# popcount_job_scheduler

popcount_job_scheduler/gate_families.png
Bar = 20 um.
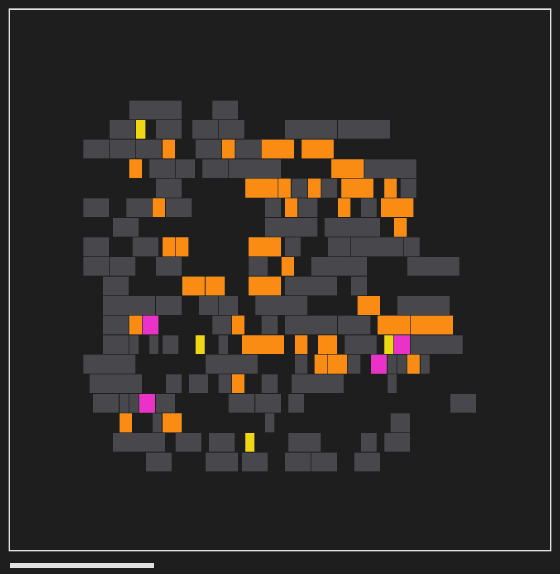
[src/rtl/popcount_sched_pkg.sv]
// rtl/popcount_sched_pkg.sv - shared types and default sizing for the popcount job scheduler
package popcount_sched_pkg;

  localparam int DATA_W       = 8;
  localparam int NUM_REQ      = 2;
  localparam int TARGET_COUNT = 4;

  localparam int CNT_W = $clog2(DATA_W + 1);
  localparam int ID_W  = $clog2(NUM_REQ);

  typedef enum logic [1:0] {
    IDLE = 2'd0,
    BUSY = 2'd1,
    RESP = 2'd2
  } state_t;

endpackage

[src/rtl/rr_arbiter.sv]
// rtl/rr_arbiter.sv - combinational round-robin arbiter, searches upward from ptr with wrap-around
module rr_arbiter #(
  parameter int NUM_REQ = popcount_sched_pkg::NUM_REQ,
  parameter int ID_W    = $clog2(NUM_REQ)
) (
  input  logic [NUM_REQ-1:0] req,
  input  logic [ID_W-1:0]    ptr,
  input  logic               en,
  output logic [NUM_REQ-1:0] gnt,
  output logic [ID_W-1:0]    idx
);

  logic found;
  int   j;

  always_comb begin
    gnt   = '0;
    idx   = '0;
    found = 1'b0;
    j     = 0;
    for (int k = 0; k < NUM_REQ; k++) begin
      j = int'(ptr) + k;
      if (j >= NUM_REQ) j = j - NUM_REQ;
      if (en && !found && req[j]) begin
        found  = 1'b1;
        gnt[j] = 1'b1;
        idx    = ID_W'(j);
      end
    end
  end

endmodule

[src/rtl/popcount_job_scheduler.sv]
// rtl/popcount_job_scheduler.sv - round-robin front end for the shift/count/compare popcount datapath
// Optional early termination once the count passes the target: POPCOUNT_EARLY_EXIT_EN
module popcount_job_scheduler #(
  parameter int DATA_W       = popcount_sched_pkg::DATA_W,
  parameter int NUM_REQ      = popcount_sched_pkg::NUM_REQ,
  parameter int TARGET_COUNT = popcount_sched_pkg::TARGET_COUNT
) (
  input  logic                          clk,
  input  logic                          rst,
  input  logic [NUM_REQ-1:0]            req_valid,
  input  logic [NUM_REQ*DATA_W-1:0]     req_data,
  output logic [NUM_REQ-1:0]            req_ready,
  output logic                          rsp_valid,
  input  logic                          rsp_ready,
  output logic [$clog2(NUM_REQ)-1:0]    rsp_id,
  output logic [$clog2(DATA_W+1)-1:0]   rsp_count,
  output logic                          rsp_match,
  output logic                          led,
  output logic                          busy
);
  import popcount_sched_pkg::*;

  localparam int CNT_BITS = $clog2(DATA_W + 1);
  localparam int ID_BITS  = $clog2(NUM_REQ);

  state_t              state_q;
  logic [ID_BITS-1:0]  ptr_q;
  logic [ID_BITS-1:0]  id_q;
  logic [DATA_W-1:0]   op_q;
  logic [CNT_BITS-1:0] cnt_q;
  logic                led_q;
  logic [NUM_REQ-1:0]  gnt;
  logic [ID_BITS-1:0]  gnt_idx;
  logic [CNT_BITS-1:0] cnt_next;

  // Grants are suppressed during reset so no requester sees a phantom accept.
  rr_arbiter #(.NUM_REQ(NUM_REQ), .ID_W(ID_BITS)) u_arb (
    .req (req_valid),
    .ptr (ptr_q),
    .en  ((state_q == IDLE) && !rst),
    .gnt (gnt),
    .idx (gnt_idx)
  );

  assign cnt_next  = cnt_q + CNT_BITS'(op_q[0]);
  assign req_ready = gnt;
  assign rsp_valid = (state_q == RESP);
  assign rsp_id    = id_q;
  assign rsp_count = cnt_q;
  assign rsp_match = (state_q == RESP) && (cnt_q == CNT_BITS'(TARGET_COUNT));
  assign led       = led_q;
  assign busy      = (state_q != IDLE);

  always_ff @(posedge clk) begin
    if (rst) begin
      state_q <= IDLE;
      ptr_q   <= '0;
      id_q    <= '0;
      op_q    <= '0;
      cnt_q   <= '0;
      led_q   <= 1'b0;
    end else begin
      case (state_q)
        IDLE: begin
          if (|gnt) begin
            op_q    <= req_data[int'(gnt_idx)*DATA_W +: DATA_W];
            cnt_q   <= '0;
            id_q    <= gnt_idx;
            state_q <= BUSY;
          end
        end
        BUSY: begin
          if (op_q == '0) begin
            state_q <= RESP;
          end else begin
            cnt_q <= cnt_next;
            op_q  <= op_q >> 1;
`ifdef POPCOUNT_EARLY_EXIT_EN
            if ((TARGET_COUNT < DATA_W) && (cnt_next == CNT_BITS'(TARGET_COUNT + 1)))
              state_q <= RESP;
`endif
          end
        end
        RESP: begin
          if (rsp_ready) begin
            led_q   <= rsp_match;
            ptr_q   <= (id_q == ID_BITS'(NUM_REQ - 1)) ? '0 : id_q + 1'b1;
            state_q <= IDLE;
          end
        end
        default: state_q <= IDLE;
      endcase
    end
  end

endmodule

[config.mk]
export PLATFORM = sky130hd
export DESIGN_NAME = popcount_job_scheduler
export DESIGN_NICKNAME = d
export VERILOG_FILES = /design/src/rtl/popcount_sched_pkg.sv /design/src/rtl/rr_arbiter.sv /design/src/rtl/popcount_job_scheduler.sv
export SDC_FILE = /design/constraint.sdc
export NUM_CORES = 1
export LEC_CHECK = 0
export ABC_CLOCK_PERIOD_IN_PS = 2700
export CAP_MARGIN = 20
export CELL_PAD_IN_SITES_DETAIL_PLACEMENT = 0
export CELL_PAD_IN_SITES_GLOBAL_PLACEMENT = 1
export CORE_MARGIN = 10
export CORE_UTILIZATION = 35
export DETAILED_ROUTE_END_ITERATION = 10
export PLACE_DENSITY_LB_ADDON = 0.1
export SLEW_MARGIN = 0
export SYNTH_ARGS = -nofsm -noshare
export SYNTH_HDL_FRONTEND = slang
export SYNTH_SLANG_ARGS = --single-unit
[constraint.sdc]
create_clock -name clk -period 2.7 [get_ports clk]
set_input_delay 0.54 -clock clk [delete_from_list [all_inputs] [get_ports clk]]
set_output_delay 0.54 -clock clk [all_outputs]
set_load 0.05 [all_outputs]
==> summary.txt <==
The flow completed. The run finished with clean final reports. TritonCTS built the clock tree. First-pass iteration count of the detailed router landed at 4. The final max-slew violation count recorded for this run is 0. Measured along the y axis, the die boundary spans 75.1 um.

Sequential cell count landed at 17. The finished cells cover 1450 um2. Count of port buffers added during placement landed at 31. Adder-cell area share of the yosys netlist landed at 2.36%.

Endpoints with negative setup slack in the final report add up to 0. Number of library cell types mapped by synthesis landed at 39. CTS clock-pin slew for the worst setup and hold paths landed at 0.10 ns. For this run, the script counts the antenna cells in the layout as 0. Number of H-tree levels landed at 1. STA classifies the critical path startpoint as a register. Count of buffer and inverter cells on the critical path landed at 2. Instance count along the most critical hold path landed at 2. In the placement report, post-DP HPWL is listed as ~2.3 mm.

Clock tree synthesis selected as its root buffer the cell sky130_fd_sc_hd__clkbuf_4. The register with the most flip-flops in the layout has 8 of them. Portion of total power attributed to the clock network landed at 16.2%. By instance count, the leading cell after synthesis is sky130_fd_sc_hd__dfxtp_1.

Internal power contribution landed at 511 uW. Multi-input combinational cell count landed at around 86. After global routing, the most crowded layer is met1.

Routed signal wires occupy layers up through met4. Pre-placement core utilization landed at 37.5%. Overall power consumption landed at 858 uW. The post-synth count of flops with an enable pin is 0. Overall chip area landed at ~5600 um2. Largest net degree at the start of global routing landed at 19. After synthesis, the cell types taking the most area are sky130_fd_sc_hd__dfxtp_1, sky130_fd_sc_hd__o31ai_2, sky130_fd_sc_hd__a41o_1.

Per the layout area report, the sequential fraction of cell area is 23.5%. Looking at hold timing, the worst path starts from rsp_id. Buffer share of cell area landed at between 20% and 30%. First-pass GRT wire length landed at 5.09 mm. The worst hold path belongs to the class reg2reg.

Maximum single-stage delay on the critical path landed at 0.79 ns. The CTS log lists the clock sinks for this run as 17. Per the synthesis report, the simple-gate share of the synthesized area is 23.3%.

Setup repair after global routing left no endpoint under its margin. For this run, asynchronously set or reset flops after synthesis account for 0%. Leaving out fill and tap cells, the most frequent cells in the layout are sky130_fd_sc_hd__clkdlybuf4s50_1, sky130_fd_sc_hd__dfxtp_1, sky130_fd_sc_hd__a21oi_1. Post-route worst hold slack landed at 0.505 ns.
About popcount_job_scheduler/gate_families.png:
color	family	cells	most used
yellow	inverters	4	inv_1
orange	inverting AOI/OAI gates	37	a21oi_1
magenta	AND and OR gates	4	and3_1
fraction of standard cell area in multi-input logic: 45.8%
most common library cell in the layout ignoring fill and taps: sky130_fd_sc_hd__clkdlybuf4s50_1
number of non-filler instances in the completed layout: 177

[kinds of logic after synthesis]
group,Yosys count
compound gates,46
simple gates,37
flops,17
buf+inv,13
fa+ha+maj,2
mux,1
[power groups by stage]
stage                     sequential [mW]  clock [mW]  combinational (mW)
after floorplan                     0.337           0               0.277
after global placement              0.336           0               0.387
after detailed placement            0.337           0               0.387
after CTS                           0.331       0.143               0.389
after global routing                0.338       0.156               0.425
final                               0.332       0.139               0.387
[repair_timing]
item,CTS,global route
resized,0,1
setup endpoints to repair,0,1
hold endpoints to repair,0,0

# mips_debug_ctrl

[src/rtl/mips_debug_ctrl.sv]
`default_nettype none
// ============================================================================
//  Module      : mips_debug_ctrl
//  Description : Front-panel debug controller for the MIPS core. Turns KEY
//                presses and SW values into PC-advance enables (single step,
//                N-step burst, free run) and a sequential preload of GPRs
//                1..NREG_LOAD. It also drives a selectable register readout
//                on LEDR.
//                Optional feature macro: MIPS_DBG_BREAKPOINT_EN adds a PC
//                breakpoint comparator that halts RUN/BURST.
//  Revision    : 1.0 - initial release
// ============================================================================
module mips_debug_ctrl #(
    parameter int XLEN       = 32,
    parameter int SW_W       = 10,
    parameter int LED_W      = 10,
    parameter int NREG_LOAD  = 3,
    parameter int STEP_CNT_W = 8
) (
    input  logic                  clk,
    input  logic                  reset,
    input  logic [SW_W-1:0]       SW,
    input  logic [3:0]            KEY,
    input  logic [XLEN-1:0]       dbg_rd_data,
`ifdef MIPS_DBG_BREAKPOINT_EN
    input  logic [XLEN-1:0]       pc_in,
    input  logic [XLEN-1:0]       bp_pc,
    input  logic                  bp_valid,
`endif
    output logic                  pc_en,
    output logic                  load_we,
    output logic [4:0]            load_addr,
    output logic [XLEN-1:0]       load_data,
    output logic [4:0]            dbg_rd_addr,
    output logic [LED_W-1:0]      LEDR,
    output logic [2:0]            state_o
);

    typedef enum logic [2:0] {
        ST_LOAD  = 3'd0,
        ST_IDLE  = 3'd1,
        ST_STEP  = 3'd2,
        ST_BURST = 3'd3,
        ST_RUN   = 3'd4
    } state_t;

    localparam logic [4:0] LAST_IDX = 5'(NREG_LOAD);

    state_t                  state;
    logic [3:0]              prev_key;
    logic [3:0]              key_edge;
    logic [4:0]              load_idx;
    logic [STEP_CNT_W-1:0]   burst_cnt;
    logic                    bp_hit;

    // Keys are active-low: a press is a high-to-low transition seen this cycle.
    assign key_edge = prev_key & ~KEY;

`ifdef MIPS_DBG_BREAKPOINT_EN
    assign bp_hit = bp_valid && (pc_in == bp_pc);
`else
    assign bp_hit = 1'b0;
`endif

    // Breakpoint masks RUN/BURST immediately; STEP is left alone so the user
    // can always step off a breakpoint.
    assign pc_en   = (state == ST_STEP) |
                     (((state == ST_BURST) | (state == ST_RUN)) & ~bp_hit);
    assign state_o = state;

    // Unused high bits of the debug read bus are folded into a sink signal.
    generate
        if (LED_W < XLEN) begin : g_unused_rd
            logic unused_rd_bits;
            assign unused_rd_bits = ^dbg_rd_data[XLEN-1:LED_W];
        end
    endgenerate

    // Main control FSM: key history, load sequencing and burst counting.
    always_ff @(posedge clk) begin
        if (reset) begin
            state     <= ST_LOAD;
            prev_key  <= 4'hF;
            load_idx  <= 5'd1;
            load_we   <= 1'b0;
            load_addr <= 5'd0;
            load_data <= '0;
            burst_cnt <= '0;
        end else begin
            prev_key <= KEY;
            load_we  <= 1'b0;
            case (state)
                ST_LOAD: begin
                    // Step and run keys are deliberately ignored while loading.
                    if (key_edge[1]) begin
                        load_we   <= 1'b1;
                        load_addr <= load_idx;
                        load_data <= XLEN'(SW);
                        if (load_idx == LAST_IDX) begin
                            load_idx <= 5'd1;
                            state    <= ST_IDLE;
                        end else begin
                            load_idx <= load_idx + 5'd1;
                        end
                    end
                end
                ST_IDLE: begin
                    if (key_edge[3]) begin
                        state <= ST_RUN;
                    end else if (key_edge[0]) begin
                        if (!SW[SW_W-1]) begin
                            state <= ST_STEP;
                        end else if (SW[STEP_CNT_W-1:0] != '0) begin
                            state     <= ST_BURST;
                            burst_cnt <= SW[STEP_CNT_W-1:0];
                        end
                    end else if (key_edge[1]) begin
                        state    <= ST_LOAD;
                        load_idx <= 5'd1;
                    end
                end
                ST_STEP: begin
                    state <= ST_IDLE;
                end
                ST_BURST: begin
                    burst_cnt <= burst_cnt - STEP_CNT_W'(1);
                    if (key_edge[3] || bp_hit || (burst_cnt == STEP_CNT_W'(1))) begin
                        state <= ST_IDLE;
                    end
                end
                ST_RUN: begin
                    if (key_edge[3] || bp_hit) begin
                        state <= ST_IDLE;
                    end
                end
                default: begin
                    state <= ST_LOAD;
                end
            endcase
        end
    end

    // Display path: KEY[2] cycles the read address, LEDR mirrors the read data.
    always_ff @(posedge clk) begin
        if (reset) begin
            dbg_rd_addr <= 5'd1;
            LEDR        <= '0;
        end else begin
            if (key_edge[2]) begin
                dbg_rd_addr <= (dbg_rd_addr == LAST_IDX) ? 5'd1 : dbg_rd_addr + 5'd1;
            end
            LEDR <= dbg_rd_data[LED_W-1:0];
        end
    end

endmodule
`default_nettype wire

[config.mk]
export PLATFORM = sky130hd
export DESIGN_NAME = mips_debug_ctrl
export DESIGN_NICKNAME = d
export VERILOG_FILES = /design/src/rtl/mips_debug_ctrl.sv
export SDC_FILE = /design/constraint.sdc
export NUM_CORES = 1
export LEC_CHECK = 0
export ABC_CLOCK_PERIOD_IN_PS = 2500
export CORE_MARGIN = 4
export CORE_UTILIZATION = 40
export CTS_CLUSTER_DIAMETER = 150
export DETAILED_ROUTE_END_ITERATION = 10
export GPL_ROUTABILITY_DRIVEN = 0
export GPL_TIMING_DRIVEN = 0
export PLACE_DENSITY = 0.77
export SYNTH_ARGS = -nofsm -noshare
export SYNTH_HDL_FRONTEND = slang
export SYNTH_SLANG_ARGS = --single-unit
[constraint.sdc]
create_clock -name clk -period 2.5 [get_ports clk]
set_input_delay 0.25 -clock clk [delete_from_list [all_inputs] [get_ports clk]]
set_output_delay 0.25 -clock clk [all_outputs]
set_load 0.005 [all_outputs]
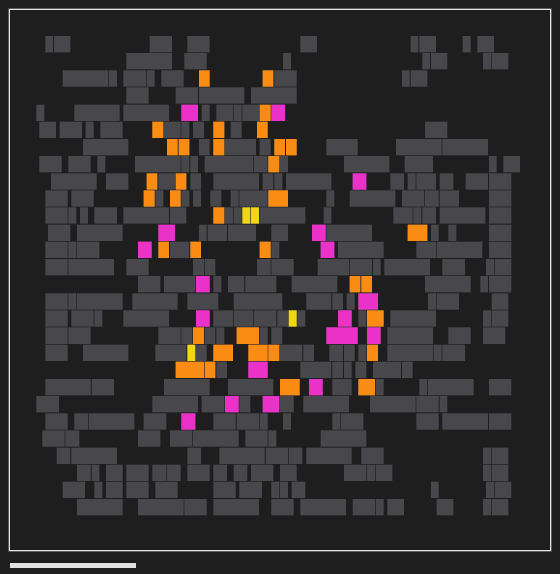
mips_debug_ctrl/gate_families.png
Bar = 20 um.
color	family	cells	most used
magenta	AND and OR gates	18	or2_2
yellow	inverters	4	inv_1
orange	inverting AOI/OAI gates	35	a21oi_1
number of non-filler instances in the completed layout: 426
fraction of standard cell area in multi-input logic: 37.5%

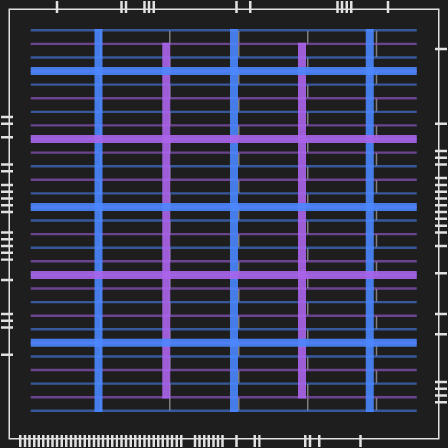
mips_debug_ctrl/pdn.png
Pins as bars on the die edge. Tap cells in gray.
color	net
blue	VSS
purple	VDD
tap cells	75
met4 straps	5
met5 straps	5
met1 rails	29
Max rail drop VDD: 0.316 mV
die extent in x: 85.7 um

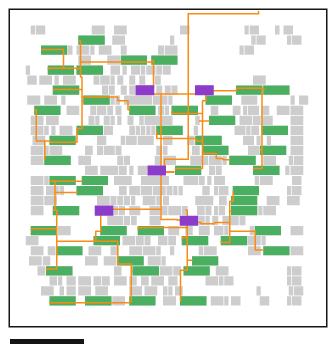
mips_debug_ctrl/clock_map.png
Bar = 20 um.
[purple] cells driving clock nets | count: 5
[green] flip-flops | count: 51
[orange] clock wires | length: 606 um
routed clock nets	6
clock insertion delay at the later pin of the skew report: 0.30 ns
portion of total power attributed to the clock network: 20.3%
worst-case clock skew: 0.00739 ns
power in the clock group: 457 uW

==> summary.txt <==
The flow completed. Detailed placement ended at an HPWL of slightly above 4 mm. Worst slew margin relative to its limit landed at 56.0%. First-pass GRT wire length landed at 8.85 mm.

The layout has 4 inverters outside the clock class. Post-synth the commonest register cell is sky130_fd_sc_hd__dfxtp_1. Core region area landed at 5890 um2. Registers are responsible for 43.0% of the overall power.

Count of library flops with an enable pin landed at 0. Met2 capacity usage during global routing landed at 25.1%. Top cell type's share of synthesized area landed at 42.3%. The area growth from synthesis to layout is 35.0%.

The floorplan report gives the top-level pin count as ~110. Count of inserted tapcells landed at 75. Number of design rule violations left after detail routing landed at 0. In the final design, more cell area goes to combinational gates than to any other class.

Sequential cell count landed at just over 50. The biggest area contributor in the post-synthesis netlist is sky130_fd_sc_hd__dfxtp_1. The report gives the cell count of the worst hold path as 2. Required time at the worst-slack endpoint landed at about 2.7 ns. Transition at the pin with the smallest max-transition slack landed at 0.655 ns.

TritonCTS built the clock tree. Global-route usage over all layers landed at 14.9%. The global router reports that the layer with the highest usage is met2. By instance count after routing, the leading logic cell types are sky130_fd_sc_hd__clkdlybuf4s50_1, sky130_fd_sc_hd__dfxtp_1, sky130_fd_sc_hd__nor2_1. Multi-input combinational cell count landed at roughly 200. The flow ran to the end, and the final reports show no timing, DRC or antenna violations. In this run the clock root is driven by a sky130_fd_sc_hd__clkbuf_8.

The cell-mix breakdown from Yosys lists the compound-gate area share as 11.9%. Share of power burned in combinational logic landed at 36.7%.
==> stage by stage <==
stage / power (mW) / std cells
after CTS: 2.27 / 426
final: 2.25 / 426
after detailed placement: 1.81 / 418
after floorplan: 1.51 / 284
after global routing: 2.39 / 426
after global placement: 1.79 / 418
==> power groups by stage <==
stage	logic [mW]	registers (mW)	clock network (mW)
3_5_place_dp	0.823	0.987	0
2_1_floorplan	0.528	0.986	0
3_3_place_gp	0.802	0.985	0
5_1_grt	0.910	0.985	0.498
6_report	0.826	0.969	0.457
4_1_cts	0.827	0.970	0.471

# match_event_logger

match_event_logger/pdn.png
Pins as bars on the die edge. Tap cells in gray.
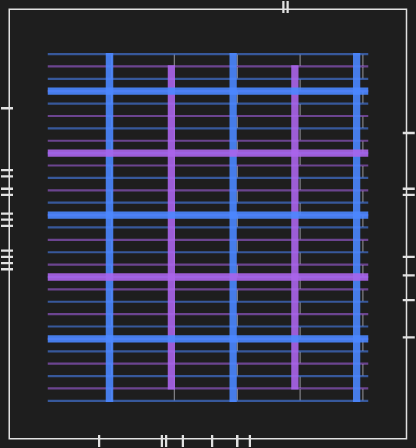
match_event_logger/final_clocks.png
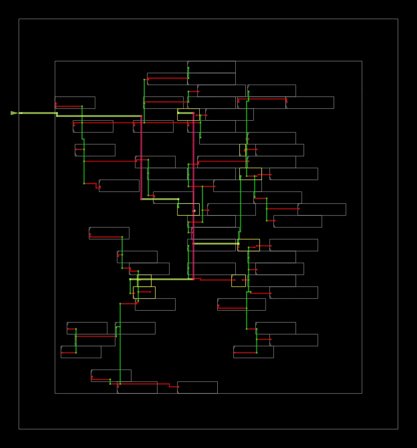
match_event_logger/gate_families.png
Bar = 20 um.
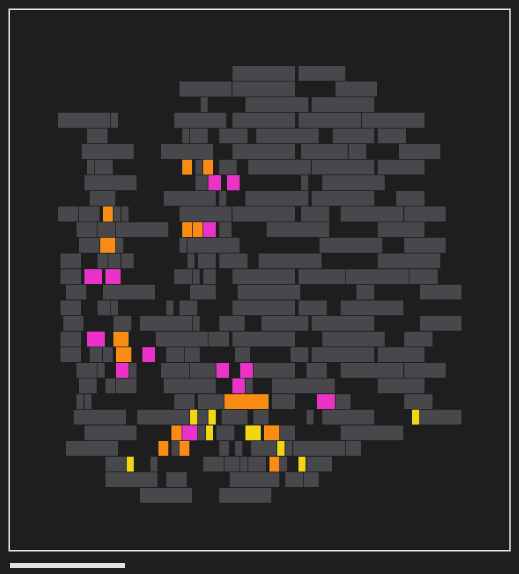
`config.mk`:
```
export PLATFORM = sky130hd
export DESIGN_NAME = match_event_logger
export DESIGN_NICKNAME = d
export VERILOG_FILES = /design/src/rtl/match_event_logger.sv
export SDC_FILE = /design/constraint.sdc
export NUM_CORES = 1
export LEC_CHECK = 0
export ABC_AREA = 0
export CORE_ASPECT_RATIO = 1.1
export CORE_MARGIN = 8
export CORE_UTILIZATION = 45
export CTS_CLUSTER_SIZE = 20
export DETAILED_ROUTE_END_ITERATION = 6
export MAX_ROUTING_LAYER = met4
export PLACE_DENSITY = 0.68
export SLEW_MARGIN = 20
export SYNTH_ARGS = -nofsm -noshare
export SYNTH_HDL_FRONTEND = slang
export SYNTH_SLANG_ARGS = --single-unit
```
`constraint.sdc`:
```
create_clock -name clk -period 3.75 [get_ports clk]
set_clock_uncertainty 0.15 [all_clocks]
set_input_delay 0.5625 -clock clk [delete_from_list [all_inputs] [get_ports clk]]
set_output_delay 0.5625 -clock clk [all_outputs]
set_load 0.1 [all_outputs]
```
`src/rtl/match_event_logger.sv`:
```
`default_nettype none
// +-----------------------------------------------------------------------------+
// | match_event_logger: logs 1101 match positions into a FWFT FIFO, with counters |
// | Rev 1.0                                                                         |
// +-----------------------------------------------------------------------------+
module match_event_logger #(
  parameter int POS_W = 8,
  parameter int DEPTH = 4,
  parameter int CNT_W = 8
) (
  input  logic                     clk,
  input  logic                     rst,
  input  logic                     clr,
  input  logic                     bit_en,
  input  logic                     tick,
  input  logic                     rd_en,
  output logic [POS_W-1:0]         rd_data,
  output logic                     rd_valid,
  output logic                     full,
  output logic [$clog2(DEPTH):0]   fill,
  output logic                     overflow,
  output logic [CNT_W-1:0]         match_cnt
);

  localparam int AW = $clog2(DEPTH);
  localparam logic [AW:0] C_FULL_LVL = (AW+1)'(DEPTH);

  logic [POS_W-1:0] pos;
  logic [AW:0]      wr_ptr;
  logic [AW:0]      rd_ptr;
  logic [POS_W-1:0] mem [DEPTH];

  logic match;
  logic pop;
  logic push;
  logic drop;

  // Status flags come only from registered pointers, never from rd_en or tick.
  assign fill     = wr_ptr - rd_ptr;
  assign full     = (fill == C_FULL_LVL);
  assign rd_valid = (fill != '0);

  assign match = bit_en & tick;
  assign pop   = rd_en & rd_valid;
  assign push  = match & (~full | pop);
  assign drop  = match & full & ~pop;

  // Gating by rd_valid makes rd_data read 0 in reset without clearing storage.
  assign rd_data = rd_valid ? mem[rd_ptr[AW-1:0]] : '0;

  // When full with a same-cycle pop, the write slot equals the departing head.
  always_ff @(posedge clk) begin
    if (push && !clr) begin
      mem[wr_ptr[AW-1:0]] <= pos;
    end
  end

  always_ff @(posedge clk or posedge rst) begin
    if (rst) begin
      pos       <= '0;
      wr_ptr    <= '0;
      rd_ptr    <= '0;
      overflow  <= 1'b0;
      match_cnt <= '0;
    end else if (clr) begin
      pos       <= '0;
      wr_ptr    <= '0;
      rd_ptr    <= '0;
      overflow  <= 1'b0;
      match_cnt <= '0;
    end else begin
      if (bit_en) begin
        pos <= pos + POS_W'(1);
      end
      if (push) begin
        wr_ptr <= wr_ptr + (AW+1)'(1);
      end
      if (pop) begin
        rd_ptr <= rd_ptr + (AW+1)'(1);
      end
      if (drop) begin
        overflow <= 1'b1;
      end
      if (match && (match_cnt != '1)) begin
        match_cnt <= match_cnt + CNT_W'(1);
      end
    end
  end

endmodule
`default_nettype wire

```
==> summary.txt <==
The flow completed. For reference, the critical path cell chain is inv_1 > ha_1 > fa_1 > xnor3_2 > clkinvlp_4 > nor2_4 > buf_4 > inv_1 > buf_12. Yosys reported that registers with async set or reset make up 41.8%. CTS placed an instance of sky130_fd_sc_hd__clkbuf_8 at the clock tree root. The count of nets left with antenna violations once routing finished came out at 0.

Worst slew margin relative to its limit landed at 34.9%. After Yosys synthesis, full adders, half adders and majority gates account for 4.83% of the synthesized area. Per the area breakdown, the dominant cell category is flip-flops and latches. Count of inserted tapcells landed at 75.

The setup path with the least slack is of type reg2out. Number of buffers outside the clock class in the layout landed at 31. For this run the detailed placement stage logged an HPWL of approximately 3.5 mm. The synthesis log from Yosys contains 0 warnings. Total standard cell area after synthesis landed at around 2500 um2. Worst setup slack after placement landed at between 0.6 and 0.7 ns. Number of global-route vias before repair landed at around 1700. The routed design shows a via density per instance of a little over 5. Top cell type's share of synthesized area landed at approximately 39%. Final core area utilization landed at between 50 and 60%. Number of library cell types mapped by synthesis landed at 33. Routed length per instance landed at 16.4 um. STA lists the endpoint of the worst register-to-register path as mem[0][0]. Area taken by flip-flops and latches landed at 1540 um2. Buffers inserted to repair hold after CTS numbered 0.

Pin placement for this block handled 28 I/O pins. For the finished layout, the period the worst path requires is about 3.4 ns. Compound-cell area share of the yosys netlist landed at under 10%. STA shows the worst min-delay path finishing at overflow. Per the post-synthesis report, the nets total around 200.

The run finished with clean final reports. sky130_fd_sc_hd__edfxtp_1 takes more of the synthesized area than any other cell. Once placement finished, the instance area stood at 2990 um2.

Logic area landed at 948 um2. CTS clock-pin slew for the worst setup and hold paths landed at 0.09 ns. Number of buffers inserted to repair setup after CTS landed at 0.

TritonCTS built the clock tree. Per the synth log, the flip-flop and latch total comes to roughly 55. The worst setup path is launched from a register. In the final report, the number of pins over their slew limit comes to 0. From the final report, the count of setup violators was given as 0.

The cell that appears most often on the critical path is sky130_fd_sc_hd__inv_1. The number of antenna violations at the first check in global routing came to 0. Required time at the worst-slack endpoint landed at 3.04 ns. The number of antenna diodes in the final layout is 0.
About match_event_logger/pdn.png:
color	net
purple	VDD
blue	VSS
tap cells	75
met5 straps	5
die extent in x: 86.9 um
overall die height: 94.0 um

About match_event_logger/final_clocks.png:
clock insertion delay at the later pin of the skew report: 0.31 ns
number of clock buffer instances in the layout: 6
clk sink count: 55
flip-flops: 55

About match_event_logger/gate_families.png:
color	family	cells
yellow	inverters	8
orange	inverting AOI/OAI gates	14
magenta	AND and OR gates	13
fraction of standard cell area in multi-input logic: 30.8%
most common library cell in the layout ignoring fill and taps: sky130_fd_sc_hd__edfxtp_1
number of non-filler instances in the completed layout: 288

## tightest hold or removal path, cell delays in order, from the launching register on
cell                      delay [ns]
sky130_fd_sc_hd__dfrtp_1        0.35
sky130_fd_sc_hd__a21oi_1        0.04
sky130_fd_sc_hd__nor2_1         0.08
## sequential cells by signal, summed over array words and instances, names as in the netlist
register and count:
mem 32, match_cnt 8, wr_ptr 3, overflow 1
pos 8, rd_ptr 3
## per-layer routing
layer,part of all wire (%),routed length (um),vias up
li1,-,-,714
met1,41,1960,741
met2,54,2560,25
met3,2.9,139,8
met4,1.5,71,0
met5,0,0,-

# estagio_alu_sinc_param

$ cat config.mk
export PLATFORM = sky130hd
export DESIGN_NAME = estagio_alu_sinc_param
export DESIGN_NICKNAME = d
export VERILOG_FILES = /design/src/rtl/estagio_alu_sinc_param.sv
export SDC_FILE = /design/constraint.sdc
export NUM_CORES = 1
export LEC_CHECK = 0
export ABC_AREA = 1
export CORE_MARGIN = 2
export CORE_UTILIZATION = 29
export CTS_CLUSTER_DIAMETER = 80
export DETAILED_ROUTE_END_ITERATION = 10
export GPL_ROUTABILITY_DRIVEN = 0
export GPL_TIMING_DRIVEN = 0
export MAX_ROUTING_LAYER = met4
export PLACE_DENSITY_LB_ADDON = 0.1
export SLEW_MARGIN = 20
export SYNTH_ARGS = -nofsm -noshare
export SYNTH_HDL_FRONTEND = slang
export SYNTH_SLANG_ARGS = --single-unit
$ cat constraint.sdc
create_clock -name clk -period 1.7 [get_ports clk]
set_input_delay 0.255 -clock clk [delete_from_list [all_inputs] [get_ports clk]]
set_output_delay 0.255 -clock clk [all_outputs]
set_load 0.05 [all_outputs]
$ cat src/rtl/estagio_alu_sinc_param.sv
// Clocked NULL/DATA ALU stage with a return-to-zero handshake, stall watchdog and token counter.
// Define ALU_SATURACAO_EN to clamp overflowing ADD/SUB results instead of wrapping them.
module estagio_alu_sinc_param #(
    parameter int unsigned LARGURA        = 8,
    parameter int unsigned LIMITE_ESPERA  = 0,
    parameter int unsigned LARGURA_TOKENS = 16
) (
    input  logic                      clk,
    input  logic                      rst,
    input  logic [LARGURA-1:0]        a,
    input  logic [LARGURA-1:0]        b,
    input  logic [2:0]                opr,
    input  logic                      ack_in,
    output logic [LARGURA-1:0]        resultado,
    output logic [1:0]                of,
    output logic [1:0]                neg,
    output logic [1:0]                zero,
    output logic                      ack_out,
    output logic                      erro,
    output logic                      timeout,
    output logic [LARGURA_TOKENS-1:0] tokens
);

    typedef enum logic {StVazio, StCheio} estado_e;

    localparam logic [1:0] DrNull  = 2'b00;
    localparam logic [1:0] DrFalso = 2'b01;
    localparam logic [1:0] DrVerd  = 2'b10;

    localparam int unsigned LARG_ESP = (LIMITE_ESPERA > 0) ? $clog2(LIMITE_ESPERA + 1) : 1;
    localparam logic [LARG_ESP-1:0] LIMITE_W = LARG_ESP'(LIMITE_ESPERA);

    estado_e                   estado_q, estado_d;
    logic [LARGURA-1:0]        res_q, res_d;
    logic [1:0]                of_q, of_d;
    logic [1:0]                neg_q, neg_d;
    logic [1:0]                zero_q, zero_d;
    logic                      ack_out_q, ack_out_d;
    logic                      erro_q, erro_d;
    logic                      timeout_q, timeout_d;
    logic [LARGURA_TOKENS-1:0] tokens_q, tokens_d;
    logic [LARG_ESP-1:0]       espera_q, espera_d;

    logic [LARGURA:0]   soma_ext, dif_ext;
    logic [LARGURA-1:0] alu_res;
    logic               alu_ovf;

    assign soma_ext = {a[LARGURA-1], a} + {b[LARGURA-1], b};
    assign dif_ext  = {a[LARGURA-1], a} - {b[LARGURA-1], b};

    // Overflow whenever the extended sign bit disagrees with the truncated MSB;
    // the extended sign bit also tells the direction for saturation.
    always_comb begin
        alu_res = '0;
        alu_ovf = 1'b0;
        unique case (opr)
            3'b001: begin
                alu_ovf = soma_ext[LARGURA] ^ soma_ext[LARGURA-1];
`ifdef ALU_SATURACAO_EN
                alu_res = alu_ovf ? {soma_ext[LARGURA], {(LARGURA-1){~soma_ext[LARGURA]}}}
                                  : soma_ext[LARGURA-1:0];
`else
                alu_res = soma_ext[LARGURA-1:0];
`endif
            end
            3'b010: begin
                alu_ovf = dif_ext[LARGURA] ^ dif_ext[LARGURA-1];
`ifdef ALU_SATURACAO_EN
                alu_res = alu_ovf ? {dif_ext[LARGURA], {(LARGURA-1){~dif_ext[LARGURA]}}}
                                  : dif_ext[LARGURA-1:0];
`else
                alu_res = dif_ext[LARGURA-1:0];
`endif
            end
            3'b011:  alu_res = a & b;
            3'b100:  alu_res = a | b;
            3'b101:  alu_res = a ^ b;
            default: alu_res = '0;
        endcase
    end

    always_comb begin
        estado_d  = estado_q;
        res_d     = res_q;
        of_d      = of_q;
        neg_d     = neg_q;
        zero_d    = zero_q;
        ack_out_d = ack_out_q;
        erro_d    = erro_q;
        timeout_d = timeout_q;
        tokens_d  = tokens_q;
        espera_d  = espera_q;
        unique case (estado_q)
            StVazio: begin
                if (opr != 3'b000 && ack_in) begin
                    estado_d  = StCheio;
                    res_d     = alu_res;
                    of_d      = alu_ovf ? DrVerd : DrFalso;
                    neg_d     = alu_res[LARGURA-1] ? DrVerd : DrFalso;
                    zero_d    = (alu_res == '0) ? DrVerd : DrFalso;
                    ack_out_d = 1'b0;
                    tokens_d  = tokens_q + 1'b1;
                    espera_d  = '0;
                    if (opr[2] && opr[1]) begin
                        erro_d = 1'b1;
                    end
                end
            end
            StCheio: begin
                if (espera_q != LIMITE_W) begin
                    espera_d = espera_q + 1'b1;
                end
                if (LIMITE_ESPERA != 0 && espera_d == LIMITE_W) begin
                    timeout_d = 1'b1;
                end
                if (opr == 3'b000 && !ack_in) begin
                    estado_d  = StVazio;
                    res_d     = '0;
                    of_d      = DrNull;
                    neg_d     = DrNull;
                    zero_d    = DrNull;
                    ack_out_d = 1'b1;
                end
            end
            default: estado_d = StVazio;
        endcase
    end

    always_ff @(posedge clk) begin
        if (rst) begin
            estado_q  <= StVazio;
            res_q     <= '0;
            of_q      <= DrNull;
            neg_q     <= DrNull;
            zero_q    <= DrNull;
            ack_out_q <= 1'b1;
            erro_q    <= 1'b0;
            timeout_q <= 1'b0;
            tokens_q  <= '0;
            espera_q  <= '0;
        end else begin
            estado_q  <= estado_d;
            res_q     <= res_d;
            of_q      <= of_d;
            neg_q     <= neg_d;
            zero_q    <= zero_d;
            ack_out_q <= ack_out_d;
            erro_q    <= erro_d;
            timeout_q <= timeout_d;
            tokens_q  <= tokens_d;
            espera_q  <= espera_d;
        end
    end

    assign resultado = res_q;
    assign of        = of_q;
    assign neg       = neg_q;
    assign zero      = zero_q;
    assign ack_out   = ack_out_q;
    assign erro      = erro_q;
    assign timeout   = timeout_q;
    assign tokens    = tokens_q;

endmodule
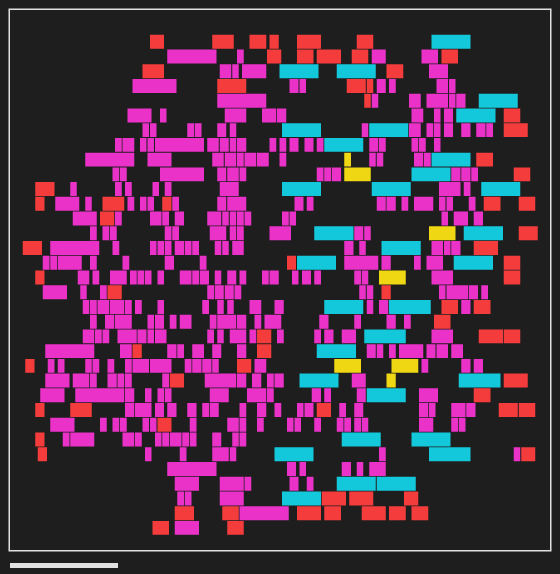
estagio_alu_sinc_param/cell_classes.png
Bar = 20 um.
color	class	cells	share of their area
yellow	clock drivers and dummy loads	7	2.2%
red	other buffers and delay cells	71	18%
cyan	flip-flops	32	18%
magenta	all other logic	373	62%
cell area after layout: 3650 um2
placeable core region: 8810 um2

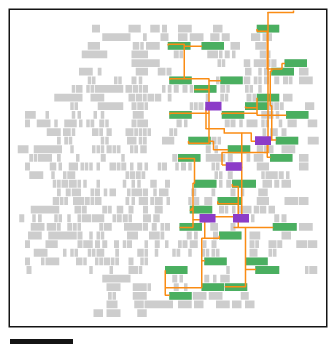
estagio_alu_sinc_param/clock_map.png
Bar = 20 um.
[purple] cells driving clock nets | count: 5
[green] flip-flops | count: 32
[orange] clock wires | length: 475 um
routed clock nets	6
worst-case clock skew: 0.00667 ns
clock insertion delay at the later pin of the skew report: 0.28 ns
portion of total power attributed to the clock network: 25.4%

==> summary.txt <==
The flow completed. Number of global-route vias before repair landed at 2625. The commonest register cell is sky130_fd_sc_hd__dfxtp_1. Number of design rule violations left after detail routing landed at 0. In this run the worst hold path is classified as in2reg. Setup repair after global routing could not meet its margin everywhere. Clock buffer count in the final layout landed at 6. Post-route minimum period landed at 1.73 ns.

Total global routing overflow landed at 0. The horizontal die dimension reported for this design is 99.7 um. Number of library cell types mapped by synthesis landed at 37.

The most critical setup path has its startpoint at a[0]. Among cell families on the critical path, the largest total delay comes from simple AND/OR/NAND/NOR gates. Power in the clock group landed at 544 uW. The fraction of cell area in multi-input combinational cells is reported as 51.8%.

Final cycle utilization of the critical path landed at 102%. For this design the total switching power over the nets is 786 uW. The critical path in this run is classified as in2reg. Required time at the worst-slack endpoint landed at 1.88 ns. The run finished, with violations left. Maximum single-stage delay on the critical path landed at 0.52 ns.

Max-cap violations in this run came to 0. Total of endpoints with negative setup slack in the final report landed at 2. The number of setup buffers added after CTS is 8. HPWL after detailed placement landed at 5.66 mm. The synthesis stat section lists a flop and latch total of 32. Routed length per instance landed at around 12 um. Area taken by flip-flops and latches landed at 646 um2. Global routing used 15.2% of the available tracks across all layers. STA classifies the critical path startpoint as a primary input. Power dissipated in combinational cells landed at 795 uW. Fraction of registers with async set/reset landed at 0%. Leaving out fill and tap cells, the most frequent cell in the layout is sky130_fd_sc_hd__nand2_1.

Site row count landed at 34. Highest fanout seen on the critical path landed at 2. The detailed placer reported the number of placed instances as between 500 and 600. The library cells used most frequently in the layout, excluding fill and tap cells, are sky130_fd_sc_hd__nand2_1, sky130_fd_sc_hd__inv_1, sky130_fd_sc_hd__nor2_1, sky130_fd_sc_hd__nand3_1, sky130_fd_sc_hd__dfxtp_1.

Number of antenna violations at the first check in global routing landed at 0. In the final layout, the multi-input gates occupy 1890 um2. The endpoint identified for the worst register-to-register timing path is tokens[14]. Per the CTS log, the root buffer master is sky130_fd_sc_hd__clkbuf_8.

In this run, post-CTS hold repair placed 0 buffers. Vertical extent of the die landed at 99.7 um. The synthesis stats list as the most numerous cell sky130_fd_sc_hd__nand2_1. In this run, post-CTS repair resized a total of about 99 instances. Worst slew margin relative to its limit landed at 58.1%. The worst hold path begins at opr[2]. Per STA, the worst path is made up of buf_8 > inv_4 > ha_4 > fa_2 > inv_2 > nand4_1 > nand2_1 > nor2_2 > nand2_1 > nor2_1 > nand3_1 > nor2_1 > nand3_1 > nand2_1 > inv_1. Count of library flops with an enable pin landed at 0.

Per Yosys stat, the portion of area used by sequential elements is 24.1%. The post-route utilization of the core is recorded as 41.5%. For this configuration, the core starts out at a cell density of 30.2%.

In the Yosys report the total cell count is 415. Count of inserted tapcells landed at 108. Sorting the Yosys area breakdown by cell type puts at the top sky130_fd_sc_hd__dfxtp_1.

Share of post-route cells with drive strength above 1 landed at between 20% and 30%. Number of routed nets with antenna violations landed at 0. The final reports fail on setup timing.

The flow reports that sequential cells draw 37.4% of the design power. The first detailed-routing pass took 4 iterations. Non-clock buffering takes up 16.9% of total cell area after layout. Of the total power, combinational logic draws 37.2%. On the critical path, the stage with the largest delay is an instance of sky130_fd_sc_hd__fa_2. After layout, the worst setup slack is -0.0283 ns. The largest cell class by area is combinational gates. CTS clock-pin slew for the worst setup and hold paths landed at approximately 0.07 ns. Final setup TNS landed at -0.0516 ns. The main area contributors are sky130_fd_sc_hd__dfxtp_1, sky130_fd_sc_hd__nand2_1, sky130_fd_sc_hd__ha_1.

Of all power groups, the one with the highest power is sequential cells. For this run, combinational gates with multiple inputs come to 298. Overall power consumption landed at 2.14 mW.
[kinds of logic (layout without fill, tap and decap cells)]
family / count (synthesis) / in the layout / share of synthesized area [%]
simple gates: 207 / 207 / 36.7
buf+inv: 85 / 153 / 12.8
compound gates: 62 / 62 / 12.7
flops: 32 / 32 / 24.1
fa+ha+maj: 27 / 27 / 13.3
other cells: 1 / 1 / 0.141
xor+xnor: 1 / 1 / 0.330
[routing by layer]
layer	vias to the layer above	wire [um]	GRT usage, %
met5	-	0	-
met4	0	70	3.48
met3	5	199	1.97
met2	50	3630	27.3
met1	1274	3350	17.9
li1	1451	-	-

# data_mem_arbiter_flat

$ cat src/rtl/data_mem_arbiter_pkg.sv
// Shared constants for the data-memory arbiter: state encodings, port IDs and default widths.
package data_mem_arbiter_pkg;
  localparam int ADDR_W_D  = 8;
  localparam int DATA_W_D  = 8;
  localparam int LEN_W_D   = 4;
  localparam int NUM_PORTS = 2;

  localparam logic [0:0] ST_IDLE  = 1'b0;
  localparam logic [0:0] ST_BURST = 1'b1;

  localparam logic PORT_CPU = 1'b0;
  localparam logic PORT_FIR = 1'b1;
endpackage

$ cat src/rtl/data_mem_arbiter_if.sv
// Requester-side burst handshake and the single-port data-memory bus.
interface data_mem_arbiter_if #(
  parameter int ADDR_W = 8,
  parameter int DATA_W = 8,
  parameter int LEN_W  = 4
);
  logic              req;
  logic              we;
  logic [ADDR_W-1:0] addr;
  logic [LEN_W-1:0]  len;
  logic [DATA_W-1:0] wdata;
  logic              gnt;
  logic              last;
  logic [DATA_W-1:0] rdata;
  logic              rvalid;

  modport master (output req, we, addr, len, wdata, input gnt, last, rdata, rvalid);
  modport slave  (input req, we, addr, len, wdata, output gnt, last, rdata, rvalid);
endinterface

interface data_mem_bus_if #(
  parameter int ADDR_W = 8,
  parameter int DATA_W = 8
);
  logic [ADDR_W-1:0] addr;
  logic [DATA_W-1:0] wdata;
  logic [DATA_W-1:0] rdata;
  logic              write;
  logic              read;

  modport master (output addr, wdata, write, read, input rdata);
  modport slave  (input addr, wdata, write, read, output rdata);
endinterface

$ cat src/rtl/data_mem_arbiter_rr_arb2.sv
// Two-input round-robin picker; the pointer only moves when both ports contend.
module rr_arb2 (
  input  logic [1:0] req,
  input  logic       ptr,
  output logic [1:0] gnt,
  output logic       ptr_nxt
);
  always_comb begin
    gnt     = 2'b00;
    ptr_nxt = ptr;
    case (req)
      2'b01: gnt = 2'b01;
      2'b10: gnt = 2'b10;
      2'b11: begin
        gnt     = ptr ? 2'b10 : 2'b01;
        ptr_nxt = ~ptr;
      end
      default: gnt = 2'b00;
    endcase
  end
endmodule

$ cat src/rtl/data_mem_arbiter.sv
// Shares one single-port data memory between the CPU datapath (port 0) and the FIR engine (port 1)
// with round-robin arbitration and auto-incrementing bursts of len+1 beats.
module data_mem_arbiter
  import data_mem_arbiter_pkg::*;
#(
  parameter int ADDR_W = ADDR_W_D,
  parameter int DATA_W = DATA_W_D,
  parameter int LEN_W  = LEN_W_D
) (
  input logic               clk,
  input logic               rst,
  data_mem_arbiter_if.slave p0,
  data_mem_arbiter_if.slave p1,
  data_mem_bus_if.master    mem
);
  typedef struct packed {
    logic              we;
    logic [ADDR_W-1:0] addr;
    logic [LEN_W-1:0]  len;
  } burst_t;

  logic [NUM_PORTS-1:0]             req;
  burst_t [NUM_PORTS-1:0]           breq;
  logic [NUM_PORTS-1:0][DATA_W-1:0] wdata;

  assign req     = {p1.req, p0.req};
  assign breq[0] = {p0.we, p0.addr, p0.len};
  assign breq[1] = {p1.we, p1.addr, p1.len};
  assign wdata   = {p1.wdata, p0.wdata};

  logic [0:0]        state;
  logic              rr_ptr;
  logic              owner;
  logic              cur_we;
  logic [ADDR_W-1:0] cur_addr;
  logic [LEN_W-1:0]  cnt;

  logic [1:0] pick;
  logic       ptr_nxt;
  logic       win;

  rr_arb2 u_arb (
    .req    (req),
    .ptr    (rr_ptr),
    .gnt    (pick),
    .ptr_nxt(ptr_nxt)
  );

  assign win = pick[1] & ~pick[0];

  // Beats are masked by rst so an aborted burst never issues a write on the reset cycle's negedge.
  logic                 in_burst;
  logic [NUM_PORTS-1:0] beat;
  logic [NUM_PORTS-1:0] last_beat;

  assign in_burst  = (state == ST_BURST) && !rst;
  assign beat      = in_burst ? (2'b01 << owner) : 2'b00;
  assign last_beat = beat & {NUM_PORTS{cnt == '0}};

  always_ff @(posedge clk) begin
    if (rst) begin
      state    <= ST_IDLE;
      rr_ptr   <= PORT_CPU;
      owner    <= PORT_CPU;
      cur_we   <= 1'b0;
      cur_addr <= '0;
      cnt      <= '0;
    end else if (state == ST_IDLE) begin
      if (|req) begin
        owner    <= win;
        cur_we   <= breq[win].we;
        cur_addr <= breq[win].addr;
        cnt      <= breq[win].len;
        rr_ptr   <= ptr_nxt;
        state    <= ST_BURST;
      end
    end else begin
      cur_addr <= cur_addr + 1'b1;
      cnt      <= cnt - 1'b1;
      if (cnt == '0) state <= ST_IDLE;
    end
  end

  logic [NUM_PORTS-1:0]             rvalid;
  logic [NUM_PORTS-1:0][DATA_W-1:0] rdata;

  always_ff @(posedge clk) begin
    if (rst) begin
      rvalid <= '0;
      rdata  <= '0;
    end else begin
      for (int i = 0; i < NUM_PORTS; i++) begin
        rvalid[i] <= beat[i] & ~cur_we;
        if (beat[i] && !cur_we) rdata[i] <= mem.rdata;
      end
    end
  end

  assign mem.addr  = cur_addr;
  assign mem.write = in_burst & cur_we;
  assign mem.read  = in_burst & ~cur_we;
  assign mem.wdata = in_burst ? wdata[owner] : '0;

  assign p0.gnt    = beat[0];
  assign p0.last   = last_beat[0];
  assign p0.rdata  = rdata[0];
  assign p0.rvalid = rvalid[0];
  assign p1.gnt    = beat[1];
  assign p1.last   = last_beat[1];
  assign p1.rdata  = rdata[1];
  assign p1.rvalid = rvalid[1];
endmodule
$ cat src/flat_wrapper.sv
// flat-port wrapper written by rule: the top's interface ports become plain ports
module data_mem_arbiter_flat import data_mem_arbiter_pkg::*;
#(
  parameter int ADDR_W = ADDR_W_D,
  parameter int DATA_W = DATA_W_D,
  parameter int LEN_W  = LEN_W_D
)
  (clk, rst, p0_req, p0_we, p0_addr, p0_len, p0_wdata, p0_gnt, p0_last, p0_rdata, p0_rvalid, p1_req, p1_we, p1_addr, p1_len, p1_wdata, p1_gnt, p1_last, p1_rdata, p1_rvalid, mem_addr, mem_wdata, mem_write, mem_read, mem_rdata);
  data_mem_arbiter_if #(.ADDR_W(ADDR_W), .DATA_W(DATA_W), .LEN_W(LEN_W)) p0_i ();
  data_mem_arbiter_if #(.ADDR_W(ADDR_W), .DATA_W(DATA_W), .LEN_W(LEN_W)) p1_i ();
  data_mem_bus_if #(.ADDR_W(ADDR_W), .DATA_W(DATA_W)) mem_i ();
  input logic clk;
  input logic rst;
  input wire logic [$bits(p0_i.req)-1:0] p0_req;
  input wire logic [$bits(p0_i.we)-1:0] p0_we;
  input wire logic [$bits(p0_i.addr)-1:0] p0_addr;
  input wire logic [$bits(p0_i.len)-1:0] p0_len;
  input wire logic [$bits(p0_i.wdata)-1:0] p0_wdata;
  output wire logic [$bits(p0_i.gnt)-1:0] p0_gnt;
  output wire logic [$bits(p0_i.last)-1:0] p0_last;
  output wire logic [$bits(p0_i.rdata)-1:0] p0_rdata;
  output wire logic [$bits(p0_i.rvalid)-1:0] p0_rvalid;
  input wire logic [$bits(p1_i.req)-1:0] p1_req;
  input wire logic [$bits(p1_i.we)-1:0] p1_we;
  input wire logic [$bits(p1_i.addr)-1:0] p1_addr;
  input wire logic [$bits(p1_i.len)-1:0] p1_len;
  input wire logic [$bits(p1_i.wdata)-1:0] p1_wdata;
  output wire logic [$bits(p1_i.gnt)-1:0] p1_gnt;
  output wire logic [$bits(p1_i.last)-1:0] p1_last;
  output wire logic [$bits(p1_i.rdata)-1:0] p1_rdata;
  output wire logic [$bits(p1_i.rvalid)-1:0] p1_rvalid;
  output wire logic [$bits(mem_i.addr)-1:0] mem_addr;
  output wire logic [$bits(mem_i.wdata)-1:0] mem_wdata;
  output wire logic [$bits(mem_i.write)-1:0] mem_write;
  output wire logic [$bits(mem_i.read)-1:0] mem_read;
  input wire logic [$bits(mem_i.rdata)-1:0] mem_rdata;
  assign p0_i.req = p0_req;
  assign p0_i.we = p0_we;
  assign p0_i.addr = p0_addr;
  assign p0_i.len = p0_len;
  assign p0_i.wdata = p0_wdata;
  assign p0_gnt = p0_i.gnt;
  assign p0_last = p0_i.last;
  assign p0_rdata = p0_i.rdata;
  assign p0_rvalid = p0_i.rvalid;
  assign p1_i.req = p1_req;
  assign p1_i.we = p1_we;
  assign p1_i.addr = p1_addr;
  assign p1_i.len = p1_len;
  assign p1_i.wdata = p1_wdata;
  assign p1_gnt = p1_i.gnt;
  assign p1_last = p1_i.last;
  assign p1_rdata = p1_i.rdata;
  assign p1_rvalid = p1_i.rvalid;
  assign mem_addr = mem_i.addr;
  assign mem_wdata = mem_i.wdata;
  assign mem_write = mem_i.write;
  assign mem_read = mem_i.read;
  assign mem_i.rdata = mem_rdata;
  data_mem_arbiter #(.ADDR_W(ADDR_W), .DATA_W(DATA_W), .LEN_W(LEN_W)) u_core (.clk(clk), .rst(rst), .p0(p0_i), .p1(p1_i), .mem(mem_i));
endmodule
$ cat config.mk
export PLATFORM = sky130hd
export DESIGN_NAME = data_mem_arbiter_flat
export DESIGN_NICKNAME = d
export VERILOG_FILES = /design/src/rtl/data_mem_arbiter_pkg.sv /design/src/rtl/data_mem_arbiter_if.sv /design/src/rtl/data_mem_arbiter_rr_arb2.sv /design/src/rtl/data_mem_arbiter.sv /design/src/flat_wrapper.sv
export SDC_FILE = /design/constraint.sdc
export NUM_CORES = 1
export LEC_CHECK = 0
export ABC_AREA = 1
export CAP_MARGIN = 20
export CORE_MARGIN = 3
export CORE_UTILIZATION = 33
export DETAILED_ROUTE_END_ITERATION = 8
export PLACE_DENSITY = 0.68
export SLEW_MARGIN = 5
export SYNTH_ARGS = -nofsm -noshare
export SYNTH_HDL_FRONTEND = slang
export SYNTH_HIERARCHICAL = 1
export SYNTH_SLANG_ARGS = --single-unit
export TNS_END_PERCENT = 50
$ cat constraint.sdc
create_clock -name clk -period 3.1 [get_ports clk]
set_input_delay 0.465 -clock clk [delete_from_list [all_inputs] [get_ports clk]]
set_output_delay 0.465 -clock clk [all_outputs]
set_load 0.005 [all_outputs]
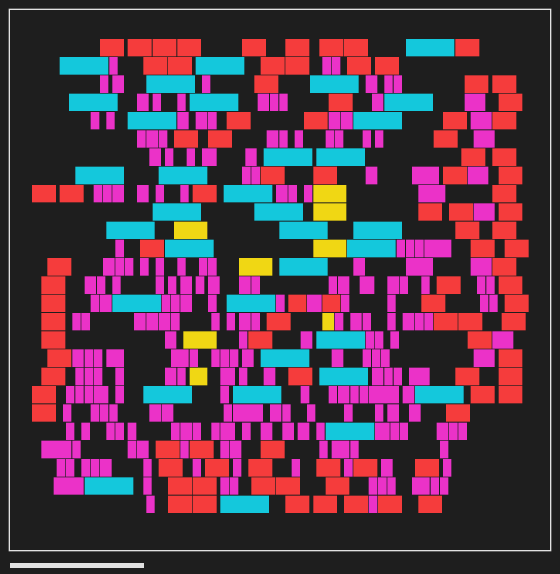
data_mem_arbiter_flat/cell_classes.png
Bar = 20 um.
color	class	cells	share of their area
magenta	all other logic	239	39%
red	other buffers and delay cells	95	33%
yellow	clock drivers and dummy loads	8	3.4%
cyan	flip-flops	34	24%
placeable core region: 5240 um2
final core utilization: 55.8%
cell area after layout: 2920 um2
sequential cell area share: 23.3%

==> summary.txt <==
The flow completed. Between the synthesized netlist and the finished layout, the area growth was recorded as 59.9%. Summing the areas of all compound-gate instances in the mapped netlist gives 17.8% of the synthesized area. After synthesis, the design contains 279 cells according to Yosys. Count of library flops with an enable pin landed at 0.

The design has 34 sequential cells. The design draws 1.30 mW. The capture point of the worst register-to-register path is recorded as u_core/mem.addr[3]. Among all cell classes, the greatest summed area belongs to combinational gates. TritonCTS built the clock tree. Per the final report, the share of cell area in clock cells is under 10%.

The share of total power dissipated in combinational logic is 32.8%. Per the synthesis report, the XOR/XNOR share of the synthesized area is 0.479%. The biggest slice of the total power is consumed by sequential cells. The run finished with clean final reports. Portion of the post-synthesis area used by sequential elements landed at 37.3%. Largest net degree at the start of global routing landed at 28. First-pass GRT wire length landed at 8.63 mm.

The worst setup path is captured at an output pin. Total met2 wirelength after detailed routing landed at roughly 2.6 mm. Per the synthesis report, the single largest cell type by area occupies approximately 37% of cell area. In the finished layout, the clock tree contains a buffer count of 6. The number of antenna violations at the first check in global routing came to 0. Count of mapped cells out of synthesis landed at 279.

Critical path depth in cells landed at 6. Instance count along the most critical hold path landed at 2. For this run, design rule violations remaining after detail routing come to 0. Yosys reports that the most numerous cell types are sky130_fd_sc_hd__nor2_1, sky130_fd_sc_hd__nand2_1, sky130_fd_sc_hd__inv_1. After synthesis the netlist holds a flip-flop and latch count of 34.

Highest fanout seen on the critical path landed at 11. The power report lists cell-internal power as 893 uW. Met1 routed wirelength after detailed routing landed at around 2.3 mm. The placed instances occupy a cell area of 2830 um2. Synthesized area per cell landed at 6.55 um2. Among cell families on the critical path, the largest total delay comes from buffers and inverters.
-- per-layer routing --
metal  global-route usage, %  vias up
li1                        -     1078
met3                    4.37        2
met5                       0        -
met2                    29.5       63
met4                    3.72        0
met1                    20.2      908
-- registers in the layout, indices dropped and copies added, names as in the netlist --
signal and count:
u_core/owner 1, u_core/p1.rdata 8, u_core/cur_we 1, u_core/state 1, u_core/cnt 4, u_core/mem.addr 8
u_core/rvalid 2, u_core/p0.rdata 8, u_core/rr_ptr 1

# result_trace_fifo

result_trace_fifo/pdn.png
Pins as bars on the die edge. Tap cells in gray.
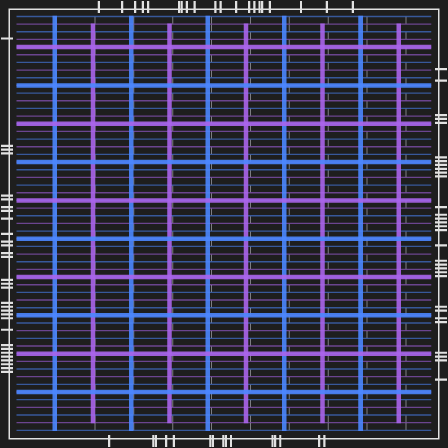
result_trace_fifo/clock_map.png
Bar = 50 um.
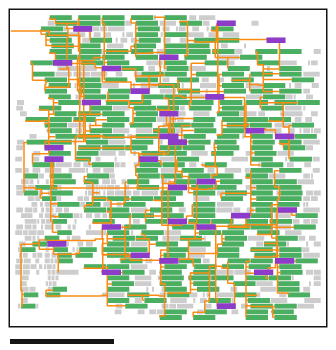
--- config.mk ---
export PLATFORM = sky130hd
export DESIGN_NAME = result_trace_fifo
export DESIGN_NICKNAME = d
export VERILOG_FILES = /design/src/rtl/result_trace_fifo.sv
export SDC_FILE = /design/constraint.sdc
export NUM_CORES = 1
export LEC_CHECK = 0
export CAP_MARGIN = 20
export CORE_MARGIN = 2
export CORE_UTILIZATION = 58
export CTS_CLUSTER_DIAMETER = 150
export DETAILED_ROUTE_END_ITERATION = 10
export PLACE_DENSITY = 0.77
export SKIP_CTS_REPAIR_TIMING = 1
export SYNTH_ARGS = -nofsm -noshare
export SYNTH_HDL_FRONTEND = slang
export SYNTH_SLANG_ARGS = --single-unit
--- constraint.sdc ---
create_clock -name clk -period 9.1 [get_ports clk]
set_input_delay 2.73 -clock clk [delete_from_list [all_inputs] [get_ports clk]]
set_output_delay 2.73 -clock clk [all_outputs]
set_load 0.03 [all_outputs]
--- src/rtl/result_trace_fifo.sv ---
// Trace FIFO for datapath write-back results: captures {opcode, result} on qualified
// register writes, drains to a debug consumer, and counts captures dropped while full.
module result_trace_fifo #(
  parameter int DEPTH = 8,
  parameter int CNT_W = 4
) (
  input  logic             clk,
  input  logic             reset,
  input  logic [31:0]      datapath_result,
  input  logic [5:0]       inst_31_26,
  input  logic             reg_write,
  input  logic             capture_en,
  output logic             out_valid,
  input  logic             out_ready,
  output logic [37:0]      out_data,
  output logic [CNT_W-1:0] count,
  output logic             full,
  output logic             empty,
  output logic             overflow,
  output logic [7:0]       drop_count
);

  localparam int PTR_W = (DEPTH > 1) ? $clog2(DEPTH) : 1;
  localparam logic [CNT_W-1:0] CNT_FULL = CNT_W'(DEPTH);
  localparam logic [CNT_W-1:0] CNT_ONE  = CNT_W'(1);
  localparam logic [PTR_W-1:0] PTR_ONE  = PTR_W'(1);

  logic [37:0]      mem [DEPTH];
  logic [PTR_W-1:0] wr_ptr;
  logic [PTR_W-1:0] rd_ptr;
  logic [CNT_W-1:0] count_q;
  logic             overflow_q;
  logic [7:0]       drop_q;

  logic push;
  logic pop;
  logic do_write;
  logic drop;

  assign push     = capture_en & reg_write;
  assign pop      = out_valid & out_ready;
  // When full, a simultaneous pop frees the head slot, so the capture still fits.
  assign do_write = push & (~full | pop);
  assign drop     = push & full & ~pop;

  assign empty     = (count_q == '0);
  assign full      = (count_q == CNT_FULL);
  assign count     = count_q;
  assign out_valid = ~empty;
  assign out_data  = empty ? 38'd0 : mem[rd_ptr];
  assign overflow  = overflow_q;
  assign drop_count = drop_q;

  // Storage is not reset; occupancy gating hides stale entries.
  always_ff @(posedge clk) begin
    if (!reset && do_write) begin
      mem[wr_ptr] <= {inst_31_26, datapath_result};
    end
  end

  always_ff @(posedge clk) begin
    if (reset) begin
      wr_ptr  <= '0;
      rd_ptr  <= '0;
      count_q <= '0;
    end else begin
      if (do_write) wr_ptr <= wr_ptr + PTR_ONE;
      if (pop)      rd_ptr <= rd_ptr + PTR_ONE;
      case ({do_write, pop})
        2'b10:   count_q <= count_q + CNT_ONE;
        2'b01:   count_q <= count_q - CNT_ONE;
        default: count_q <= count_q;
      endcase
    end
  end

  always_ff @(posedge clk) begin
    if (reset) begin
      overflow_q <= 1'b0;
      drop_q     <= 8'd0;
    end else if (drop) begin
      overflow_q <= 1'b1;
      if (drop_q != 8'hFF) drop_q <= drop_q + 8'd1;
    end
  end

endmodule
==> summary.txt <==
The flow completed. Final non-filler cell total landed at roughly 1000. Setup repair after global routing left no endpoint under its margin. Count of inserted tapcells landed at 280. The synthesized netlist occupies a cell area of 12700 um2. Number of global-route vias before repair landed at ~6600. The floorplan has roughly 54 rows. Final cycle utilization of the critical path landed at around 70%.

Internal power contribution landed at 2.93 mW. In this run the critical register-to-register path is captured at mem[5][25]. The cell type that accounts for the most area after synthesis is sky130_fd_sc_hd__edfxtp_1. The flow measured a signed area growth from synthesis to layout of 18.3%.

OpenSTA lists the critical path endpoint as out_data[32]. Fill cells in the final layout number 1358. Per the post-route antenna check, the number of violating nets is 0. The synthesized instance count is 619.

The launch point of the worst register-to-register path is recorded as count[0]. The number of antenna violations at the first check in global routing is 0. The script reports the combined buffer and inverter count of the critical path as 2. Maximum vdd ir drop landed at approximately 0.21 mV. The wire length recorded after detailed routing is 23.9 mm. Max-slew check failures listed in the final report amount to 0.

Maximum single-stage delay on the critical path landed at 0.90 ns. The share of total power dissipated in sequential elements is between 40 and 50%. Met2 capacity usage during global routing landed at 36.0%.

In this run, the synthesized area fraction spent on adder and majority cells is recorded as less than 1%. Number of inserted diodes landed at 0. Post-route worst hold slack landed at slightly below 0.5 ns. Highest fanout seen on the critical path landed at 43. Number of H-tree levels landed at 1. Per the STA report, the cell with the highest stage delay on the worst path is sky130_fd_sc_hd__dfxtp_4. Count of port buffers added during placement landed at about 96. Clock tree buffers and inverters occupy 6.76% of the routed design's cell area. The timing report gives the worst reg2reg path a setup slack of 6.31 ns. The final layout contains a sequential cell count of about 330.

Hold-check failures listed in the final report amount to 0. For this block, the via count after detailed routing is 6249. Signal routing reaches up to met4. In the Yosys report, the sequential cells make up around three quarters of the chip area. Pre-placement core utilization landed at 58.7%.

The flow ran to the end, and the final reports show no timing, DRC or antenna violations. met1 track demand over resource after global routing is 29.7%. The main area contributors are sky130_fd_sc_hd__edfxtp_1, sky130_fd_sc_hd__mux4_2, sky130_fd_sc_hd__dfxtp_1. Number of cells after detailed placement landed at 974. Buffer share of cell area landed at around 7.3%. The register with the most flip-flops in the layout has 304 of them. Met3 routing resource usage after global routing landed at under 10%. The synthesized netlist was found by Yosys to have 619 cells.

In the routed layout, each cell is associated on average with a via count of between 6 and 7. STA classifies the critical path endpoint as an output pin. In the per-layer summary, the met1 wirelength comes to 10.0 mm. Counting flops with a built-in enable in the synthesized netlist gives 304. Sorting the synthesis cell report by count puts at the top sky130_fd_sc_hd__edfxtp_1.

Number of buffers added by the clock tree synthesis step landed at 31. Net switching power figure landed at between 1 and 1.5 mW. Share of post-route cells with drive strength above 1 landed at 20.9%. The dominant power group in this design is sequential cells. The wire-length estimate of the detail-placed layout is between 10 and 15 mm.

Total number of nets in the final design landed at 775. The first detailed-routing pass ran for 5 iterations. TritonCTS built the clock tree. Measured against its own limit, the worst slew margin works out to 39.2%. The share of total power dissipated in combinational logic is 26.6%.
About result_trace_fifo/pdn.png:
color	net
purple	VDD
blue	VSS
rows	54
met1 rails	55
tap cells	280
signal pins	97
placeable core region: 21600 um2
overall die height: 152 um
die extent in x: 152 um

About result_trace_fifo/clock_map.png:
[orange] clock wires | length: 3160 um
[green] flip-flops | count: 326
[purple] cells driving clock nets | count: 31
flops lie	widely spread
routed clock nets	32
power in the clock group: 1.27 mW
clock insertion delay at the later pin of the skew report: 0.54 ns
portion of total power attributed to the clock network: 30.9%
worst-case clock skew: 0.00776 ns

-- metrics by stage --
| stage | cell area [um2] | utilization (%) | power, mW |
|---|---|---|---|
| finish | 15000 | 69.4 | 4.11 |
| global route | 15000 | 69.4 | 4.27 |
| CTS | 15000 | 69.3 | 4.14 |
| detailed placement | 14000 | 64.6 | 2.88 |
| global placement | 14000 | 64.6 | 2.87 |
| floorplan | 12700 | - | 2.54 |
-- how the worst min path moves through the flow --
stage / start / endpoint
after global routing: overflow / overflow
after CTS: rd_ptr[1] / register
final: overflow / overflow
after detailed placement: overflow / overflow
after floorplan: rd_ptr[1] / register
after global placement: rd_ptr[1] / register

# aes_trace_sequencer

### src/rtl/aes_seq_pkg.sv
// aes_seq_pkg: shared state encoding, mode codes and LFSR step for the AES trace sequencer
package aes_seq_pkg;

    typedef enum logic [2:0] {
        S_IDLE,
        S_LOAD,
        S_RUN,
        S_GAP,
        S_DONE,
        S_ERR
    } state_t;

    localparam logic [1:0] MODE_FIXED  = 2'b00;
    localparam logic [1:0] MODE_RANDOM = 2'b01;
    localparam logic [1:0] MODE_ALT    = 2'b10;

    localparam int LFSR_W = 128;

    // Taps for x^128 + x^7 + x^2 + x + 1 (the x^128 term is the shifted-out bit)
    localparam logic [LFSR_W-1:0] LFSR_POLY = 128'h87;

    // One Galois step: shift left, fold the outgoing MSB back through the taps
    function automatic logic [LFSR_W-1:0] lfsr_next(input logic [LFSR_W-1:0] q);
        return {q[LFSR_W-2:0], 1'b0} ^ (q[LFSR_W-1] ? LFSR_POLY : '0);
    endfunction

endpackage

### src/rtl/aes_lfsr128.sv
// aes_lfsr128: 128-bit Galois LFSR plaintext source, advances only when step is high
module aes_lfsr128
    import aes_seq_pkg::*;
#(
    parameter int                WIDTH = LFSR_W,
    parameter logic [WIDTH-1:0] SEED  = 1
) (
    input  logic             clk,
    input  logic             rst_n,
    input  logic             step,
    output logic [WIDTH-1:0] q
);

    // Hold the seed after reset, advance one polynomial step per request
    always_ff @(posedge clk or negedge rst_n) begin
        if (!rst_n) q <= SEED;
        else if (step) q <= lfsr_next(q);
    end

endmodule

### src/rtl/aes_trace_sequencer.sv
// aes_trace_sequencer: drives AES_top with fixed/random plaintexts and captures ciphertexts per trace
module aes_trace_sequencer
    import aes_seq_pkg::*;
#(
    parameter int                 DATA_W      = 128,
    parameter int                 NUM_TRACES  = 1000,
    parameter int                 CNT_W       = 16,
    parameter int                 GAP_CYCLES  = 15,
    parameter int                 TRIG_CYCLES = 4,
    parameter int                 TIMEOUT_CYC = 255,
    parameter logic [LFSR_W-1:0]  LFSR_SEED   = 1
) (
    input  logic              AES_clk,
    input  logic              AES_rst_n,
    input  logic              start,
    input  logic              abort,
    input  logic [1:0]        mode,
    input  logic [DATA_W-1:0] fixed_pt,
    input  logic [DATA_W-1:0] key_cfg,
    output logic              aes_en,
    output logic [DATA_W-1:0] aes_data_in,
    output logic [DATA_W-1:0] aes_key_in,
    input  logic              aes_valid,
    input  logic [DATA_W-1:0] aes_data_out,
    output logic [DATA_W-1:0] ct_out,
    output logic              ct_valid,
    output logic              trigger,
    output logic [CNT_W-1:0]  trace_idx,
    output logic              busy,
    output logic              done,
    output logic              err
);

    localparam logic [CNT_W-1:0] TRIG_LAST = CNT_W'(TRIG_CYCLES - 1);
    localparam logic [CNT_W-1:0] TO_LAST   = CNT_W'(TIMEOUT_CYC - 1);
    localparam logic [CNT_W-1:0] GAP_LAST  = CNT_W'(GAP_CYCLES - 1);
    localparam logic [CNT_W-1:0] N_TRACES  = CNT_W'(NUM_TRACES);

    state_t             state;
    logic [CNT_W-1:0]   run_cnt;
    logic [CNT_W-1:0]   gap_cnt;
    logic [LFSR_W-1:0]  lfsr_q;
    logic [CNT_W-1:0]   idx_nxt;
    logic               use_fixed;
    logic               last_trace;

    // Random plaintexts take the post-step LFSR value, so trace n sees step n+1 from the seed
    aes_lfsr128 #(.WIDTH(LFSR_W), .SEED(LFSR_SEED)) u_lfsr (
        .clk   (AES_clk),
        .rst_n (AES_rst_n),
        .step  (state == S_LOAD && !abort),
        .q     (lfsr_q)
    );

    assign idx_nxt    = trace_idx + CNT_W'(1);
    assign use_fixed  = (mode == MODE_RANDOM) ? 1'b0 : (mode == MODE_ALT) ? ~trace_idx[0] : 1'b1;
    assign last_trace = (NUM_TRACES != 0) && (idx_nxt == N_TRACES);

    // Campaign FSM: load plaintext, hold en until valid or timeout, idle gap, repeat
    always_ff @(posedge AES_clk or negedge AES_rst_n) begin
        if (!AES_rst_n) begin
            state       <= S_IDLE;
            aes_en      <= 1'b0;
            aes_data_in <= '0;
            aes_key_in  <= '0;
            ct_out      <= '0;
            ct_valid    <= 1'b0;
            trigger     <= 1'b0;
            trace_idx   <= '0;
            busy        <= 1'b0;
            done        <= 1'b0;
            err         <= 1'b0;
            run_cnt     <= '0;
            gap_cnt     <= '0;
        end else begin
            ct_valid <= 1'b0;
            if (abort) begin
                state   <= S_IDLE;
                aes_en  <= 1'b0;
                trigger <= 1'b0;
                busy    <= 1'b0;
            end else begin
                case (state)
                    S_IDLE, S_DONE, S_ERR: begin
                        if (start) begin
                            state      <= S_LOAD;
                            trace_idx  <= '0;
                            done       <= 1'b0;
                            err        <= 1'b0;
                            busy       <= 1'b1;
                            aes_key_in <= key_cfg;
                        end
                    end
                    S_LOAD: begin
                        aes_data_in <= use_fixed ? fixed_pt : DATA_W'(lfsr_next(lfsr_q));
                        aes_en      <= 1'b1;
                        trigger     <= 1'b1;
                        run_cnt     <= '0;
                        state       <= S_RUN;
                    end
                    S_RUN: begin
                        run_cnt <= run_cnt + CNT_W'(1);
                        if (run_cnt == TRIG_LAST) trigger <= 1'b0;
                        if (aes_valid) begin
                            ct_out   <= aes_data_out;
                            ct_valid <= 1'b1;
                            aes_en   <= 1'b0;
                            trigger  <= 1'b0;
                            gap_cnt  <= '0;
                            state    <= S_GAP;
                        end else if (run_cnt == TO_LAST) begin
                            aes_en  <= 1'b0;
                            trigger <= 1'b0;
                            err     <= 1'b1;
                            busy    <= 1'b0;
                            state   <= S_ERR;
                        end
                    end
                    S_GAP: begin
                        gap_cnt <= gap_cnt + CNT_W'(1);
                        if (gap_cnt == GAP_LAST) begin
                            if (last_trace) begin
                                done  <= 1'b1;
                                busy  <= 1'b0;
                                state <= S_DONE;
                            end else begin
                                trace_idx <= idx_nxt;
                                state     <= S_LOAD;
                            end
                        end
                    end
                    default: state <= S_IDLE;
                endcase
            end
        end
    end

endmodule

### config.mk
export PLATFORM = sky130hd
export DESIGN_NAME = aes_trace_sequencer
export DESIGN_NICKNAME = d
export VERILOG_FILES = /design/src/rtl/aes_seq_pkg.sv /design/src/rtl/aes_lfsr128.sv /design/src/rtl/aes_trace_sequencer.sv
export SDC_FILE = /design/constraint.sdc
export NUM_CORES = 1
export LEC_CHECK = 0
export ABC_AREA = 1
export CAP_MARGIN = 25
export CORE_AREA = 3 3 311 313
export CTS_BUF_LIST = sky130_fd_sc_hd__clkbuf_16
export CTS_CLUSTER_SIZE = 14
export DETAILED_ROUTE_END_ITERATION = 16
export DIE_AREA = 0 0 314 316
export PLACE_DENSITY = 0.49
export REMOVE_ABC_BUFFERS = 1
export SLEW_MARGIN = 20
export SYNTH_ARGS = -nofsm -noshare
export SYNTH_HDL_FRONTEND = slang
export SYNTH_HIERARCHICAL = 1
export SYNTH_SLANG_ARGS = --single-unit
### constraint.sdc
create_clock -name AES_clk -period 1.9 [get_ports AES_clk]
set_input_delay 0.57 -clock AES_clk [delete_from_list [all_inputs] [get_ports AES_clk]]
set_output_delay 0.57 -clock AES_clk [all_outputs]
set_load 0.02 [all_outputs]
==> summary.txt <==
The flow completed. Arrival time of data at the critical path endpoint landed at 1.44 ns. The detailed router finished its first iteration with 1399 violations. Count of library flops with an enable pin landed at 0. In the routed design, unresolved DRC markers number 0.

For this run, the final setup violation count is recorded as 21. CTS placed an instance of sky130_fd_sc_hd__clkbuf_16 at the clock tree root. Detailed routing inserted a total of 21800 vias. In the global route stage, overall resource usage came out at 18.2%. Count of mapped cells out of synthesis landed at 2779. Sequential share of cell area landed at 38.4%. Number of buffers between clock root and the deepest sink landed at 3. Count of final hold-check violations landed at 0. The number of global-route vias before repair came to 21800. The flow ran to the end, but the final reports show violations. Sequential cell count landed at 569. Xor-xnor portion of the synthesized cell area landed at less than 1%.

HPWL after detailed placement landed at 69.0 mm. Combinational fraction of the cell area landed at 22.9%. Total standard cell area after synthesis landed at around 24000 um2. The layout contains a multi-input combinational cell count of slightly below 2000.

The layout report lists the multi-input gate area as 8520 um2. The worst register-to-register path ends at state[0]. After layout, the minimum clock period comes to 2.01 ns.

Summing all flip-flop and latch instances after layout gives 14200 um2. Looking at the reg2reg group, the worst path starts from trace_idx[2]. The initialized floorplan defines around 110 standard-cell rows.

Share of post-route cells with drive strength above 1 landed at 21.3%. Met3 routing resource usage after global routing landed at roughly 5.4%. For reference, the most critical setup path is categorized as reg2out. Setup slack of the critical path after layout landed at -0.106 ns. Number of routed nets with antenna violations landed at 0. In this run, the synthesized area fraction spent on adder and majority cells is recorded as 0.318%.

After synthesis, the largest family of logic cells by area is simple AND/OR/NAND/NOR gates. Per the STA report, the cell with the highest stage delay on the worst path is sky130_fd_sc_hd__dfrtp_2. Count of pins on the block boundary landed at about 800.

Measured against its own limit, the worst slew margin works out to 75.1%. By instance count, the leading cell after synthesis is sky130_fd_sc_hd__nand2_1. The design draws approximately 57 mW.

The checks that failed: setup timing.
-- layer usage --
metal / vias up / part of all wire, % / wire length [um]
li1: 10700 / - / -
met1: 10300 / 42 / 40300
met2: 674 / 47 / 44700
met3: 129 / 7.6 / 7250
met4: 6 / 2.7 / 2600
met5: - / 0.045 / 43
-- report_power, final --
group | internal, mW | switching [mW]
Combinational | 9.08 | 14.4
Clock | 7.97 | 5.65
Sequential | 16.9 | 2.92
Total | 33.9 | 23.0
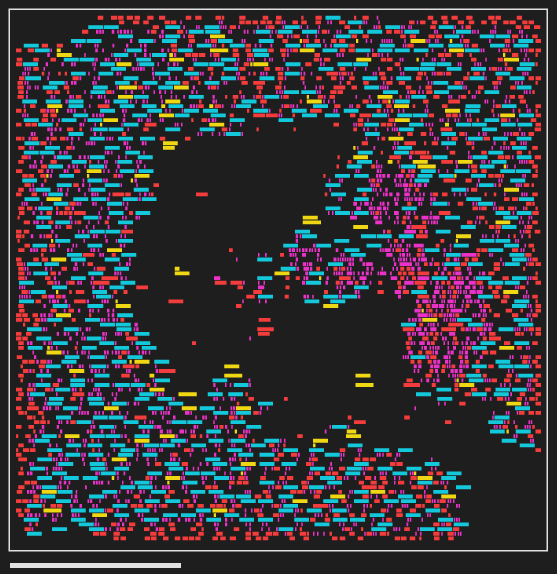
aes_trace_sequencer/cell_classes.png
Bar = 100 um.
color	class	cells	share of their area
cyan	flip-flops	569	40%
red	other buffers and delay cells	1003	28%
magenta	all other logic	2066	25%
yellow	clock drivers and dummy loads	124	6.5%
cell area after layout: 37100 um2
final core utilization: 39.3%
placeable core region: 94600 um2

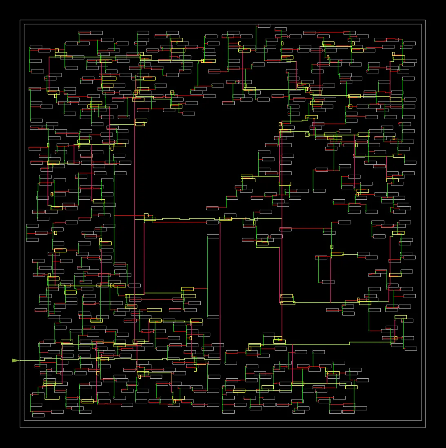
aes_trace_sequencer/final_clocks.png
clk sink count: 569
clock buffers created by TritonCTS: 71
number of clock buffer instances in the layout: 73
clock insertion delay at the later pin of the skew report: 0.62 ns
power in the clock group: 13.6 mW

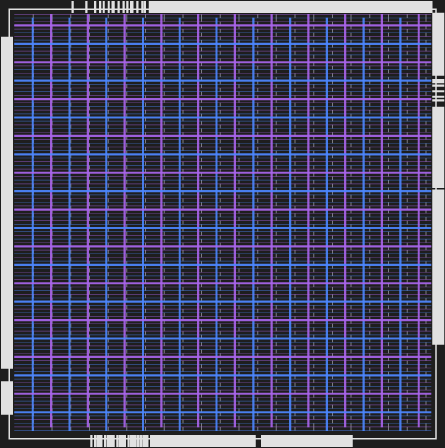
aes_trace_sequencer/pdn.png
Pins as bars on the die edge. Tap cells in gray.
color	net
purple	VDD
blue	VSS
met4 straps	22
rows	113
signal pins	797
met1 rails	114
overall die height: 316 um
Max rail drop VDD: 0.646 mV
die extent in x: 314 um


# my_counter

File: config.mk
export PLATFORM = sky130hd
export DESIGN_NAME = my_counter
export DESIGN_NICKNAME = d
export VERILOG_FILES = /design/src/rtl/my_counter_pkg.sv /design/src/rtl/my_counter_tick.sv /design/src/rtl/my_counter.sv
export SDC_FILE = /design/constraint.sdc
export NUM_CORES = 1
export LEC_CHECK = 0
export ABC_AREA = 1
export CAP_MARGIN = 20
export CORE_AREA = 2 2 39 41
export DETAILED_ROUTE_END_ITERATION = 6
export DIE_AREA = 0 0 41 43
export MAX_ROUTING_LAYER = met4
export SLEW_MARGIN = 30
export SYNTH_ARGS = -nofsm -noshare
export SYNTH_HDL_FRONTEND = slang
export SYNTH_SLANG_ARGS = --single-unit
File: constraint.sdc
create_clock -name CLK -period 0.8 [get_ports CLK]
set_input_delay 0.2 -clock CLK [delete_from_list [all_inputs] [get_ports CLK]]
set_output_delay 0.2 -clock CLK [all_outputs]
set_load 0.02 [all_outputs]
File: src/rtl/my_counter_pkg.sv
// Shared types and elaboration helpers for the my_counter up/down counter.
package my_counter_pkg;

    typedef enum logic {
        DIR_UP   = 1'b0,
        DIR_DOWN = 1'b1
    } dir_e;

    // Prescaler register width; a divide-by-one prescaler still keeps one bit.
    function automatic int cnt_width(input int div);
        return (div > 32'sd1) ? $clog2(div) : 32'sd1;
    endfunction

endpackage

File: src/rtl/my_counter_tick.sv
// Prescaler: counts 0..TICK_DIV-1 and raises a one-cycle registered tick on the terminal count.
module my_counter_tick
    import my_counter_pkg::*;
#(
    parameter int TICK_DIV = 1
) (
    input  logic CLK,
    input  logic RST,
    output logic tick
);

    localparam int            CW       = cnt_width(TICK_DIV);
    localparam logic [CW-1:0] LAST     = CW'(TICK_DIV - 1);
    localparam logic          TICK_RST = (TICK_DIV == 1) ? 1'b1 : 1'b0;

    logic [CW-1:0] cnt_r;
    logic [CW-1:0] cnt_nxt_s;
    logic          tick_r;

    // Next prescaler count, wrapping to zero after the terminal count.
    always_comb begin
        cnt_nxt_s = cnt_r;
        if (cnt_r == LAST) begin
            cnt_nxt_s = '0;
        end else begin
            cnt_nxt_s = cnt_r + CW'(1);
        end
    end

    // Prescaler state; tick is registered so it is high exactly while cnt_r sits at the terminal count.
    always_ff @(posedge CLK or negedge RST) begin
        if (!RST) begin
            cnt_r  <= '0;
            tick_r <= TICK_RST;
        end else begin
            cnt_r  <= cnt_nxt_s;
            tick_r <= (cnt_nxt_s == LAST);
        end
    end

    assign tick = tick_r;

endmodule

File: src/rtl/my_counter.sv
// Up/down LED counter with synchronized direction input and reset release, stepping on prescaler ticks.
module my_counter
    import my_counter_pkg::*;
#(
    parameter int WIDTH    = 3,
    parameter int TICK_DIV = 1
) (
    input  logic             CLK,
    input  logic             RST,
    input  logic             DIR,
    output logic [WIDTH-1:0] LED
);

    logic             rst_meta_r;
    logic             rst_sync_r;
    logic             dir_meta_r;
    dir_e             dir_s;
    logic             tick_s;
    logic [WIDTH-1:0] led_r;
    logic [WIDTH-1:0] led_nxt_s;

    // Reset synchronizer: asserts immediately, releases two edges after RST rises.
    always_ff @(posedge CLK or negedge RST) begin
        if (!RST) begin
            rst_meta_r <= 1'b0;
            rst_sync_r <= 1'b0;
        end else begin
            rst_meta_r <= 1'b1;
            rst_sync_r <= rst_meta_r;
        end
    end

    // Two-flop synchronizer for the asynchronous direction input.
    always_ff @(posedge CLK or negedge RST) begin
        if (!RST) begin
            dir_meta_r <= 1'b0;
            dir_s      <= DIR_UP;
        end else begin
            dir_meta_r <= DIR;
            dir_s      <= dir_e'(dir_meta_r);
        end
    end

    my_counter_tick #(
        .TICK_DIV (TICK_DIV)
    ) u_tick (
        .CLK  (CLK),
        .RST  (rst_sync_r),
        .tick (tick_s)
    );

    // Next counter value: direction is only consulted on a tick; otherwise hold.
    always_comb begin
        led_nxt_s = led_r;
        if (tick_s) begin
            case (dir_s)
                DIR_UP:   led_nxt_s = led_r + WIDTH'(1);
                DIR_DOWN: led_nxt_s = led_r - WIDTH'(1);
                default:  led_nxt_s = led_r;
            endcase
        end else begin
            led_nxt_s = led_r;
        end
    end

    // Counter register; cleared asynchronously whenever the synchronized reset drops.
    always_ff @(posedge CLK or negedge rst_sync_r) begin
        if (!rst_sync_r) begin
            led_r <= '0;
        end else begin
            led_r <= led_nxt_s;
        end
    end

    assign LED = led_r;

endmodule

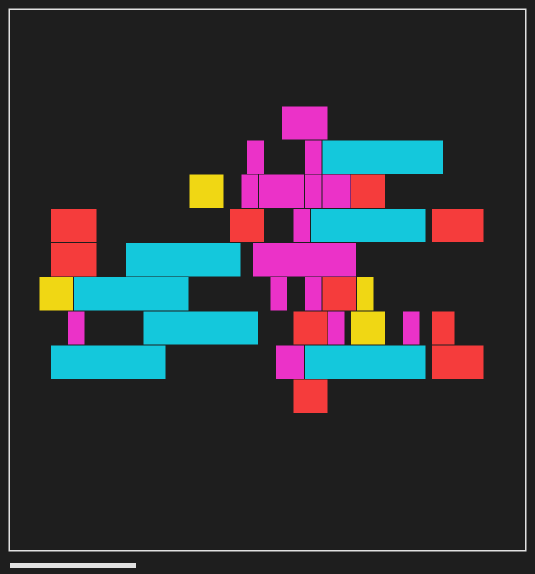
my_counter/cell_classes.png
Bar = 10 um.
color	class	cells	share of their area
cyan	flip-flops	7	47%
yellow	clock drivers and dummy loads	4	6.9%
red	other buffers and delay cells	10	22%
magenta	all other logic	15	24%
count of standard-cell rows: 14
sequential cell area share: 44.2%
placeable core region: 1380 um2
cell area after layout: 402 um2

==> summary.txt <==
The flow completed. The checks that failed: setup timing. The detailed router used layers up to and including met4. Synthesized area per cell landed at 11.5 um2. Slack of the worst reg-to-reg path landed at -0.31 ns. Per the layout report, the design carries 4 clock buffers. Number of buffers outside the clock class in the layout landed at 10. The run finished, with violations left.

In the synthesized netlist the dominant register cell turns out to be sky130_fd_sc_hd__dfrtp_1. Among all stages on the critical path, the maximum delay recorded is 0.56 ns. After legalization and detailed placement, the total HPWL measured 269 um. Number of warning messages in the logs landed at 29. Total of endpoints with negative setup slack in the final report landed at 5. Of the post-synthesis cell area, the part taken by muxes is 0%.

Registers take 178 um2. Per the synth stats, the proportion of register bits with asynchronous set or reset is 100%. Number of buffers added by the clock tree synthesis step landed at 3. The stat command in Yosys gives a chip area of 253 um2.

Number of fill cells in the layout landed at 147. Setup slack of the critical path after layout landed at -0.307 ns.
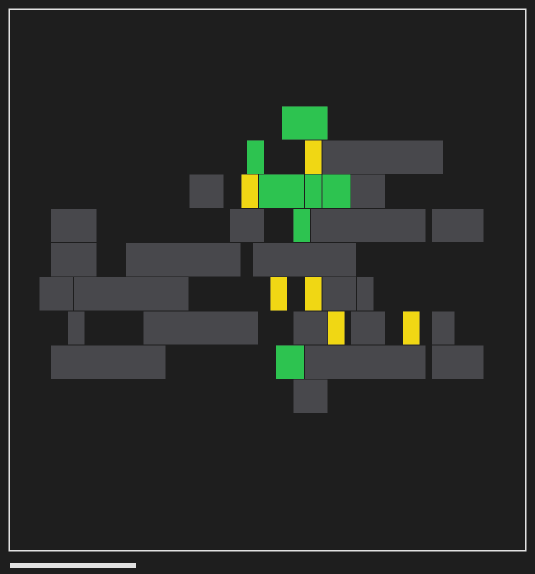
my_counter/gate_families.png
Bar = 10 um.
color	family	cells	most used
green	NAND gates	7	nand2_1
yellow	inverters	6	inv_2
number of non-filler instances in the completed layout: 52
fraction of standard cell area in multi-input logic: 17.4%

-- cells by family after synthesis --
family / Yosys count
AND/OR/NAND/NOR: 7
flip-flops: 7
buffers and inverters: 6
adder cells (fa/ha/maj): 1
other: 1
-- report_power, final --
part / total [mW] / internal [mW] / switching [mW]
registers: 0.467 / 0.423 / 0.0442
logic: 0.436 / 0.201 / 0.235
clock network: 0.322 / 0.190 / 0.132
total: 1.23 / 0.814 / 0.411

# uart_frame_check

uart_frame_check/gate_families.png
Bar = 20 um.
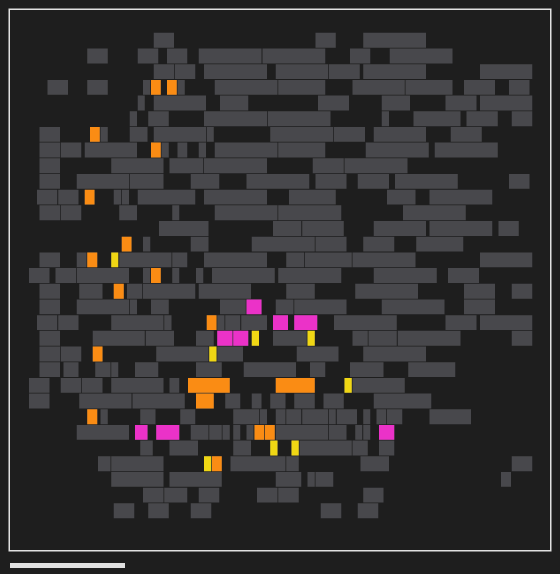
uart_frame_check/cell_classes.png
Bar = 20 um.
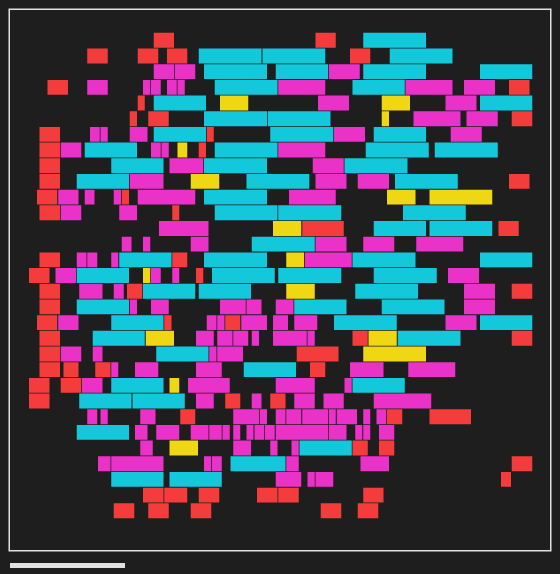
uart_frame_check/pdn.png
Pins as bars on the die edge. Tap cells in gray.
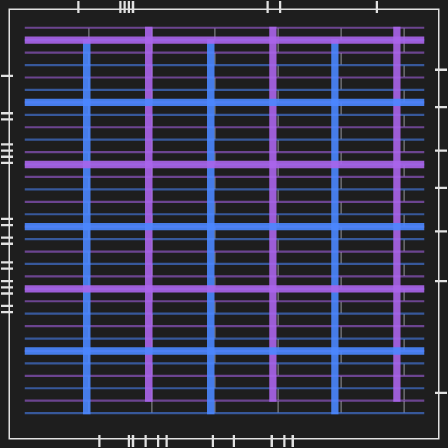
## src/rtl/uart_frame_check.sv

```systemverilog
// uart_frame_check: frame checker and output FIFO behind the UART RX sampler.
// Detects the rising edge of the sampler's done level and captures the frame.
// Checks the start, parity and stop bits in a single CHECK cycle.
// Pushes good payloads into a first-word-fall-through FIFO read with valid/ready.
// Optional feature macro: UART_ERR_CNT_EN adds saturating 8-bit error counters
// (err_cnt_par, err_cnt_stp, err_cnt_ovf).
module uart_frame_check #(
  parameter int DATA_W     = 8,
  parameter int FIFO_DEPTH = 4
) (
  input  logic                            clk,
  input  logic                            rst,
  input  logic                            frame_done,
  input  logic [DATA_W+2:0]               data_parity,
  input  logic [DATA_W+1:0]               data_no_parity,
  input  logic                            PAR_EN,
  input  logic                            PAR_TYP,
  input  logic                            err_clr,
  output logic [DATA_W-1:0]               dout,
  output logic                            dout_valid,
  input  logic                            dout_ready,
  output logic                            strt_err,
  output logic                            par_err,
  output logic                            stp_err,
  output logic                            ovf_err,
  output logic [$clog2(FIFO_DEPTH):0]     fifo_count
`ifdef UART_ERR_CNT_EN
  ,
  output logic [7:0]                      err_cnt_par,
  output logic [7:0]                      err_cnt_stp,
  output logic [7:0]                      err_cnt_ovf
`endif
);

  localparam int PW = DATA_W + 3;
  localparam int NW = DATA_W + 2;
  localparam int AW = $clog2(FIFO_DEPTH);
  localparam int CW = AW + 1;

  typedef enum logic [0:0] {
    ST_IDLE  = 1'b0,
    ST_CHECK = 1'b1
  } state_t;

  state_t state_reg, state_next;

  // Done-level history and an arm flag: the arm flag only sets once frame_done
  // has been seen low after reset, so a done level still held across reset is
  // not mistaken for a new frame.
  logic done_prev_reg;
  logic armed_reg;
  logic done_edge;

  // Capture register holds the frame normalised to the parity layout.
  logic [PW-1:0] cap_frame_reg;
  logic          cap_par_en_reg;
  logic          cap_par_typ_reg;
  logic          capture;

  logic              cap_start;
  logic [DATA_W-1:0] cap_data;
  logic              cap_par;
  logic              cap_stop;

  logic strt_flag, par_flag, stp_flag;
  logic frame_good;

  // FIFO state
  logic [DATA_W-1:0] mem [FIFO_DEPTH];
  logic [AW-1:0]     wr_ptr_reg, wr_ptr_next;
  logic [AW-1:0]     rd_ptr_reg, rd_ptr_next;
  logic [CW-1:0]     count_reg, count_next;
  logic [DATA_W-1:0] dout_reg, dout_next;
  logic              ovf_reg, ovf_next;

  logic fifo_full;
  logic fifo_nonempty;
  logic pop;
  logic push;
  logic drop_full;

  assign done_edge = frame_done & ~done_prev_reg & armed_reg;

  assign cap_start = cap_frame_reg[0];
  assign cap_data  = cap_frame_reg[DATA_W:1];
  assign cap_par   = cap_frame_reg[DATA_W+1];
  assign cap_stop  = cap_frame_reg[DATA_W+2];

  // State register, done-edge history and frame capture.
  always_ff @(posedge clk or negedge rst) begin
    if (!rst) begin
      state_reg       <= ST_IDLE;
      done_prev_reg   <= 1'b0;
      armed_reg       <= 1'b0;
      cap_frame_reg   <= '0;
      cap_par_en_reg  <= 1'b0;
      cap_par_typ_reg <= 1'b0;
    end else begin
      state_reg     <= state_next;
      done_prev_reg <= frame_done;
      armed_reg     <= armed_reg | ~frame_done;
      if (capture) begin
        cap_par_en_reg  <= PAR_EN;
        cap_par_typ_reg <= PAR_TYP;
        if (PAR_EN) begin
          cap_frame_reg <= data_parity;
        end else begin
          cap_frame_reg <= {data_no_parity[NW-1], 1'b0, data_no_parity[NW-2:0]};
        end
      end
    end
  end

  // Next-state logic and the per-frame error checks.
  always_comb begin
    state_next = state_reg;
    capture    = 1'b0;
    strt_flag  = 1'b0;
    par_flag   = 1'b0;
    stp_flag   = 1'b0;
    frame_good = 1'b0;
    case (state_reg)
      ST_IDLE: begin
        if (done_edge) begin
          capture    = 1'b1;
          state_next = ST_CHECK;
        end
      end
      ST_CHECK: begin
        strt_flag  = cap_start;
        stp_flag   = ~cap_stop;
        par_flag   = cap_par_en_reg & ((^{cap_data, cap_par}) != cap_par_typ_reg);
        frame_good = ~(strt_flag | par_flag | stp_flag);
        state_next = ST_IDLE;
      end
      default: state_next = ST_IDLE;
    endcase
  end

  assign strt_err = strt_flag;
  assign par_err  = par_flag;
  assign stp_err  = stp_flag;

  assign fifo_nonempty = (count_reg != '0);
  assign fifo_full     = (count_reg == CW'(FIFO_DEPTH));
  assign pop           = fifo_nonempty & dout_ready;
  assign push          = frame_good & (~fifo_full | pop);
  assign drop_full     = frame_good & fifo_full & ~pop;

  // FIFO pointer, occupancy, head and overflow next-state logic.
  always_comb begin
    wr_ptr_next = wr_ptr_reg;
    rd_ptr_next = rd_ptr_reg;
    count_next  = count_reg;
    dout_next   = dout_reg;
    ovf_next    = ovf_reg;

    if (push) begin
      wr_ptr_next = wr_ptr_reg + AW'(1);
    end
    if (pop) begin
      rd_ptr_next = rd_ptr_reg + AW'(1);
    end
    if (push && !pop) begin
      count_next = count_reg + CW'(1);
    end else if (!push && pop) begin
      count_next = count_reg - CW'(1);
    end

    // Head register tracks mem[rd_ptr]; the word being written this cycle is
    // forwarded when it becomes the new head. An empty FIFO keeps the last head.
    if (count_next != '0) begin
      if (push && (wr_ptr_reg == rd_ptr_next)) begin
        dout_next = cap_data;
      end else begin
        dout_next = mem[rd_ptr_next];
      end
    end

    // A drop sets the flag even when err_clr is asserted in the same cycle.
    if (drop_full) begin
      ovf_next = 1'b1;
    end else if (err_clr) begin
      ovf_next = 1'b0;
    end
  end

  // FIFO storage write port (no reset, maps onto RAM).
  always_ff @(posedge clk) begin
    if (push) begin
      mem[wr_ptr_reg] <= cap_data;
    end
  end

  // FIFO control registers and sticky overflow flag.
  always_ff @(posedge clk or negedge rst) begin
    if (!rst) begin
      wr_ptr_reg <= '0;
      rd_ptr_reg <= '0;
      count_reg  <= '0;
      dout_reg   <= '0;
      ovf_reg    <= 1'b0;
    end else begin
      wr_ptr_reg <= wr_ptr_next;
      rd_ptr_reg <= rd_ptr_next;
      count_reg  <= count_next;
      dout_reg   <= dout_next;
      ovf_reg    <= ovf_next;
    end
  end

  assign dout       = dout_reg;
  assign dout_valid = fifo_nonempty;
  assign fifo_count = count_reg;
  assign ovf_err    = ovf_reg;

`ifdef UART_ERR_CNT_EN
  // Counter 0: parity, 1: start/stop framing, 2: overflow drops.
  logic [2:0] cnt_event;
  logic [7:0] cnt_reg [3];

  assign cnt_event[0] = par_flag;
  assign cnt_event[1] = strt_flag | stp_flag;
  assign cnt_event[2] = drop_full;

  genvar gi;
  generate
    for (gi = 0; gi < 3; gi++) begin : g_err_cnt
      // Saturating error counter; err_clr takes priority over a new event.
      always_ff @(posedge clk or negedge rst) begin
        if (!rst) begin
          cnt_reg[gi] <= 8'd0;
        end else if (err_clr) begin
          cnt_reg[gi] <= 8'd0;
        end else if (cnt_event[gi] && (cnt_reg[gi] != 8'hFF)) begin
          cnt_reg[gi] <= cnt_reg[gi] + 8'd1;
        end
      end
    end
  endgenerate

  assign err_cnt_par = cnt_reg[0];
  assign err_cnt_stp = cnt_reg[1];
  assign err_cnt_ovf = cnt_reg[2];
`endif

endmodule

```

## config.mk

```make
export PLATFORM = sky130hd
export DESIGN_NAME = uart_frame_check
export DESIGN_NICKNAME = d
export VERILOG_FILES = /design/src/rtl/uart_frame_check.sv
export SDC_FILE = /design/constraint.sdc
export NUM_CORES = 1
export LEC_CHECK = 0
export CORE_MARGIN = 3
export CORE_UTILIZATION = 40
export DETAILED_ROUTE_END_ITERATION = 7
export GPL_ROUTABILITY_DRIVEN = 0
export RECOVER_POWER = 50
export SLEW_MARGIN = 20
export SYNTH_ARGS = -nofsm -noshare
export SYNTH_HDL_FRONTEND = slang
export SYNTH_SLANG_ARGS = --single-unit
```

## constraint.sdc

```tcl
create_clock -name clk -period 2.6 [get_ports clk]
set_input_delay 0.78 -clock clk [delete_from_list [all_inputs] [get_ports clk]]
set_output_delay 0.78 -clock clk [all_outputs]
set_load 0.01 [all_outputs]
```

==> summary.txt <==
The flow completed. The run finished, with violations left. The final reports fail on setup timing. In the post-route analysis, the smallest setup slack over all paths is -0.00667 ns. Clock insertion delay at the later pin of the skew report landed at 0.34 ns. For the pin with the worst max-slew slack, the measured transition is 0.870 ns. Setup repair after global routing could not meet its margin everywhere. Pre-placement core utilization landed at 41.7%. The violation tally recorded at the end of detailed-routing iteration 0 is 79. For the worst reg-to-reg path, the endpoint reported by OpenROAD is dout[5]. Following the worst setup path forward leads to its endpoint at dout[5]. Entering global routing, the biggest net connects 33 pins. Leaving out fill and tap cells, the most frequent cells in the layout are sky130_fd_sc_hd__clkdlybuf4s50_1, sky130_fd_sc_hd__edfxtp_1, sky130_fd_sc_hd__dfrtp_1. Looking at the area split, the leading class of cells is flip-flops and latches. The launch point of the worst min-delay path is recorded as armed_reg. The share of total power dissipated in sequential elements is 31.7%. Among the stages of the critical path, the cell type that occurs most often is sky130_fd_sc_hd__mux2_4. The filler cells instantiated in the layout total 641.

Layout inverter count without the clock tree landed at 8. Per the run summary, max-cap violations total 0. Net switching power figure landed at 1.30 mW. Instance area after placement landed at about 3800 um2. In this run the clock root is driven by a sky130_fd_sc_hd__clkbuf_8. Global routing met1 resource utilization landed at between 10% and 20%. The share of total power dissipated in the clock network is 20.7%.

Summing internal, switching and leakage power gives 4.40 mW. For this design, Yosys synthesis ends with a cell count of between 150 and 200. Top cell type's share of synthesized area landed at 31.3%. Global-route usage over all layers landed at 13.6%. Per the finish-stage timing summary, setup violations number 3. Counting the clock-network buffers in the layout gives 10. By area the synthesized netlist is led by sky130_fd_sc_hd__edfxtp_1, sky130_fd_sc_hd__dfrtp_1, sky130_fd_sc_hd__mux2_4. The number of nets in the synthesized netlist is 234.

Via-per-instance ratio landed at about 4.7. The register with the most flip-flops in the layout has 32 of them. For this run, the slowest stage of the critical path takes approximately 0.48 ns. Portion of the post-synthesis area used by sequential elements landed at between 50% and 60%. Global routing used a little over a fifth of the available met2 tracks.

The worst path uses 100% of the clock period. For this run, the chip area from Yosys synthesis comes to 3070 um2. The number of global-route vias before repair was around 1800. The final design was reported to hold multi-input combinational gates totalling roughly 120.
About uart_frame_check/gate_families.png:
color	family	cells	most used
yellow	inverters	8	inv_1
magenta	AND and OR gates	8	and2_2
orange	inverting AOI/OAI gates	18	a21oi_1
most common library cell in the layout ignoring fill and taps: sky130_fd_sc_hd__clkdlybuf4s50_1
number of non-filler instances in the completed layout: 377
fraction of standard cell area in multi-input logic: 31.8%

About uart_frame_check/cell_classes.png:
color	class	cells	share of their area
red	other buffers and delay cells	68	16%
cyan	flip-flops	64	45%
magenta	all other logic	130	34%
yellow	clock drivers and dummy loads	16	5.4%
final core utilization: 54.7%
cell area after layout: 4030 um2
count of standard-cell rows: 31
placeable core region: 7370 um2

About uart_frame_check/pdn.png:
color	net
purple	VDD
blue	VSS
rows	31
met1 rails	32
met5 straps	6
tap cells	99
overall die height: 93.7 um
die extent in x: 93.7 um
Max rail drop VDD: 0.401 mV

what timing repair did:
| action | 4_1_cts | 5_1_grt |
|---|---|---|
| pin swaps | 5 | 0 |
| setup endpoints to repair | 9 | 9 |
| resized | 8 | 0 |
| buffers inserted | 1 | 1 |
cells by family after synthesis:
kind of cell / after synthesis / synth area share, %
buffers and inverters: 13 / 1.83
adders and majority gates: 7 / 2.85
muxes: 39 / 19.5
and+or+nand+nor: 40 / 7.04
AOI/OAI and AO/OA: 20 / 4.44
DFF: 64 / 57.3
xor gates and xnor gates: 16 / 7.00

# serial_adder_ctrl

### src/rtl/serial_adder_ctrl.sv
// Bit-serial WIDTH-bit adder: one full-adder cell reused over WIDTH cycles.
// Optional subtract mode with a `sub` port under `ifdef SERIAL_ADDER_SUB_EN.

module half_adder (
    input  logic a_i,
    input  logic b_i,
    output logic s_o,
    output logic c_o
);
    assign s_o = a_i ^ b_i;
    assign c_o = a_i & b_i;
endmodule

module serial_adder_ctrl #(
    parameter int WIDTH = 8
) (
    input  logic             clk,
    input  logic             rst_n,
    input  logic             start,
    input  logic [WIDTH-1:0] a,
    input  logic [WIDTH-1:0] b,
`ifdef SERIAL_ADDER_SUB_EN
    input  logic             sub,
`endif
    output logic [WIDTH-1:0] sum,
    output logic             carry_out,
    output logic             busy,
    output logic             done
);
    localparam int CW = (WIDTH > 1) ? $clog2(WIDTH) : 1;

    typedef enum logic [1:0] {
        IDLE = 2'd0,
        RUN  = 2'd1,
        DONE = 2'd2
    } state_t;

    state_t           state_q, state_d;
    logic [WIDTH-1:0] a_sr_q, a_sr_d;
    logic [WIDTH-1:0] b_sr_q, b_sr_d;
    logic [WIDTH-1:0] sum_q, sum_d;
    logic [CW-1:0]    cnt_q, cnt_d;
    logic             c_q, c_d;
    logic             cout_q, cout_d;

    logic             ha0_s, ha0_c, cell_s, ha1_c, cell_c;
    logic [WIDTH-1:0] sum_shift;
    logic             last;
    logic             sub_en;

`ifdef SERIAL_ADDER_SUB_EN
    assign sub_en = sub;
`else
    assign sub_en = 1'b0;
`endif

    half_adder u_ha0 (
        .a_i (a_sr_q[0]),
        .b_i (b_sr_q[0]),
        .s_o (ha0_s),
        .c_o (ha0_c)
    );

    half_adder u_ha1 (
        .a_i (ha0_s),
        .b_i (c_q),
        .s_o (cell_s),
        .c_o (ha1_c)
    );

    assign cell_c = ha0_c | ha1_c;

    generate
        if (WIDTH == 1) begin : g_w1
            assign sum_shift = cell_s;
        end else begin : g_wn
            assign sum_shift = {cell_s, sum_q[WIDTH-1:1]};
        end
    endgenerate

    assign last = (cnt_q == CW'(WIDTH - 1));

    // Next-state and datapath: load in IDLE, one bit per RUN cycle, pulse in DONE
    always_comb begin
        state_d = state_q;
        a_sr_d  = a_sr_q;
        b_sr_d  = b_sr_q;
        sum_d   = sum_q;
        cnt_d   = cnt_q;
        c_d     = c_q;
        cout_d  = cout_q;
        unique case (state_q)
            IDLE: begin
                if (start) begin
                    a_sr_d  = a;
                    b_sr_d  = sub_en ? ~b : b;
                    c_d     = sub_en;
                    cnt_d   = '0;
                    state_d = RUN;
                end
            end
            RUN: begin
                a_sr_d = a_sr_q >> 1;
                b_sr_d = b_sr_q >> 1;
                sum_d  = sum_shift;
                c_d    = cell_c;
                cnt_d  = cnt_q + 1'b1;
                if (last) begin
                    cout_d  = cell_c;
                    state_d = DONE;
                end
            end
            DONE: begin
                state_d = IDLE;
            end
            default: begin
                state_d = IDLE;
            end
        endcase
    end

    // State and datapath registers with asynchronous clear
    always_ff @(posedge clk or negedge rst_n) begin
        if (!rst_n) begin
            state_q <= IDLE;
            a_sr_q  <= '0;
            b_sr_q  <= '0;
            sum_q   <= '0;
            cnt_q   <= '0;
            c_q     <= 1'b0;
            cout_q  <= 1'b0;
        end else begin
            state_q <= state_d;
            a_sr_q  <= a_sr_d;
            b_sr_q  <= b_sr_d;
            sum_q   <= sum_d;
            cnt_q   <= cnt_d;
            c_q     <= c_d;
            cout_q  <= cout_d;
        end
    end

    assign sum       = sum_q;
    assign carry_out = cout_q;
    assign busy      = (state_q == RUN);
    assign done      = (state_q == DONE);

endmodule

### config.mk
export PLATFORM = sky130hd
export DESIGN_NAME = serial_adder_ctrl
export DESIGN_NICKNAME = d
export VERILOG_FILES = /design/src/rtl/serial_adder_ctrl.sv
export SDC_FILE = /design/constraint.sdc
export NUM_CORES = 1
export LEC_CHECK = 0
export CAP_MARGIN = 15
export CELL_PAD_IN_SITES_DETAIL_PLACEMENT = 1
export CELL_PAD_IN_SITES_GLOBAL_PLACEMENT = 1
export CORE_UTILIZATION = 23
export DETAILED_ROUTE_END_ITERATION = 7
export PLACE_DENSITY_LB_ADDON = 0.15
export SLEW_MARGIN = 20
export SYNTH_ARGS = -nofsm -noshare
export SYNTH_HDL_FRONTEND = slang
export SYNTH_SLANG_ARGS = --single-unit
export TNS_END_PERCENT = 5
### constraint.sdc
create_clock -name clk -period 1.2 [get_ports clk]
set_input_delay 0.24 -clock clk [delete_from_list [all_inputs] [get_ports clk]]
set_output_delay 0.24 -clock clk [all_outputs]
set_load 0.005 [all_outputs]
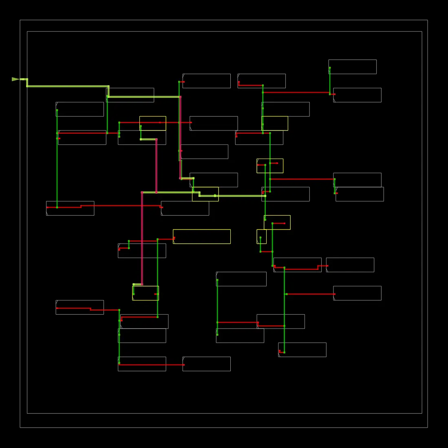
serial_adder_ctrl/final_clocks.png
clock buffers created by TritonCTS: 5
clock insertion delay at the later pin of the skew report: 0.28 ns
clk sink count: 31
worst-case clock skew: 0.00577 ns
power in the clock group: 1.07 mW

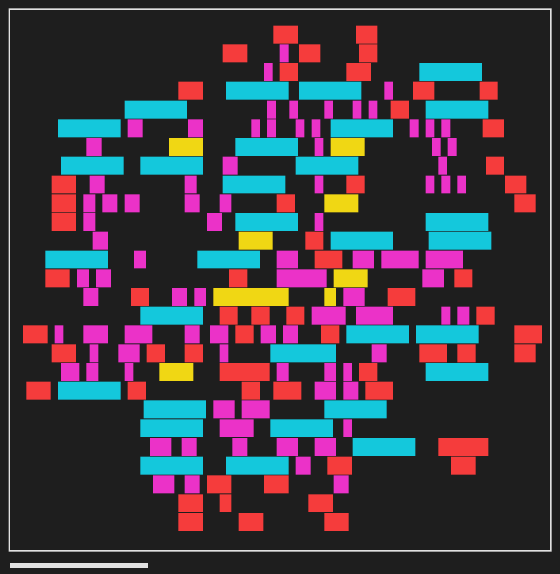
serial_adder_ctrl/cell_classes.png
Bar = 20 um.
color	class	cells	share of their area
magenta	all other logic	87	28%
yellow	clock drivers and dummy loads	8	5.9%
red	other buffers and delay cells	59	27%
cyan	flip-flops	31	39%
sequential cell area share: 37.3%
cell area after layout: 2080 um2
placeable core region: 5570 um2
count of standard-cell rows: 27

==> summary.txt <==
The flow completed. For this design, Yosys synthesis ends with a cell count of 127. Pre-placement core utilization landed at between 20% and 30%. The OpenROAD report gives the critical path a data arrival time of 1.55 ns. Setup slack of the critical path after layout landed at -0.184 ns. Setup repair after global routing could not meet its margin everywhere. Routed length on met3 landed at 118 um. Summed over all instances, the cell type with the most area after synthesis is sky130_fd_sc_hd__dfrtp_1. STA classifies the critical path endpoint as a register. CTS clock-pin slew for the worst setup and hold paths landed at 0.07 ns.

Total power per unit cell area landed at around 2600 nW/um2. Clock tree buffers and inverters occupy around 5.6% of the routed design's cell area. In this run, the synthesized area fraction spent on adder and majority cells is recorded as between 3 and 4%.

The area growth from synthesis to layout is 55.3%. Per the synthesis report, the AND-OR/OR-AND share of the synthesized area is between 20% and 30%. Per the final timing report, the hold violations number 0.

The highest supply drop recorded on VDD is 0.676 mV. The flow reports that combinational logic draws a little under half of the design power. The worst setup path is of the reg2reg kind. Transition at the pin with the smallest max-transition slack landed at 0.215 ns. The final reports fail on setup timing. The run finished, with violations left. Post-cts hold buffer count landed at 0. The first global-routing pass estimated 6.27 mm of wire. The final report lists the setup-violating endpoint count as 21. Synthesized flop and latch total landed at 31. In this run the worst path has a maximum fanout of 6.
sequential cells by signal (all words and copies together), names as in the netlist:
name	cells
c_q	1
state_q	2
b_sr_q	8
sum	8
carry_out	1
a_sr_q	8
cnt_q	3
final timing paths:
check	from	endpoint	slack [ns]	cells after the start
worst max-delay path	state_q[1]	a_sr_q[1]	-0.18	4
worst min-delay path	rst_n	cnt_q[0]	0.32	2
worst max register to register	state_q[1]	a_sr_q[1]	-0.18	4
worst min register to register	sum[0]	sum[0]	0.48	2
max in group asynchronous	rst_n	state_q[0]	0.70	2
min in group clk	sum[0]	sum[0]	0.48	2

# pos_trigger

pos_trigger/cell_classes.png
Bar = 50 um.
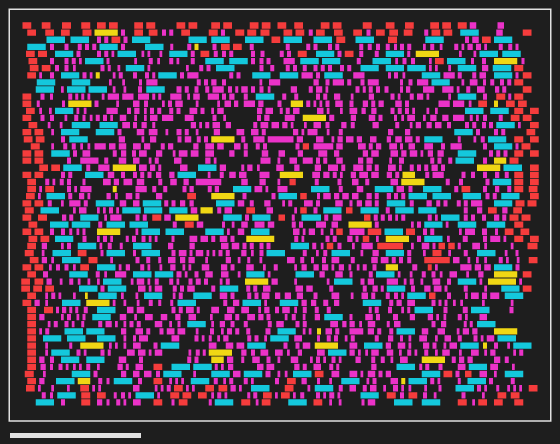
pos_trigger/pdn.png
Pins as bars on the die edge. Tap cells in gray.
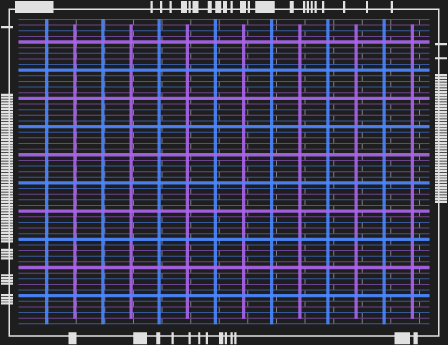
pos_trigger/gate_families.png
Bar = 50 um.
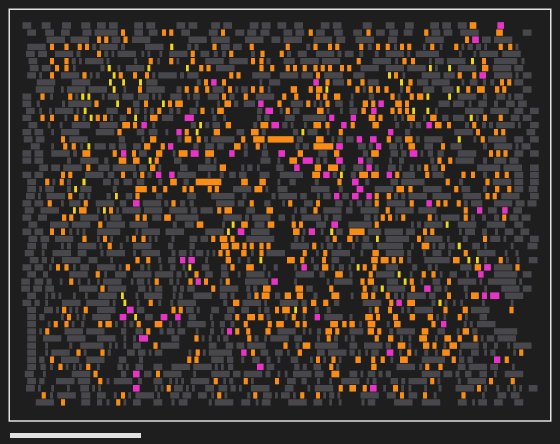
==> config.mk <==
export PLATFORM = sky130hd
export DESIGN_NAME = pos_trigger
export DESIGN_NICKNAME = d
export VERILOG_FILES = /design/src/rtl/pos_trigger.sv
export SDC_FILE = /design/constraint.sdc
export NUM_CORES = 1
export LEC_CHECK = 0
export CAP_MARGIN = 30
export CELL_PAD_IN_SITES_DETAIL_PLACEMENT = 1
export CELL_PAD_IN_SITES_GLOBAL_PLACEMENT = 1
export CORE_ASPECT_RATIO = 0.75
export CORE_MARGIN = 4
export CORE_UTILIZATION = 42
export DETAILED_ROUTE_END_ITERATION = 16
export PLACE_DENSITY_LB_ADDON = 0.05
export SLEW_MARGIN = 10
export SYNTH_ARGS = -nofsm -noshare
export SYNTH_HDL_FRONTEND = slang
export SYNTH_SLANG_ARGS = --single-unit
==> constraint.sdc <==
create_clock -name clk -period 12.82 [get_ports clk]
set_input_delay 2.564 -clock clk [delete_from_list [all_inputs] [get_ports clk]]
set_output_delay 2.564 -clock clk [all_outputs]
set_load 0.02 [all_outputs]
==> src/rtl/pos_trigger.sv <==
// Position-compare trigger: fires a fixed-width output pulse when pos_in reaches
// a latched target, then enforces a quiet holdoff before re-arming is possible.
module pos_trigger #(
    parameter bit          INVERT = 1'b0,
    parameter int unsigned CNT_W  = 8
) (
    input  logic             clk,
    input  logic             reset,
    input  logic             arm,
    input  logic             cancel,
    input  logic             dir,
    input  logic [31:0]      pos_in,
    input  logic [31:0]      target,
    input  logic [31:0]      pulse_len,
    input  logic [31:0]      holdoff,
    output logic             sig_out,
    output logic             fired,
    output logic             busy,
    output logic [31:0]      pos_out,
    output logic [31:0]      overshoot,
    output logic [CNT_W-1:0] cycles
);

    localparam int unsigned POS_W = 32;

    // Physical output levels; all internal decisions are active-high.
    localparam logic SIG_ACT  = INVERT ? 1'b0 : 1'b1;
    localparam logic SIG_IDLE = INVERT ? 1'b1 : 1'b0;

    typedef enum logic [1:0] {
        S_IDLE  = 2'd0,
        S_ARMED = 2'd1,
        S_PULSE = 2'd2,
        S_HOLD  = 2'd3
    } state_t;

    state_t           state;
    logic [POS_W-1:0] tgt_l;
    logic [POS_W-1:0] len_l;
    logic [POS_W-1:0] hold_l;
    logic [POS_W-1:0] cnt;
    logic             dir_l;

    logic [POS_W-1:0] diff;
    logic             diff_neg;
    logic             diff_zero;
    logic             hit;
    logic [POS_W-1:0] len_sel;

    // Wrapping subtraction read as signed keeps the compare correct across 0x7FFFFFFF/0x80000000.
    assign diff      = pos_in - tgt_l;
    assign diff_neg  = diff[POS_W-1];
    assign diff_zero = (diff == '0);
    assign hit       = dir_l ? !diff_neg : (diff_neg || diff_zero);

    // A zero-length request still produces a single-clock pulse.
    assign len_sel   = (pulse_len == '0) ? POS_W'(1) : pulse_len;

    always_ff @(posedge clk) begin
        if (reset) begin
            state     <= S_IDLE;
            sig_out   <= SIG_IDLE;
            fired     <= 1'b0;
            busy      <= 1'b0;
            pos_out   <= '0;
            overshoot <= '0;
            cycles    <= '0;
            cnt       <= '0;
            tgt_l     <= '0;
            len_l     <= '0;
            hold_l    <= '0;
            dir_l     <= 1'b0;
        end else begin
            fired <= 1'b0;
            case (state)
                S_IDLE: begin
                    if (arm && !cancel) begin
                        tgt_l  <= target;
                        dir_l  <= dir;
                        len_l  <= len_sel;
                        hold_l <= holdoff;
                        busy   <= 1'b1;
                        state  <= S_ARMED;
                    end
                end

                S_ARMED: begin
                    if (cancel) begin
                        busy  <= 1'b0;
                        state <= S_IDLE;
                    end else if (hit) begin
                        sig_out   <= SIG_ACT;
                        fired     <= 1'b1;
                        pos_out   <= pos_in;
                        overshoot <= diff;
                        cycles    <= cycles + CNT_W'(1);
                        cnt       <= len_l - POS_W'(1);
                        state     <= S_PULSE;
                    end
                end

                // Pulse runs to completion; arm and cancel have no effect here.
                S_PULSE: begin
                    if (cnt == '0) begin
                        sig_out <= SIG_IDLE;
                        if (hold_l == '0) begin
                            busy  <= 1'b0;
                            state <= S_IDLE;
                        end else begin
                            cnt   <= hold_l - POS_W'(1);
                            state <= S_HOLD;
                        end
                    end else begin
                        cnt <= cnt - POS_W'(1);
                    end
                end

                S_HOLD: begin
                    if (cnt == '0) begin
                        busy  <= 1'b0;
                        state <= S_IDLE;
                    end else begin
                        cnt <= cnt - POS_W'(1);
                    end
                end

                default: begin
                    sig_out <= SIG_IDLE;
                    busy    <= 1'b0;
                    state   <= S_IDLE;
                end
            endcase
        end
    end

endmodule

==> summary.txt <==
The flow completed. Clock tree buffers and inverters occupy between 4 and 5% of the routed design's cell area. Walking the worst path, the cells encountered are clkdlybuf4s50_1 > inv_1 > ha_1 > fa_1 > nor2b_1 > o2111ai_1 > a31o_1 > a211oi_1 > o21ai_0 > a221oi_1 > or3_1 > o31a_2 > buf_4 > nor4_1 > mux2_1. Per the summary, power density relative to cell area is 143 nW/um2. Count of buffer and inverter cells on the critical path landed at 3. The library cells used most frequently in the layout, excluding fill and tap cells, are sky130_fd_sc_hd__nand2_1, sky130_fd_sc_hd__a21oi_1, sky130_fd_sc_hd__clkdlybuf4s50_1.

Share of post-route cells with drive strength above 1 landed at 4.87%. In this run the post-CTS setup repair buffer count came out at 0. The switching portion of total power comes to a little under two fifths.

In the global route stage, met3 resource usage came out at around 4.2%. For met2 alone, demand over resource in global routing was 41.1%. Net switching power figure landed at 839 uW.

For this design the static power due to leakage is 5.32 nW. The run finished with clean final reports. The startpoint identified for the worst hold timing path is tgt_l[17]. STA classifies the critical path endpoint as a register.

Clock buffer count in the final layout landed at 31. Routed length per instance landed at 21.6 um. Count of pins on the block boundary landed at approximately 210. Across the placement rows, the number of tap cells is roughly 390. Overall routing resource usage recorded by global route was 28.8%. For reference, the critical path is captured by cycles[7]. In this run the number of H-tree levels came out at 1. The first detailed-routing pass ran for 5 iterations.

Number of design rule violations left after detail routing landed at 0.
About pos_trigger/cell_classes.png:
color	class	cells	share of their area
magenta	all other logic	1377	52%
yellow	clock drivers and dummy loads	40	5.1%
cyan	flip-flops	206	28%
red	other buffers and delay cells	225	15%
placeable core region: 29100 um2
cell area after layout: 15500 um2
final core utilization: 53.2%

About pos_trigger/pdn.png:
color	net
purple	VDD
blue	VSS
rows	54
signal pins	208
die extent in x: 207 um
Max rail drop VDD: 0.0960 mV
overall die height: 157 um

About pos_trigger/gate_families.png:
color	family	cells	most used
yellow	inverters	59	inv_1
magenta	AND and OR gates	75	or4_1
orange	inverting AOI/OAI gates	502	a21oi_1
number of non-filler instances in the completed layout: 2240
fraction of standard cell area in multi-input logic: 49.2%
most common library cell in the layout ignoring fill and taps: sky130_fd_sc_hd__nand2_1

[power by group through the flow]
| stage | logic (mW) | clock network, mW | registers (mW) |
|---|---|---|---|
| final | 0.772 | 0.692 | 0.743 |
| after floorplan | 0.500 | 0 | 0.742 |
| after global routing | 0.841 | 0.724 | 0.750 |
| after CTS | 0.757 | 0.699 | 0.742 |
| after global placement | 0.727 | 0 | 0.752 |
| after detailed placement | 0.750 | 0 | 0.755 |

# delay_sweep_fsm

delay_sweep_fsm/final_clocks.png
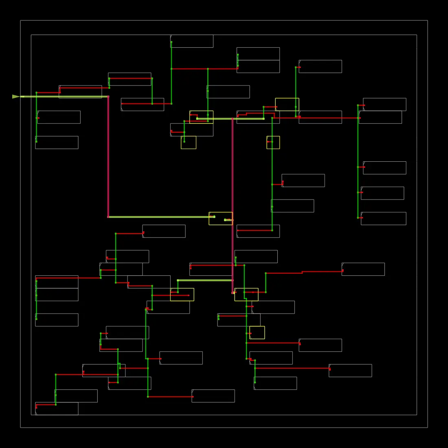
delay_sweep_fsm/clock_map.png
Bar = 20 um.
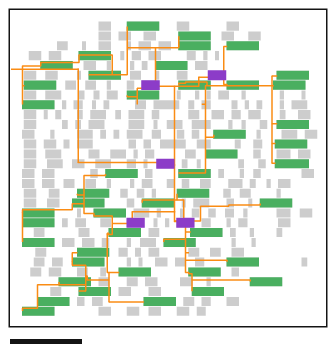
### config.mk
export PLATFORM = sky130hd
export DESIGN_NAME = delay_sweep_fsm
export DESIGN_NICKNAME = d
export VERILOG_FILES = /design/src/rtl/delay_sweep_fsm.sv
export SDC_FILE = /design/constraint.sdc
export NUM_CORES = 1
export LEC_CHECK = 0
export ABC_AREA = 0
export CELL_PAD_IN_SITES_DETAIL_PLACEMENT = 2
export CELL_PAD_IN_SITES_GLOBAL_PLACEMENT = 2
export CORE_MARGIN = 2
export CORE_UTILIZATION = 37
export DETAILED_ROUTE_END_ITERATION = 7
export PLACE_DENSITY = 0.94
export SLEW_MARGIN = 10
export SYNTH_ARGS = -nofsm -noshare
export SYNTH_HDL_FRONTEND = slang
export SYNTH_SLANG_ARGS = --single-unit
### constraint.sdc
create_clock -name sclk -period 3.2 [get_ports sclk]
set_input_delay 0.32 -clock sclk [delete_from_list [all_inputs] [get_ports sclk]]
set_output_delay 0.32 -clock sclk [all_outputs]
set_load 0.03 [all_outputs]
### src/rtl/delay_sweep_fsm.sv
// Per-lane delay-line training sequencer: sweeps taps upward, finds the passing window, walks back to its centre.
// Define DELAY_SWEEP_TIMEOUT_EN to add a watchdog on the sample handshake.
module delay_sweep_fsm #(
  parameter int WIDTH       = 7,
  parameter int RESET_VAL   = 1,
  parameter int MAX_TAP     = 126,
  parameter int SETTLE_CYC  = 4,
  parameter int MIN_WIN     = 3,
  parameter int TIMEOUT_CYC = 255
) (
  input  logic             sclk,
  input  logic             reset_n,
  input  logic             start,
  input  logic             sample_valid,
  input  logic             sample_pass,
  input  logic             out_of_range,
  input  logic [WIDTH-1:0] delay_val,
  output logic             sample_req,
  output logic             dly_enable,
  output logic             dly_load,
  output logic             dly_move,
  output logic             dly_direction,
  output logic             busy,
  output logic             done,
  output logic             fail,
  output logic [WIDTH-1:0] left_edge,
  output logic [WIDTH-1:0] right_edge,
  output logic [WIDTH-1:0] centre
);

  localparam logic [3:0] S_IDLE    = 4'd0;
  localparam logic [3:0] S_LOAD    = 4'd1;
  localparam logic [3:0] S_MOVE_HI = 4'd2;
  localparam logic [3:0] S_MOVE_LO = 4'd3;
  localparam logic [3:0] S_SETTLE  = 4'd4;
  localparam logic [3:0] S_SAMPLE  = 4'd5;
  localparam logic [3:0] S_EVAL    = 4'd6;
  localparam logic [3:0] S_CENTRE  = 4'd7;
  localparam logic [3:0] S_CCHK    = 4'd8;
  localparam logic [3:0] S_DONE    = 4'd9;
  localparam logic [3:0] S_FAIL    = 4'd10;

  localparam int SET_W = $clog2(SETTLE_CYC + 1);
  localparam int RUN_W = $clog2(MIN_WIN + 1);
  localparam logic [SET_W-1:0] SET_LAST = SET_W'(SETTLE_CYC - 1);
  localparam logic [RUN_W-1:0] RUN_FULL = RUN_W'(MIN_WIN);
  localparam logic [WIDTH-1:0] TAP_LAST = WIDTH'(MAX_TAP);

  // The downstream register freezes at all-ones, so the sweep must stop short of it.
  if (RESET_VAL < 1 || MAX_TAP >= (2**WIDTH) - 1 || SETTLE_CYC < 1 || MIN_WIN < 1 ||
      TIMEOUT_CYC < 1) begin : g_cfg_check
    $error("delay_sweep_fsm: illegal parameter set");
  end

  function automatic logic [WIDTH-1:0] mid_tap(input logic [WIDTH-1:0] a,
                                               input logic [WIDTH-1:0] b);
    logic [WIDTH:0] sum;
    sum = {1'b0, a} + {1'b0, b};
    return sum[WIDTH:1];
  endfunction

  function automatic logic [RUN_W-1:0] run_sat_inc(input logic [RUN_W-1:0] r);
    return (r >= RUN_FULL) ? RUN_FULL : r + RUN_W'(1);
  endfunction

  logic [3:0]       state, state_nxt;
  logic [SET_W-1:0] settle_cnt;
  logic [RUN_W-1:0] run_cnt, run_nxt;
  logic [WIDTH-1:0] cand_left, cand_nxt;
  logic             pass_q;
  logic             cen_phase;
  logic             at_end, fail_close, end_close, tmo_hit;

`ifdef DELAY_SWEEP_TIMEOUT_EN
  localparam int TMO_W = $clog2(TIMEOUT_CYC + 1);
  localparam logic [TMO_W-1:0] TMO_LAST = TMO_W'(TIMEOUT_CYC - 1);
  logic [TMO_W-1:0] tmo_cnt;

  always_ff @(posedge sclk or negedge reset_n) begin
    if (!reset_n)               tmo_cnt <= '0;
    else if (state == S_SAMPLE) tmo_cnt <= tmo_cnt + TMO_W'(1);
    else                        tmo_cnt <= '0;
  end

  assign tmo_hit = (tmo_cnt == TMO_LAST);
`else
  assign tmo_hit = 1'b0;
`endif

  // Window bookkeeping for the tap just sampled.
  always_comb begin
    run_nxt    = pass_q ? run_sat_inc(run_cnt) : '0;
    cand_nxt   = (pass_q && run_cnt == '0) ? delay_val : cand_left;
    at_end     = (delay_val == TAP_LAST) || out_of_range;
    fail_close = !pass_q && (run_cnt >= RUN_FULL);
    end_close  = at_end && (run_nxt >= RUN_FULL);
  end

  always_comb begin
    state_nxt = state;
    case (state)
      S_IDLE:    if (start) state_nxt = S_LOAD;
      S_LOAD:    state_nxt = S_SETTLE;
      S_MOVE_HI: state_nxt = S_MOVE_LO;
      S_MOVE_LO: state_nxt = S_SETTLE;
      S_SETTLE:  if (settle_cnt == SET_LAST) state_nxt = cen_phase ? S_CCHK : S_SAMPLE;
      S_SAMPLE: begin
        if (sample_valid) state_nxt = S_EVAL;
        else if (tmo_hit) state_nxt = S_FAIL;
      end
      S_EVAL: begin
        if (fail_close || end_close) state_nxt = S_CENTRE;
        else if (at_end)             state_nxt = S_FAIL;
        else                         state_nxt = S_MOVE_HI;
      end
      S_CENTRE:  state_nxt = S_CCHK;
      S_CCHK: begin
        if (delay_val == centre)     state_nxt = S_DONE;
        else if (delay_val < centre) state_nxt = S_FAIL;
        else                         state_nxt = S_MOVE_HI;
      end
      S_DONE:    state_nxt = S_IDLE;
      S_FAIL:    state_nxt = S_IDLE;
      default:   state_nxt = S_IDLE;
    endcase
  end

  // Strobes are registered from the next state so dly_move/dly_load never glitch.
  always_ff @(posedge sclk or negedge reset_n) begin
    if (!reset_n) begin
      state      <= S_IDLE;
      dly_enable <= 1'b0;
      busy       <= 1'b0;
      dly_load   <= 1'b0;
      dly_move   <= 1'b0;
      sample_req <= 1'b0;
    end else begin
      state      <= state_nxt;
      dly_enable <= !(state_nxt inside {S_IDLE, S_DONE, S_FAIL});
      busy       <= !(state_nxt inside {S_IDLE, S_DONE, S_FAIL});
      dly_load   <= (state_nxt == S_LOAD);
      dly_move   <= (state_nxt == S_MOVE_HI);
      sample_req <= (state_nxt == S_SAMPLE);
    end
  end

  always_ff @(posedge sclk or negedge reset_n) begin
    if (!reset_n)               settle_cnt <= '0;
    else if (state == S_SETTLE) settle_cnt <= settle_cnt + SET_W'(1);
    else                        settle_cnt <= '0;
  end

  always_ff @(posedge sclk or negedge reset_n) begin
    if (!reset_n) begin
      dly_direction <= 1'b1;
      done          <= 1'b0;
      fail          <= 1'b0;
      left_edge     <= '0;
      right_edge    <= '0;
      centre        <= '0;
      run_cnt       <= '0;
      cand_left     <= '0;
      pass_q        <= 1'b0;
      cen_phase     <= 1'b0;
    end else begin
      case (state)
        S_IDLE: if (start) begin
          done          <= 1'b0;
          fail          <= 1'b0;
          left_edge     <= '0;
          right_edge    <= '0;
          centre        <= '0;
          run_cnt       <= '0;
          cand_left     <= '0;
          cen_phase     <= 1'b0;
          dly_direction <= 1'b1;
        end
        S_SAMPLE: if (sample_valid) pass_q <= sample_pass;
        S_EVAL: begin
          run_cnt   <= run_nxt;
          cand_left <= cand_nxt;
          if (fail_close) begin
            left_edge  <= cand_left;
            right_edge <= delay_val - WIDTH'(1);
            cen_phase  <= 1'b1;
          end else if (end_close) begin
            left_edge  <= cand_nxt;
            right_edge <= delay_val;
            cen_phase  <= 1'b1;
          end else if (!at_end) begin
            dly_direction <= 1'b1;
          end
        end
        S_CENTRE: centre <= mid_tap(left_edge, right_edge);
        // Walk-back always steps down: the sweep stops at or just above right_edge.
        S_CCHK: if (delay_val > centre) dly_direction <= 1'b0;
        default: ;
      endcase
      if (state_nxt == S_DONE) done <= 1'b1;
      if (state_nxt == S_FAIL) begin
        fail       <= 1'b1;
        left_edge  <= '0;
        right_edge <= '0;
        centre     <= '0;
      end
    end
  end

endmodule

==> summary.txt <==
The flow completed. In the final layout, excluding clock buffers the buffer count is between 40 and 50. Clock cells make up ~3% of the layout cell area. Number of design rule violations left after detail routing landed at 0. In this design, the largest share of critical-path delay is due to AND-OR/OR-AND gates.

The run finished with clean final reports. Highest clock rate landed at 384 MHz. For reference, the critical path cell chain is clkdlybuf4s50_1 > ha_1 > nor2b_1 > o211ai_1 > a211oi_1 > o21ai_2 > a211oi_4 > a22o_1. The number of multi-input combinational cells in the layout is 180. Measured on the final layout, buffering overhead outside the clock network stands at a little over an eighth.

Detailed placement reports a standard cell area of 3040 um2. For reference, the top cells by area after synthesis are sky130_fd_sc_hd__dfrtp_1, sky130_fd_sc_hd__ha_1, sky130_fd_sc_hd__nor2_1. The layout summary lists the proportion of cells stronger than drive strength 1 as ~8%. STA classifies the critical path startpoint as a primary input. Number of library cell types mapped by synthesis landed at 51. The most critical min-delay path falls under in2async. CTS saw 46 sinks.

Width of the chip landed at a little under 90 um. The post-route utilization of the core is recorded as 46.3%. Number of routed nets with antenna violations landed at 0.
Notes on delay_sweep_fsm/final_clocks.png above:
clock insertion delay at the later pin of the skew report: 0.31 ns
number of clock buffer instances in the layout: 5
flip-flops: 46

Notes on delay_sweep_fsm/clock_map.png above:
[orange] clock wires | length: 618 um
[green] flip-flops | count: 46
[purple] cells driving clock nets | count: 5
routed clock nets	6
flops lie	widely spread
worst-case clock skew: 0.0123 ns
portion of total power attributed to the clock network: 20.3%

[cell usage after synthesis, drive strengths merged (3+ instances only)]
library cell   n
a211oi         3
a21o           4
a21oi         11
a22o           9
a31oi          6
a32o           8
buf            6
clkbuf         6
dfrtp         45
ha            17
inv           10
mux2           3
mux2i          7
nand2         19
nand2b         3
nand3          4
nor2          23
nor2b          4
nor3           7
o21ai          6
o21bai         3
o2bb2ai        7
or3            4
xnor2          5
xor2           6
[per-layer routing]
layer	part of all wire (%)	track usage, %	vias to the layer above
met1	44	28.0	1138
met5	0	0	-
met2	53	40.8	40
li1	-	-	978
met4	0.78	4.06	0
met3	2.1	2.94	6

# mem_boot_loader

mem_boot_loader/final_clocks.png
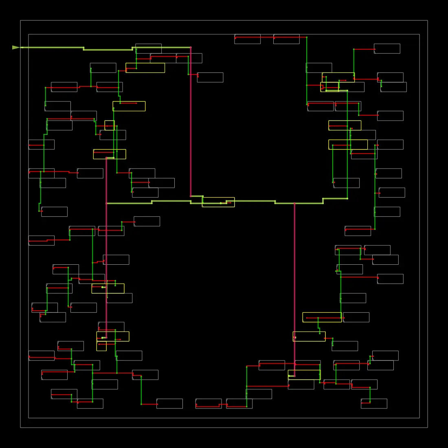
<file path="src/rtl/mem_boot_loader.sv">
// mem_boot_loader: streams program words into the MIPS unified memory port and
// holds the core in reset until the image is in place.
// Optional readback verification is compiled in when LOADER_VERIFY_EN is defined.
module mem_boot_loader #(
  parameter logic [31:0] BASE_ADDR = 32'h0000_0000,
  parameter int unsigned NUM_WORDS = 32
) (
  input  logic        clk,
  input  logic        RESET,
  input  logic        start,
  input  logic        src_valid,
  input  logic [31:0] src_data,
  output logic        src_ready,
  output logic [31:0] MemoryAddress,
  output logic [31:0] MemoryWD,
  output logic        MemoryWE,
  input  logic [31:0] MemoryRD,
  output logic        cpu_reset,
  output logic        done,
  output logic        error,
  output logic [31:0] checksum
);

  localparam int unsigned IdxW = (NUM_WORDS > 1) ? $clog2(NUM_WORDS) : 1;
  localparam logic [IdxW-1:0] LastIdx = IdxW'(NUM_WORDS - 1);

`ifdef LOADER_VERIFY_EN
  typedef enum logic [2:0] {
    StIdle, StWrAcc, StWrPulse, StRdReq, StRdCap, StCheck, StDone, StError
  } state_e;
`else
  typedef enum logic [2:0] {StIdle, StWrAcc, StWrPulse, StDone} state_e;
`endif

  state_e          r_state;
  state_e          w_state_next;
  logic [IdxW-1:0] r_idx;
  logic [IdxW-1:0] w_idx_inc;
  logic            w_last;
  logic [31:0]     w_addr_cur;
  logic [31:0]     r_addr;
  logic [31:0]     r_wd;
  logic [31:0]     r_checksum;
  logic            r_we;
  logic            r_done;
  logic            r_cpu_reset;
  logic            w_src_ready;
  logic            w_we_next;
  logic            w_done_next;
  logic            w_idle_like;
  logic            w_restart;

`ifdef LOADER_VERIFY_EN
  logic [31:0] r_rdsum;
  logic [31:0] w_addr_inc;
  logic        r_error;
  logic        w_error_next;

  assign w_idle_like = (r_state == StIdle) || (r_state == StDone) || (r_state == StError);
  assign w_addr_inc  = BASE_ADDR + (32'(w_idx_inc) << 2);
`else
  logic w_unused_rd;

  // Readback is compiled out, so the read port is intentionally left unused.
  assign w_unused_rd = ^MemoryRD;
  assign w_idle_like = (r_state == StIdle) || (r_state == StDone);
`endif

  assign w_restart  = start && w_idle_like;
  assign w_last     = (r_idx == LastIdx);
  assign w_idx_inc  = r_idx + IdxW'(1);
  assign w_addr_cur = BASE_ADDR + (32'(r_idx) << 2);

  // State register.
  always_ff @(posedge clk) begin
    if (RESET) begin
      r_state <= StIdle;
    end else begin
      r_state <= w_state_next;
    end
  end

  // Next-state decode.
  always_comb begin
    w_state_next = r_state;
    case (r_state)
      StIdle:    if (start) w_state_next = StWrAcc;
      StWrAcc:   if (src_valid) w_state_next = StWrPulse;
`ifdef LOADER_VERIFY_EN
      StWrPulse: w_state_next = w_last ? StRdReq : StWrAcc;
      StRdReq:   w_state_next = StRdCap;
      StRdCap:   w_state_next = w_last ? StCheck : StRdReq;
      StCheck:   w_state_next = (r_rdsum == r_checksum) ? StDone : StError;
      StError:   if (start) w_state_next = StWrAcc;
`else
      StWrPulse: w_state_next = w_last ? StDone : StWrAcc;
`endif
      StDone:    if (start) w_state_next = StWrAcc;
      default:   w_state_next = StIdle;
    endcase
  end

  // Output decode; everything except src_ready is registered below.
  // A restart clears done/error on the same edge that leaves DONE/ERROR.
  always_comb begin
    w_src_ready  = (r_state == StWrAcc);
    w_we_next    = (w_state_next == StWrPulse);
    w_done_next  = (r_state == StDone) && !start;
`ifdef LOADER_VERIFY_EN
    w_error_next = (r_state == StError) && !start;
`endif
  end

  // Registered control outputs.
  always_ff @(posedge clk) begin
    if (RESET) begin
      r_we        <= 1'b0;
      r_done      <= 1'b0;
      r_cpu_reset <= 1'b1;
`ifdef LOADER_VERIFY_EN
      r_error     <= 1'b0;
`endif
    end else begin
      r_we        <= w_we_next;
      r_done      <= w_done_next;
      r_cpu_reset <= !w_done_next;
`ifdef LOADER_VERIFY_EN
      r_error     <= w_error_next;
`endif
    end
  end

  // Datapath: index, address/data latches and running sums.
  always_ff @(posedge clk) begin
    if (RESET) begin
      r_idx      <= '0;
      r_addr     <= BASE_ADDR;
      r_wd       <= 32'h0;
      r_checksum <= 32'h0;
`ifdef LOADER_VERIFY_EN
      r_rdsum    <= 32'h0;
`endif
    end else if (w_restart) begin
      r_idx      <= '0;
      r_checksum <= 32'h0;
`ifdef LOADER_VERIFY_EN
      r_rdsum    <= 32'h0;
`endif
    end else begin
      case (r_state)
        StWrAcc: begin
          if (src_valid) begin
            r_wd       <= src_data;
            r_addr     <= w_addr_cur;
            r_checksum <= r_checksum + src_data;
          end
        end
        StWrPulse: begin
          if (!w_last) begin
            r_idx <= w_idx_inc;
`ifdef LOADER_VERIFY_EN
          end else begin
            // Present word 0's address during the first RD_REQ cycle.
            r_idx  <= '0;
            r_addr <= BASE_ADDR;
`endif
          end
        end
`ifdef LOADER_VERIFY_EN
        StRdCap: begin
          r_rdsum <= r_rdsum + MemoryRD;
          if (!w_last) begin
            r_idx  <= w_idx_inc;
            r_addr <= w_addr_inc;
          end
        end
`endif
        default: ;
      endcase
    end
  end

  assign src_ready     = w_src_ready;
  assign MemoryAddress = r_addr;
  assign MemoryWD      = r_wd;
  assign MemoryWE      = r_we;
  assign cpu_reset     = r_cpu_reset;
  assign done          = r_done;
  assign checksum      = r_checksum;
`ifdef LOADER_VERIFY_EN
  assign error         = r_error;
`else
  assign error         = 1'b0;
`endif

endmodule

</file>
<file path="config.mk">
export PLATFORM = sky130hd
export DESIGN_NAME = mem_boot_loader
export DESIGN_NICKNAME = d
export VERILOG_FILES = /design/src/rtl/mem_boot_loader.sv
export SDC_FILE = /design/constraint.sdc
export NUM_CORES = 1
export LEC_CHECK = 0
export ABC_AREA = 1
export CAP_MARGIN = 20
export CORE_MARGIN = 2
export CORE_UTILIZATION = 45
export CTS_BUF_LIST = sky130_fd_sc_hd__clkbuf_4 sky130_fd_sc_hd__clkbuf_8 sky130_fd_sc_hd__clkbuf_16
export DETAILED_ROUTE_END_ITERATION = 8
export PLACE_DENSITY_LB_ADDON = 0.12
export SLEW_MARGIN = 5
export SYNTH_ARGS = -nofsm -noshare
export SYNTH_HDL_FRONTEND = slang
export SYNTH_SLANG_ARGS = --single-unit
</file>
<file path="constraint.sdc">
create_clock -name clk -period 2.45 [get_ports clk]
set_input_delay 0.3675 -clock clk [delete_from_list [all_inputs] [get_ports clk]]
set_output_delay 0.3675 -clock clk [all_outputs]
set_load 0.05 [all_outputs]
</file>
==> summary.txt <==
The flow completed. Layout inverter count without the clock tree landed at 163. Vertical extent of the die landed at 115 um. Per report_power, the Clock row totals 1.56 mW. Via-per-instance ratio landed at 4.52.

Number of inserted diodes landed at 0. The first global-routing pass estimated 23.6 mm of wire. Per the post-place timing report, worst setup slack is -0.0402 ns. Ranked by total cell area, the synthesized netlist is headed by sky130_fd_sc_hd__dfxtp_1, sky130_fd_sc_hd__nand2_1, sky130_fd_sc_hd__nor2_1. CTS saw 80 sinks. Part of the total power dissipated in sequential elements landed at about two fifths. The run finished with clean final reports. Synthesized flop and latch total landed at 80. Detailed routing inserted a total of approximately 5400 vias. The sequential cells in the finished layout cover a total of 1600 um2.

The most frequently used library cell after synthesis is sky130_fd_sc_hd__nand2_1. The script extracted a total leakage power of between 3 and 4 nW. The top cell type in the final layout, fill and taps aside, is sky130_fd_sc_hd__nand2_1. The final layout report lists a non-clock buffer count of around 120.

Based on the critical path, the design can be clocked at up to between 400 and 500 MHz. Sequential power for this build is around 1.3 mW. Per the area breakdown, the dominant cell category is combinational gates. The most critical min-delay path falls under reg2reg. After layout the signal buffers, clock cells excluded, come to 17.0% of cell area.

Combinational fraction of the cell area landed at 44.2%. The synthesis report names the predominant flop master as sky130_fd_sc_hd__dfxtp_1. Top cell type's share of synthesized area landed at 28.6%. The synthesized netlist occupies a cell area of 5590 um2. Of the combinational cells, the family taking the most area is simple AND/OR/NAND/NOR gates. The net switching power in the latest report is approximately 960 uW. Hold analysis shows the worst path with a depth of 2. Synthesized area per cell landed at ~6 um2. Setup slack closes at 0.232 ns. Sorting the Yosys area breakdown by cell type puts at the top sky130_fd_sc_hd__dfxtp_1. The library cells used most frequently in the layout, excluding fill and tap cells, are sky130_fd_sc_hd__nand2_1, sky130_fd_sc_hd__nor2_1, sky130_fd_sc_hd__inv_1.

Looking at the worst setup and hold paths, the clock pins of their registers show a slew of around 0.060 ns. The final layout report lists a filler cell count of 1263. Total met2 wirelength after detailed routing landed at 5.82 mm. Highest fanout seen on the critical path landed at 3. The timing report lists the critical path depth as 5 cells.

Adder-cell area share of the yosys netlist landed at 7.74%. The H-tree generated during clock tree synthesis spans 3 levels. Proportion of total power due to net switching landed at 27.2%. Core region area landed at 12100 um2.

For this design, the slowest cell found on the critical path is sky130_fd_sc_hd__clkdlybuf4s50_1. Site row count landed at ~40. Clock buffer and inverter area fraction after layout landed at between 4 and 5%.

Among all stages on the critical path, the maximum delay recorded is ~0.80 ns. Setup repair after global routing left no endpoint under its margin.
## Picture notes: mem_boot_loader/final_clocks.png
clock insertion delay at the later pin of the skew report: 0.34 ns
flip-flops: 80

==> registers in the layout, indices dropped and copies added, names as in the netlist <==
name / cells
r_state: 3
MemoryAddress: 5
MemoryWE: 1
checksum: 32
r_idx: 5
cpu_reset: 1
done: 1
MemoryWD: 32
==> path summary, 6_finish.rpt <==
check | start | to | slack (ns)
setup / recovery | r_state[0] | src_ready | 0.23
hold / removal | checksum[0] | checksum[0] | 0.50
setup reg to reg | checksum[0] | checksum[24] | 0.48
hold reg to reg | checksum[0] | checksum[0] | 0.50

# seq_store_buf_flat

seq_store_buf_flat/pdn.png
Pins as bars on the die edge. Tap cells in gray.
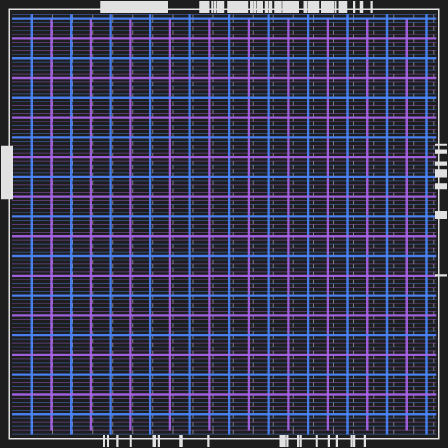
seq_store_buf_flat/clock_map.png
Bar = 100 um.
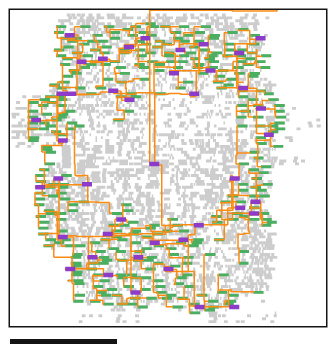
seq_store_buf_flat/gate_families.png
Bar = 100 um.
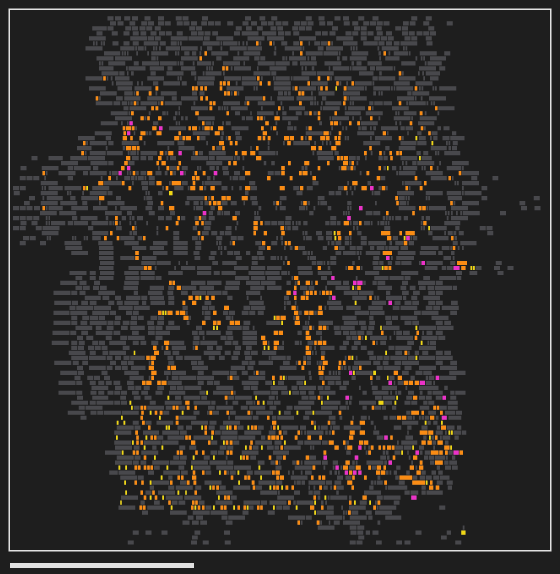
## src/rtl/morse_pkg.sv

```systemverilog
// Package: morse_pkg
// Shared definitions for the Morse sequence store buffer.
//   SEQ_W_DEF    default width of one Morse sequence code
//   DEPTH_DEF    default number of stored sequence slots
//   INVALID_TAG  MSB pair that marks a lane as carrying no sequence
//   rd_state_t   read-out FSM state encoding
//   tag_ok()     lane-validity helper applied to the two MSBs of a lane
package morse_pkg;

   localparam int SEQ_W_DEF = 10;
   localparam int DEPTH_DEF = 16;

   localparam logic [1:0] INVALID_TAG = 2'b11;

   typedef enum logic {
      IDLE   = 1'b0,
      STREAM = 1'b1
   } rd_state_t;

   // A lane is usable unless its two MSBs carry the invalid tag.
   function automatic logic tag_ok(input logic [1:0] tag);
      return (tag != INVALID_TAG);
   endfunction

endpackage

```

## src/rtl/seq_store_buf_if.sv

```systemverilog
// Interface: seq_store_buf_if
// Read-out stream of the sequence store buffer (valid/ready handshake).
//   rd_data   sequence code being presented (master -> slave)
//   rd_valid  rd_data holds a snapshot entry (master -> slave)
//   rd_last   rd_data is the final entry of the stream (master -> slave)
//   rd_ready  consumer accepts rd_data this cycle (slave -> master)
interface seq_store_buf_if #(
   parameter int SEQ_W = morse_pkg::SEQ_W_DEF
) ();

   logic [SEQ_W-1:0] rd_data;
   logic             rd_valid;
   logic             rd_last;
   logic             rd_ready;

   modport master (
      output rd_data,
      output rd_valid,
      output rd_last,
      input  rd_ready
   );

   modport slave (
      input  rd_data,
      input  rd_valid,
      input  rd_last,
      output rd_ready
   );

endinterface

```

## src/rtl/seq_readout.sv

```systemverilog
// Module: seq_readout
// Read-out FSM that streams a snapshot oldest-first over a valid/ready port.
// Snapshot slot 0 is the newest entry, so the stream walks the slot index
// downward from (length-1) to 0.
//   clk, reset  clock and asynchronous active-high reset
//   enter       snapshot/read-out request (ignored while streaming)
//   start_len   number of entries in the snapshot being captured
//   sel         snapshot slot whose data is wanted next
//   sel_data    data of slot sel, supplied by the buffer
//   idle        FSM is in IDLE (a request would be accepted)
//   rd          read-out stream, master side
module seq_readout
   import morse_pkg::*;
#(
   parameter int SEQ_W = SEQ_W_DEF,
   parameter int DEPTH = DEPTH_DEF
) (
   input  logic                         clk,
   input  logic                         reset,
   input  logic                         enter,
   input  logic [$clog2(DEPTH+1)-1:0]   start_len,
   output logic [$clog2(DEPTH)-1:0]     sel,
   input  logic [SEQ_W-1:0]             sel_data,
   output logic                         idle,
   seq_store_buf_if.master              rd
);

   localparam int PW = $clog2(DEPTH);
   localparam int CW = $clog2(DEPTH+1);

   rd_state_t       state_r;
   logic [PW-1:0]   idx_r;

   // Slot to fetch next: the oldest slot when starting, else one step newer.
   always_comb begin
      sel = idx_r;
      if (state_r == IDLE) begin
         sel = PW'(start_len - CW'(1));
      end else begin
         sel = idx_r - PW'(1);
      end
   end

   assign idle = (state_r == IDLE);

   // Read-out FSM with registered stream outputs.
   always_ff @(posedge clk or posedge reset) begin
      if (reset) begin
         state_r     <= IDLE;
         idx_r       <= '0;
         rd.rd_valid <= 1'b0;
         rd.rd_last  <= 1'b0;
         rd.rd_data  <= '1;
      end else begin
         case (state_r)
            IDLE: begin
               if (enter && (start_len != CW'(0))) begin
                  state_r     <= STREAM;
                  idx_r       <= sel;
                  rd.rd_valid <= 1'b1;
                  rd.rd_data  <= sel_data;
                  rd.rd_last  <= (sel == PW'(0));
               end else begin
                  rd.rd_valid <= 1'b0;
                  rd.rd_last  <= 1'b0;
               end
            end
            STREAM: begin
               if (rd.rd_ready) begin
                  if (idx_r == PW'(0)) begin
                     state_r     <= IDLE;
                     rd.rd_valid <= 1'b0;
                     rd.rd_last  <= 1'b0;
                  end else begin
                     idx_r      <= sel;
                     rd.rd_data <= sel_data;
                     rd.rd_last <= (sel == PW'(0));
                  end
               end else begin
                  // Stalled: hold the presented entry.
                  idx_r <= idx_r;
               end
            end
            default: begin
               state_r     <= IDLE;
               rd.rd_valid <= 1'b0;
               rd.rd_last  <= 1'b0;
            end
         endcase
      end
   end

endmodule

```

## src/rtl/seq_store_buf.sv

```systemverilog
// Module: seq_store_buf
// Circular store for Morse sequence codes with an on-demand snapshot and an
// oldest-first read-out stream.
// Build option: define SEQ_STORE_RING_EN to overwrite the oldest entry when a
// write hits a full buffer; otherwise such writes are dropped. Either way the
// sticky overflow flag sets.
//   clk, reset           clock and asynchronous active-high reset
//   store                sample strobe for first_seq/sec_seq
//   first_seq, sec_seq   candidate codes (invalid when MSBs are 2'b11)
//   enter                snapshot + read-out request
//   o_sequence           snapshot, newest entry in the low slot, unused = ones
//   count, full          live entry count and full flag
//   overflow             sticky: a write found the buffer full
//   rd                   read-out stream (master side)
module seq_store_buf
   import morse_pkg::*;
#(
   parameter int SEQ_W = SEQ_W_DEF,
   parameter int DEPTH = DEPTH_DEF
) (
   input  logic                         clk,
   input  logic                         reset,
   input  logic                         store,
   input  logic [SEQ_W-1:0]             first_seq,
   input  logic [SEQ_W-1:0]             sec_seq,
   input  logic                         enter,
   output logic [DEPTH*SEQ_W-1:0]       o_sequence,
   output logic [$clog2(DEPTH+1)-1:0]   count,
   output logic                         full,
   output logic                         overflow,
   seq_store_buf_if.master              rd
);

   localparam int PW = $clog2(DEPTH);
   localparam int CW = $clog2(DEPTH+1);

   logic [SEQ_W-1:0] mem_r      [DEPTH];
   logic [SEQ_W-1:0] snap_r     [DEPTH];
   logic [PW-1:0]    wr_ptr_r;
   logic [CW-1:0]    count_r;
   logic             overflow_r;

   logic [SEQ_W-1:0] mem_nxt_s  [DEPTH];
   logic [SEQ_W-1:0] snap_nxt_s [DEPTH];
   logic [PW-1:0]    ptr_nxt_s;
   logic [CW-1:0]    count_nxt_s;
   logic [CW:0]      cnt_ext_s;
   logic [CW:0]      sum_s;
   logic             first_ok_s, sec_ok_s;
   logic             a_en_s, b_en_s, a_ok_s, b_ok_s;
   logic [SEQ_W-1:0] a_data_s;
   logic             ovf_set_s;
   logic             idle_s;
   logic             take_snap_s;
   logic [PW-1:0]    sel_s;
   logic [SEQ_W-1:0] sel_data_s;

   function automatic logic [PW-1:0] ptr_inc(input logic [PW-1:0] p);
      return (p == PW'(DEPTH-1)) ? PW'(0) : p + PW'(1);
   endfunction

   // Write arbitration: lane a is the first valid lane, lane b the second.
   always_comb begin
      first_ok_s = tag_ok(first_seq[SEQ_W-1 -: 2]);
      sec_ok_s   = tag_ok(sec_seq[SEQ_W-1 -: 2]);
      a_en_s     = store && (first_ok_s || sec_ok_s);
      b_en_s     = store && first_ok_s && sec_ok_s;
      a_data_s   = first_ok_s ? first_seq : sec_seq;
      cnt_ext_s  = {1'b0, count_r};
`ifdef SEQ_STORE_RING_EN
      a_ok_s      = a_en_s;
      b_ok_s      = b_en_s;
      sum_s       = cnt_ext_s + (CW+1)'(a_ok_s) + (CW+1)'(b_ok_s);
      ovf_set_s   = (sum_s > (CW+1)'(DEPTH));
      count_nxt_s = ovf_set_s ? CW'(DEPTH) : CW'(sum_s);
`else
      a_ok_s      = a_en_s && (cnt_ext_s < (CW+1)'(DEPTH));
      b_ok_s      = b_en_s && ((cnt_ext_s + (CW+1)'(2)) <= (CW+1)'(DEPTH));
      sum_s       = cnt_ext_s + (CW+1)'(a_ok_s) + (CW+1)'(b_ok_s);
      ovf_set_s   = (a_en_s && !a_ok_s) || (b_en_s && !b_ok_s);
      count_nxt_s = CW'(sum_s);
`endif
   end

   // Next memory image: writes land at the write pointer, first lane first.
   // When full in ring mode the write pointer sits on the oldest slot.
   always_comb begin
      mem_nxt_s = mem_r;
      ptr_nxt_s = wr_ptr_r;
      if (a_ok_s) begin
         mem_nxt_s[ptr_nxt_s] = a_data_s;
         ptr_nxt_s            = ptr_inc(ptr_nxt_s);
      end else begin
         ptr_nxt_s = ptr_nxt_s;
      end
      if (b_ok_s) begin
         mem_nxt_s[ptr_nxt_s] = sec_seq;
         ptr_nxt_s            = ptr_inc(ptr_nxt_s);
      end else begin
         ptr_nxt_s = ptr_nxt_s;
      end
   end

   // Snapshot of the post-write state so same-cycle stores are included.
   always_comb begin
      for (int k = 0; k < DEPTH; k++) begin
         snap_nxt_s[k] = (k < int'(count_nxt_s))
                       ? mem_nxt_s[PW'((int'(ptr_nxt_s) + DEPTH - 1 - k) % DEPTH)]
                       : '1;
      end
   end

   assign take_snap_s = enter && idle_s;
   assign sel_data_s  = take_snap_s ? snap_nxt_s[sel_s] : snap_r[sel_s];

   // Buffer, pointer, count, overflow and snapshot registers.
   always_ff @(posedge clk or posedge reset) begin
      if (reset) begin
         for (int k = 0; k < DEPTH; k++) begin
            mem_r[k]  <= '1;
            snap_r[k] <= '1;
         end
         wr_ptr_r   <= '0;
         count_r    <= '0;
         overflow_r <= 1'b0;
      end else begin
         mem_r    <= mem_nxt_s;
         wr_ptr_r <= ptr_nxt_s;
         count_r  <= count_nxt_s;
         if (ovf_set_s) begin
            overflow_r <= 1'b1;
         end else begin
            overflow_r <= overflow_r;
         end
         if (take_snap_s) begin
            snap_r <= snap_nxt_s;
         end else begin
            snap_r <= snap_r;
         end
      end
   end

   // Flatten the snapshot onto the output vector.
   always_comb begin
      o_sequence = '1;
      for (int k = 0; k < DEPTH; k++) begin
         o_sequence[k*SEQ_W +: SEQ_W] = snap_r[k];
      end
   end

   assign count    = count_r;
   assign full     = (count_r == CW'(DEPTH));
   assign overflow = overflow_r;

   seq_readout #(
      .SEQ_W (SEQ_W),
      .DEPTH (DEPTH)
   ) u_readout (
      .clk       (clk),
      .reset     (reset),
      .enter     (enter),
      .start_len (count_nxt_s),
      .sel       (sel_s),
      .sel_data  (sel_data_s),
      .idle      (idle_s),
      .rd        (rd)
   );

endmodule

```

## src/flat_wrapper.sv

```systemverilog
// flat-port wrapper written by rule: the top's interface ports become plain ports
module seq_store_buf_flat import morse_pkg::*;
#(
   parameter int SEQ_W = SEQ_W_DEF,
   parameter int DEPTH = DEPTH_DEF
)
  (clk, reset, store, first_seq, sec_seq, enter, o_sequence, count, full, overflow, rd_rd_data, rd_rd_valid, rd_rd_last, rd_rd_ready);
  seq_store_buf_if #(.SEQ_W(SEQ_W)) rd_i ();
  input  logic clk;
  input  logic reset;
  input  logic store;
  input  logic [SEQ_W-1:0] first_seq;
  input  logic [SEQ_W-1:0] sec_seq;
  input  logic enter;
  output logic [DEPTH*SEQ_W-1:0] o_sequence;
  output logic [$clog2(DEPTH+1)-1:0] count;
  output logic full;
  output logic overflow;
  output wire logic [$bits(rd_i.rd_data)-1:0] rd_rd_data;
  output wire logic [$bits(rd_i.rd_valid)-1:0] rd_rd_valid;
  output wire logic [$bits(rd_i.rd_last)-1:0] rd_rd_last;
  input wire logic [$bits(rd_i.rd_ready)-1:0] rd_rd_ready;
  assign rd_rd_data = rd_i.rd_data;
  assign rd_rd_valid = rd_i.rd_valid;
  assign rd_rd_last = rd_i.rd_last;
  assign rd_i.rd_ready = rd_rd_ready;
  seq_store_buf #(.SEQ_W(SEQ_W), .DEPTH(DEPTH)) u_core (.clk(clk), .reset(reset), .store(store), .first_seq(first_seq), .sec_seq(sec_seq), .enter(enter), .o_sequence(o_sequence), .count(count), .full(full), .overflow(overflow), .rd(rd_i));
endmodule
```

## config.mk

```make
export PLATFORM = sky130hd
export DESIGN_NAME = seq_store_buf_flat
export DESIGN_NICKNAME = d
export VERILOG_FILES = /design/src/rtl/morse_pkg.sv /design/src/rtl/seq_store_buf_if.sv /design/src/rtl/seq_readout.sv /design/src/rtl/seq_store_buf.sv /design/src/flat_wrapper.sv
export SDC_FILE = /design/constraint.sdc
export NUM_CORES = 2
export LEC_CHECK = 0
export CORE_UTILIZATION = 33
export CTS_CLUSTER_SIZE = 10
export DETAILED_ROUTE_END_ITERATION = 10
export RECOVER_POWER = 25
export SKIP_CTS_REPAIR_TIMING = 1
export SYNTH_ARGS = -nofsm -noshare
export SYNTH_HDL_FRONTEND = slang
export SYNTH_SLANG_ARGS = --single-unit
export TNS_END_PERCENT = 50
```

## constraint.sdc

```tcl
create_clock -name clk -period 12.27 [get_ports clk]
set_clock_uncertainty 0.15 [all_clocks]
set_input_delay 3.681 -clock clk [delete_from_list [all_inputs] [get_ports clk]]
set_output_delay 3.681 -clock clk [all_outputs]
set_load 0.02 [all_outputs]
```

==> summary.txt <==
The flow completed. The flow ran to the end, but the final reports show violations. The checks that failed: capacitance limit, slew limit. The top cell type by area accounts for a little under a third of the synthesized area.

Instance area after placement landed at 31600 um2. Per the synthesis report, the simple-gate share of the synthesized area is around 11%. Of the available clock period, the critical path in the final layout requires a little under nine tenths. Share of post-route cells with drive strength above 1 landed at 29.0%.

Ranked by instance count, the synthesized netlist is headed by sky130_fd_sc_hd__mux2i_1, sky130_fd_sc_hd__dfstp_2, sky130_fd_sc_hd__nand2_1. On the worst setup and hold paths after CTS, the clock-pin slew comes to around 0.060 ns. The synthesis report lists the most area-consuming cells as sky130_fd_sc_hd__dfstp_2, sky130_fd_sc_hd__mux2i_1, sky130_fd_sc_hd__mux4_2. Proportion of synthesized area in mux cells landed at approximately a third. Entering global routing, the biggest net connects 163 pins. The layout stage reports a final design area of 32800 um2. A synthesized cell averages 9.70 um2. STA classifies the critical path startpoint as a primary input. Total number of nets in the final design landed at 3064. The critical path starts at sec_seq[9].

The most used flip-flop cell after synthesis is sky130_fd_sc_hd__dfstp_2. Synthesis inferred 347 register bits. Once the floorplan was initialized, standard cells occupied 33.5% of the core. The timing report attributes the biggest portion of critical-path delay to AND-OR/OR-AND gates. Number of antenna violations at the first check in global routing landed at 3.

Number of inserted diodes landed at 0. The critical path in this run is classified as in2reg. The cell type that accounts for the most area after synthesis is sky130_fd_sc_hd__dfstp_2. Looking at the gate-level netlist, the highest instance count belongs to sky130_fd_sc_hd__mux2i_1.

Data arrives at the worst endpoint at roughly 11 ns. Total clock sinks landed at roughly 350. The floorplan has approximately 110 rows. Number of cells in Yosys stat landed at approximately 2900.

Total standard cell area after synthesis landed at 28200 um2. The cell count after synthesis came out at 2905. For this run, the detailed router's first-pass iteration total came to 6. Nets still carrying antenna violations after routing amount to 0. Met1 routed wirelength after detailed routing landed at just over 50 mm.

Max-slew violation count landed at 277. TritonRoute reported its final design rule violation total as 0. HPWL after detailed placement landed at ~100 mm. In this run the number of cells on the critical path is 18. STA lists the endpoint of the worst register-to-register path as u_core.u_readout.rd.rd_data[5].

The floorplan report gives the top-level pin count as 204. The first global-routing pass estimated about 190 mm of wire. Instance count along the most critical hold path landed at 2. Slack of the worst reg-to-reg path landed at about 5.2 ns.

Number of max-capacitance violations reported landed at 3. Wire segments on met3 add up to 14.1 mm in the final route. Global-route usage over all layers landed at 30.2%.

The worst setup path is captured at a register. TritonCTS built the clock tree. Number of buffers added by the clock tree synthesis step landed at 43.
About seq_store_buf_flat/pdn.png:
color	net
blue	VSS
purple	VDD
tap cells	1134
rows	106
met5 straps	21
overall die height: 294 um
die extent in x: 294 um
placeable core region: 84100 um2

About seq_store_buf_flat/clock_map.png:
[purple] cells driving clock nets | count: 43
[orange] clock wires | length: 5530 um
[green] flip-flops | count: 347
flops lie	widely spread
routed clock nets	44
clock insertion delay at the later pin of the skew report: 0.58 ns

About seq_store_buf_flat/gate_families.png:
color	family	cells	most used
magenta	AND and OR gates	41	or3_1
yellow	inverters	126	inv_1
orange	inverting AOI/OAI gates	623	a21oi_1
most common library cell in the layout ignoring fill and taps: sky130_fd_sc_hd__mux2i_1
fraction of standard cell area in multi-input logic: 53.8%
number of non-filler instances in the completed layout: 4168

## flip-flops by register name (all words and copies together) (netlist names), 4 cells and up
name,flops
u_core.count,5
u_core.mem_r,160
u_core.o_sequence,160
u_core.u_readout.idx_r,4
u_core.u_readout.rd.rd_data,10
u_core.wr_ptr_r,4
## final cells by class
class | instances | area [um2] | area share [%]
Sequential cell | 347 | 9100 | 27.7
Inverter | 126 | 485 | 1.48
Clock inverter | 4 | 75.1 | 0.229
Timing Repair Buffer | 309 | 2860 | 8.70
Multi-Input combinational cell | 2190 | 17700 | 53.8
Tap cell | 1134 | 1420 | 4.32
Clock buffer | 58 | 1220 | 3.73

# pong_match_ctrl

## src/rtl/pong_match_ctrl.sv

```systemverilog
// Match-level sequencer for Pong: owns scores, serve timing/direction and game over,
// and drives the run/freeze enable and ball-reset strobe back into the field controller.
module pong_match_ctrl #(
  parameter int WIN_SCORE    = 9,
  parameter int SERVE_FRAMES = 60,
  parameter int HOLD_FRAMES  = 90
) (
  input  logic       clk,
  input  logic       rst,
  input  logic       start,
  input  logic       frame_tick,
  input  logic       p1_point,
  input  logic       p2_point,
  output logic       run,
  output logic       ball_reset,
  output logic       serve_dir,
  output logic [3:0] p1_score,
  output logic [3:0] p2_score,
  output logic [1:0] winner,
  output logic       done
);

  localparam logic [2:0] IDLE       = 3'd0;
  localparam logic [2:0] SERVE      = 3'd1;
  localparam logic [2:0] PLAY       = 3'd2;
  localparam logic [2:0] HOLD       = 3'd3;
  localparam logic [2:0] MATCH_OVER = 3'd4;

  localparam logic [3:0] WIN        = 4'(WIN_SCORE);
  localparam logic [7:0] SERVE_LAST = 8'(SERVE_FRAMES - 1);
  localparam logic [7:0] HOLD_LAST  = 8'(HOLD_FRAMES - 1);

  logic [2:0] state;
  logic [7:0] fcnt;
  logic       start_q;
  logic       start_edge;

  // Scores stop at the winning value; the hold phase ends the match before another point.
  function automatic logic [3:0] sat_inc(input logic [3:0] s);
    return (s >= WIN) ? WIN : s + 4'd1;
  endfunction

  assign start_edge = start & ~start_q;
  assign run        = (state == PLAY);
  assign done       = (state == MATCH_OVER);

  always_ff @(posedge clk) begin
    if (rst) begin
      state      <= IDLE;
      fcnt       <= 8'd0;
      start_q    <= 1'b1;
      ball_reset <= 1'b0;
      serve_dir  <= 1'b1;
      p1_score   <= 4'd0;
      p2_score   <= 4'd0;
      winner     <= 2'b00;
    end else begin
      start_q    <= start;
      ball_reset <= 1'b0;
      case (state)
        IDLE, MATCH_OVER: begin
          if (start_edge) begin
            p1_score   <= 4'd0;
            p2_score   <= 4'd0;
            winner     <= 2'b00;
            serve_dir  <= 1'b1;
            ball_reset <= 1'b1;
            fcnt       <= 8'd0;
            state      <= SERVE;
          end
        end
        SERVE: begin
          if (frame_tick) begin
            if (fcnt == SERVE_LAST) begin
              fcnt  <= 8'd0;
              state <= PLAY;
            end else begin
              fcnt <= fcnt + 8'd1;
            end
          end
        end
        PLAY: begin
          if (p1_point | p2_point) begin
            // A simultaneous pair is treated as a dead ball: freeze, but no score.
            if (p1_point & ~p2_point) begin
              p1_score  <= sat_inc(p1_score);
              serve_dir <= 1'b0;
            end else if (p2_point & ~p1_point) begin
              p2_score  <= sat_inc(p2_score);
              serve_dir <= 1'b1;
            end
            ball_reset <= 1'b1;
            fcnt       <= 8'd0;
            state      <= HOLD;
          end
        end
        HOLD: begin
          if (frame_tick) begin
            if (fcnt == HOLD_LAST) begin
              fcnt <= 8'd0;
              if (p1_score == WIN) begin
                winner <= 2'b01;
                state  <= MATCH_OVER;
              end else if (p2_score == WIN) begin
                winner <= 2'b10;
                state  <= MATCH_OVER;
              end else begin
                state <= SERVE;
              end
            end else begin
              fcnt <= fcnt + 8'd1;
            end
          end
        end
        default: begin
          fcnt  <= 8'd0;
          state <= IDLE;
        end
      endcase
    end
  end

endmodule

```

## config.mk

```make
export PLATFORM = sky130hd
export DESIGN_NAME = pong_match_ctrl
export DESIGN_NICKNAME = d
export VERILOG_FILES = /design/src/rtl/pong_match_ctrl.sv
export SDC_FILE = /design/constraint.sdc
export NUM_CORES = 1
export LEC_CHECK = 0
export ABC_CLOCK_PERIOD_IN_PS = 3500
export CORE_ASPECT_RATIO = 1.25
export CORE_MARGIN = 5
export CORE_UTILIZATION = 45
export CTS_CLUSTER_DIAMETER = 100
export CTS_CLUSTER_SIZE = 25
export DETAILED_ROUTE_END_ITERATION = 10
export GPL_TIMING_DRIVEN = 0
export PLACE_DENSITY = 0.75
export SLEW_MARGIN = 30
export SYNTH_ARGS = -nofsm -noshare
export SYNTH_HDL_FRONTEND = slang
export SYNTH_SLANG_ARGS = --single-unit
```

## constraint.sdc

```tcl
create_clock -name clk -period 3.5 [get_ports clk]
set_input_delay 0.7 -clock clk [delete_from_list [all_inputs] [get_ports clk]]
set_output_delay 0.7 -clock clk [all_outputs]
set_load 0.01 [all_outputs]
```

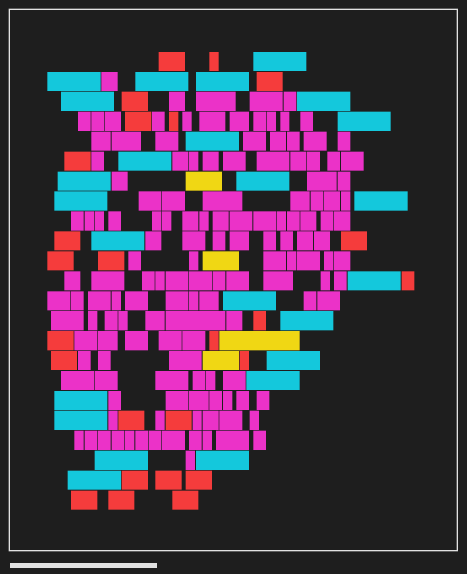
pong_match_ctrl/cell_classes.png
Bar = 20 um.
color	class	cells	share of their area
cyan	flip-flops	24	28%
magenta	all other logic	143	55%
red	other buffers and delay cells	25	13%
yellow	clock drivers and dummy loads	4	4.1%
final core utilization: 55.8%
placeable core region: 3170 um2
sequential cell area share: 27.2%
cell area after layout: 1770 um2

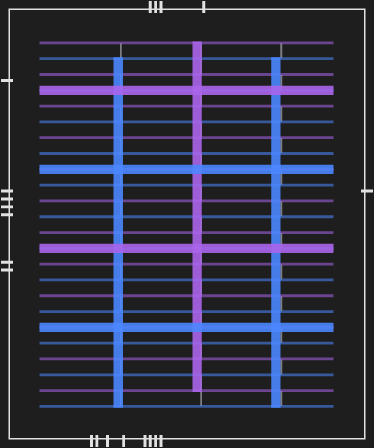
pong_match_ctrl/pdn.png
Pins as bars on the die edge. Tap cells in gray.
color	net
blue	VSS
purple	VDD
rows	23
signal pins	20
met4 straps	3
overall die height: 73.7 um
die extent in x: 60.9 um

==> summary.txt <==
The flow completed. For reference, the post-synthesis area per instance comes to 8.43 um2. The top cell type in the final layout, fill and taps aside, is sky130_fd_sc_hd__dfxtp_1. Share of post-route cells with drive strength above 1 landed at 9.69%. Total standard cell area after synthesis landed at 1460 um2. The final layout reports a setup TNS of 0 ns.

The registers reported with the highest flop counts are fcnt x8, p1_score x4, p2_score x4. Logic area landed at ~920 um2. According to the timing report, the critical path is captured at run. The final power report lists total power as ~960 uW. Hold analysis shows the worst path with a depth of 2. In this run, synthesis inferred 0 flip-flops with an integrated enable.

The detailed router placed 1403 vias in this run. The timing report shows that the slowest cell on the worst path is sky130_fd_sc_hd__clkdlybuf4s50_1. Final wirelength landed at 3.57 mm.

The arrival time of data at the worst endpoint is listed as between 1.5 and 2 ns. On the critical path the largest part of the delay comes from buffers and inverters. The worst setup path is of the reg2out kind.

The data required time reported for the critical path is around 2.8 ns. Number of warning messages in the logs landed at 31. Setup slack of the critical path after layout landed at 0.836 ns. The run finished with clean final reports. met1 track demand over resource after global routing is approximately a fifth. The worst setup path is launched from a register. First-pass iteration count of the detailed router landed at 4. For reference, the critical path is launched at state[2].

For the worst reg-to-reg path, the startpoint reported by OpenROAD is state[0]. In this run the critical register-to-register path is captured at fcnt[3]. The script logs the mean routed wire length per placed instance as 15.3 um. The floorplan step records an initial core utilization of approximately 46%. Post-CTS repair ended up resizing 0 cells. Total number of nets in the final design landed at 211. The synthesis report names the predominant flop master as sky130_fd_sc_hd__dfxtp_1. Number of buffers added by the clock tree synthesis step landed at 3. In this run the post-CTS setup repair buffer count came out at 0.
-- where the power goes --
part / internal, mW / total, mW / switching (mW)
logic: 0.165 / 0.399 / 0.234
clock network: 0.153 / 0.243 / 0.0901
registers: 0.297 / 0.320 / 0.0222
-- area by class of cell --
| class | count | area share (%) |
|---|---|---|
| Buffer | 6 | 1.42 |
| Clock buffer | 3 | 2.34 |
| Clock inverter | 1 | 1.70 |
| Inverter | 10 | 2.12 |
| Multi-Input combinational cell | 133 | 51.8 |
| Sequential cell | 24 | 27.2 |
| Tap cell | 37 | 2.62 |
| Timing Repair Buffer | 19 | 10.8 |

# pdm_multi_window

$ cat config.mk
export PLATFORM = sky130hd
export DESIGN_NAME = pdm_multi_window
export DESIGN_NICKNAME = d
export VERILOG_FILES = /design/src/rtl/pdm_multi_window.sv
export SDC_FILE = /design/constraint.sdc
export NUM_CORES = 1
export LEC_CHECK = 0
export ABC_AREA = 1
export CAP_MARGIN = 0
export CORE_MARGIN = 2
export CORE_UTILIZATION = 30
export DETAILED_ROUTE_END_ITERATION = 8
export GPL_ROUTABILITY_DRIVEN = 0
export PLACE_DENSITY_LB_ADDON = 0.25
export SYNTH_ARGS = -nofsm -noshare
export SYNTH_HDL_FRONTEND = slang
export SYNTH_SLANG_ARGS = --single-unit
$ cat constraint.sdc
create_clock -name clk -period 5.2 [get_ports clk]
set_input_delay 1.04 -clock clk [delete_from_list [all_inputs] [get_ports clk]]
set_output_delay 1.04 -clock clk [all_outputs]
set_load 0.1 [all_outputs]
$ cat src/rtl/pdm_multi_window.sv
// PDM microphone front end: generates the microphone clock, samples one or two
// channels on opposite clock edges, and counts ones over several overlapping
// windows per channel. Finished window counts queue up in a small
// first-word-fall-through FIFO.
module pdm_multi_window #(
  parameter int CLK_FREQ      = 100,
  parameter int MCLK_FREQ     = 2400000,
  parameter int WINDOW_SIZE   = 200,
  parameter int SAMPLE_WINDOW = 128,
  parameter int NUM_WINDOWS   = 2,
  parameter int STEREO        = 0,
  parameter int FIFO_DEPTH    = 4,
  localparam int AW = $clog2(SAMPLE_WINDOW + 1),
  localparam int WW = (NUM_WINDOWS > 1) ? $clog2(NUM_WINDOWS) : 1
) (
  input  logic          clk,
  input  logic          rst,
  input  logic          enable,
  output logic          m_clk,
  output logic          m_clk_en,
  input  logic          m_data,
  output logic [AW-1:0] amp_data,
  output logic          amp_channel,
  output logic [WW-1:0] amp_window,
  output logic          amp_valid,
  input  logic          amp_ready,
  output logic          overflow
);

  localparam int CLK_RAW   = (CLK_FREQ * 1000000) / (MCLK_FREQ * 2);
  localparam int CLK_COUNT = (CLK_RAW < 2) ? 2 : CLK_RAW;
  localparam int CW        = $clog2(CLK_COUNT);
  localparam int NCH       = (STEREO != 0) ? 2 : 1;
  localparam int OFFSET    = WINDOW_SIZE / NUM_WINDOWS;
  localparam int PW        = $clog2(WINDOW_SIZE);
  localparam int FAW       = $clog2(FIFO_DEPTH);
  localparam int EW        = 1 + WW + AW;

  localparam logic [CW-1:0]  CNT_LAST = CW'(CLK_COUNT - 1);
  localparam logic [PW-1:0]  PH_LAST  = PW'(WINDOW_SIZE - 1);
  localparam logic [PW-1:0]  PH_EMIT  = PW'(SAMPLE_WINDOW);
  localparam logic [FAW:0]   FULL_CNT = (FAW + 1)'(FIFO_DEPTH);

  logic [CW-1:0] divCnt_q, divCnt_d;
  logic          mClk_q, mClk_d;
  logic          mClkPrev_q, mClkPrev_d;

  logic [PW-1:0] phase_q  [NCH][NUM_WINDOWS];
  logic [PW-1:0] phase_d  [NCH][NUM_WINDOWS];
  logic [AW-1:0] acc_q    [NCH][NUM_WINDOWS];
  logic [AW-1:0] acc_d    [NCH][NUM_WINDOWS];
  logic          primed_q [NCH][NUM_WINDOWS];
  logic          primed_d [NCH][NUM_WINDOWS];

  logic [EW-1:0] fifoMem_q [FIFO_DEPTH];
  logic [FAW-1:0] rdPtr_q, wrPtr_q;
  logic [FAW:0]  count_q;
  logic          overflow_q;

  logic           riseEn;
  logic [NCH-1:0] chEn;
  logic           push;
  logic [EW-1:0]  pushEntry;
  logic           validInt;
  logic           pop;
  logic           full;
  logic           pushOk;

  // An edge is reported in the first enabled cycle that sees the new m_clk
  // level, so a pause never loses a pending edge.
  assign riseEn = enable & ~rst & mClk_q & ~mClkPrev_q;

  if (NCH == 2) begin : g_stereo
    assign chEn = {enable & ~rst & ~mClk_q & mClkPrev_q, riseEn};
  end else begin : g_mono
    assign chEn = riseEn;
  end

  assign m_clk    = mClk_q & ~rst;
  assign m_clk_en = riseEn;

  // Next-state for the divider and every window's phase, accumulator and priming.
  always_comb begin
    divCnt_d   = divCnt_q;
    mClk_d     = mClk_q;
    mClkPrev_d = mClkPrev_q;
    phase_d    = phase_q;
    acc_d      = acc_q;
    primed_d   = primed_q;
    push       = 1'b0;
    pushEntry  = '0;
    if (enable) begin
      mClkPrev_d = mClk_q;
      if (divCnt_q == CNT_LAST) begin
        divCnt_d = '0;
        mClk_d   = ~mClk_q;
      end else begin
        divCnt_d = divCnt_q + CW'(1);
      end
    end
    for (int c = 0; c < NCH; c++) begin
      for (int k = 0; k < NUM_WINDOWS; k++) begin
        if (chEn[c]) begin
          phase_d[c][k] = (phase_q[c][k] == PH_LAST) ? '0 : phase_q[c][k] + PW'(1);
          if (phase_q[c][k] == '0) begin
            primed_d[c][k] = 1'b1;
          end
          if (phase_q[c][k] < PH_EMIT) begin
            acc_d[c][k] = acc_q[c][k] + AW'(m_data);
          end else if (phase_q[c][k] == PH_EMIT) begin
            acc_d[c][k] = '0;
            if (primed_q[c][k]) begin
              push      = 1'b1;
              pushEntry = {1'(c), WW'(k), acc_q[c][k]};
            end
          end
        end
      end
    end
  end

  // Capture state registers; windows start staggered by OFFSET samples.
  always_ff @(posedge clk) begin
    if (rst) begin
      divCnt_q   <= '0;
      mClk_q     <= 1'b0;
      mClkPrev_q <= 1'b0;
      for (int c = 0; c < NCH; c++) begin
        for (int k = 0; k < NUM_WINDOWS; k++) begin
          phase_q[c][k]  <= PW'(k * OFFSET);
          acc_q[c][k]    <= '0;
          primed_q[c][k] <= (k == 0);
        end
      end
    end else begin
      divCnt_q   <= divCnt_d;
      mClk_q     <= mClk_d;
      mClkPrev_q <= mClkPrev_d;
      phase_q    <= phase_d;
      acc_q      <= acc_d;
      primed_q   <= primed_d;
    end
  end

  assign validInt = (count_q != '0) & ~rst;
  assign full     = (count_q == FULL_CNT);
  assign pop      = validInt & amp_ready;
  assign pushOk   = push & (~full | pop);

  // Result FIFO; a push into a full FIFO is only dropped if no pop frees a slot.
  always_ff @(posedge clk) begin
    if (rst) begin
      rdPtr_q    <= '0;
      wrPtr_q    <= '0;
      count_q    <= '0;
      overflow_q <= 1'b0;
    end else begin
      if (pushOk) begin
        fifoMem_q[wrPtr_q] <= pushEntry;
        wrPtr_q            <= wrPtr_q + FAW'(1);
      end
      if (pop) begin
        rdPtr_q <= rdPtr_q + FAW'(1);
      end
      if (pushOk && !pop) begin
        count_q <= count_q + (FAW + 1)'(1);
      end else if (!pushOk && pop) begin
        count_q <= count_q - (FAW + 1)'(1);
      end
      if (push && full && !pop) begin
        overflow_q <= 1'b1;
      end
    end
  end

  assign amp_valid = validInt;
  assign overflow  = overflow_q & ~rst;
  assign {amp_channel, amp_window, amp_data} = validInt ? fifoMem_q[rdPtr_q] : '0;

endmodule

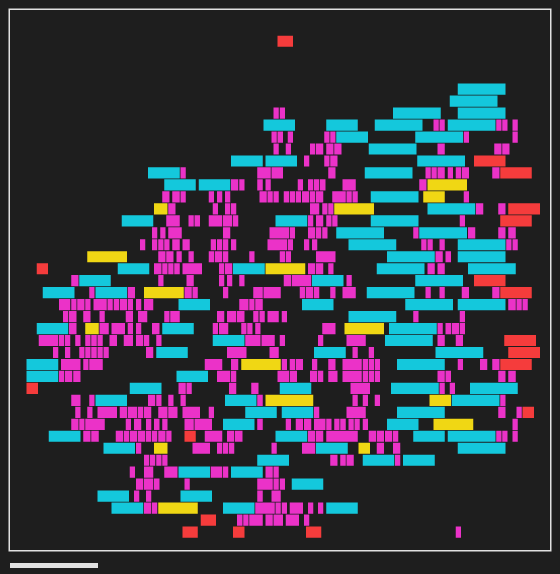
pdm_multi_window/cell_classes.png
Bar = 20 um.
color	class	cells	share of their area
red	other buffers and delay cells	18	5.5%
magenta	all other logic	413	44%
cyan	flip-flops	86	44%
yellow	clock drivers and dummy loads	16	6.7%
count of standard-cell rows: 43
placeable core region: 13800 um2
sequential cell area share: 42.1%

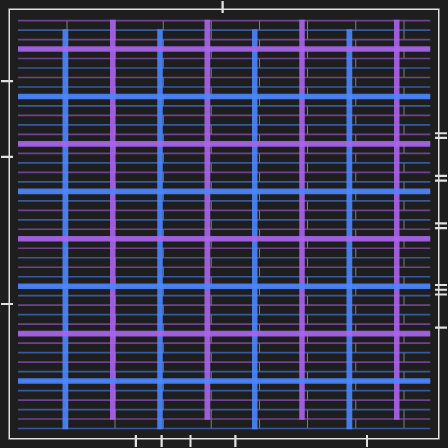
pdm_multi_window/pdn.png
Pins as bars on the die edge. Tap cells in gray.
color	net
purple	VDD
blue	VSS
tap cells	180
signal pins	19
overall die height: 123 um
die extent in x: 123 um

==> summary.txt <==
The flow completed. The flow ran to the end, and the final reports show no timing, DRC or antenna violations. Fraction of registers with async set/reset landed at 0%. The report lists the number of cells resized after CTS as 0. Number of cells after detailed placement landed at about 700. The worst path meets setup with 1.12 ns of slack. Per the STA report, the cell with the highest stage delay on the worst path is sky130_fd_sc_hd__clkdlybuf4s50_1.

Count of pins on the block boundary landed at 19. The most used flip-flop cell after synthesis is sky130_fd_sc_hd__dfxtp_1. For reference, the final report shows the max-slew violation count at 0. Traced cell by cell, the critical path runs through clkdlybuf4s50_1 > buf_4 > inv_2 > nand2_1 > a21oi_1 > buf_12.

In this design, the largest share of critical-path delay is due to buffers and inverters. Total power per unit cell area landed at around 280 nW/um2. Internal power contribution landed at 1.11 mW. Final standard cell area without fillers landed at roughly 4900 um2. Final setup TNS landed at 0 ns. Adder-cell area share of the yosys netlist landed at 4.62%. Count of final hold-check violations landed at 0.

Xor-xnor portion of the synthesized cell area landed at 2.49%. The number of global-route vias before repair came to around 3000. Clock latency on the worst-skew pair, taken at its later pin, is about 0.35 ns. Once layout is complete, the utilization of the core stands at 35.8%.

Final non-filler cell total landed at 713. The net count after synthesis is 534. According to the timing report, the critical path is captured at amp_window.

The detailed router placed around 3200 vias in this run. The registers reported with the highest flop counts are fifoMem_q x36, acc_q x16, phase_q x16. The register with the most flip-flops in the layout has 36 of them. In this run the critical register-to-register path is launched from phase_q[7].

The report puts the cell count of the worst reg-to-reg path at 15. The cell sitting at the root of the clock tree is a sky130_fd_sc_hd__clkbuf_16. Required time at the worst-slack endpoint landed at around 4.2 ns. The top cell type in the final layout, fill and taps aside, is sky130_fd_sc_hd__nor2_1. Sequential power landed at 700 uW. At the end of the flow, the number of nets in the layout was 548.

Grouping non-sequential cells by family puts the most area in simple AND/OR/NAND/NOR gates. STA classifies the critical path endpoint as an output pin. Yosys-reported design area after synthesis landed at 4230 um2. Looking at the gate-level netlist, the highest instance count belongs to sky130_fd_sc_hd__nor2_1. Derived from the worst setup path, the maximum achievable clock frequency is 245 MHz. The power report attributes to the sequential group a share of approximately 50%.

Across every metal layer, demand over resource in global routing totals 12.6%. The buffer_ports step reported a buffer count of 17. For reference, the clock transition at the flip-flops on the worst setup and hold paths is 0.06 ns. The final layout report lists a filler cell count of 1382. Count of yosys warnings during synthesis landed at 0. Critical path depth in cells landed at 6.

Number of H-tree levels landed at 3. The first global-routing pass estimated 14.8 mm of wire. The critical path maximum fanout is 22. Detailed router's first-iteration violation count landed at about 250. Slack of the worst reg-to-reg path landed at 2.54 ns. First-pass iteration count of the detailed router landed at 5. The number of setup buffers added after CTS is 0. In this run, power in combinational logic comes to 25.3 uW.
[cell type report]
class / count / area, um2 / area share, %
flip-flops and latches: 86 / 2080 / 42.1
multi-input cells: 355 / 1850 / 37.3
repair buffers: 18 / 258 / 5.21
clock buffers: 11 / 253 / 5.11
well taps: 180 / 225 / 4.55
inverters: 58 / 220 / 4.45
clock inverters: 5 / 63.8 / 1.29
[layer usage]
metal / wire, um / GRT usage (%)
met5: 0 / 0
met4: 181 / 5.39
met3: 320 / 3.58
met2: 3870 / 20.2
met1: 4280 / 15.8

# csr_std_rd

csr_std_rd/pdn.png
Pins as bars on the die edge. Tap cells in gray.
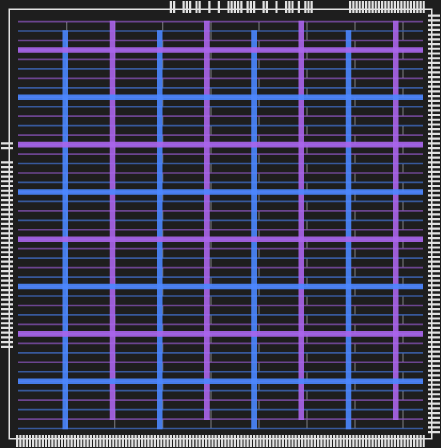
### config.mk
export PLATFORM = sky130hd
export DESIGN_NAME = csr_std_rd
export DESIGN_NICKNAME = d
export VERILOG_FILES = /design/src/rtl/cpu_params_pkg.sv /design/src/rtl/csr_addr_match.sv /design/src/rtl/csr_std_rd.sv
export SDC_FILE = /design/constraint.sdc
export NUM_CORES = 1
export LEC_CHECK = 0
export ABC_AREA = 0
export CAP_MARGIN = 25
export CORE_AREA = 2 2 119 121
export DETAILED_ROUTE_END_ITERATION = 10
export DIE_AREA = 0 0 121 123
export PLACE_DENSITY = 0.64
export REMOVE_ABC_BUFFERS = 1
export SYNTH_ARGS = -nofsm -noshare
export SYNTH_HDL_FRONTEND = slang
export SYNTH_SLANG_ARGS = --single-unit
### constraint.sdc
create_clock -name clk_in -period 2.7 [get_ports clk_in]
set_input_delay 0.54 -clock clk_in [delete_from_list [all_inputs] [get_ports clk_in]]
set_output_delay 0.54 -clock clk_in [all_outputs]
set_load 0.02 [all_outputs]
### src/rtl/cpu_params_pkg.sv
// Shared CPU parameters for the CSR read path.
//   RSZ         : register / CSR width
//   CSR_ADDR_W  : CSR address width (12)
//   PRIV_*      : privilege mode encodings (U=0, S=1, M=3; 2 is reserved)
//   csr_req_t   : request fields held in the decode/select stage
//   is_ro_space : addr[11:10]==2'b11 marks the read-only CSR space
package cpu_params_pkg;
   localparam int RSZ        = 32;
   localparam int CSR_ADDR_W = 12;

   localparam logic [1:0] PRIV_U = 2'd0;
   localparam logic [1:0] PRIV_S = 2'd1;
   localparam logic [1:0] PRIV_M = 2'd3;

   typedef struct packed {
      logic [CSR_ADDR_W-1:0] addr;
      logic [1:0]            mode;
      logic                  wr_intent;
   } csr_req_t;

   function automatic logic is_ro_space(input logic [CSR_ADDR_W-1:0] addr);
      return (addr[11:10] == 2'b11);
   endfunction
endpackage

### src/rtl/csr_addr_match.sv
// Combinational CSR address decoder.
//   addr : CSR address to look up
//   hit  : some table entry matches addr
//   sel  : one-hot select of the matching entry; on duplicate entries
//          only the lowest index is selected
module csr_addr_match
   import cpu_params_pkg::*;
#(
   parameter int                            N_CSR      = 8,
   parameter logic [N_CSR*CSR_ADDR_W-1:0]   ADDR_TABLE = '0
) (
   input  logic [CSR_ADDR_W-1:0] addr,
   output logic                  hit,
   output logic [N_CSR-1:0]      sel
);

   // Scan upward; once an entry hits, later duplicates are ignored.
   always_comb begin
      hit = 1'b0;
      sel = '0;
      for (int i = 0; i < N_CSR; i++) begin
         if (!hit && (ADDR_TABLE[i*CSR_ADDR_W +: CSR_ADDR_W] == addr)) begin
            sel[i] = 1'b1;
            hit    = 1'b1;
         end
      end
   end

endmodule

### src/rtl/csr_std_rd.sv
// Read side of the standard CSR block. Requests from EXE pass through a
// decode/select stage (s1) and a response register (rsp). csr_values is
// sampled when s1 moves into rsp, so a write landing on that same edge is
// not seen and the old value is returned.
//
// Handshakes: a transfer happens at a posedge where valid & ready are both 1.
// A producer holds valid and its payload stable until the transfer; ready
// never depends combinationally on the valid/payload of the same interface.
//
// Ports:
//   clk_in, reset_in          : clock, synchronous active-high reset
//   req_valid/req_ready       : request handshake
//   req_addr/mode/wr_intent   : CSR address, privilege mode, write intent
//   csr_values                : flattened CSR contents, CSR i at [i*SZ +: SZ]
//   rsp_valid/rsp_ready       : response handshake
//   rsp_data/rsp_illegal      : CSR value (0 when illegal), illegal flag
module csr_std_rd
   import cpu_params_pkg::*;
#(
   parameter int                            SZ         = RSZ,
   parameter int                            N_CSR      = 8,
   parameter logic [N_CSR*CSR_ADDR_W-1:0]   ADDR_TABLE = '0
) (
   input  logic                  clk_in,
   input  logic                  reset_in,
   input  logic                  req_valid,
   output logic                  req_ready,
   input  logic [CSR_ADDR_W-1:0] req_addr,
   input  logic [1:0]            req_mode,
   input  logic                  req_wr_intent,
   input  logic [N_CSR*SZ-1:0]   csr_values,
   output logic                  rsp_valid,
   input  logic                  rsp_ready,
   output logic [SZ-1:0]         rsp_data,
   output logic                  rsp_illegal
);

   logic            s1_valid;
   csr_req_t        s1_req;
   logic            s1_advance;
   logic            req_accept;
   logic            hit;
   logic [N_CSR-1:0] sel;
   logic            illegal;
   logic [SZ-1:0]   data_mux;

   csr_addr_match #(
      .N_CSR      (N_CSR),
      .ADDR_TABLE (ADDR_TABLE)
   ) u_match (
      .addr (s1_req.addr),
      .hit  (hit),
      .sel  (sel)
   );

   assign s1_advance = s1_valid & (~rsp_valid | rsp_ready);
   // Gated by reset so nothing is accepted on a reset edge.
   assign req_ready  = ~reset_in & (~s1_valid | s1_advance);
   assign req_accept = req_valid & req_ready;

   // Unsigned 2-bit mode compare; reserved mode 2 ranks between S and M.
   assign illegal = ~hit
                  | (s1_req.mode < s1_req.addr[9:8])
                  | (s1_req.wr_intent & is_ro_space(s1_req.addr));

   // AND-OR mux over the one-hot select.
   always_comb begin
      data_mux = '0;
      for (int i = 0; i < N_CSR; i++) begin
         data_mux = data_mux | (csr_values[i*SZ +: SZ] & {SZ{sel[i]}});
      end
   end

   always_ff @(posedge clk_in) begin
      if (reset_in) begin
         s1_valid    <= 1'b0;
         s1_req      <= '0;
         rsp_valid   <= 1'b0;
         rsp_data    <= '0;
         rsp_illegal <= 1'b0;
      end else begin
         if (req_accept) begin
            s1_valid         <= 1'b1;
            s1_req.addr      <= req_addr;
            s1_req.mode      <= req_mode;
            s1_req.wr_intent <= req_wr_intent;
         end else if (s1_advance) begin
            s1_valid <= 1'b0;
         end

         if (s1_advance) begin
            rsp_valid   <= 1'b1;
            rsp_data    <= illegal ? '0 : data_mux;
            rsp_illegal <= illegal;
         end else if (rsp_ready) begin
            rsp_valid <= 1'b0;
         end
      end
   end

endmodule

==> summary.txt <==
The flow completed. Among the non-sequential cells, AND-OR/OR-AND gates take the most area. TritonCTS built the clock tree. Per the detail_route report, vias per standard cell equal 4.23. Routed length per instance landed at 16.0 um. Once synthesis finished, the tally of register bits stood at 48.

Total global routing overflow landed at 0. The detailed router used layers up to and including met4. Per report_power, the Sequential row totals 770 uW. Global-route usage over all layers landed at 10.2%.

VDD sags by at most 0.218 mV. Number of flip-flops under the largest register name landed at 32. Counting stages on the worst path, the most repeated cell is sky130_fd_sc_hd__clkdlybuf4s50_1. The run finished with clean final reports.

Looking at area per cell type in the netlist, the leader is sky130_fd_sc_hd__dfxtp_1. Largest net degree at the start of global routing landed at 49. The path with the worst hold slack has its endpoint at rsp_data[6].
Notes on csr_std_rd/pdn.png above:
color	net
blue	VSS
purple	VDD
met1 rails	44
tap cells	180
met5 straps	8
rows	43
placeable core region: 13600 um2
overall die height: 123 um

cell type report:
cell class	instances	area share (%)
clock buffers	5	3.62
clock inverters	1	0.870
inverters	4	0.435
multi-input cells	137	34.0
flip-flops and latches	48	27.8
well taps	180	6.52
repair buffers	94	26.7
through the flow:
step	hold WS, ns	instance area (um2)	utilization [%]	power, mW	TNS (ns)
2_1_floorplan	0.562	2130	-	0.934	-27.36
3_3_place_gp	0.484	3280	24.1	1.12	0
3_5_place_dp	0.490	3300	24.2	1.13	0
4_1_cts	0.502	3450	25.4	1.82	0
5_1_grt	0.530	3450	25.4	1.87	0
6_report	0.499	3450	25.4	1.79	0

# ram_arbiter

ram_arbiter/pdn.png
Pins as bars on the die edge. Tap cells in gray.
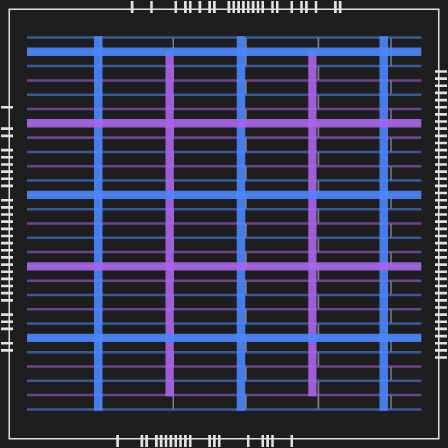
## config.mk

```make
export PLATFORM = sky130hd
export DESIGN_NAME = ram_arbiter
export DESIGN_NICKNAME = d
export VERILOG_FILES = /design/src/rtl/ram_arb_pkg.sv /design/src/rtl/ram_arb_pick.sv /design/src/rtl/ram_arbiter.sv
export SDC_FILE = /design/constraint.sdc
export NUM_CORES = 1
export LEC_CHECK = 0
export ABC_CLOCK_PERIOD_IN_PS = 1200
export CORE_MARGIN = 3
export CORE_UTILIZATION = 33
export CTS_CLUSTER_DIAMETER = 200
export DETAILED_ROUTE_END_ITERATION = 8
export PLACE_DENSITY = 0.75
export SYNTH_ARGS = -nofsm -noshare
export SYNTH_HDL_FRONTEND = slang
export SYNTH_SLANG_ARGS = --single-unit
```

## constraint.sdc

```tcl
create_clock -name Clk -period 1.2 [get_ports Clk]
set_clock_uncertainty 0.05 [all_clocks]
set_input_delay 0.18 -clock Clk [delete_from_list [all_inputs] [get_ports Clk]]
set_output_delay 0.18 -clock Clk [all_outputs]
set_load 0.02 [all_outputs]
```

## src/rtl/ram_arb_pkg.sv

```systemverilog
`default_nettype none
// ============================================================================
// Module   : ram_arb_pkg
// Brief    : State encoding and port identifiers for the RAM arbiter.
// Revision : 1.0 - initial release
// ============================================================================
package ram_arb_pkg;

    typedef enum logic [1:0] {
        ST_IDLE   = 2'd0,
        ST_ACCESS = 2'd1,
        ST_DONE   = 2'd2
    } state_t;

    localparam logic PORT_DATA  = 1'b0;
    localparam logic PORT_FETCH = 1'b1;

endpackage
`default_nettype wire

```

## src/rtl/ram_arb_pick.sv

```systemverilog
`default_nettype none
// ============================================================================
// Module   : ram_arb_pick
// Brief    : Combinational winner select between the data and fetch ports.
//            Define RAM_ARB_ROUND_ROBIN_EN to alternate on ties.
// Revision : 1.0 - initial release
// ============================================================================
module ram_arb_pick
    import ram_arb_pkg::*;
(
    input  logic i_p0_req,
    input  logic i_p1_req,
    input  logic i_last,
    output logic o_grant,
    output logic o_owner
);

    assign o_grant = i_p0_req | i_p1_req;

`ifdef RAM_ARB_ROUND_ROBIN_EN
    // On a tie the port that was not served last wins.
    always_comb begin
        if (i_p0_req && i_p1_req) begin
            o_owner = ~i_last;
        end else if (i_p1_req) begin
            o_owner = PORT_FETCH;
        end else begin
            o_owner = PORT_DATA;
        end
    end
`else
    logic w_unused_last;
    assign w_unused_last = i_last;
    assign o_owner       = i_p0_req ? PORT_DATA : (i_p1_req ? PORT_FETCH : PORT_DATA);
`endif

endmodule
`default_nettype wire

```

## src/rtl/ram_arbiter.sv

```systemverilog
`default_nettype none
// ============================================================================
// Module   : ram_arbiter
// Brief    : Shares a single-port data RAM between a load/store port and an
//            instruction-fetch port (IDLE -> ACCESS -> DONE per access).
//            Define RAM_ARB_ROUND_ROBIN_EN for round-robin tie breaking.
// Revision : 1.0 - initial release
// ============================================================================
module ram_arbiter
    import ram_arb_pkg::*;
#(
    parameter  int DATA_WIDTH = 16,
    parameter  int RAM_DEPTH  = 256,
    localparam int c_ADDR_W   = $clog2(RAM_DEPTH)
) (
    input  logic                  Clk,
    input  logic                  Rst,
    input  logic                  P0_Req,
    input  logic                  P0_We,
    input  logic [c_ADDR_W-1:0]   P0_Addr,
    input  logic [DATA_WIDTH-1:0] P0_Wdata,
    output logic                  P0_Ack,
    output logic [DATA_WIDTH-1:0] P0_Rdata,
    input  logic                  P1_Req,
    input  logic [c_ADDR_W-1:0]   P1_Addr,
    output logic                  P1_Ack,
    output logic [DATA_WIDTH-1:0] P1_Rdata,
    output logic [c_ADDR_W-1:0]   Ram_Address,
    output logic [DATA_WIDTH-1:0] Ram_Data_in,
    output logic                  Ram_DW,
    input  logic [DATA_WIDTH-1:0] Ram_Data_out,
    output logic                  Busy
);

    state_t                r_state;
    logic [c_ADDR_W-1:0]   r_addr;
    logic [DATA_WIDTH-1:0] r_wdata;
    logic [DATA_WIDTH-1:0] r_rdata;
    logic                  r_we;
    logic                  r_owner;
    logic                  r_last;
    logic                  r_p0_ack;
    logic                  r_p1_ack;
    logic                  r_busy;
    logic                  w_grant;
    logic                  w_owner;

    ram_arb_pick u_pick (
        .i_p0_req (P0_Req),
        .i_p1_req (P1_Req),
        .i_last   (r_last),
        .o_grant  (w_grant),
        .o_owner  (w_owner)
    );

    always_ff @(posedge Clk) begin
        if (Rst) begin
            r_state  <= ST_IDLE;
            r_addr   <= '0;
            r_wdata  <= '0;
            r_rdata  <= '0;
            r_we     <= 1'b0;
            r_owner  <= PORT_DATA;
            r_last   <= PORT_FETCH;
            r_p0_ack <= 1'b0;
            r_p1_ack <= 1'b0;
            r_busy   <= 1'b0;
        end else begin
            r_p0_ack <= 1'b0;
            r_p1_ack <= 1'b0;
            case (r_state)
                ST_IDLE: begin
                    if (w_grant) begin
                        r_owner <= w_owner;
                        if (w_owner == PORT_DATA) begin
                            r_addr  <= P0_Addr;
                            r_wdata <= P0_Wdata;
                            r_we    <= P0_We;
                        end else begin
                            r_addr  <= P1_Addr;
                            r_we    <= 1'b0;
                        end
                        r_state <= ST_ACCESS;
                        r_busy  <= 1'b1;
                    end
                end
                ST_ACCESS: begin
                    // Captured on the same edge the write commits, so writes return the old word.
                    r_rdata  <= Ram_Data_out;
                    r_p0_ack <= (r_owner == PORT_DATA);
                    r_p1_ack <= (r_owner == PORT_FETCH);
                    r_state  <= ST_DONE;
                end
                ST_DONE: begin
                    r_last  <= r_owner;
                    r_state <= ST_IDLE;
                    r_busy  <= 1'b0;
                end
                default: begin
                    r_state <= ST_IDLE;
                    r_busy  <= 1'b0;
                end
            endcase
        end
    end

    assign Ram_Address = r_addr;
    assign Ram_Data_in = r_wdata;
    assign Ram_DW      = r_we & (r_state == ST_ACCESS) & ~Rst;
    assign P0_Ack      = r_p0_ack;
    assign P1_Ack      = r_p1_ack;
    assign P0_Rdata    = r_rdata;
    assign P1_Rdata    = r_rdata;
    assign Busy        = r_busy;

endmodule
`default_nettype wire
```

==> summary.txt <==
The flow completed. Number of buffers inserted to repair setup after CTS landed at 2. Top cell type's share of synthesized area landed at between 50% and 60%. For reference, full adder, half adder and majority cells occupy 0% of the area reported after synthesis. Total of endpoints with negative setup slack in the final report landed at 33. Recorded from the global router log, the overflow total was 0.

For the pin with the worst max-slew slack, the measured transition is 0.625 ns. Once routing completed, OpenROAD measured the worst setup slack at -0.176 ns. Per the layout area report, the combinational fraction of cell area is 30.3%. Internal power contribution landed at 2.82 mW. Part of the total power dissipated in sequential elements landed at 44.5%.

The flow reports power dissipated in combinational cells as 1.10 mW. The highest metal layer carrying signal wires in the routed design is met4. The checks that failed: setup timing. Number of vias in the routed layout landed at between 1500 and 2000.

The flow ran to the end, but the final reports show violations. TritonRoute output was used to compute an average wire per cell of 13.9 um. Yosys instantiated no cell more often than sky130_fd_sc_hd__nand2_1.
About ram_arbiter/pdn.png:
color	net
purple	VDD
blue	VSS
rows	26
met4 straps	5
overall die height: 81.4 um
placeable core region: 5300 um2
Max rail drop VDD: 0.558 mV

stage by stage:
| stage | cells | hold slack [ns] | instance area [um2] | power, mW |
|---|---|---|---|---|
| 2_1_floorplan | 230 | 0.266 | 1880 | 2.28 |
| 3_3_place_gp | 396 | 0.387 | 2990 | 2.75 |
| 3_5_place_dp | 396 | 0.397 | 2990 | 2.77 |
| 4_1_cts | 407 | 0.139 | 3190 | 3.86 |
| 5_1_grt | 413 | 0.265 | 3340 | 4.16 |
| 6_report | 413 | 0.274 | 3340 | 3.96 |

# prog_loader

--- src/rtl/prog_loader.sv ---
// Framed byte-stream loader for the MiniRiscV instruction memory.
// Assembles big-endian words, pads with NOP, then releases the core.
module prog_loader #(
    parameter int          MEM_DEPTH   = 16,
    parameter int          INSTR_WIDTH = 16,
    parameter logic [15:0] NOP_WORD    = 16'hF000,
    parameter logic [7:0]  HDR_BYTE    = 8'hA5
) (
    input  logic                         clk,
    input  logic                         reset_n,
    input  logic                         in_valid,
    output logic                         in_ready,
    input  logic [7:0]                   in_data,
    output logic                         imem_we,
    output logic [$clog2(MEM_DEPTH)-1:0] imem_addr,
    output logic [INSTR_WIDTH-1:0]       imem_wdata,
    output logic                         cpu_run,
    output logic                         busy,
    output logic                         err,
    output logic [$clog2(MEM_DEPTH):0]   words_loaded
);

    localparam int AW = $clog2(MEM_DEPTH);
    localparam int CW = AW + 1;
    localparam logic [8:0] MAXN = 9'(MEM_DEPTH);

    typedef enum logic [2:0] {
        IDLE, COUNT, DATA_HI, DATA_LO, CHECK, FILL, RUN, ERR
    } state_t;

    state_t     state;
    logic [8:0] cnt;
    logic [8:0] waddr;
    logic [7:0] hi;
    logic [7:0] chk;
    logic       accept;

    assign in_ready = reset_n && (state != FILL);
    assign accept   = in_valid && in_ready;
    assign busy     = (state == COUNT) || (state == DATA_HI) ||
                      (state == DATA_LO) || (state == CHECK) ||
                      (state == FILL);

    always_ff @(posedge clk or negedge reset_n) begin
        if (!reset_n) begin
            state        <= IDLE;
            cnt          <= '0;
            waddr        <= '0;
            hi           <= '0;
            chk          <= '0;
            imem_we      <= 1'b0;
            imem_addr    <= '0;
            imem_wdata   <= '0;
            cpu_run      <= 1'b0;
            err          <= 1'b0;
            words_loaded <= '0;
        end else begin
            imem_we <= 1'b0;
            unique case (state)
                IDLE, RUN, ERR: begin
                    cpu_run <= (state == RUN);
                    if (accept && in_data == HDR_BYTE) begin
                        state   <= COUNT;
                        err     <= 1'b0;
                        cpu_run <= 1'b0;
                    end
                end
                COUNT: if (accept) begin
                    if (in_data == 8'd0 || {1'b0, in_data} > MAXN) begin
                        state <= ERR;
                        err   <= 1'b1;
                    end else begin
                        cnt   <= {1'b0, in_data};
                        waddr <= '0;
                        chk   <= in_data;
                        state <= DATA_HI;
                    end
                end
                DATA_HI: if (accept) begin
                    hi    <= in_data;
                    chk   <= chk ^ in_data;
                    state <= DATA_LO;
                end
                DATA_LO: if (accept) begin
                    imem_we    <= 1'b1;
                    imem_addr  <= waddr[AW-1:0];
                    imem_wdata <= {hi, in_data};
                    chk        <= chk ^ in_data;
                    waddr      <= waddr + 9'd1;
                    state      <= (waddr + 9'd1 == cnt) ? CHECK : DATA_HI;
                end
                CHECK: if (accept) begin
                    if (in_data != chk) begin
                        state <= ERR;
                        err   <= 1'b1;
                    end else begin
                        words_loaded <= cnt[CW-1:0];
                        // full image: last write already retired, run now
                        if (cnt == MAXN) begin
                            state   <= RUN;
                            cpu_run <= 1'b1;
                        end else begin
                            state <= FILL;
                        end
                    end
                end
                FILL: begin
                    imem_we    <= 1'b1;
                    imem_addr  <= waddr[AW-1:0];
                    imem_wdata <= NOP_WORD;
                    waddr      <= waddr + 9'd1;
                    if (waddr == MAXN - 9'd1) state <= RUN;
                end
                default: state <= IDLE;
            endcase
        end
    end

endmodule

--- config.mk ---
export PLATFORM = sky130hd
export DESIGN_NAME = prog_loader
export DESIGN_NICKNAME = d
export VERILOG_FILES = /design/src/rtl/prog_loader.sv
export SDC_FILE = /design/constraint.sdc
export NUM_CORES = 1
export LEC_CHECK = 0
export CAP_MARGIN = 20
export CORE_UTILIZATION = 53
export DETAILED_ROUTE_END_ITERATION = 12
export HOLD_SLACK_MARGIN = 0.12
export PLACE_DENSITY = 0.79
export SYNTH_ARGS = -nofsm -noshare
export SYNTH_HDL_FRONTEND = slang
export SYNTH_SLANG_ARGS = --single-unit
--- constraint.sdc ---
create_clock -name clk -period 2.8 [get_ports clk]
set_input_delay 0.42 -clock clk [delete_from_list [all_inputs] [get_ports clk]]
set_output_delay 0.42 -clock clk [all_outputs]
set_load 0.01 [all_outputs]
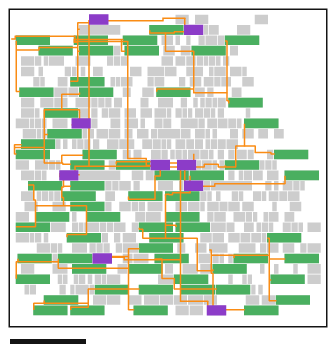
prog_loader/clock_map.png
Bar = 20 um.
[purple] cells driving clock nets | count: 9
[green] flip-flops | count: 64
[orange] clock wires | length: 881 um
routed clock nets	10
flops lie	widely spread
worst-case clock skew: 0.00869 ns
power in the clock group: 1.01 mW
portion of total power attributed to the clock network: 23.0%

==> summary.txt <==
The flow completed. Portion of the post-synthesis area used by sequential elements landed at a little under half. Post-cts hold buffer count landed at 1. Along the worst path, the maximum fanout reaches 13. First-pass GRT wire length landed at between 10 and 15 mm.

Largest net degree at the start of global routing landed at around 57. The run finished with clean final reports. The layout has 57 buffers outside the clock class. Final estimated routing congestion in global placement landed at 0.896. The switching portion of total power comes to 36.9%.

Signal nets in the final route climb as high as met4. Counting flops with an async set or reset pin after synthesis yields a share of 100%. 0 antenna diodes ended up in the layout. The synthesized design spends more area on one cell type than any other, namely sky130_fd_sc_hd__dfrtp_1. Per the final report, max-transition violations number 0. From left edge to right edge, the die measures between 80 and 90 um. Detailed-route iteration 0 reported a violation count of 179.

In the synthesized netlist the dominant register cell turns out to be sky130_fd_sc_hd__dfrtp_1. Per the synth log, the flip-flop and latch total comes to 64. Setup slack of the critical path after layout landed at 0.209 ns.

Multi-input combinational cell count landed at approximately 280. According to the timing report, the data required time at the worst endpoint equals 2.38 ns. Number of cells in Yosys stat landed at 376. Part of the total power dissipated in sequential elements landed at roughly 36%.

Global routing used 44.8% of the available met2 tracks. The finished layout holds 501 standard cells, fillers aside. Total global routing overflow landed at 0. approximately 40 I/O pins were placed. The area taken by multi-input combinational cells is reported as between 1500 and 2000 um2. In the final design database the tool counted about 430 nets. Area taken by flip-flops and latches landed at 1600 um2. Once the clock tree was built, the resizer swapped 0 gates to a different size. The first detailed-routing pass ran for 4 iterations.

Setup repair after global routing left no endpoint under its margin. Count of mapped cells out of synthesis landed at roughly 380. Sequential share of cell area landed at 38.0%. For reference, the final report shows the hold violation count at 0.

The flow inserted 77 tap cells. The global routing report lists combined usage of all routing layers as around 27%. Global routing met1 resource utilization landed at 33.8%.

The final layout contains a sequential cell count of 64. The post-route report lists met1 wire length as about 3.6 mm. After synthesis, the most frequently instantiated cells are sky130_fd_sc_hd__dfrtp_1, sky130_fd_sc_hd__nand2_1, sky130_fd_sc_hd__o21ai_0. Instance area after placement landed at a little under 4000 um2. Net switching power figure landed at 1.62 mW. For reference, the most critical setup path is categorized as in2out.

On the final layout, the worst hold slack is 0.467 ns. Worst slew margin relative to its limit landed at between 50% and 60%. Overall power consumption landed at 4.39 mW. Clock buffer and inverter area fraction after layout landed at between 5 and 6%.
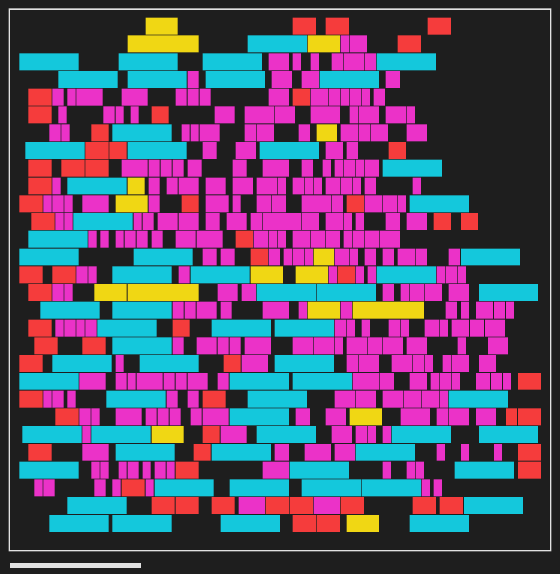
prog_loader/cell_classes.png
Bar = 20 um.
color	class	cells	share of their area
yellow	clock drivers and dummy loads	16	6.1%
magenta	all other logic	287	42%
red	other buffers and delay cells	57	13%
cyan	flip-flops	64	39%
cell area after layout: 4220 um2
placeable core region: 6310 um2
final core utilization: 66.8%

-- state kept, by name, indices dropped and copies added, names as in the netlist, 3 cells and up --
register      cells
state             3
imem_wdata       16
waddr             9
words_loaded      5
cnt               8
hi                8
imem_addr         4
chk               8
-- final timing paths --
path	end	cells after the start	slack (ns)
max	in_ready	5	0.21
min	imem_addr[3]	2	0.47
max reg2reg	state[2]	7	0.53
min reg2reg	imem_addr[3]	2	0.47
max in group asynchronous	imem_wdata[11]	4	1.19
min in group asynchronous	state[1]	2	0.48

# uart_tx_fifo_unloader

**src/rtl/uart_tx_fifo_unloader.sv**
```systemverilog
// Pops bytes from a TX FIFO and serialises them as UART frames:
// start, 7/8 data bits LSB first, optional parity, 1 or 2 stop bits.
module uart_tx_fifo_unloader #(
  parameter int STOP_BITS = 1
) (
  input  logic       clock,
  input  logic       reset_n,
  input  logic       baud_tick,
  input  logic       fifo_empty,
  input  logic [7:0] fifo_data,
  input  logic       bit8,
  input  logic       parity_en,
  input  logic       odd_n_even,
  output logic       fifo_read_n,
  output logic       tx,
  output logic       tx_busy
);

  typedef enum logic [2:0] {
    S_IDLE, S_POP, S_WAIT, S_LOAD, S_START, S_DATA, S_PARITY, S_STOP
  } state_t;

  state_t     state, state_nxt;
  logic       armed;
  logic [7:0] shreg;
  logic [2:0] bit_cnt;
  logic       stop_cnt;
  logic       started;
  logic       bit8_q, par_en_q, par_q;
  logic       last_bit, last_stop, par_calc;

  assign last_bit  = bit_cnt == (bit8_q ? 3'd7 : 3'd6);
  assign last_stop = (STOP_BITS == 1) || stop_cnt;
  // bit 7 is masked out of the parity when only 7 data bits go on the line
  assign par_calc  = (^(fifo_data & {bit8, 7'h7f})) ^ odd_n_even;

  always_ff @(posedge clock or negedge reset_n) begin
    if (!reset_n) state <= S_IDLE;
    else          state <= state_nxt;
  end

  // Holds off the first pop by one edge after reset release.
  always_ff @(posedge clock or negedge reset_n) begin
    if (!reset_n) armed <= 1'b0;
    else          armed <= 1'b1;
  end

  always_comb begin
    state_nxt = state;
    case (state)
      S_IDLE:   if (armed && !fifo_empty) state_nxt = S_POP;
      S_POP:    state_nxt = S_WAIT;
      S_WAIT:   state_nxt = S_LOAD;
      S_LOAD:   state_nxt = S_START;
      S_START:  if (baud_tick && started) state_nxt = S_DATA;
      S_DATA:   if (baud_tick && last_bit) state_nxt = par_en_q ? S_PARITY : S_STOP;
      S_PARITY: if (baud_tick) state_nxt = S_STOP;
      S_STOP:   if (baud_tick && last_stop) state_nxt = fifo_empty ? S_IDLE : S_POP;
      default:  state_nxt = S_IDLE;
    endcase
  end

  always_comb begin
    fifo_read_n = (state != S_POP);
    tx_busy     = (state != S_IDLE);
  end

  // tx is updated on the tick that ends the current bit, so it is a plain flop.
  always_ff @(posedge clock or negedge reset_n) begin
    if (!reset_n) begin
      tx       <= 1'b1;
      shreg    <= 8'h00;
      bit_cnt  <= 3'd0;
      stop_cnt <= 1'b0;
      started  <= 1'b0;
      bit8_q   <= 1'b0;
      par_en_q <= 1'b0;
      par_q    <= 1'b0;
    end else begin
      case (state)
        S_LOAD: begin
          shreg    <= fifo_data;
          bit8_q   <= bit8;
          par_en_q <= parity_en;
          par_q    <= par_calc;
          bit_cnt  <= 3'd0;
          stop_cnt <= 1'b0;
          started  <= 1'b0;
        end
        S_START: if (baud_tick) begin
          if (!started) begin
            started <= 1'b1;
            tx      <= 1'b0;
          end else begin
            tx    <= shreg[0];
            shreg <= {1'b0, shreg[7:1]};
          end
        end
        S_DATA: if (baud_tick) begin
          if (last_bit) begin
            tx <= par_en_q ? par_q : 1'b1;
          end else begin
            tx      <= shreg[0];
            shreg   <= {1'b0, shreg[7:1]};
            bit_cnt <= bit_cnt + 3'd1;
          end
        end
        S_PARITY: if (baud_tick) tx <= 1'b1;
        S_STOP: if (baud_tick) begin
          tx       <= 1'b1;
          stop_cnt <= last_stop ? 1'b0 : 1'b1;
        end
        default: tx <= 1'b1;
      endcase
    end
  end

endmodule

```
**config.mk**
```make
export PLATFORM = sky130hd
export DESIGN_NAME = uart_tx_fifo_unloader
export DESIGN_NICKNAME = d
export VERILOG_FILES = /design/src/rtl/uart_tx_fifo_unloader.sv
export SDC_FILE = /design/constraint.sdc
export NUM_CORES = 1
export LEC_CHECK = 0
export CAP_MARGIN = 20
export CORE_MARGIN = 4
export CORE_UTILIZATION = 35
export DETAILED_ROUTE_END_ITERATION = 8
export SETUP_SLACK_MARGIN = 0.15
export SLEW_MARGIN = 0
export SYNTH_ARGS = -nofsm -noshare
export SYNTH_HDL_FRONTEND = slang
export SYNTH_SLANG_ARGS = --single-unit
```
**constraint.sdc**
```tcl
create_clock -name clock -period 3.2 [get_ports clock]
set_clock_uncertainty 0.15 [all_clocks]
set_input_delay 0.64 -clock clock [delete_from_list [all_inputs] [get_ports clock]]
set_output_delay 0.64 -clock clock [all_outputs]
set_load 0.01 [all_outputs]
```
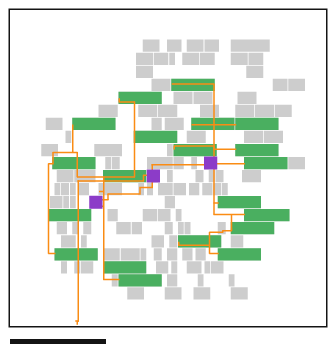
uart_tx_fifo_unloader/clock_map.png
Bar = 20 um.
[orange] clock wires | length: 270 um
[purple] cells driving clock nets | count: 3
[green] flip-flops | count: 20
routed clock nets	4
clock insertion delay at the later pin of the skew report: 0.30 ns
power in the clock group: 146 uW
portion of total power attributed to the clock network: 12.3%

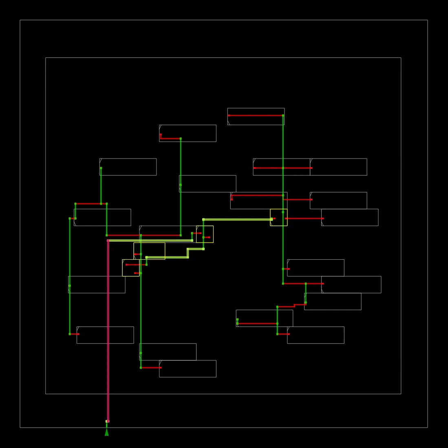
uart_tx_fifo_unloader/final_clocks.png
number of clock buffer instances in the layout: 4
clock buffers created by TritonCTS: 3
clk sink count: 20
flip-flops: 20

==> summary.txt <==
The flow completed. Highest fanout seen on the critical path landed at 20. For this block, wires on met1 add up to just over 1 mm. After synthesis, the largest area contributor takes up 40.5% of total cell area. For this run, design rule violations remaining after detail routing come to 0. Counting instances in the post-synthesis netlist gives the leading cell types as sky130_fd_sc_hd__dfrtp_1, sky130_fd_sc_hd__nand2_1, sky130_fd_sc_hd__mux2_2. The worst setup path is launched from a register. Setup repair after global routing left no endpoint under its margin.

The root buffer cell chosen for the clock tree is sky130_fd_sc_hd__clkbuf_4. Critical path depth in cells landed at 2. The overall die size recorded for this design is approximately 4300 um2.

Once placement finished, the instance area stood at 1370 um2. The number of hold buffers added after CTS was 0. Per the gpl log, the routability congestion estimate is 0.754. Met2 capacity usage during global routing landed at 20.0%. Number of H-tree levels landed at 1.

Total met2 wirelength after detailed routing landed at 1.12 mm. The run finished with clean final reports. Across the run, the number of max-cap violations was 0.

Total number of nets in the final design landed at 148. Worst setup slack after placement landed at around 0.82 ns. Number of routed nets with antenna violations landed at 0. For this run, asynchronously set or reset flops after synthesis account for 100%.

Summed over all sequential cells, the power is roughly 500 uW. In the power breakdown, the internal column shows approximately 740 uW. Per the hold report, the tightest min-delay path originates at shreg[1]. The final route contains 880 vias. The detailed router finished its first iteration with 19 violations. After global routing the overflow that remains totals 0. The most critical min-delay path falls under reg2reg. Arrival time of data at the critical path endpoint landed at around 1.9 ns. 18 I/O pins were placed. The largest individual stage delay along the critical path comes from the cell sky130_fd_sc_hd__dfrtp_1. The first global-routing pass estimated 3.80 mm of wire. The report lists the cells along the critical path as or3_1 > clkdlybuf4s50_1. Of the synthesized area, sequential elements account for 42.7%. The worst register-to-register path ends at shreg[6]. From synthesis to final layout, the design area changed by 19.9%.
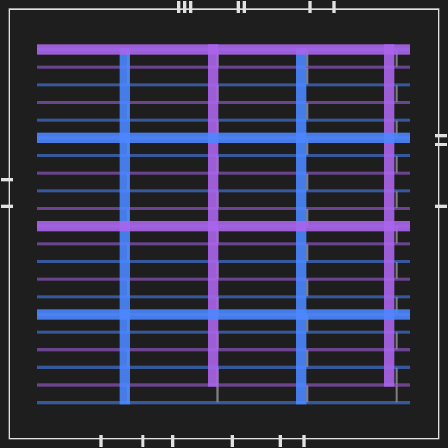
uart_tx_fifo_unloader/pdn.png
Pins as bars on the die edge. Tap cells in gray.
color	net
blue	VSS
purple	VDD
met4 straps	4
tap cells	44
met1 rails	21
signal pins	18
met5 straps	4
Max rail drop VDD: 0.316 mV
placeable core region: 3130 um2
die extent in x: 65.9 um

## area by class of cell
type,instances,share of cell area [%]
inverter,2,0.533
multi-input combinational,88,45.3
tap,44,3.91
clock buffer,4,2.58
timing repair buffer,17,12.1
sequential,20,35.6
## kinds of logic (layout without fill, tap and decap cells)
logic type	after synthesis	in the layout	share of synthesized area, %
multiplexers	16	16	15.3
adder cells (fa/ha/maj)	1	1	1.06
AND/OR/NAND/NOR	41	41	16.9
other	1	1	0.319
flip-flops	20	20	42.7
buffers and inverters	9	23	2.98
XOR/XNOR	8	8	7.77
AND-OR/OR-AND	21	21	12.9

# data_mem_bank

data_mem_bank/pdn.png
Pins as bars on the die edge. Tap cells in gray.
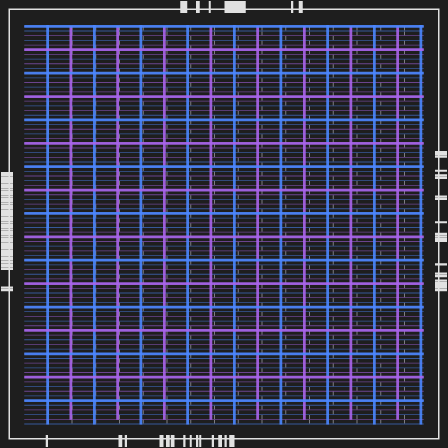
## config.mk

```make
export PLATFORM = sky130hd
export DESIGN_NAME = data_mem_bank
export DESIGN_NICKNAME = d
export VERILOG_FILES = /design/src/rtl/data_mem_bank.sv
export SDC_FILE = /design/constraint.sdc
export NUM_CORES = 1
export LEC_CHECK = 0
export CORE_MARGIN = 8
export CORE_UTILIZATION = 40
export DETAILED_ROUTE_END_ITERATION = 7
export SYNTH_ARGS = -nofsm -noshare
export SYNTH_HDL_FRONTEND = slang
export SYNTH_SLANG_ARGS = --single-unit
```

## constraint.sdc

```tcl
create_clock -name clk -period 6.35 [get_ports clk]
set_input_delay 1.27 -clock clk [delete_from_list [all_inputs] [get_ports clk]]
set_output_delay 1.27 -clock clk [all_outputs]
set_load 0.005 [all_outputs]
```

## src/rtl/data_mem_bank.sv

```systemverilog
// Byte-addressed, word-organised data memory for the MEM stage: byte-enable writes,
// pipelined reads, alignment/range error responses and a post-reset clear sequence.
module data_mem_bank #(
    parameter int DATA_W       = 32,
    parameter int ADDR_W       = 32,
    parameter int DEPTH        = 16,
    parameter int RD_LAT       = 1,
    parameter int CLEAR_ON_RST = 1
) (
    input  logic                clk,
    input  logic                rst,
    input  logic                req_valid,
    output logic                req_ready,
    input  logic                req_we,
    input  logic                req_re,
    input  logic [ADDR_W-1:0]   req_addr,
    input  logic [DATA_W-1:0]   req_wdata,
    input  logic [DATA_W/8-1:0] req_be,
    output logic                rsp_valid,
    output logic [DATA_W-1:0]   rsp_rdata,
    output logic                rsp_err,
    output logic                init_done
);

    localparam int NB    = DATA_W / 8;
    localparam int OFF_W = $clog2(NB);
    localparam int IDX_W = $clog2(DEPTH);
    localparam logic [ADDR_W-1:0] OFF_MASK = ADDR_W'((1 << OFF_W) - 1);

    typedef enum logic {INIT, RUN} state_t;

    state_t             state_q, state_d;
    logic [IDX_W-1:0]   clr_cnt;
    logic [DATA_W-1:0]  mem [DEPTH];

    logic [IDX_W-1:0]   idx;
    logic               misalign, out_of_range, req_err;
    logic               accept, do_write, do_read;
    logic [DATA_W-1:0]  rd_word;

    logic [RD_LAT-1:0]  pipe_valid;
    logic [RD_LAT-1:0]  pipe_err;
    logic [DATA_W-1:0]  pipe_data [RD_LAT];

    // ---------------- control FSM ----------------
    always_ff @(posedge clk) begin
        if (rst) begin
            state_q <= INIT;
            clr_cnt <= '0;
        end else begin
            state_q <= state_d;
            if (state_q == INIT)
                clr_cnt <= clr_cnt + IDX_W'(1);
        end
    end

    // NOTE: every output of this block gets a default first, so no latch can be inferred.
    always_comb begin
        state_d   = state_q;
        req_ready = 1'b0;
        init_done = 1'b0;
        case (state_q)
            INIT: begin
                if (CLEAR_ON_RST == 0 || clr_cnt == IDX_W'(DEPTH - 1))
                    state_d = RUN;
            end
            RUN: begin
                req_ready = 1'b1;
                init_done = 1'b1;
            end
            default: state_d = INIT;
        endcase
    end

    // ---------------- request decode ----------------
    assign idx          = req_addr[OFF_W +: IDX_W];
    assign misalign     = |(req_addr & OFF_MASK);
    assign out_of_range = |(req_addr >> (OFF_W + IDX_W));
    assign req_err      = (req_we & req_re) | misalign | out_of_range;
    assign accept       = req_valid & req_ready & (req_we | req_re);
    assign do_write     = accept & req_we & ~req_err;
    assign do_read      = accept & req_re & ~req_err;
    assign rd_word      = do_read ? mem[idx] : '0;

    // NOTE: the array has no reset term; zeroing is done one word per cycle by the INIT state.
    always_ff @(posedge clk) begin
        if (!rst) begin
            if (state_q == INIT && CLEAR_ON_RST != 0) begin
                mem[clr_cnt] <= '0;
            end else if (do_write) begin
                for (int b = 0; b < NB; b++)
                    if (req_be[b])
                        mem[idx][8*b +: 8] <= req_wdata[8*b +: 8];
            end
        end
    end

    // ---------------- response pipeline ----------------
    always_ff @(posedge clk) begin
        if (rst) begin
            pipe_valid <= '0;
        end else begin
            pipe_valid[0] <= accept;
            for (int i = 1; i < RD_LAT; i++)
                pipe_valid[i] <= pipe_valid[i-1];
        end
    end

    // Payload travels unreset beside the valid bits; outputs are gated by valid.
    always_ff @(posedge clk) begin
        pipe_data[0] <= rd_word;
        pipe_err[0]  <= req_err & accept;
        for (int i = 1; i < RD_LAT; i++) begin
            pipe_data[i] <= pipe_data[i-1];
            pipe_err[i]  <= pipe_err[i-1];
        end
    end

    assign rsp_valid = pipe_valid[RD_LAT-1];
    assign rsp_err   = pipe_valid[RD_LAT-1] & pipe_err[RD_LAT-1];
    assign rsp_rdata = pipe_valid[RD_LAT-1] ? pipe_data[RD_LAT-1] : '0;

endmodule

```

==> summary.txt <==
The flow completed. After layout, the worst setup slack is 2.49 ns. CTS saw 551 sinks. In this run the remaining antenna-violating nets after routing total 0. Multi-input combinational cell count landed at about 500. Instance area after placement landed at ~24000 um2. The worst path needs 3.86 ns of the cycle, external delays included. From the final report, the count of setup violators was given as 0.

Synthesized flop and latch total landed at 551. The highest layer touched by signal routing is met4. The layout report lists the non-clock buffer share of cell area as 5.14%. Number of cells traversed by the worst register-to-register path landed at 5. Largest net degree at the start of global routing landed at 60. Yosys mapped a number of flops with a built-in enable equal to 512. Transition at the pin with the smallest max-transition slack landed at about 1.1 ns.

Via-per-instance ratio landed at about 5.5. For this design, the CTS-stage hold fixing added 0 buffers. Logic area landed at between 5000 and 6000 um2. Per the detailed-route log, wirelength across all metal layers totals 47.8 mm.

The worst register-to-register path begins at state_q. For the worst min-delay path, the startpoint reported by OpenROAD is clr_cnt[3]. First-pass iteration count of the detailed router landed at 5.

The worst setup path is captured at a register. Leaving out fill and tap cells, the most frequent cell in the layout is sky130_fd_sc_hd__edfxtp_1. In the detailed route, the total length drawn on met2 is 23.0 mm. Top cell type's share of synthesized area landed at 70.9%. Global-route usage over all layers landed at 15.4%. The leakage power in the latest report is roughly 8.4 nW. Total number of nets in the final design landed at approximately 1300. Area taken by flip-flops and latches landed at 16200 um2. Per the synth stats, the flop cell with the highest instance count is sky130_fd_sc_hd__edfxtp_1. HPWL after detailed placement landed at 28.3 mm. Total standard cell area after synthesis landed at 21700 um2. Overall chip area landed at 61900 um2. Site row count landed at roughly 85. Setup repair after global routing left no endpoint under its margin.

The final timing summary puts the cycle share of the worst path at 60.8%. The DRC violation total left in the routed layout is recorded as 0. By area, the combinational part of the netlist is dominated by multiplexers. The run finished with clean final reports.

During synthesis, Yosys emitted a total of 0 warnings. Final core area utilization landed at 47.0%. The synthesis run shows the most used standard cells to be sky130_fd_sc_hd__edfxtp_1, sky130_fd_sc_hd__mux4_2, sky130_fd_sc_hd__nor2_1.

Multi-input logic gates represent a cell area share of about a fifth. Of all nets on the critical path, the largest fanout is 16. Number of antenna violations at the first check in global routing landed at 1. Looking at the gate-level netlist, the highest instance count belongs to sky130_fd_sc_hd__edfxtp_1. Max-slew violation count landed at 0.

First-pass GRT wire length landed at 72.4 mm. The path with the worst hold slack has its endpoint at state_q. Including well taps, the total number of placed cells is 1870. By area the synthesized netlist is led by sky130_fd_sc_hd__edfxtp_1, sky130_fd_sc_hd__mux4_2, sky130_fd_sc_hd__dfxtp_1.

For flop-to-flop paths, the worst setup slack is 3.25 ns. Routed length on met3 landed at 2.93 mm. CTS placed an instance of sky130_fd_sc_hd__clkbuf_16 at the clock tree root. Count of pins on the block boundary landed at 109. Sequential share of cell area landed at a little under two thirds. Worst clock skew landed at 0.0113 ns. The worst pin sits at a relative slew slack of 23.8%. In the final timing run, aggregate negative setup slack is 0 ns. By instance count after routing, the leading logic cell types are sky130_fd_sc_hd__edfxtp_1, sky130_fd_sc_hd__mux4_2, sky130_fd_sc_hd__clkdlybuf4s50_1. Data on the critical path is required at its endpoint by 6.56 ns. Highest clock rate landed at 259 MHz. Looking at the worst setup and hold paths, the clock pins of their registers show a slew of 0.06 ns. Global routing consumed, on the met2 layer, 24.7% of the routing resources. The global router reports that the layer with the highest usage is met2. Summed over all instances, the cell type with the most area after synthesis is sky130_fd_sc_hd__edfxtp_1. The critical path is of the in2reg type.
About data_mem_bank/pdn.png:
color	net
blue	VSS
purple	VDD
met1 rails	86
met4 straps	17
met5 straps	17
tap cells	696
placeable core region: 53700 um2
overall die height: 249 um
Max rail drop VDD: 0.229 mV
die extent in x: 249 um

worst max-delay path, delay by kind of cell:
kind	cells	cell delay, ns
and+or+nand+nor	4	1.78
buffers and inverters	2	0.74
muxes	1	0.26
where the power goes:
part	total [mW]	leakage (nW)	switching (mW)	internal, mW
sequential	3.97	5.44	0.0129	3.96
combinational	0.295	2.16	0.159	0.136
clock	3.10	0.842	1.32	1.78
total	7.37	8.44	1.49	5.88
state kept, by name, indices dropped and copies added, names as in the netlist:
name,flops
pipe_data,32
state_q,1
pipe_err,1
clr_cnt,4
mem,512
rsp_valid,1

# z_m_seq_sub

$ cat src/rtl/z_m_seq_sub.sv
// Serial subtractor: a - b - b_in, M bits per clock; optional ovf output under Z_M_SEQ_SUB_OVF_EN.
// Latency N/M+1 clocks from the start sample to the one-cycle done pulse.
// No backpressure: start is taken only in IDLE/DONE and ignored while busy.
module z_m_seq_sub #(
  parameter int M = 4,
  parameter int N = 16
) (
  input  logic         clk,
  input  logic         rst_n,
  input  logic         start,
  input  logic [N-1:0] a,
  input  logic [N-1:0] b,
  input  logic         b_in,
  output logic         busy,
  output logic         done,
  output logic [N-1:0] diff,
`ifdef Z_M_SEQ_SUB_OVF_EN
  output logic         b_out,
  output logic         ovf
`else
  output logic         b_out
`endif
);

  localparam int S  = N / M;
  localparam int KW = (S > 1) ? $clog2(S) : 1;
  localparam logic [KW-1:0] LAST = KW'(S - 1);

  localparam logic [1:0] IDLE = 2'd0;
  localparam logic [1:0] RUN  = 2'd1;
  localparam logic [1:0] DONE = 2'd2;

  logic [1:0]    state;
  logic [KW-1:0] k;
  logic          borrow;
  logic [N-1:0]  a_q, b_q, diff_q;
  logic          b_out_q;
  logic [M-1:0]  a_sl, b_sl;
  logic [M:0]    sub;
  int unsigned   base;

  // Current slice difference; the extra MSB of sub is the slice borrow-out.
  always_comb begin
    base = 32'(k) * 32'(M);
    a_sl = a_q[base +: M];
    b_sl = b_q[base +: M];
    sub  = {1'b0, a_sl} - {1'b0, b_sl} - {{M{1'b0}}, borrow};
  end

`ifdef Z_M_SEQ_SUB_OVF_EN
  logic ovf_q;
  always_ff @(posedge clk or negedge rst_n) begin
    if (!rst_n) begin
      ovf_q <= 1'b0;
    end else if (state == RUN && k == LAST) begin
      ovf_q <= (a_q[N-1] ^ b_q[N-1]) & (a_q[N-1] ^ sub[M-1]);
    end
  end
  assign ovf = ovf_q;
`endif

  always_ff @(posedge clk or negedge rst_n) begin
    if (!rst_n) begin
      state   <= IDLE;
      k       <= '0;
      borrow  <= 1'b0;
      a_q     <= '0;
      b_q     <= '0;
      diff_q  <= '0;
      b_out_q <= 1'b0;
    end else begin
      case (state)
        IDLE, DONE: begin
          if (start) begin
            a_q    <= a;
            b_q    <= b;
            borrow <= b_in;
            k      <= '0;
            state  <= RUN;
          end else begin
            state <= IDLE;
          end
        end
        RUN: begin
          diff_q[base +: M] <= sub[M-1:0];
          borrow            <= sub[M];
          if (k == LAST) begin
            b_out_q <= sub[M];
            state   <= DONE;
          end else begin
            k <= k + 1'b1;
          end
        end
        default: state <= IDLE;
      endcase
    end
  end

  assign busy  = (state == RUN);
  assign done  = (state == DONE);
  assign diff  = diff_q;
  assign b_out = b_out_q;

endmodule
$ cat config.mk
export PLATFORM = sky130hd
export DESIGN_NAME = z_m_seq_sub
export DESIGN_NICKNAME = d
export VERILOG_FILES = /design/src/rtl/z_m_seq_sub.sv
export SDC_FILE = /design/constraint.sdc
export NUM_CORES = 1
export LEC_CHECK = 0
export ABC_AREA = 0
export ABC_CLOCK_PERIOD_IN_PS = 3250
export CAP_MARGIN = 20
export CORE_MARGIN = 8
export CORE_UTILIZATION = 50
export DETAILED_ROUTE_END_ITERATION = 6
export MAX_ROUTING_LAYER = met4
export PLACE_DENSITY = 0.8
export SYNTH_ARGS = -nofsm -noshare
export SYNTH_HDL_FRONTEND = slang
export SYNTH_SLANG_ARGS = --single-unit
$ cat constraint.sdc
create_clock -name clk -period 3.25 [get_ports clk]
set_clock_uncertainty 0.05 [all_clocks]
set_input_delay 0.65 -clock clk [delete_from_list [all_inputs] [get_ports clk]]
set_output_delay 0.65 -clock clk [all_outputs]
set_load 0.05 [all_outputs]
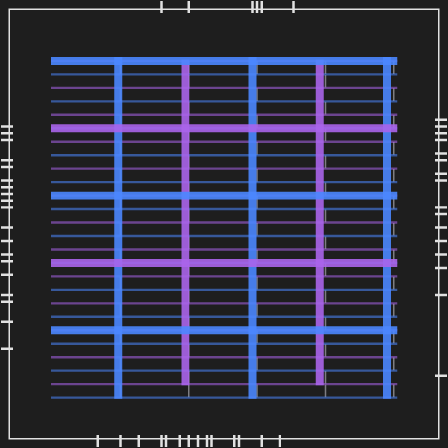
z_m_seq_sub/pdn.png
Pins as bars on the die edge. Tap cells in gray.
color	net
purple	VDD
blue	VSS
met4 straps	5
tap cells	67
met5 straps	5
signal pins	55
overall die height: 86.4 um
die extent in x: 86.4 um
Max rail drop VDD: 0.503 mV
placeable core region: 4750 um2

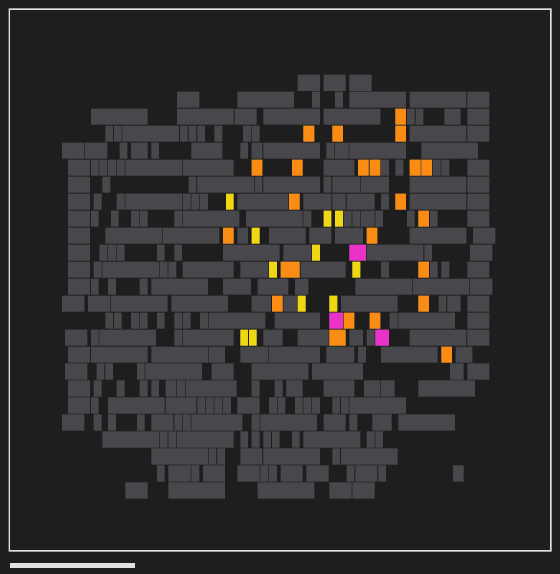
z_m_seq_sub/gate_families.png
Bar = 20 um.
color	family	cells
orange	inverting AOI/OAI gates	23
magenta	AND and OR gates	3
yellow	inverters	11
most common library cell in the layout ignoring fill and taps: sky130_fd_sc_hd__nand2_1
fraction of standard cell area in multi-input logic: 32.7%

==> summary.txt <==
The flow completed. Via-per-instance ratio landed at 4.99. The run finished with clean final reports. The power report attributes to the combinational group a share of 55.9%.

Per the Yosys statistics, synthesis produced between 200 and 300 cells. Sequential cells placed in the final layout were counted as 54. After global routing the overflow that remains totals 0. The floorplan has 25 rows.

Number of inserted diodes landed at 0. Count of mapped cells out of synthesis landed at 257. Number of max-capacitance violations reported landed at 0. Number of cells after detailed placement landed at 373. For met2 alone, demand over resource in global routing was 26.1%. Number of cells traversed by the worst register-to-register path landed at 9.

The number of antenna violations at the first check in global routing was 0. First-pass iteration count of the detailed router landed at 5. Pre-placement core utilization landed at 52.2%. HPWL after detailed placement landed at 4.01 mm. The post-CTS hold buffer count recorded in the log is 0. CTS reports a maximum clock tree buffer depth of 2.
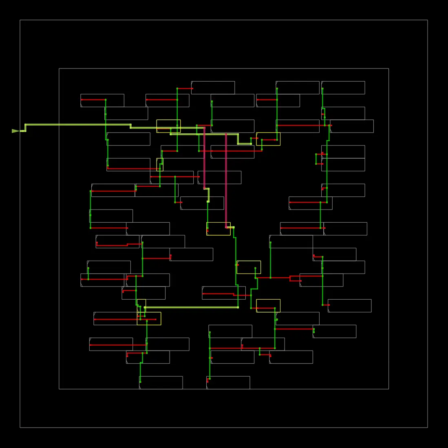
z_m_seq_sub/final_clocks.png
power in the clock group: 379 uW
clock buffers created by TritonCTS: 5
number of clock buffer instances in the layout: 7

==> stage by stage <==
step                cell area (um2)  utilization, %
detailed placement             3100            65.3
global route                   3190            67.2
floorplan                      2480               -
global placement               3100            65.3
CTS                            3190            67.2
finish                         3190            67.2
==> kinds of logic after synthesis <==
| kind of cell | Yosys count |
|---|---|
| XOR/XNOR | 3 |
| AND-OR/OR-AND | 23 |
| buffers and inverters | 22 |
| flip-flops | 54 |
| adder cells (fa/ha/maj) | 12 |
| AND/OR/NAND/NOR | 135 |
| multiplexers | 8 |

# alu_seq

alu_seq/final_clocks.png
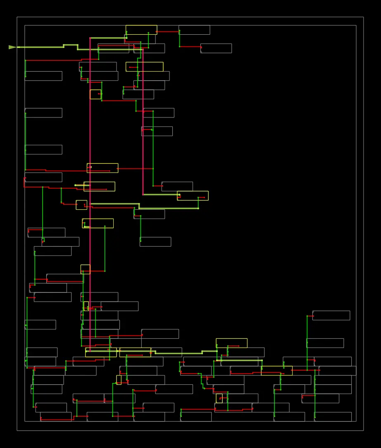
alu_seq/cell_classes.png
Bar = 20 um.
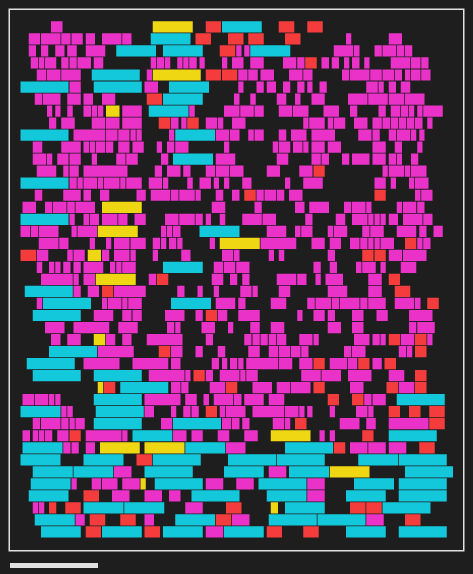
### config.mk
export PLATFORM = sky130hd
export DESIGN_NAME = alu_seq
export DESIGN_NICKNAME = d
export VERILOG_FILES = /design/src/rtl/alu_seq.sv
export SDC_FILE = /design/constraint.sdc
export NUM_CORES = 1
export LEC_CHECK = 0
export CORE_ASPECT_RATIO = 1.2
export CORE_MARGIN = 2
export CORE_UTILIZATION = 55
export CTS_CLUSTER_SIZE = 20
export DETAILED_ROUTE_END_ITERATION = 8
export PLACE_DENSITY_LB_ADDON = 0.05
export SYNTH_ARGS = -nofsm -noshare
export SYNTH_HDL_FRONTEND = slang
export SYNTH_SLANG_ARGS = --single-unit
### constraint.sdc
create_clock -name clk -period 3.6 [get_ports clk]
set_input_delay 0.72 -clock clk [delete_from_list [all_inputs] [get_ports clk]]
set_output_delay 0.72 -clock clk [all_outputs]
set_load 0.005 [all_outputs]
### src/rtl/alu_seq.sv
// Sequential ALU: strobe-loaded operands, start/busy/done handshake, 16 ops with
// iterative shift-add multiply and restoring divide. All results and flags are registered.
module alu_seq #(
  parameter int WIDTH = 8,
  parameter int CNT_W = 4
) (
  input  logic             clk,
  input  logic             rst_n,
  input  logic [WIDTH-1:0] data_in,
  input  logic             select_a,
  input  logic             select_b,
  input  logic [3:0]       select,
  input  logic             start,
  output logic [WIDTH-1:0] out_put,
  output logic             carry_flag,
  output logic             zero_flag,
  output logic             neg_flag,
  output logic             ovf_flag,
  output logic             div_err,
  output logic             busy,
  output logic             done
);
  localparam int MSB = WIDTH - 1;
  localparam logic [3:0] OP_ADD = 4'h0, OP_SUB = 4'h1, OP_AND = 4'h2, OP_OR  = 4'h3,
                         OP_XOR = 4'h4, OP_NOT = 4'h5, OP_SHL = 4'h6, OP_SHR = 4'h7,
                         OP_INC = 4'h8, OP_DEC = 4'h9, OP_PSB = 4'hA, OP_CMP = 4'hB,
                         OP_MUL = 4'hC, OP_DIV = 4'hD, OP_MOD = 4'hE, OP_ROL = 4'hF;

  typedef enum logic [1:0] {IDLE, ARM, EXEC, ITER} state_t;

  state_t             state_q, state_d;
  logic               sa_prev_q, sb_prev_q;
  logic [WIDTH-1:0]   a_q, b_q;
  logic [3:0]         op_q;
  logic [WIDTH-1:0]   opa_q, opb_q;
  logic [2*WIDTH-1:0] work_q, work_d;
  logic [CNT_W-1:0]   cnt_q, cnt_d;
  logic [WIDTH-1:0]   out_q, out_d;
  logic carry_q, carry_d, zero_q, zero_d, neg_q, neg_d, ovf_q, ovf_d;
  logic derr_q, derr_d, busy_q, busy_d, done_q, done_d;
  logic accept, is_iter_op;

  logic [WIDTH-1:0] s_res;
  logic             s_carry, s_zero, s_neg, s_ovf, s_derr;
  logic [WIDTH:0]   sum_w, diff_w, inc_w, dec_w;

  always_comb begin
    sum_w   = {1'b0, opa_q} + {1'b0, opb_q};
    diff_w  = {1'b0, opa_q} - {1'b0, opb_q};
    inc_w   = {1'b0, opa_q} + {{WIDTH{1'b0}}, 1'b1};
    dec_w   = {1'b0, opa_q} - {{WIDTH{1'b0}}, 1'b1};
    s_res   = out_q;
    s_carry = 1'b0;
    s_ovf   = 1'b0;
    s_derr  = 1'b0;
    case (op_q)
      OP_ADD: begin
        s_res   = sum_w[MSB:0];
        s_carry = sum_w[WIDTH];
        s_ovf   = (opa_q[MSB] == opb_q[MSB]) && (sum_w[MSB] != opa_q[MSB]);
      end
      OP_SUB, OP_CMP: begin
        if (op_q == OP_SUB) s_res = diff_w[MSB:0];
        s_carry = diff_w[WIDTH];
        s_ovf   = (opa_q[MSB] != opb_q[MSB]) && (diff_w[MSB] != opa_q[MSB]);
      end
      OP_AND: s_res = opa_q & opb_q;
      OP_OR:  s_res = opa_q | opb_q;
      OP_XOR: s_res = opa_q ^ opb_q;
      OP_NOT: s_res = ~opa_q;
      OP_SHL: begin
        s_res   = {opa_q[MSB-1:0], 1'b0};
        s_carry = opa_q[MSB];
      end
      OP_SHR: begin
        s_res   = {1'b0, opa_q[MSB:1]};
        s_carry = opa_q[0];
      end
      OP_INC: begin
        s_res   = inc_w[MSB:0];
        s_carry = inc_w[WIDTH];
        s_ovf   = ~opa_q[MSB] & inc_w[MSB];
      end
      OP_DEC: begin
        s_res   = dec_w[MSB:0];
        s_carry = dec_w[WIDTH];
        s_ovf   = opa_q[MSB] & ~dec_w[MSB];
      end
      OP_PSB: s_res = opb_q;
      // Only reached on the single-cycle path when the divisor is zero
      OP_DIV, OP_MOD: begin
        s_res  = '1;
        s_derr = 1'b1;
      end
      OP_ROL: begin
        s_res   = {opa_q[MSB-1:0], opa_q[MSB]};
        s_carry = opa_q[MSB];
      end
      default: s_res = '0;
    endcase
    s_zero = (s_res == '0);
    s_neg  = s_res[MSB];
    if (op_q == OP_CMP) begin
      s_zero = (diff_w[MSB:0] == '0);
      s_neg  = diff_w[MSB];
    end
  end

  logic [WIDTH:0]     mul_sum, div_sh, div_tr;
  logic               div_ge;
  logic [2*WIDTH-1:0] mul_next, div_next, step_next;
  logic [WIDTH-1:0]   i_res;
  logic               i_carry;

  // work_q holds {high, low}: product/multiplier for MUL, remainder/quotient for DIV/MOD
  always_comb begin
    mul_sum   = {1'b0, work_q[2*WIDTH-1:WIDTH]} + (work_q[0] ? {1'b0, opa_q} : '0);
    mul_next  = {mul_sum, work_q[WIDTH-1:1]};
    div_sh    = {work_q[2*WIDTH-1:WIDTH], work_q[WIDTH-1]};
    div_tr    = div_sh - {1'b0, opb_q};
    div_ge    = ~div_tr[WIDTH];
    div_next  = {(div_ge ? div_tr[MSB:0] : div_sh[MSB:0]), work_q[WIDTH-2:0], div_ge};
    step_next = (op_q == OP_MUL) ? mul_next : div_next;
    i_carry   = 1'b0;
    case (op_q)
      OP_MUL: begin
        i_res   = mul_next[MSB:0];
        i_carry = |mul_next[2*WIDTH-1:WIDTH];
      end
      OP_MOD:  i_res = div_next[2*WIDTH-1:WIDTH];
      default: i_res = div_next[MSB:0];
    endcase
  end

  assign is_iter_op = (op_q == OP_MUL) || (((op_q == OP_DIV) || (op_q == OP_MOD)) && (opb_q != '0));

  always_comb begin
    state_d = state_q;
    cnt_d   = cnt_q;
    work_d  = work_q;
    out_d   = out_q;
    carry_d = carry_q;
    zero_d  = zero_q;
    neg_d   = neg_q;
    ovf_d   = ovf_q;
    derr_d  = derr_q;
    done_d  = 1'b0;
    accept  = 1'b0;
    case (state_q)
      IDLE: begin
        if (start) begin
          accept  = 1'b1;
          state_d = ARM;
        end
      end
      ARM: state_d = EXEC;
      EXEC: begin
        if (is_iter_op) begin
          state_d = ITER;
          cnt_d   = CNT_W'(WIDTH - 1);
          work_d  = (op_q == OP_MUL) ? {{WIDTH{1'b0}}, opb_q} : {{WIDTH{1'b0}}, opa_q};
        end else begin
          state_d = IDLE;
          out_d   = s_res;
          carry_d = s_carry;
          zero_d  = s_zero;
          neg_d   = s_neg;
          ovf_d   = s_ovf;
          derr_d  = s_derr;
          done_d  = 1'b1;
        end
      end
      ITER: begin
        work_d = step_next;
        cnt_d  = cnt_q - CNT_W'(1);
        if (cnt_q == '0) begin
          state_d = IDLE;
          out_d   = i_res;
          carry_d = i_carry;
          zero_d  = (i_res == '0);
          neg_d   = i_res[MSB];
          ovf_d   = 1'b0;
          derr_d  = 1'b0;
          done_d  = 1'b1;
        end
      end
      default: state_d = IDLE;
    endcase
    busy_d = (state_d == EXEC) || (state_d == ITER);
  end

  always_ff @(posedge clk or negedge rst_n) begin
    if (!rst_n) begin
      state_q   <= IDLE;
      sa_prev_q <= 1'b0;
      sb_prev_q <= 1'b0;
      a_q       <= '0;
      b_q       <= '0;
      cnt_q     <= '0;
      out_q     <= '0;
      carry_q   <= 1'b0;
      zero_q    <= 1'b0;
      neg_q     <= 1'b0;
      ovf_q     <= 1'b0;
      derr_q    <= 1'b0;
      busy_q    <= 1'b0;
      done_q    <= 1'b0;
    end else begin
      state_q   <= state_d;
      sa_prev_q <= select_a;
      sb_prev_q <= select_b;
      if (select_a && !sa_prev_q) a_q <= data_in;
      if (select_b && !sb_prev_q) b_q <= data_in;
      cnt_q     <= cnt_d;
      out_q     <= out_d;
      carry_q   <= carry_d;
      zero_q    <= zero_d;
      neg_q     <= neg_d;
      ovf_q     <= ovf_d;
      derr_q    <= derr_d;
      busy_q    <= busy_d;
      done_q    <= done_d;
    end
  end

  // Operand snapshot and iteration datapath carry no reset; they are qualified by state
  always_ff @(posedge clk) begin
    if (accept) begin
      op_q  <= select;
      opa_q <= a_q;
      opb_q <= b_q;
    end
    work_q <= work_d;
  end

  assign out_put    = out_q;
  assign carry_flag = carry_q;
  assign zero_flag  = zero_q;
  assign neg_flag   = neg_q;
  assign ovf_flag   = ovf_q;
  assign div_err    = derr_q;
  assign busy       = busy_q;
  assign done       = done_q;
endmodule
==> summary.txt <==
The flow completed. The run finished with clean final reports. Via-per-instance ratio landed at between 6 and 7. On the worst setup and hold paths after CTS, the clock-pin slew comes to 0.06 ns. Before any placement, the netlist area is recorded as 6400 um2. After the first detailed-routing iteration, the DRC count stood at 464.

In this run the number of H-tree levels came out at 3. In this run the count of I/O pins placed on the die edge is 32. In the detailed route, the total length drawn on met2 is just over 10 mm. Setup slack of the critical path after layout landed at 0.186 ns. According to the floorplan report, the die width is 102 um.

First-pass GRT wire length landed at 33.4 mm. In the global route stage, met3 resource usage came out at between 7 and 8%. Global-route usage over all layers landed at 36.0%. According to the finish report, the design has a final net count of 787. The number of setup buffers added after CTS is 0.

Largest net degree at the start of global routing landed at 40. Per report_power, the Combinational row totals approximately 3 mW. Number of routed nets with antenna violations landed at 0. According to the dpl log, the detail-placed design has an HPWL of 16.2 mm.
About alu_seq/final_clocks.png:
number of clock buffer instances in the layout: 10
worst-case clock skew: 0.00720 ns
clk sink count: 75
clock buffers created by TritonCTS: 9
flip-flops: 75

About alu_seq/cell_classes.png:
color	class	cells	share of their area
cyan	flip-flops	75	29%
magenta	all other logic	567	58%
yellow	clock drivers and dummy loads	16	4.2%
red	other buffers and delay cells	68	8.3%
cell area after layout: 7240 um2
sequential cell area share: 28.4%
final core utilization: 63.1%
count of standard-cell rows: 43
placeable core region: 11500 um2

[kinds of logic after synthesis]
group,synth area share (%)
buffers and inverters,5.96
and+or+nand+nor,18.4
xor gates and xnor gates,3.03
adders and majority gates,10.1
muxes,8.02
AOI/OAI and AO/OA,22.3
DFF,32.2
[final timing paths]
check	slack (ns)	from	end	cells past startpoint
setup reg to reg	0.19	opa_q[0]	zero_flag	12
max in group asynchronous	2.51	rst_n	div_err	1
min in group asynchronous	0.52	rst_n	busy	1
hold reg to reg	0.44	a_q[3]	opa_q[3]	0
setup / recovery	0.19	opa_q[0]	zero_flag	12
hold / removal	0.44	a_q[3]	opa_q[3]	0

# spi_bus_bridge

spi_bus_bridge/final_clocks.png
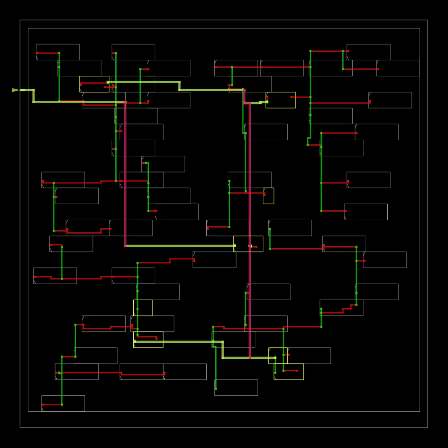
spi_bus_bridge/cell_classes.png
Bar = 20 um.
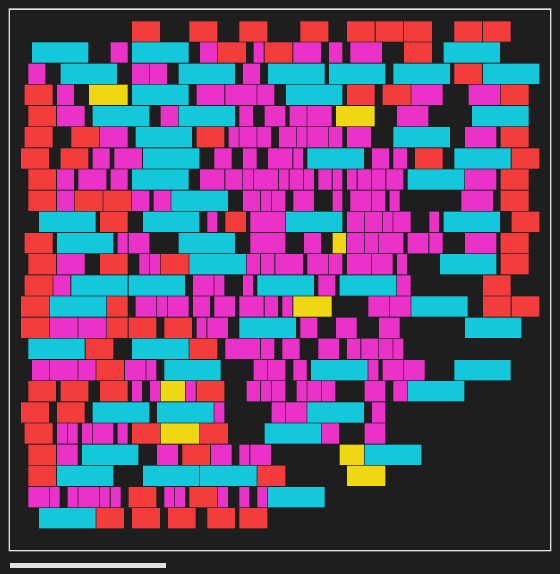
spi_bus_bridge/pdn.png
Pins as bars on the die edge. Tap cells in gray.
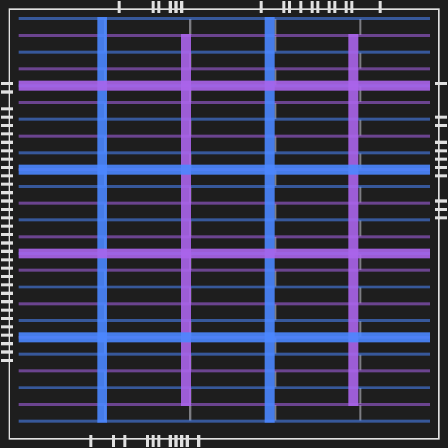
[config.mk]
export PLATFORM = sky130hd
export DESIGN_NAME = spi_bus_bridge
export DESIGN_NICKNAME = d
export VERILOG_FILES = /design/src/rtl/spi_bus_bridge.sv
export SDC_FILE = /design/constraint.sdc
export NUM_CORES = 1
export LEC_CHECK = 0
export CAP_MARGIN = 20
export CORE_UTILIZATION = 50
export CTS_BUF_LIST = sky130_fd_sc_hd__clkbuf_8
export DETAILED_ROUTE_END_ITERATION = 12
export PLACE_DENSITY = 0.91
export SKIP_LAST_GASP = 1
export SLEW_MARGIN = 20
export SYNTH_ARGS = -nofsm -noshare
export SYNTH_HDL_FRONTEND = slang
export SYNTH_SLANG_ARGS = --single-unit
[constraint.sdc]
create_clock -name clk -period 3.5 [get_ports clk]
set_input_delay 0.875 -clock clk [delete_from_list [all_inputs] [get_ports clk]]
set_output_delay 0.875 -clock clk [all_outputs]
set_load 0.01 [all_outputs]
[src/rtl/spi_bus_bridge.sv]
// spi_bus_bridge: front end between the 6809 bus and the SPI flash controller.
// Brings the asynchronous E/Q/RW strobes into the clk domain and decodes the
// 4 KB flash window. It then issues one request per bus cycle, holding MRDY low
// until read data returns or the watchdog gives up.
//
//  state     | meaning
//  ----------+-----------------------------------------------------------
//  IDLE      | waiting for Q-rise with an address in the flash window
//  WAIT_DATA | write accepted, waiting for E-rise to sample CPU data
//  REQ       | request pending, held off while the controller is busy
//  WAIT_DONE | read issued, waiting for the controller's done pulse
//  RELEASE   | access finished, hold the data bus until E-fall
module spi_bus_bridge #(
    parameter logic [15:0] BASE_ADDR      = 16'hE000,
    parameter int          SYNC_STAGES    = 2,
    parameter int          TIMEOUT_CYCLES = 1023
) (
    input  logic        clk,
    input  logic        reset,
    input  logic        i_E,
    input  logic        i_Q,
    input  logic        i_RW,
    input  logic [15:0] i_ADDRESS_BUS,
    input  logic [7:0]  i_DataBus,
    input  logic        i_spi_busy,
    input  logic        i_spi_done,
    input  logic [7:0]  i_spi_rdata,
    output logic        o_rd_req,
    output logic        o_wr_req,
    output logic [11:0] o_addr,
    output logic [7:0]  o_wdata,
    output logic [7:0]  o_data_out,
    output logic        o_data_oe,
    output logic        o_MemoryReady,
    output logic        o_timeout
);

    localparam logic [2:0] IDLE      = 3'd0;
    localparam logic [2:0] WAIT_DATA = 3'd1;
    localparam logic [2:0] REQ       = 3'd2;
    localparam logic [2:0] WAIT_DONE = 3'd3;
    localparam logic [2:0] RELEASE   = 3'd4;

    localparam int               CNT_W    = $clog2(TIMEOUT_CYCLES + 1);
    // Abort decision is taken in the cycle whose increment would reach the limit.
    localparam logic [CNT_W-1:0] TMO_LAST = CNT_W'(TIMEOUT_CYCLES - 1);

    logic [SYNC_STAGES-1:0] r_e_sync;
    logic [SYNC_STAGES-1:0] r_q_sync;
    logic [SYNC_STAGES-1:0] r_rw_sync;
    logic                   r_e_d;
    logic                   r_q_d;

    logic [2:0]       r_state;
    logic             r_is_read;
    logic [CNT_W-1:0] r_tmo_cnt;
    logic             r_rd_req;
    logic             r_wr_req;
    logic [11:0]      r_addr;
    logic [7:0]       r_wdata;
    logic [7:0]       r_data_out;
    logic             r_data_oe;
    logic             r_mrdy;
    logic             r_timeout;

    logic w_e_rise;
    logic w_e_fall;
    logic w_q_rise;
    logic w_rw;
    logic w_addr_hit;
    logic w_tmo_hit;

    assign w_e_rise   = r_e_sync[SYNC_STAGES-1] & ~r_e_d;
    assign w_e_fall   = ~r_e_sync[SYNC_STAGES-1] & r_e_d;
    assign w_q_rise   = r_q_sync[SYNC_STAGES-1] & ~r_q_d;
    assign w_rw       = r_rw_sync[SYNC_STAGES-1];
    assign w_addr_hit = (i_ADDRESS_BUS[15:12] == BASE_ADDR[15:12]);
    assign w_tmo_hit  = (r_tmo_cnt == TMO_LAST);

    // Synchronise the bus strobes and keep one delayed copy for edge detection.
    always_ff @(posedge clk) begin
        if (!reset) begin
            r_e_sync  <= '0;
            r_q_sync  <= '0;
            r_rw_sync <= '0;
            r_e_d     <= 1'b0;
            r_q_d     <= 1'b0;
        end else begin
            r_e_sync  <= {r_e_sync[SYNC_STAGES-2:0], i_E};
            r_q_sync  <= {r_q_sync[SYNC_STAGES-2:0], i_Q};
            r_rw_sync <= {r_rw_sync[SYNC_STAGES-2:0], i_RW};
            r_e_d     <= r_e_sync[SYNC_STAGES-1];
            r_q_d     <= r_q_sync[SYNC_STAGES-1];
        end
    end

    // Access sequencer: decode, request, wait for data or abort, release bus.
    always_ff @(posedge clk) begin
        if (!reset) begin
            r_state    <= IDLE;
            r_is_read  <= 1'b0;
            r_tmo_cnt  <= '0;
            r_rd_req   <= 1'b0;
            r_wr_req   <= 1'b0;
            r_addr     <= 12'h000;
            r_wdata    <= 8'h00;
            r_data_out <= 8'h00;
            r_data_oe  <= 1'b0;
            r_mrdy     <= 1'b1;
            r_timeout  <= 1'b0;
        end else begin
            r_rd_req  <= 1'b0;
            r_wr_req  <= 1'b0;
            r_timeout <= 1'b0;
            case (r_state)
                IDLE: begin
                    if (w_q_rise && w_addr_hit) begin
                        r_addr    <= i_ADDRESS_BUS[11:0];
                        r_is_read <= w_rw;
                        r_mrdy    <= 1'b0;
                        r_tmo_cnt <= '0;
                        r_state   <= w_rw ? REQ : WAIT_DATA;
                    end
                end
                WAIT_DATA: begin
                    if (w_e_rise) begin
                        r_wdata   <= i_DataBus;
                        r_tmo_cnt <= '0;
                        r_state   <= REQ;
                    end
                end
                REQ: begin
                    // A stuck busy line must not stall the CPU forever, so the
                    // watchdog is checked before trying to issue.
                    if (w_tmo_hit) begin
                        r_timeout <= 1'b1;
                        r_mrdy    <= 1'b1;
                        if (r_is_read) begin
                            r_data_out <= 8'hFF;
                            r_data_oe  <= 1'b1;
                        end
                        r_state <= RELEASE;
                    end else begin
                        r_tmo_cnt <= r_tmo_cnt + 1'b1;
                        if (!i_spi_busy) begin
                            if (r_is_read) begin
                                r_rd_req <= 1'b1;
                                r_state  <= WAIT_DONE;
                            end else begin
                                // Writes are posted: release the CPU with the request.
                                r_wr_req <= 1'b1;
                                r_mrdy   <= 1'b1;
                                r_state  <= RELEASE;
                            end
                        end
                    end
                end
                WAIT_DONE: begin
                    if (i_spi_done) begin
                        r_data_out <= i_spi_rdata;
                        r_data_oe  <= 1'b1;
                        r_mrdy     <= 1'b1;
                        r_state    <= RELEASE;
                    end else if (w_tmo_hit) begin
                        r_timeout  <= 1'b1;
                        r_data_out <= 8'hFF;
                        r_data_oe  <= 1'b1;
                        r_mrdy     <= 1'b1;
                        r_state    <= RELEASE;
                    end else begin
                        r_tmo_cnt <= r_tmo_cnt + 1'b1;
                    end
                end
                RELEASE: begin
                    if (w_e_fall) begin
                        r_data_oe <= 1'b0;
                        r_state   <= IDLE;
                    end
                end
                default: begin
                    r_state <= IDLE;
                end
            endcase
        end
    end

    assign o_rd_req      = r_rd_req;
    assign o_wr_req      = r_wr_req;
    assign o_addr        = r_addr;
    assign o_wdata       = r_wdata;
    assign o_data_out    = r_data_out;
    assign o_data_oe     = r_data_oe;
    assign o_MemoryReady = r_mrdy;
    assign o_timeout     = r_timeout;

endmodule
==> summary.txt <==
The flow completed. By count the netlist is led by sky130_fd_sc_hd__dfxtp_1, sky130_fd_sc_hd__nand2_1, sky130_fd_sc_hd__a21boi_0, sky130_fd_sc_hd__nor2b_1. First-pass iteration count of the detailed router landed at 4. Global-route usage over all layers landed at 21.6%. STA reports the tightest min-delay check as being of type reg2reg. The max-slew check reports its worst relative slack as around three fifths. The detailed router reports a met3 wire length of approximately 380 um. HPWL after detailed placement landed at ~3.5 mm. Number of fill cells in the layout landed at 331. The worst path in the final design needs a cycle of 2.64 ns, including I/O delays and setup. Looking at the group totals, the largest power group turns out to be sequential cells. The portion of synthesized area spent on multiplexers is roughly 3.5%. Global routing used a little under a tenth of the available met3 tracks.

Compound-cell area share of the yosys netlist landed at roughly a fifth. Synthesis-to-layout area growth landed at 37.0%. The critical path is of the in2reg type.

STA classifies the critical path endpoint as a register. Share of post-route cells with drive strength above 1 landed at 7.62%. Total standard cell area after synthesis landed at ~2300 um2. Per the timing report, the biggest fanout along the worst path comes to 18. Per the hold report, the tightest min-delay path originates at r_q_sync[0]. The chip occupies 4820 um2. Once routing completed, OpenROAD measured the worst setup slack at 0.860 ns. The detailed router placed 2000 vias in this run.

Portion of total power attributed to the clock network landed at between 30% and 40%. Leaving out buffers and inverters, the combinational logic in the layout accounts for 1090 um2. In this run the register-to-register setup slack is 1.43 ns.

The most common logic cells in the final layout are sky130_fd_sc_hd__clkdlybuf4s50_1, sky130_fd_sc_hd__dfxtp_1, sky130_fd_sc_hd__nand2_1. For this run, design rule violations remaining after detail routing come to 0. Looking at the cell usage after synthesis, the top flip-flop cell is sky130_fd_sc_hd__dfxtp_1. Total number of nets in the final design landed at 355. The run finished with clean final reports.

Count of library flops with an enable pin landed at 0. In this run the critical register-to-register path is launched from r_tmo_cnt[0]. Met1 routed wirelength after detailed routing landed at around 2.1 mm. Per the STA report, the cell with the highest stage delay on the worst path is sky130_fd_sc_hd__or4_1. First-pass GRT wire length landed at 8.29 mm. Per the post-CTS timing run, clock transition at the registers of the reported paths is ~0.10 ns. After detailed routing, the total wire length is ~4.8 mm. Instance area after placement landed at 3020 um2.

Required time at the worst-slack endpoint landed at approximately 3.7 ns. Number of max-capacitance violations reported landed at 0. By instance count after routing, the leading logic cell type is sky130_fd_sc_hd__clkdlybuf4s50_1. In the final report, the number of endpoints failing setup comes to 0. Post-route worst hold slack landed at 0.442 ns. Per the detail_route log, the uppermost layer with routed signals is met4.

The most critical setup path has its startpoint at i_ADDRESS_BUS[12]. In this run, power in the clock network comes to 358 uW. Post-CTS repair ended up resizing 0 cells.

The detail route stage leaves a number of antenna-violating nets equal to 0. Internal power contribution landed at approximately 800 uW. Top cell type's share of synthesized area landed at 48.5%. Max-slew violation count landed at 0. Number of cells traversed by the worst register-to-register path landed at 7. Setup repair after global routing left no endpoint under its margin.

Entering global routing, the biggest net connects 27 pins. Power comes to 1.06 mW. For this configuration, the core starts out at a cell density of 52.2%. TritonCTS built the clock tree. The synthesized design spends more area on one cell type than any other, namely sky130_fd_sc_hd__dfxtp_1.
Notes on spi_bus_bridge/final_clocks.png above:
clock insertion delay at the later pin of the skew report: 0.32 ns
flip-flops: 55
worst-case clock skew: 0.0121 ns
clk sink count: 55

Notes on spi_bus_bridge/cell_classes.png above:
color	class	cells	share of their area
red	other buffers and delay cells	74	24%
cyan	flip-flops	55	36%
magenta	all other logic	178	37%
yellow	clock drivers and dummy loads	8	3.0%
placeable core region: 4350 um2
cell area after layout: 3110 um2
sequential cell area share: 35.4%
count of standard-cell rows: 24
final core utilization: 71.5%

Notes on spi_bus_bridge/pdn.png above:
color	net
purple	VDD
blue	VSS
signal pins	72
met1 rails	25
tap cells	52
met4 straps	4
Max rail drop VDD: 0.359 mV
die extent in x: 69.4 um
overall die height: 69.4 um

[critical path: cells and delay by family]
kind	cells	cell delay, ns
simple gates	3	1.10
compound gates	2	0.49
buf+inv	1	0.41
[area by class of cell]
type / instances / area share [%]
clock buffer: 5 / 2.21
clock inverter: 3 / 0.724
inverter: 7 / 0.844
multi-input combinational: 171 / 35.2
sequential: 55 / 35.4
tap: 52 / 2.09
timing repair buffer: 74 / 23.6


==> layout pictures side by side <==
Routed clock nets over the placement.
Plate I
Bar = 20 um.
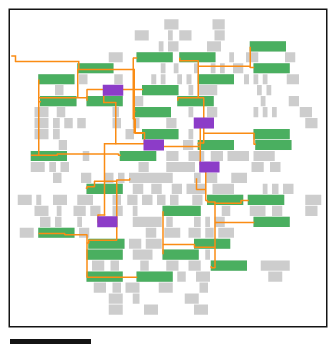
Plate II
Bar = 20 um.
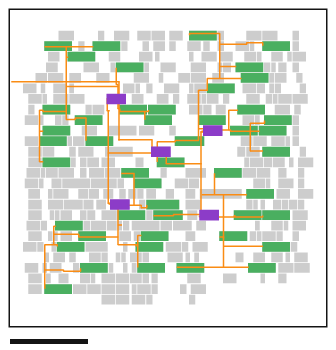
Plate III
Bar = 50 um.
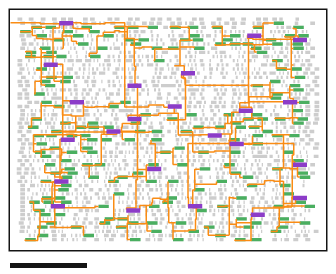
Plate IV
Bar = 50 um.
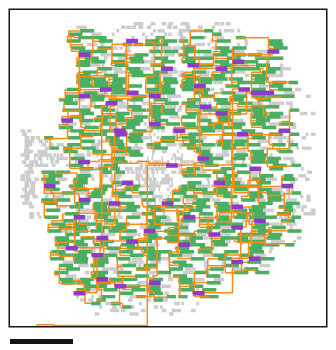
Plate V
Bar = 20 um.
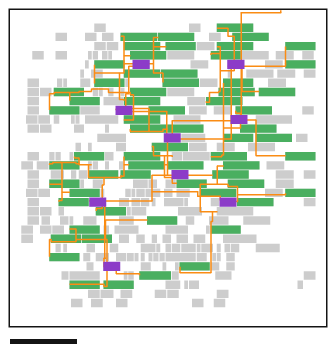
Plate VI
Bar = 20 um.
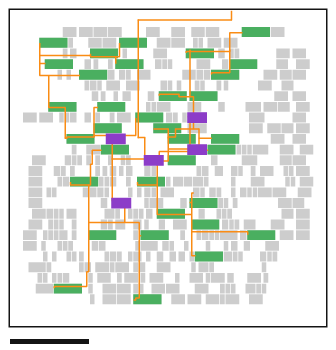
serial_adder_ctrl: Plate I
data_mem_bank: Plate IV
data_mem_arbiter_flat: Plate VI
pos_trigger: Plate III
ram_arbiter: Plate II
uart_frame_check: Plate V

Key to Plate VI:
[green] flip-flops | count: 34
[purple] cells driving clock nets | count: 5
[orange] clock wires | length: 469 um
routed clock nets	6


==> notes/layouts.md <==
Pictures saved along the way, in no particular order.

Logic cells by family.
image #1
Bar = 20 um.
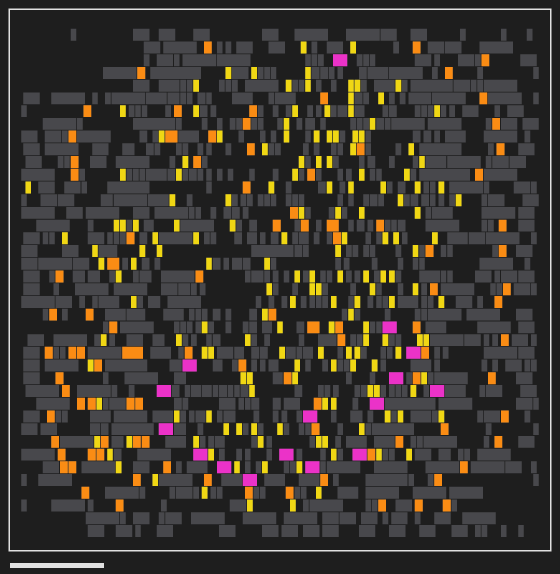
image #2
Bar = 100 um.
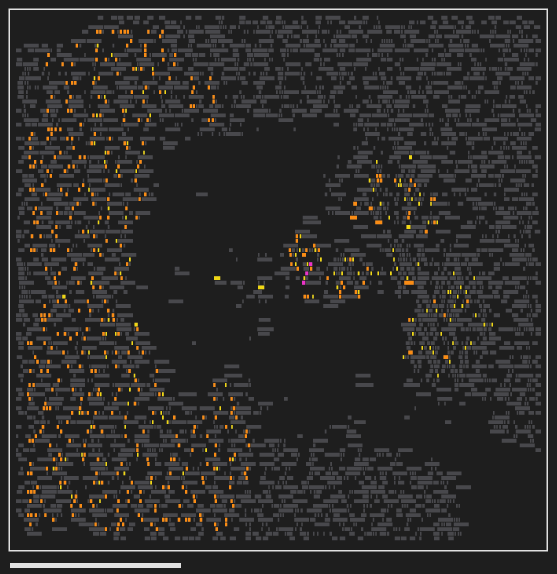
image #3
Bar = 20 um.
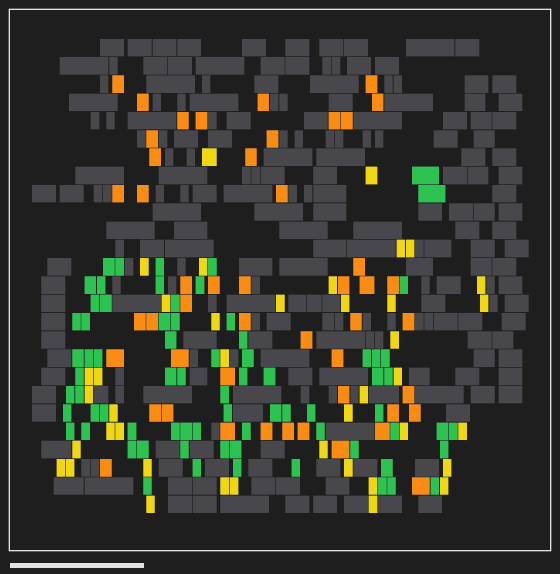
image #4
Bar = 20 um.
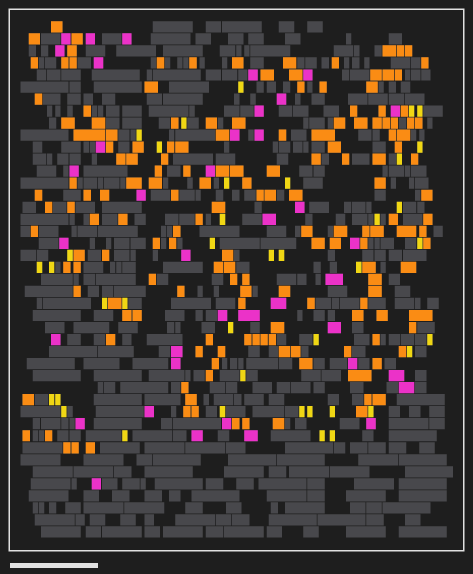
image #5
Bar = 20 um.
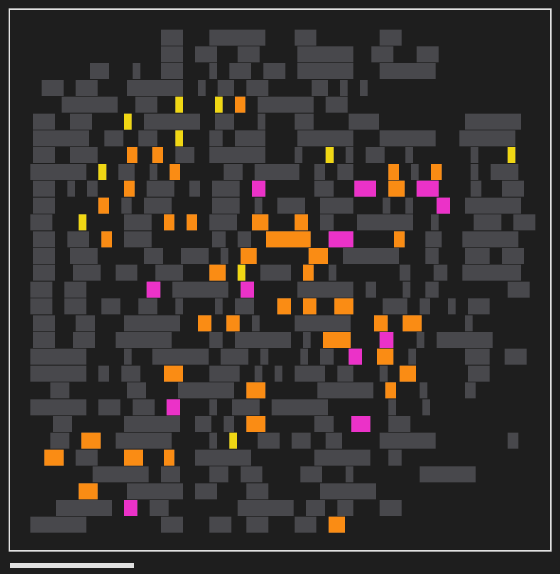
image #6
Bar = 50 um.
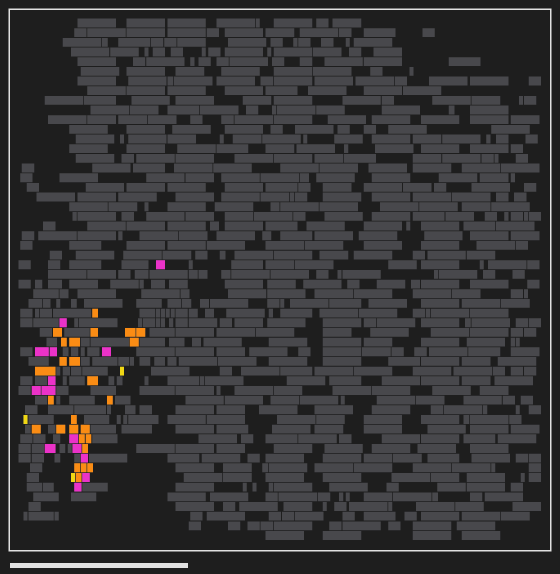
The one with the fewest cells is image #5.
The one with the largest die is image #2.
| picture | from |
|---|---|
| image #1 | mem_boot_loader |
| image #3 | data_mem_arbiter_flat |
| image #2 | aes_trace_sequencer |
| image #6 | result_trace_fifo |
| image #5 | delay_sweep_fsm |
| image #4 | alu_seq |

Power figures rest on the tool's default switching activity, not on a simulated workload.
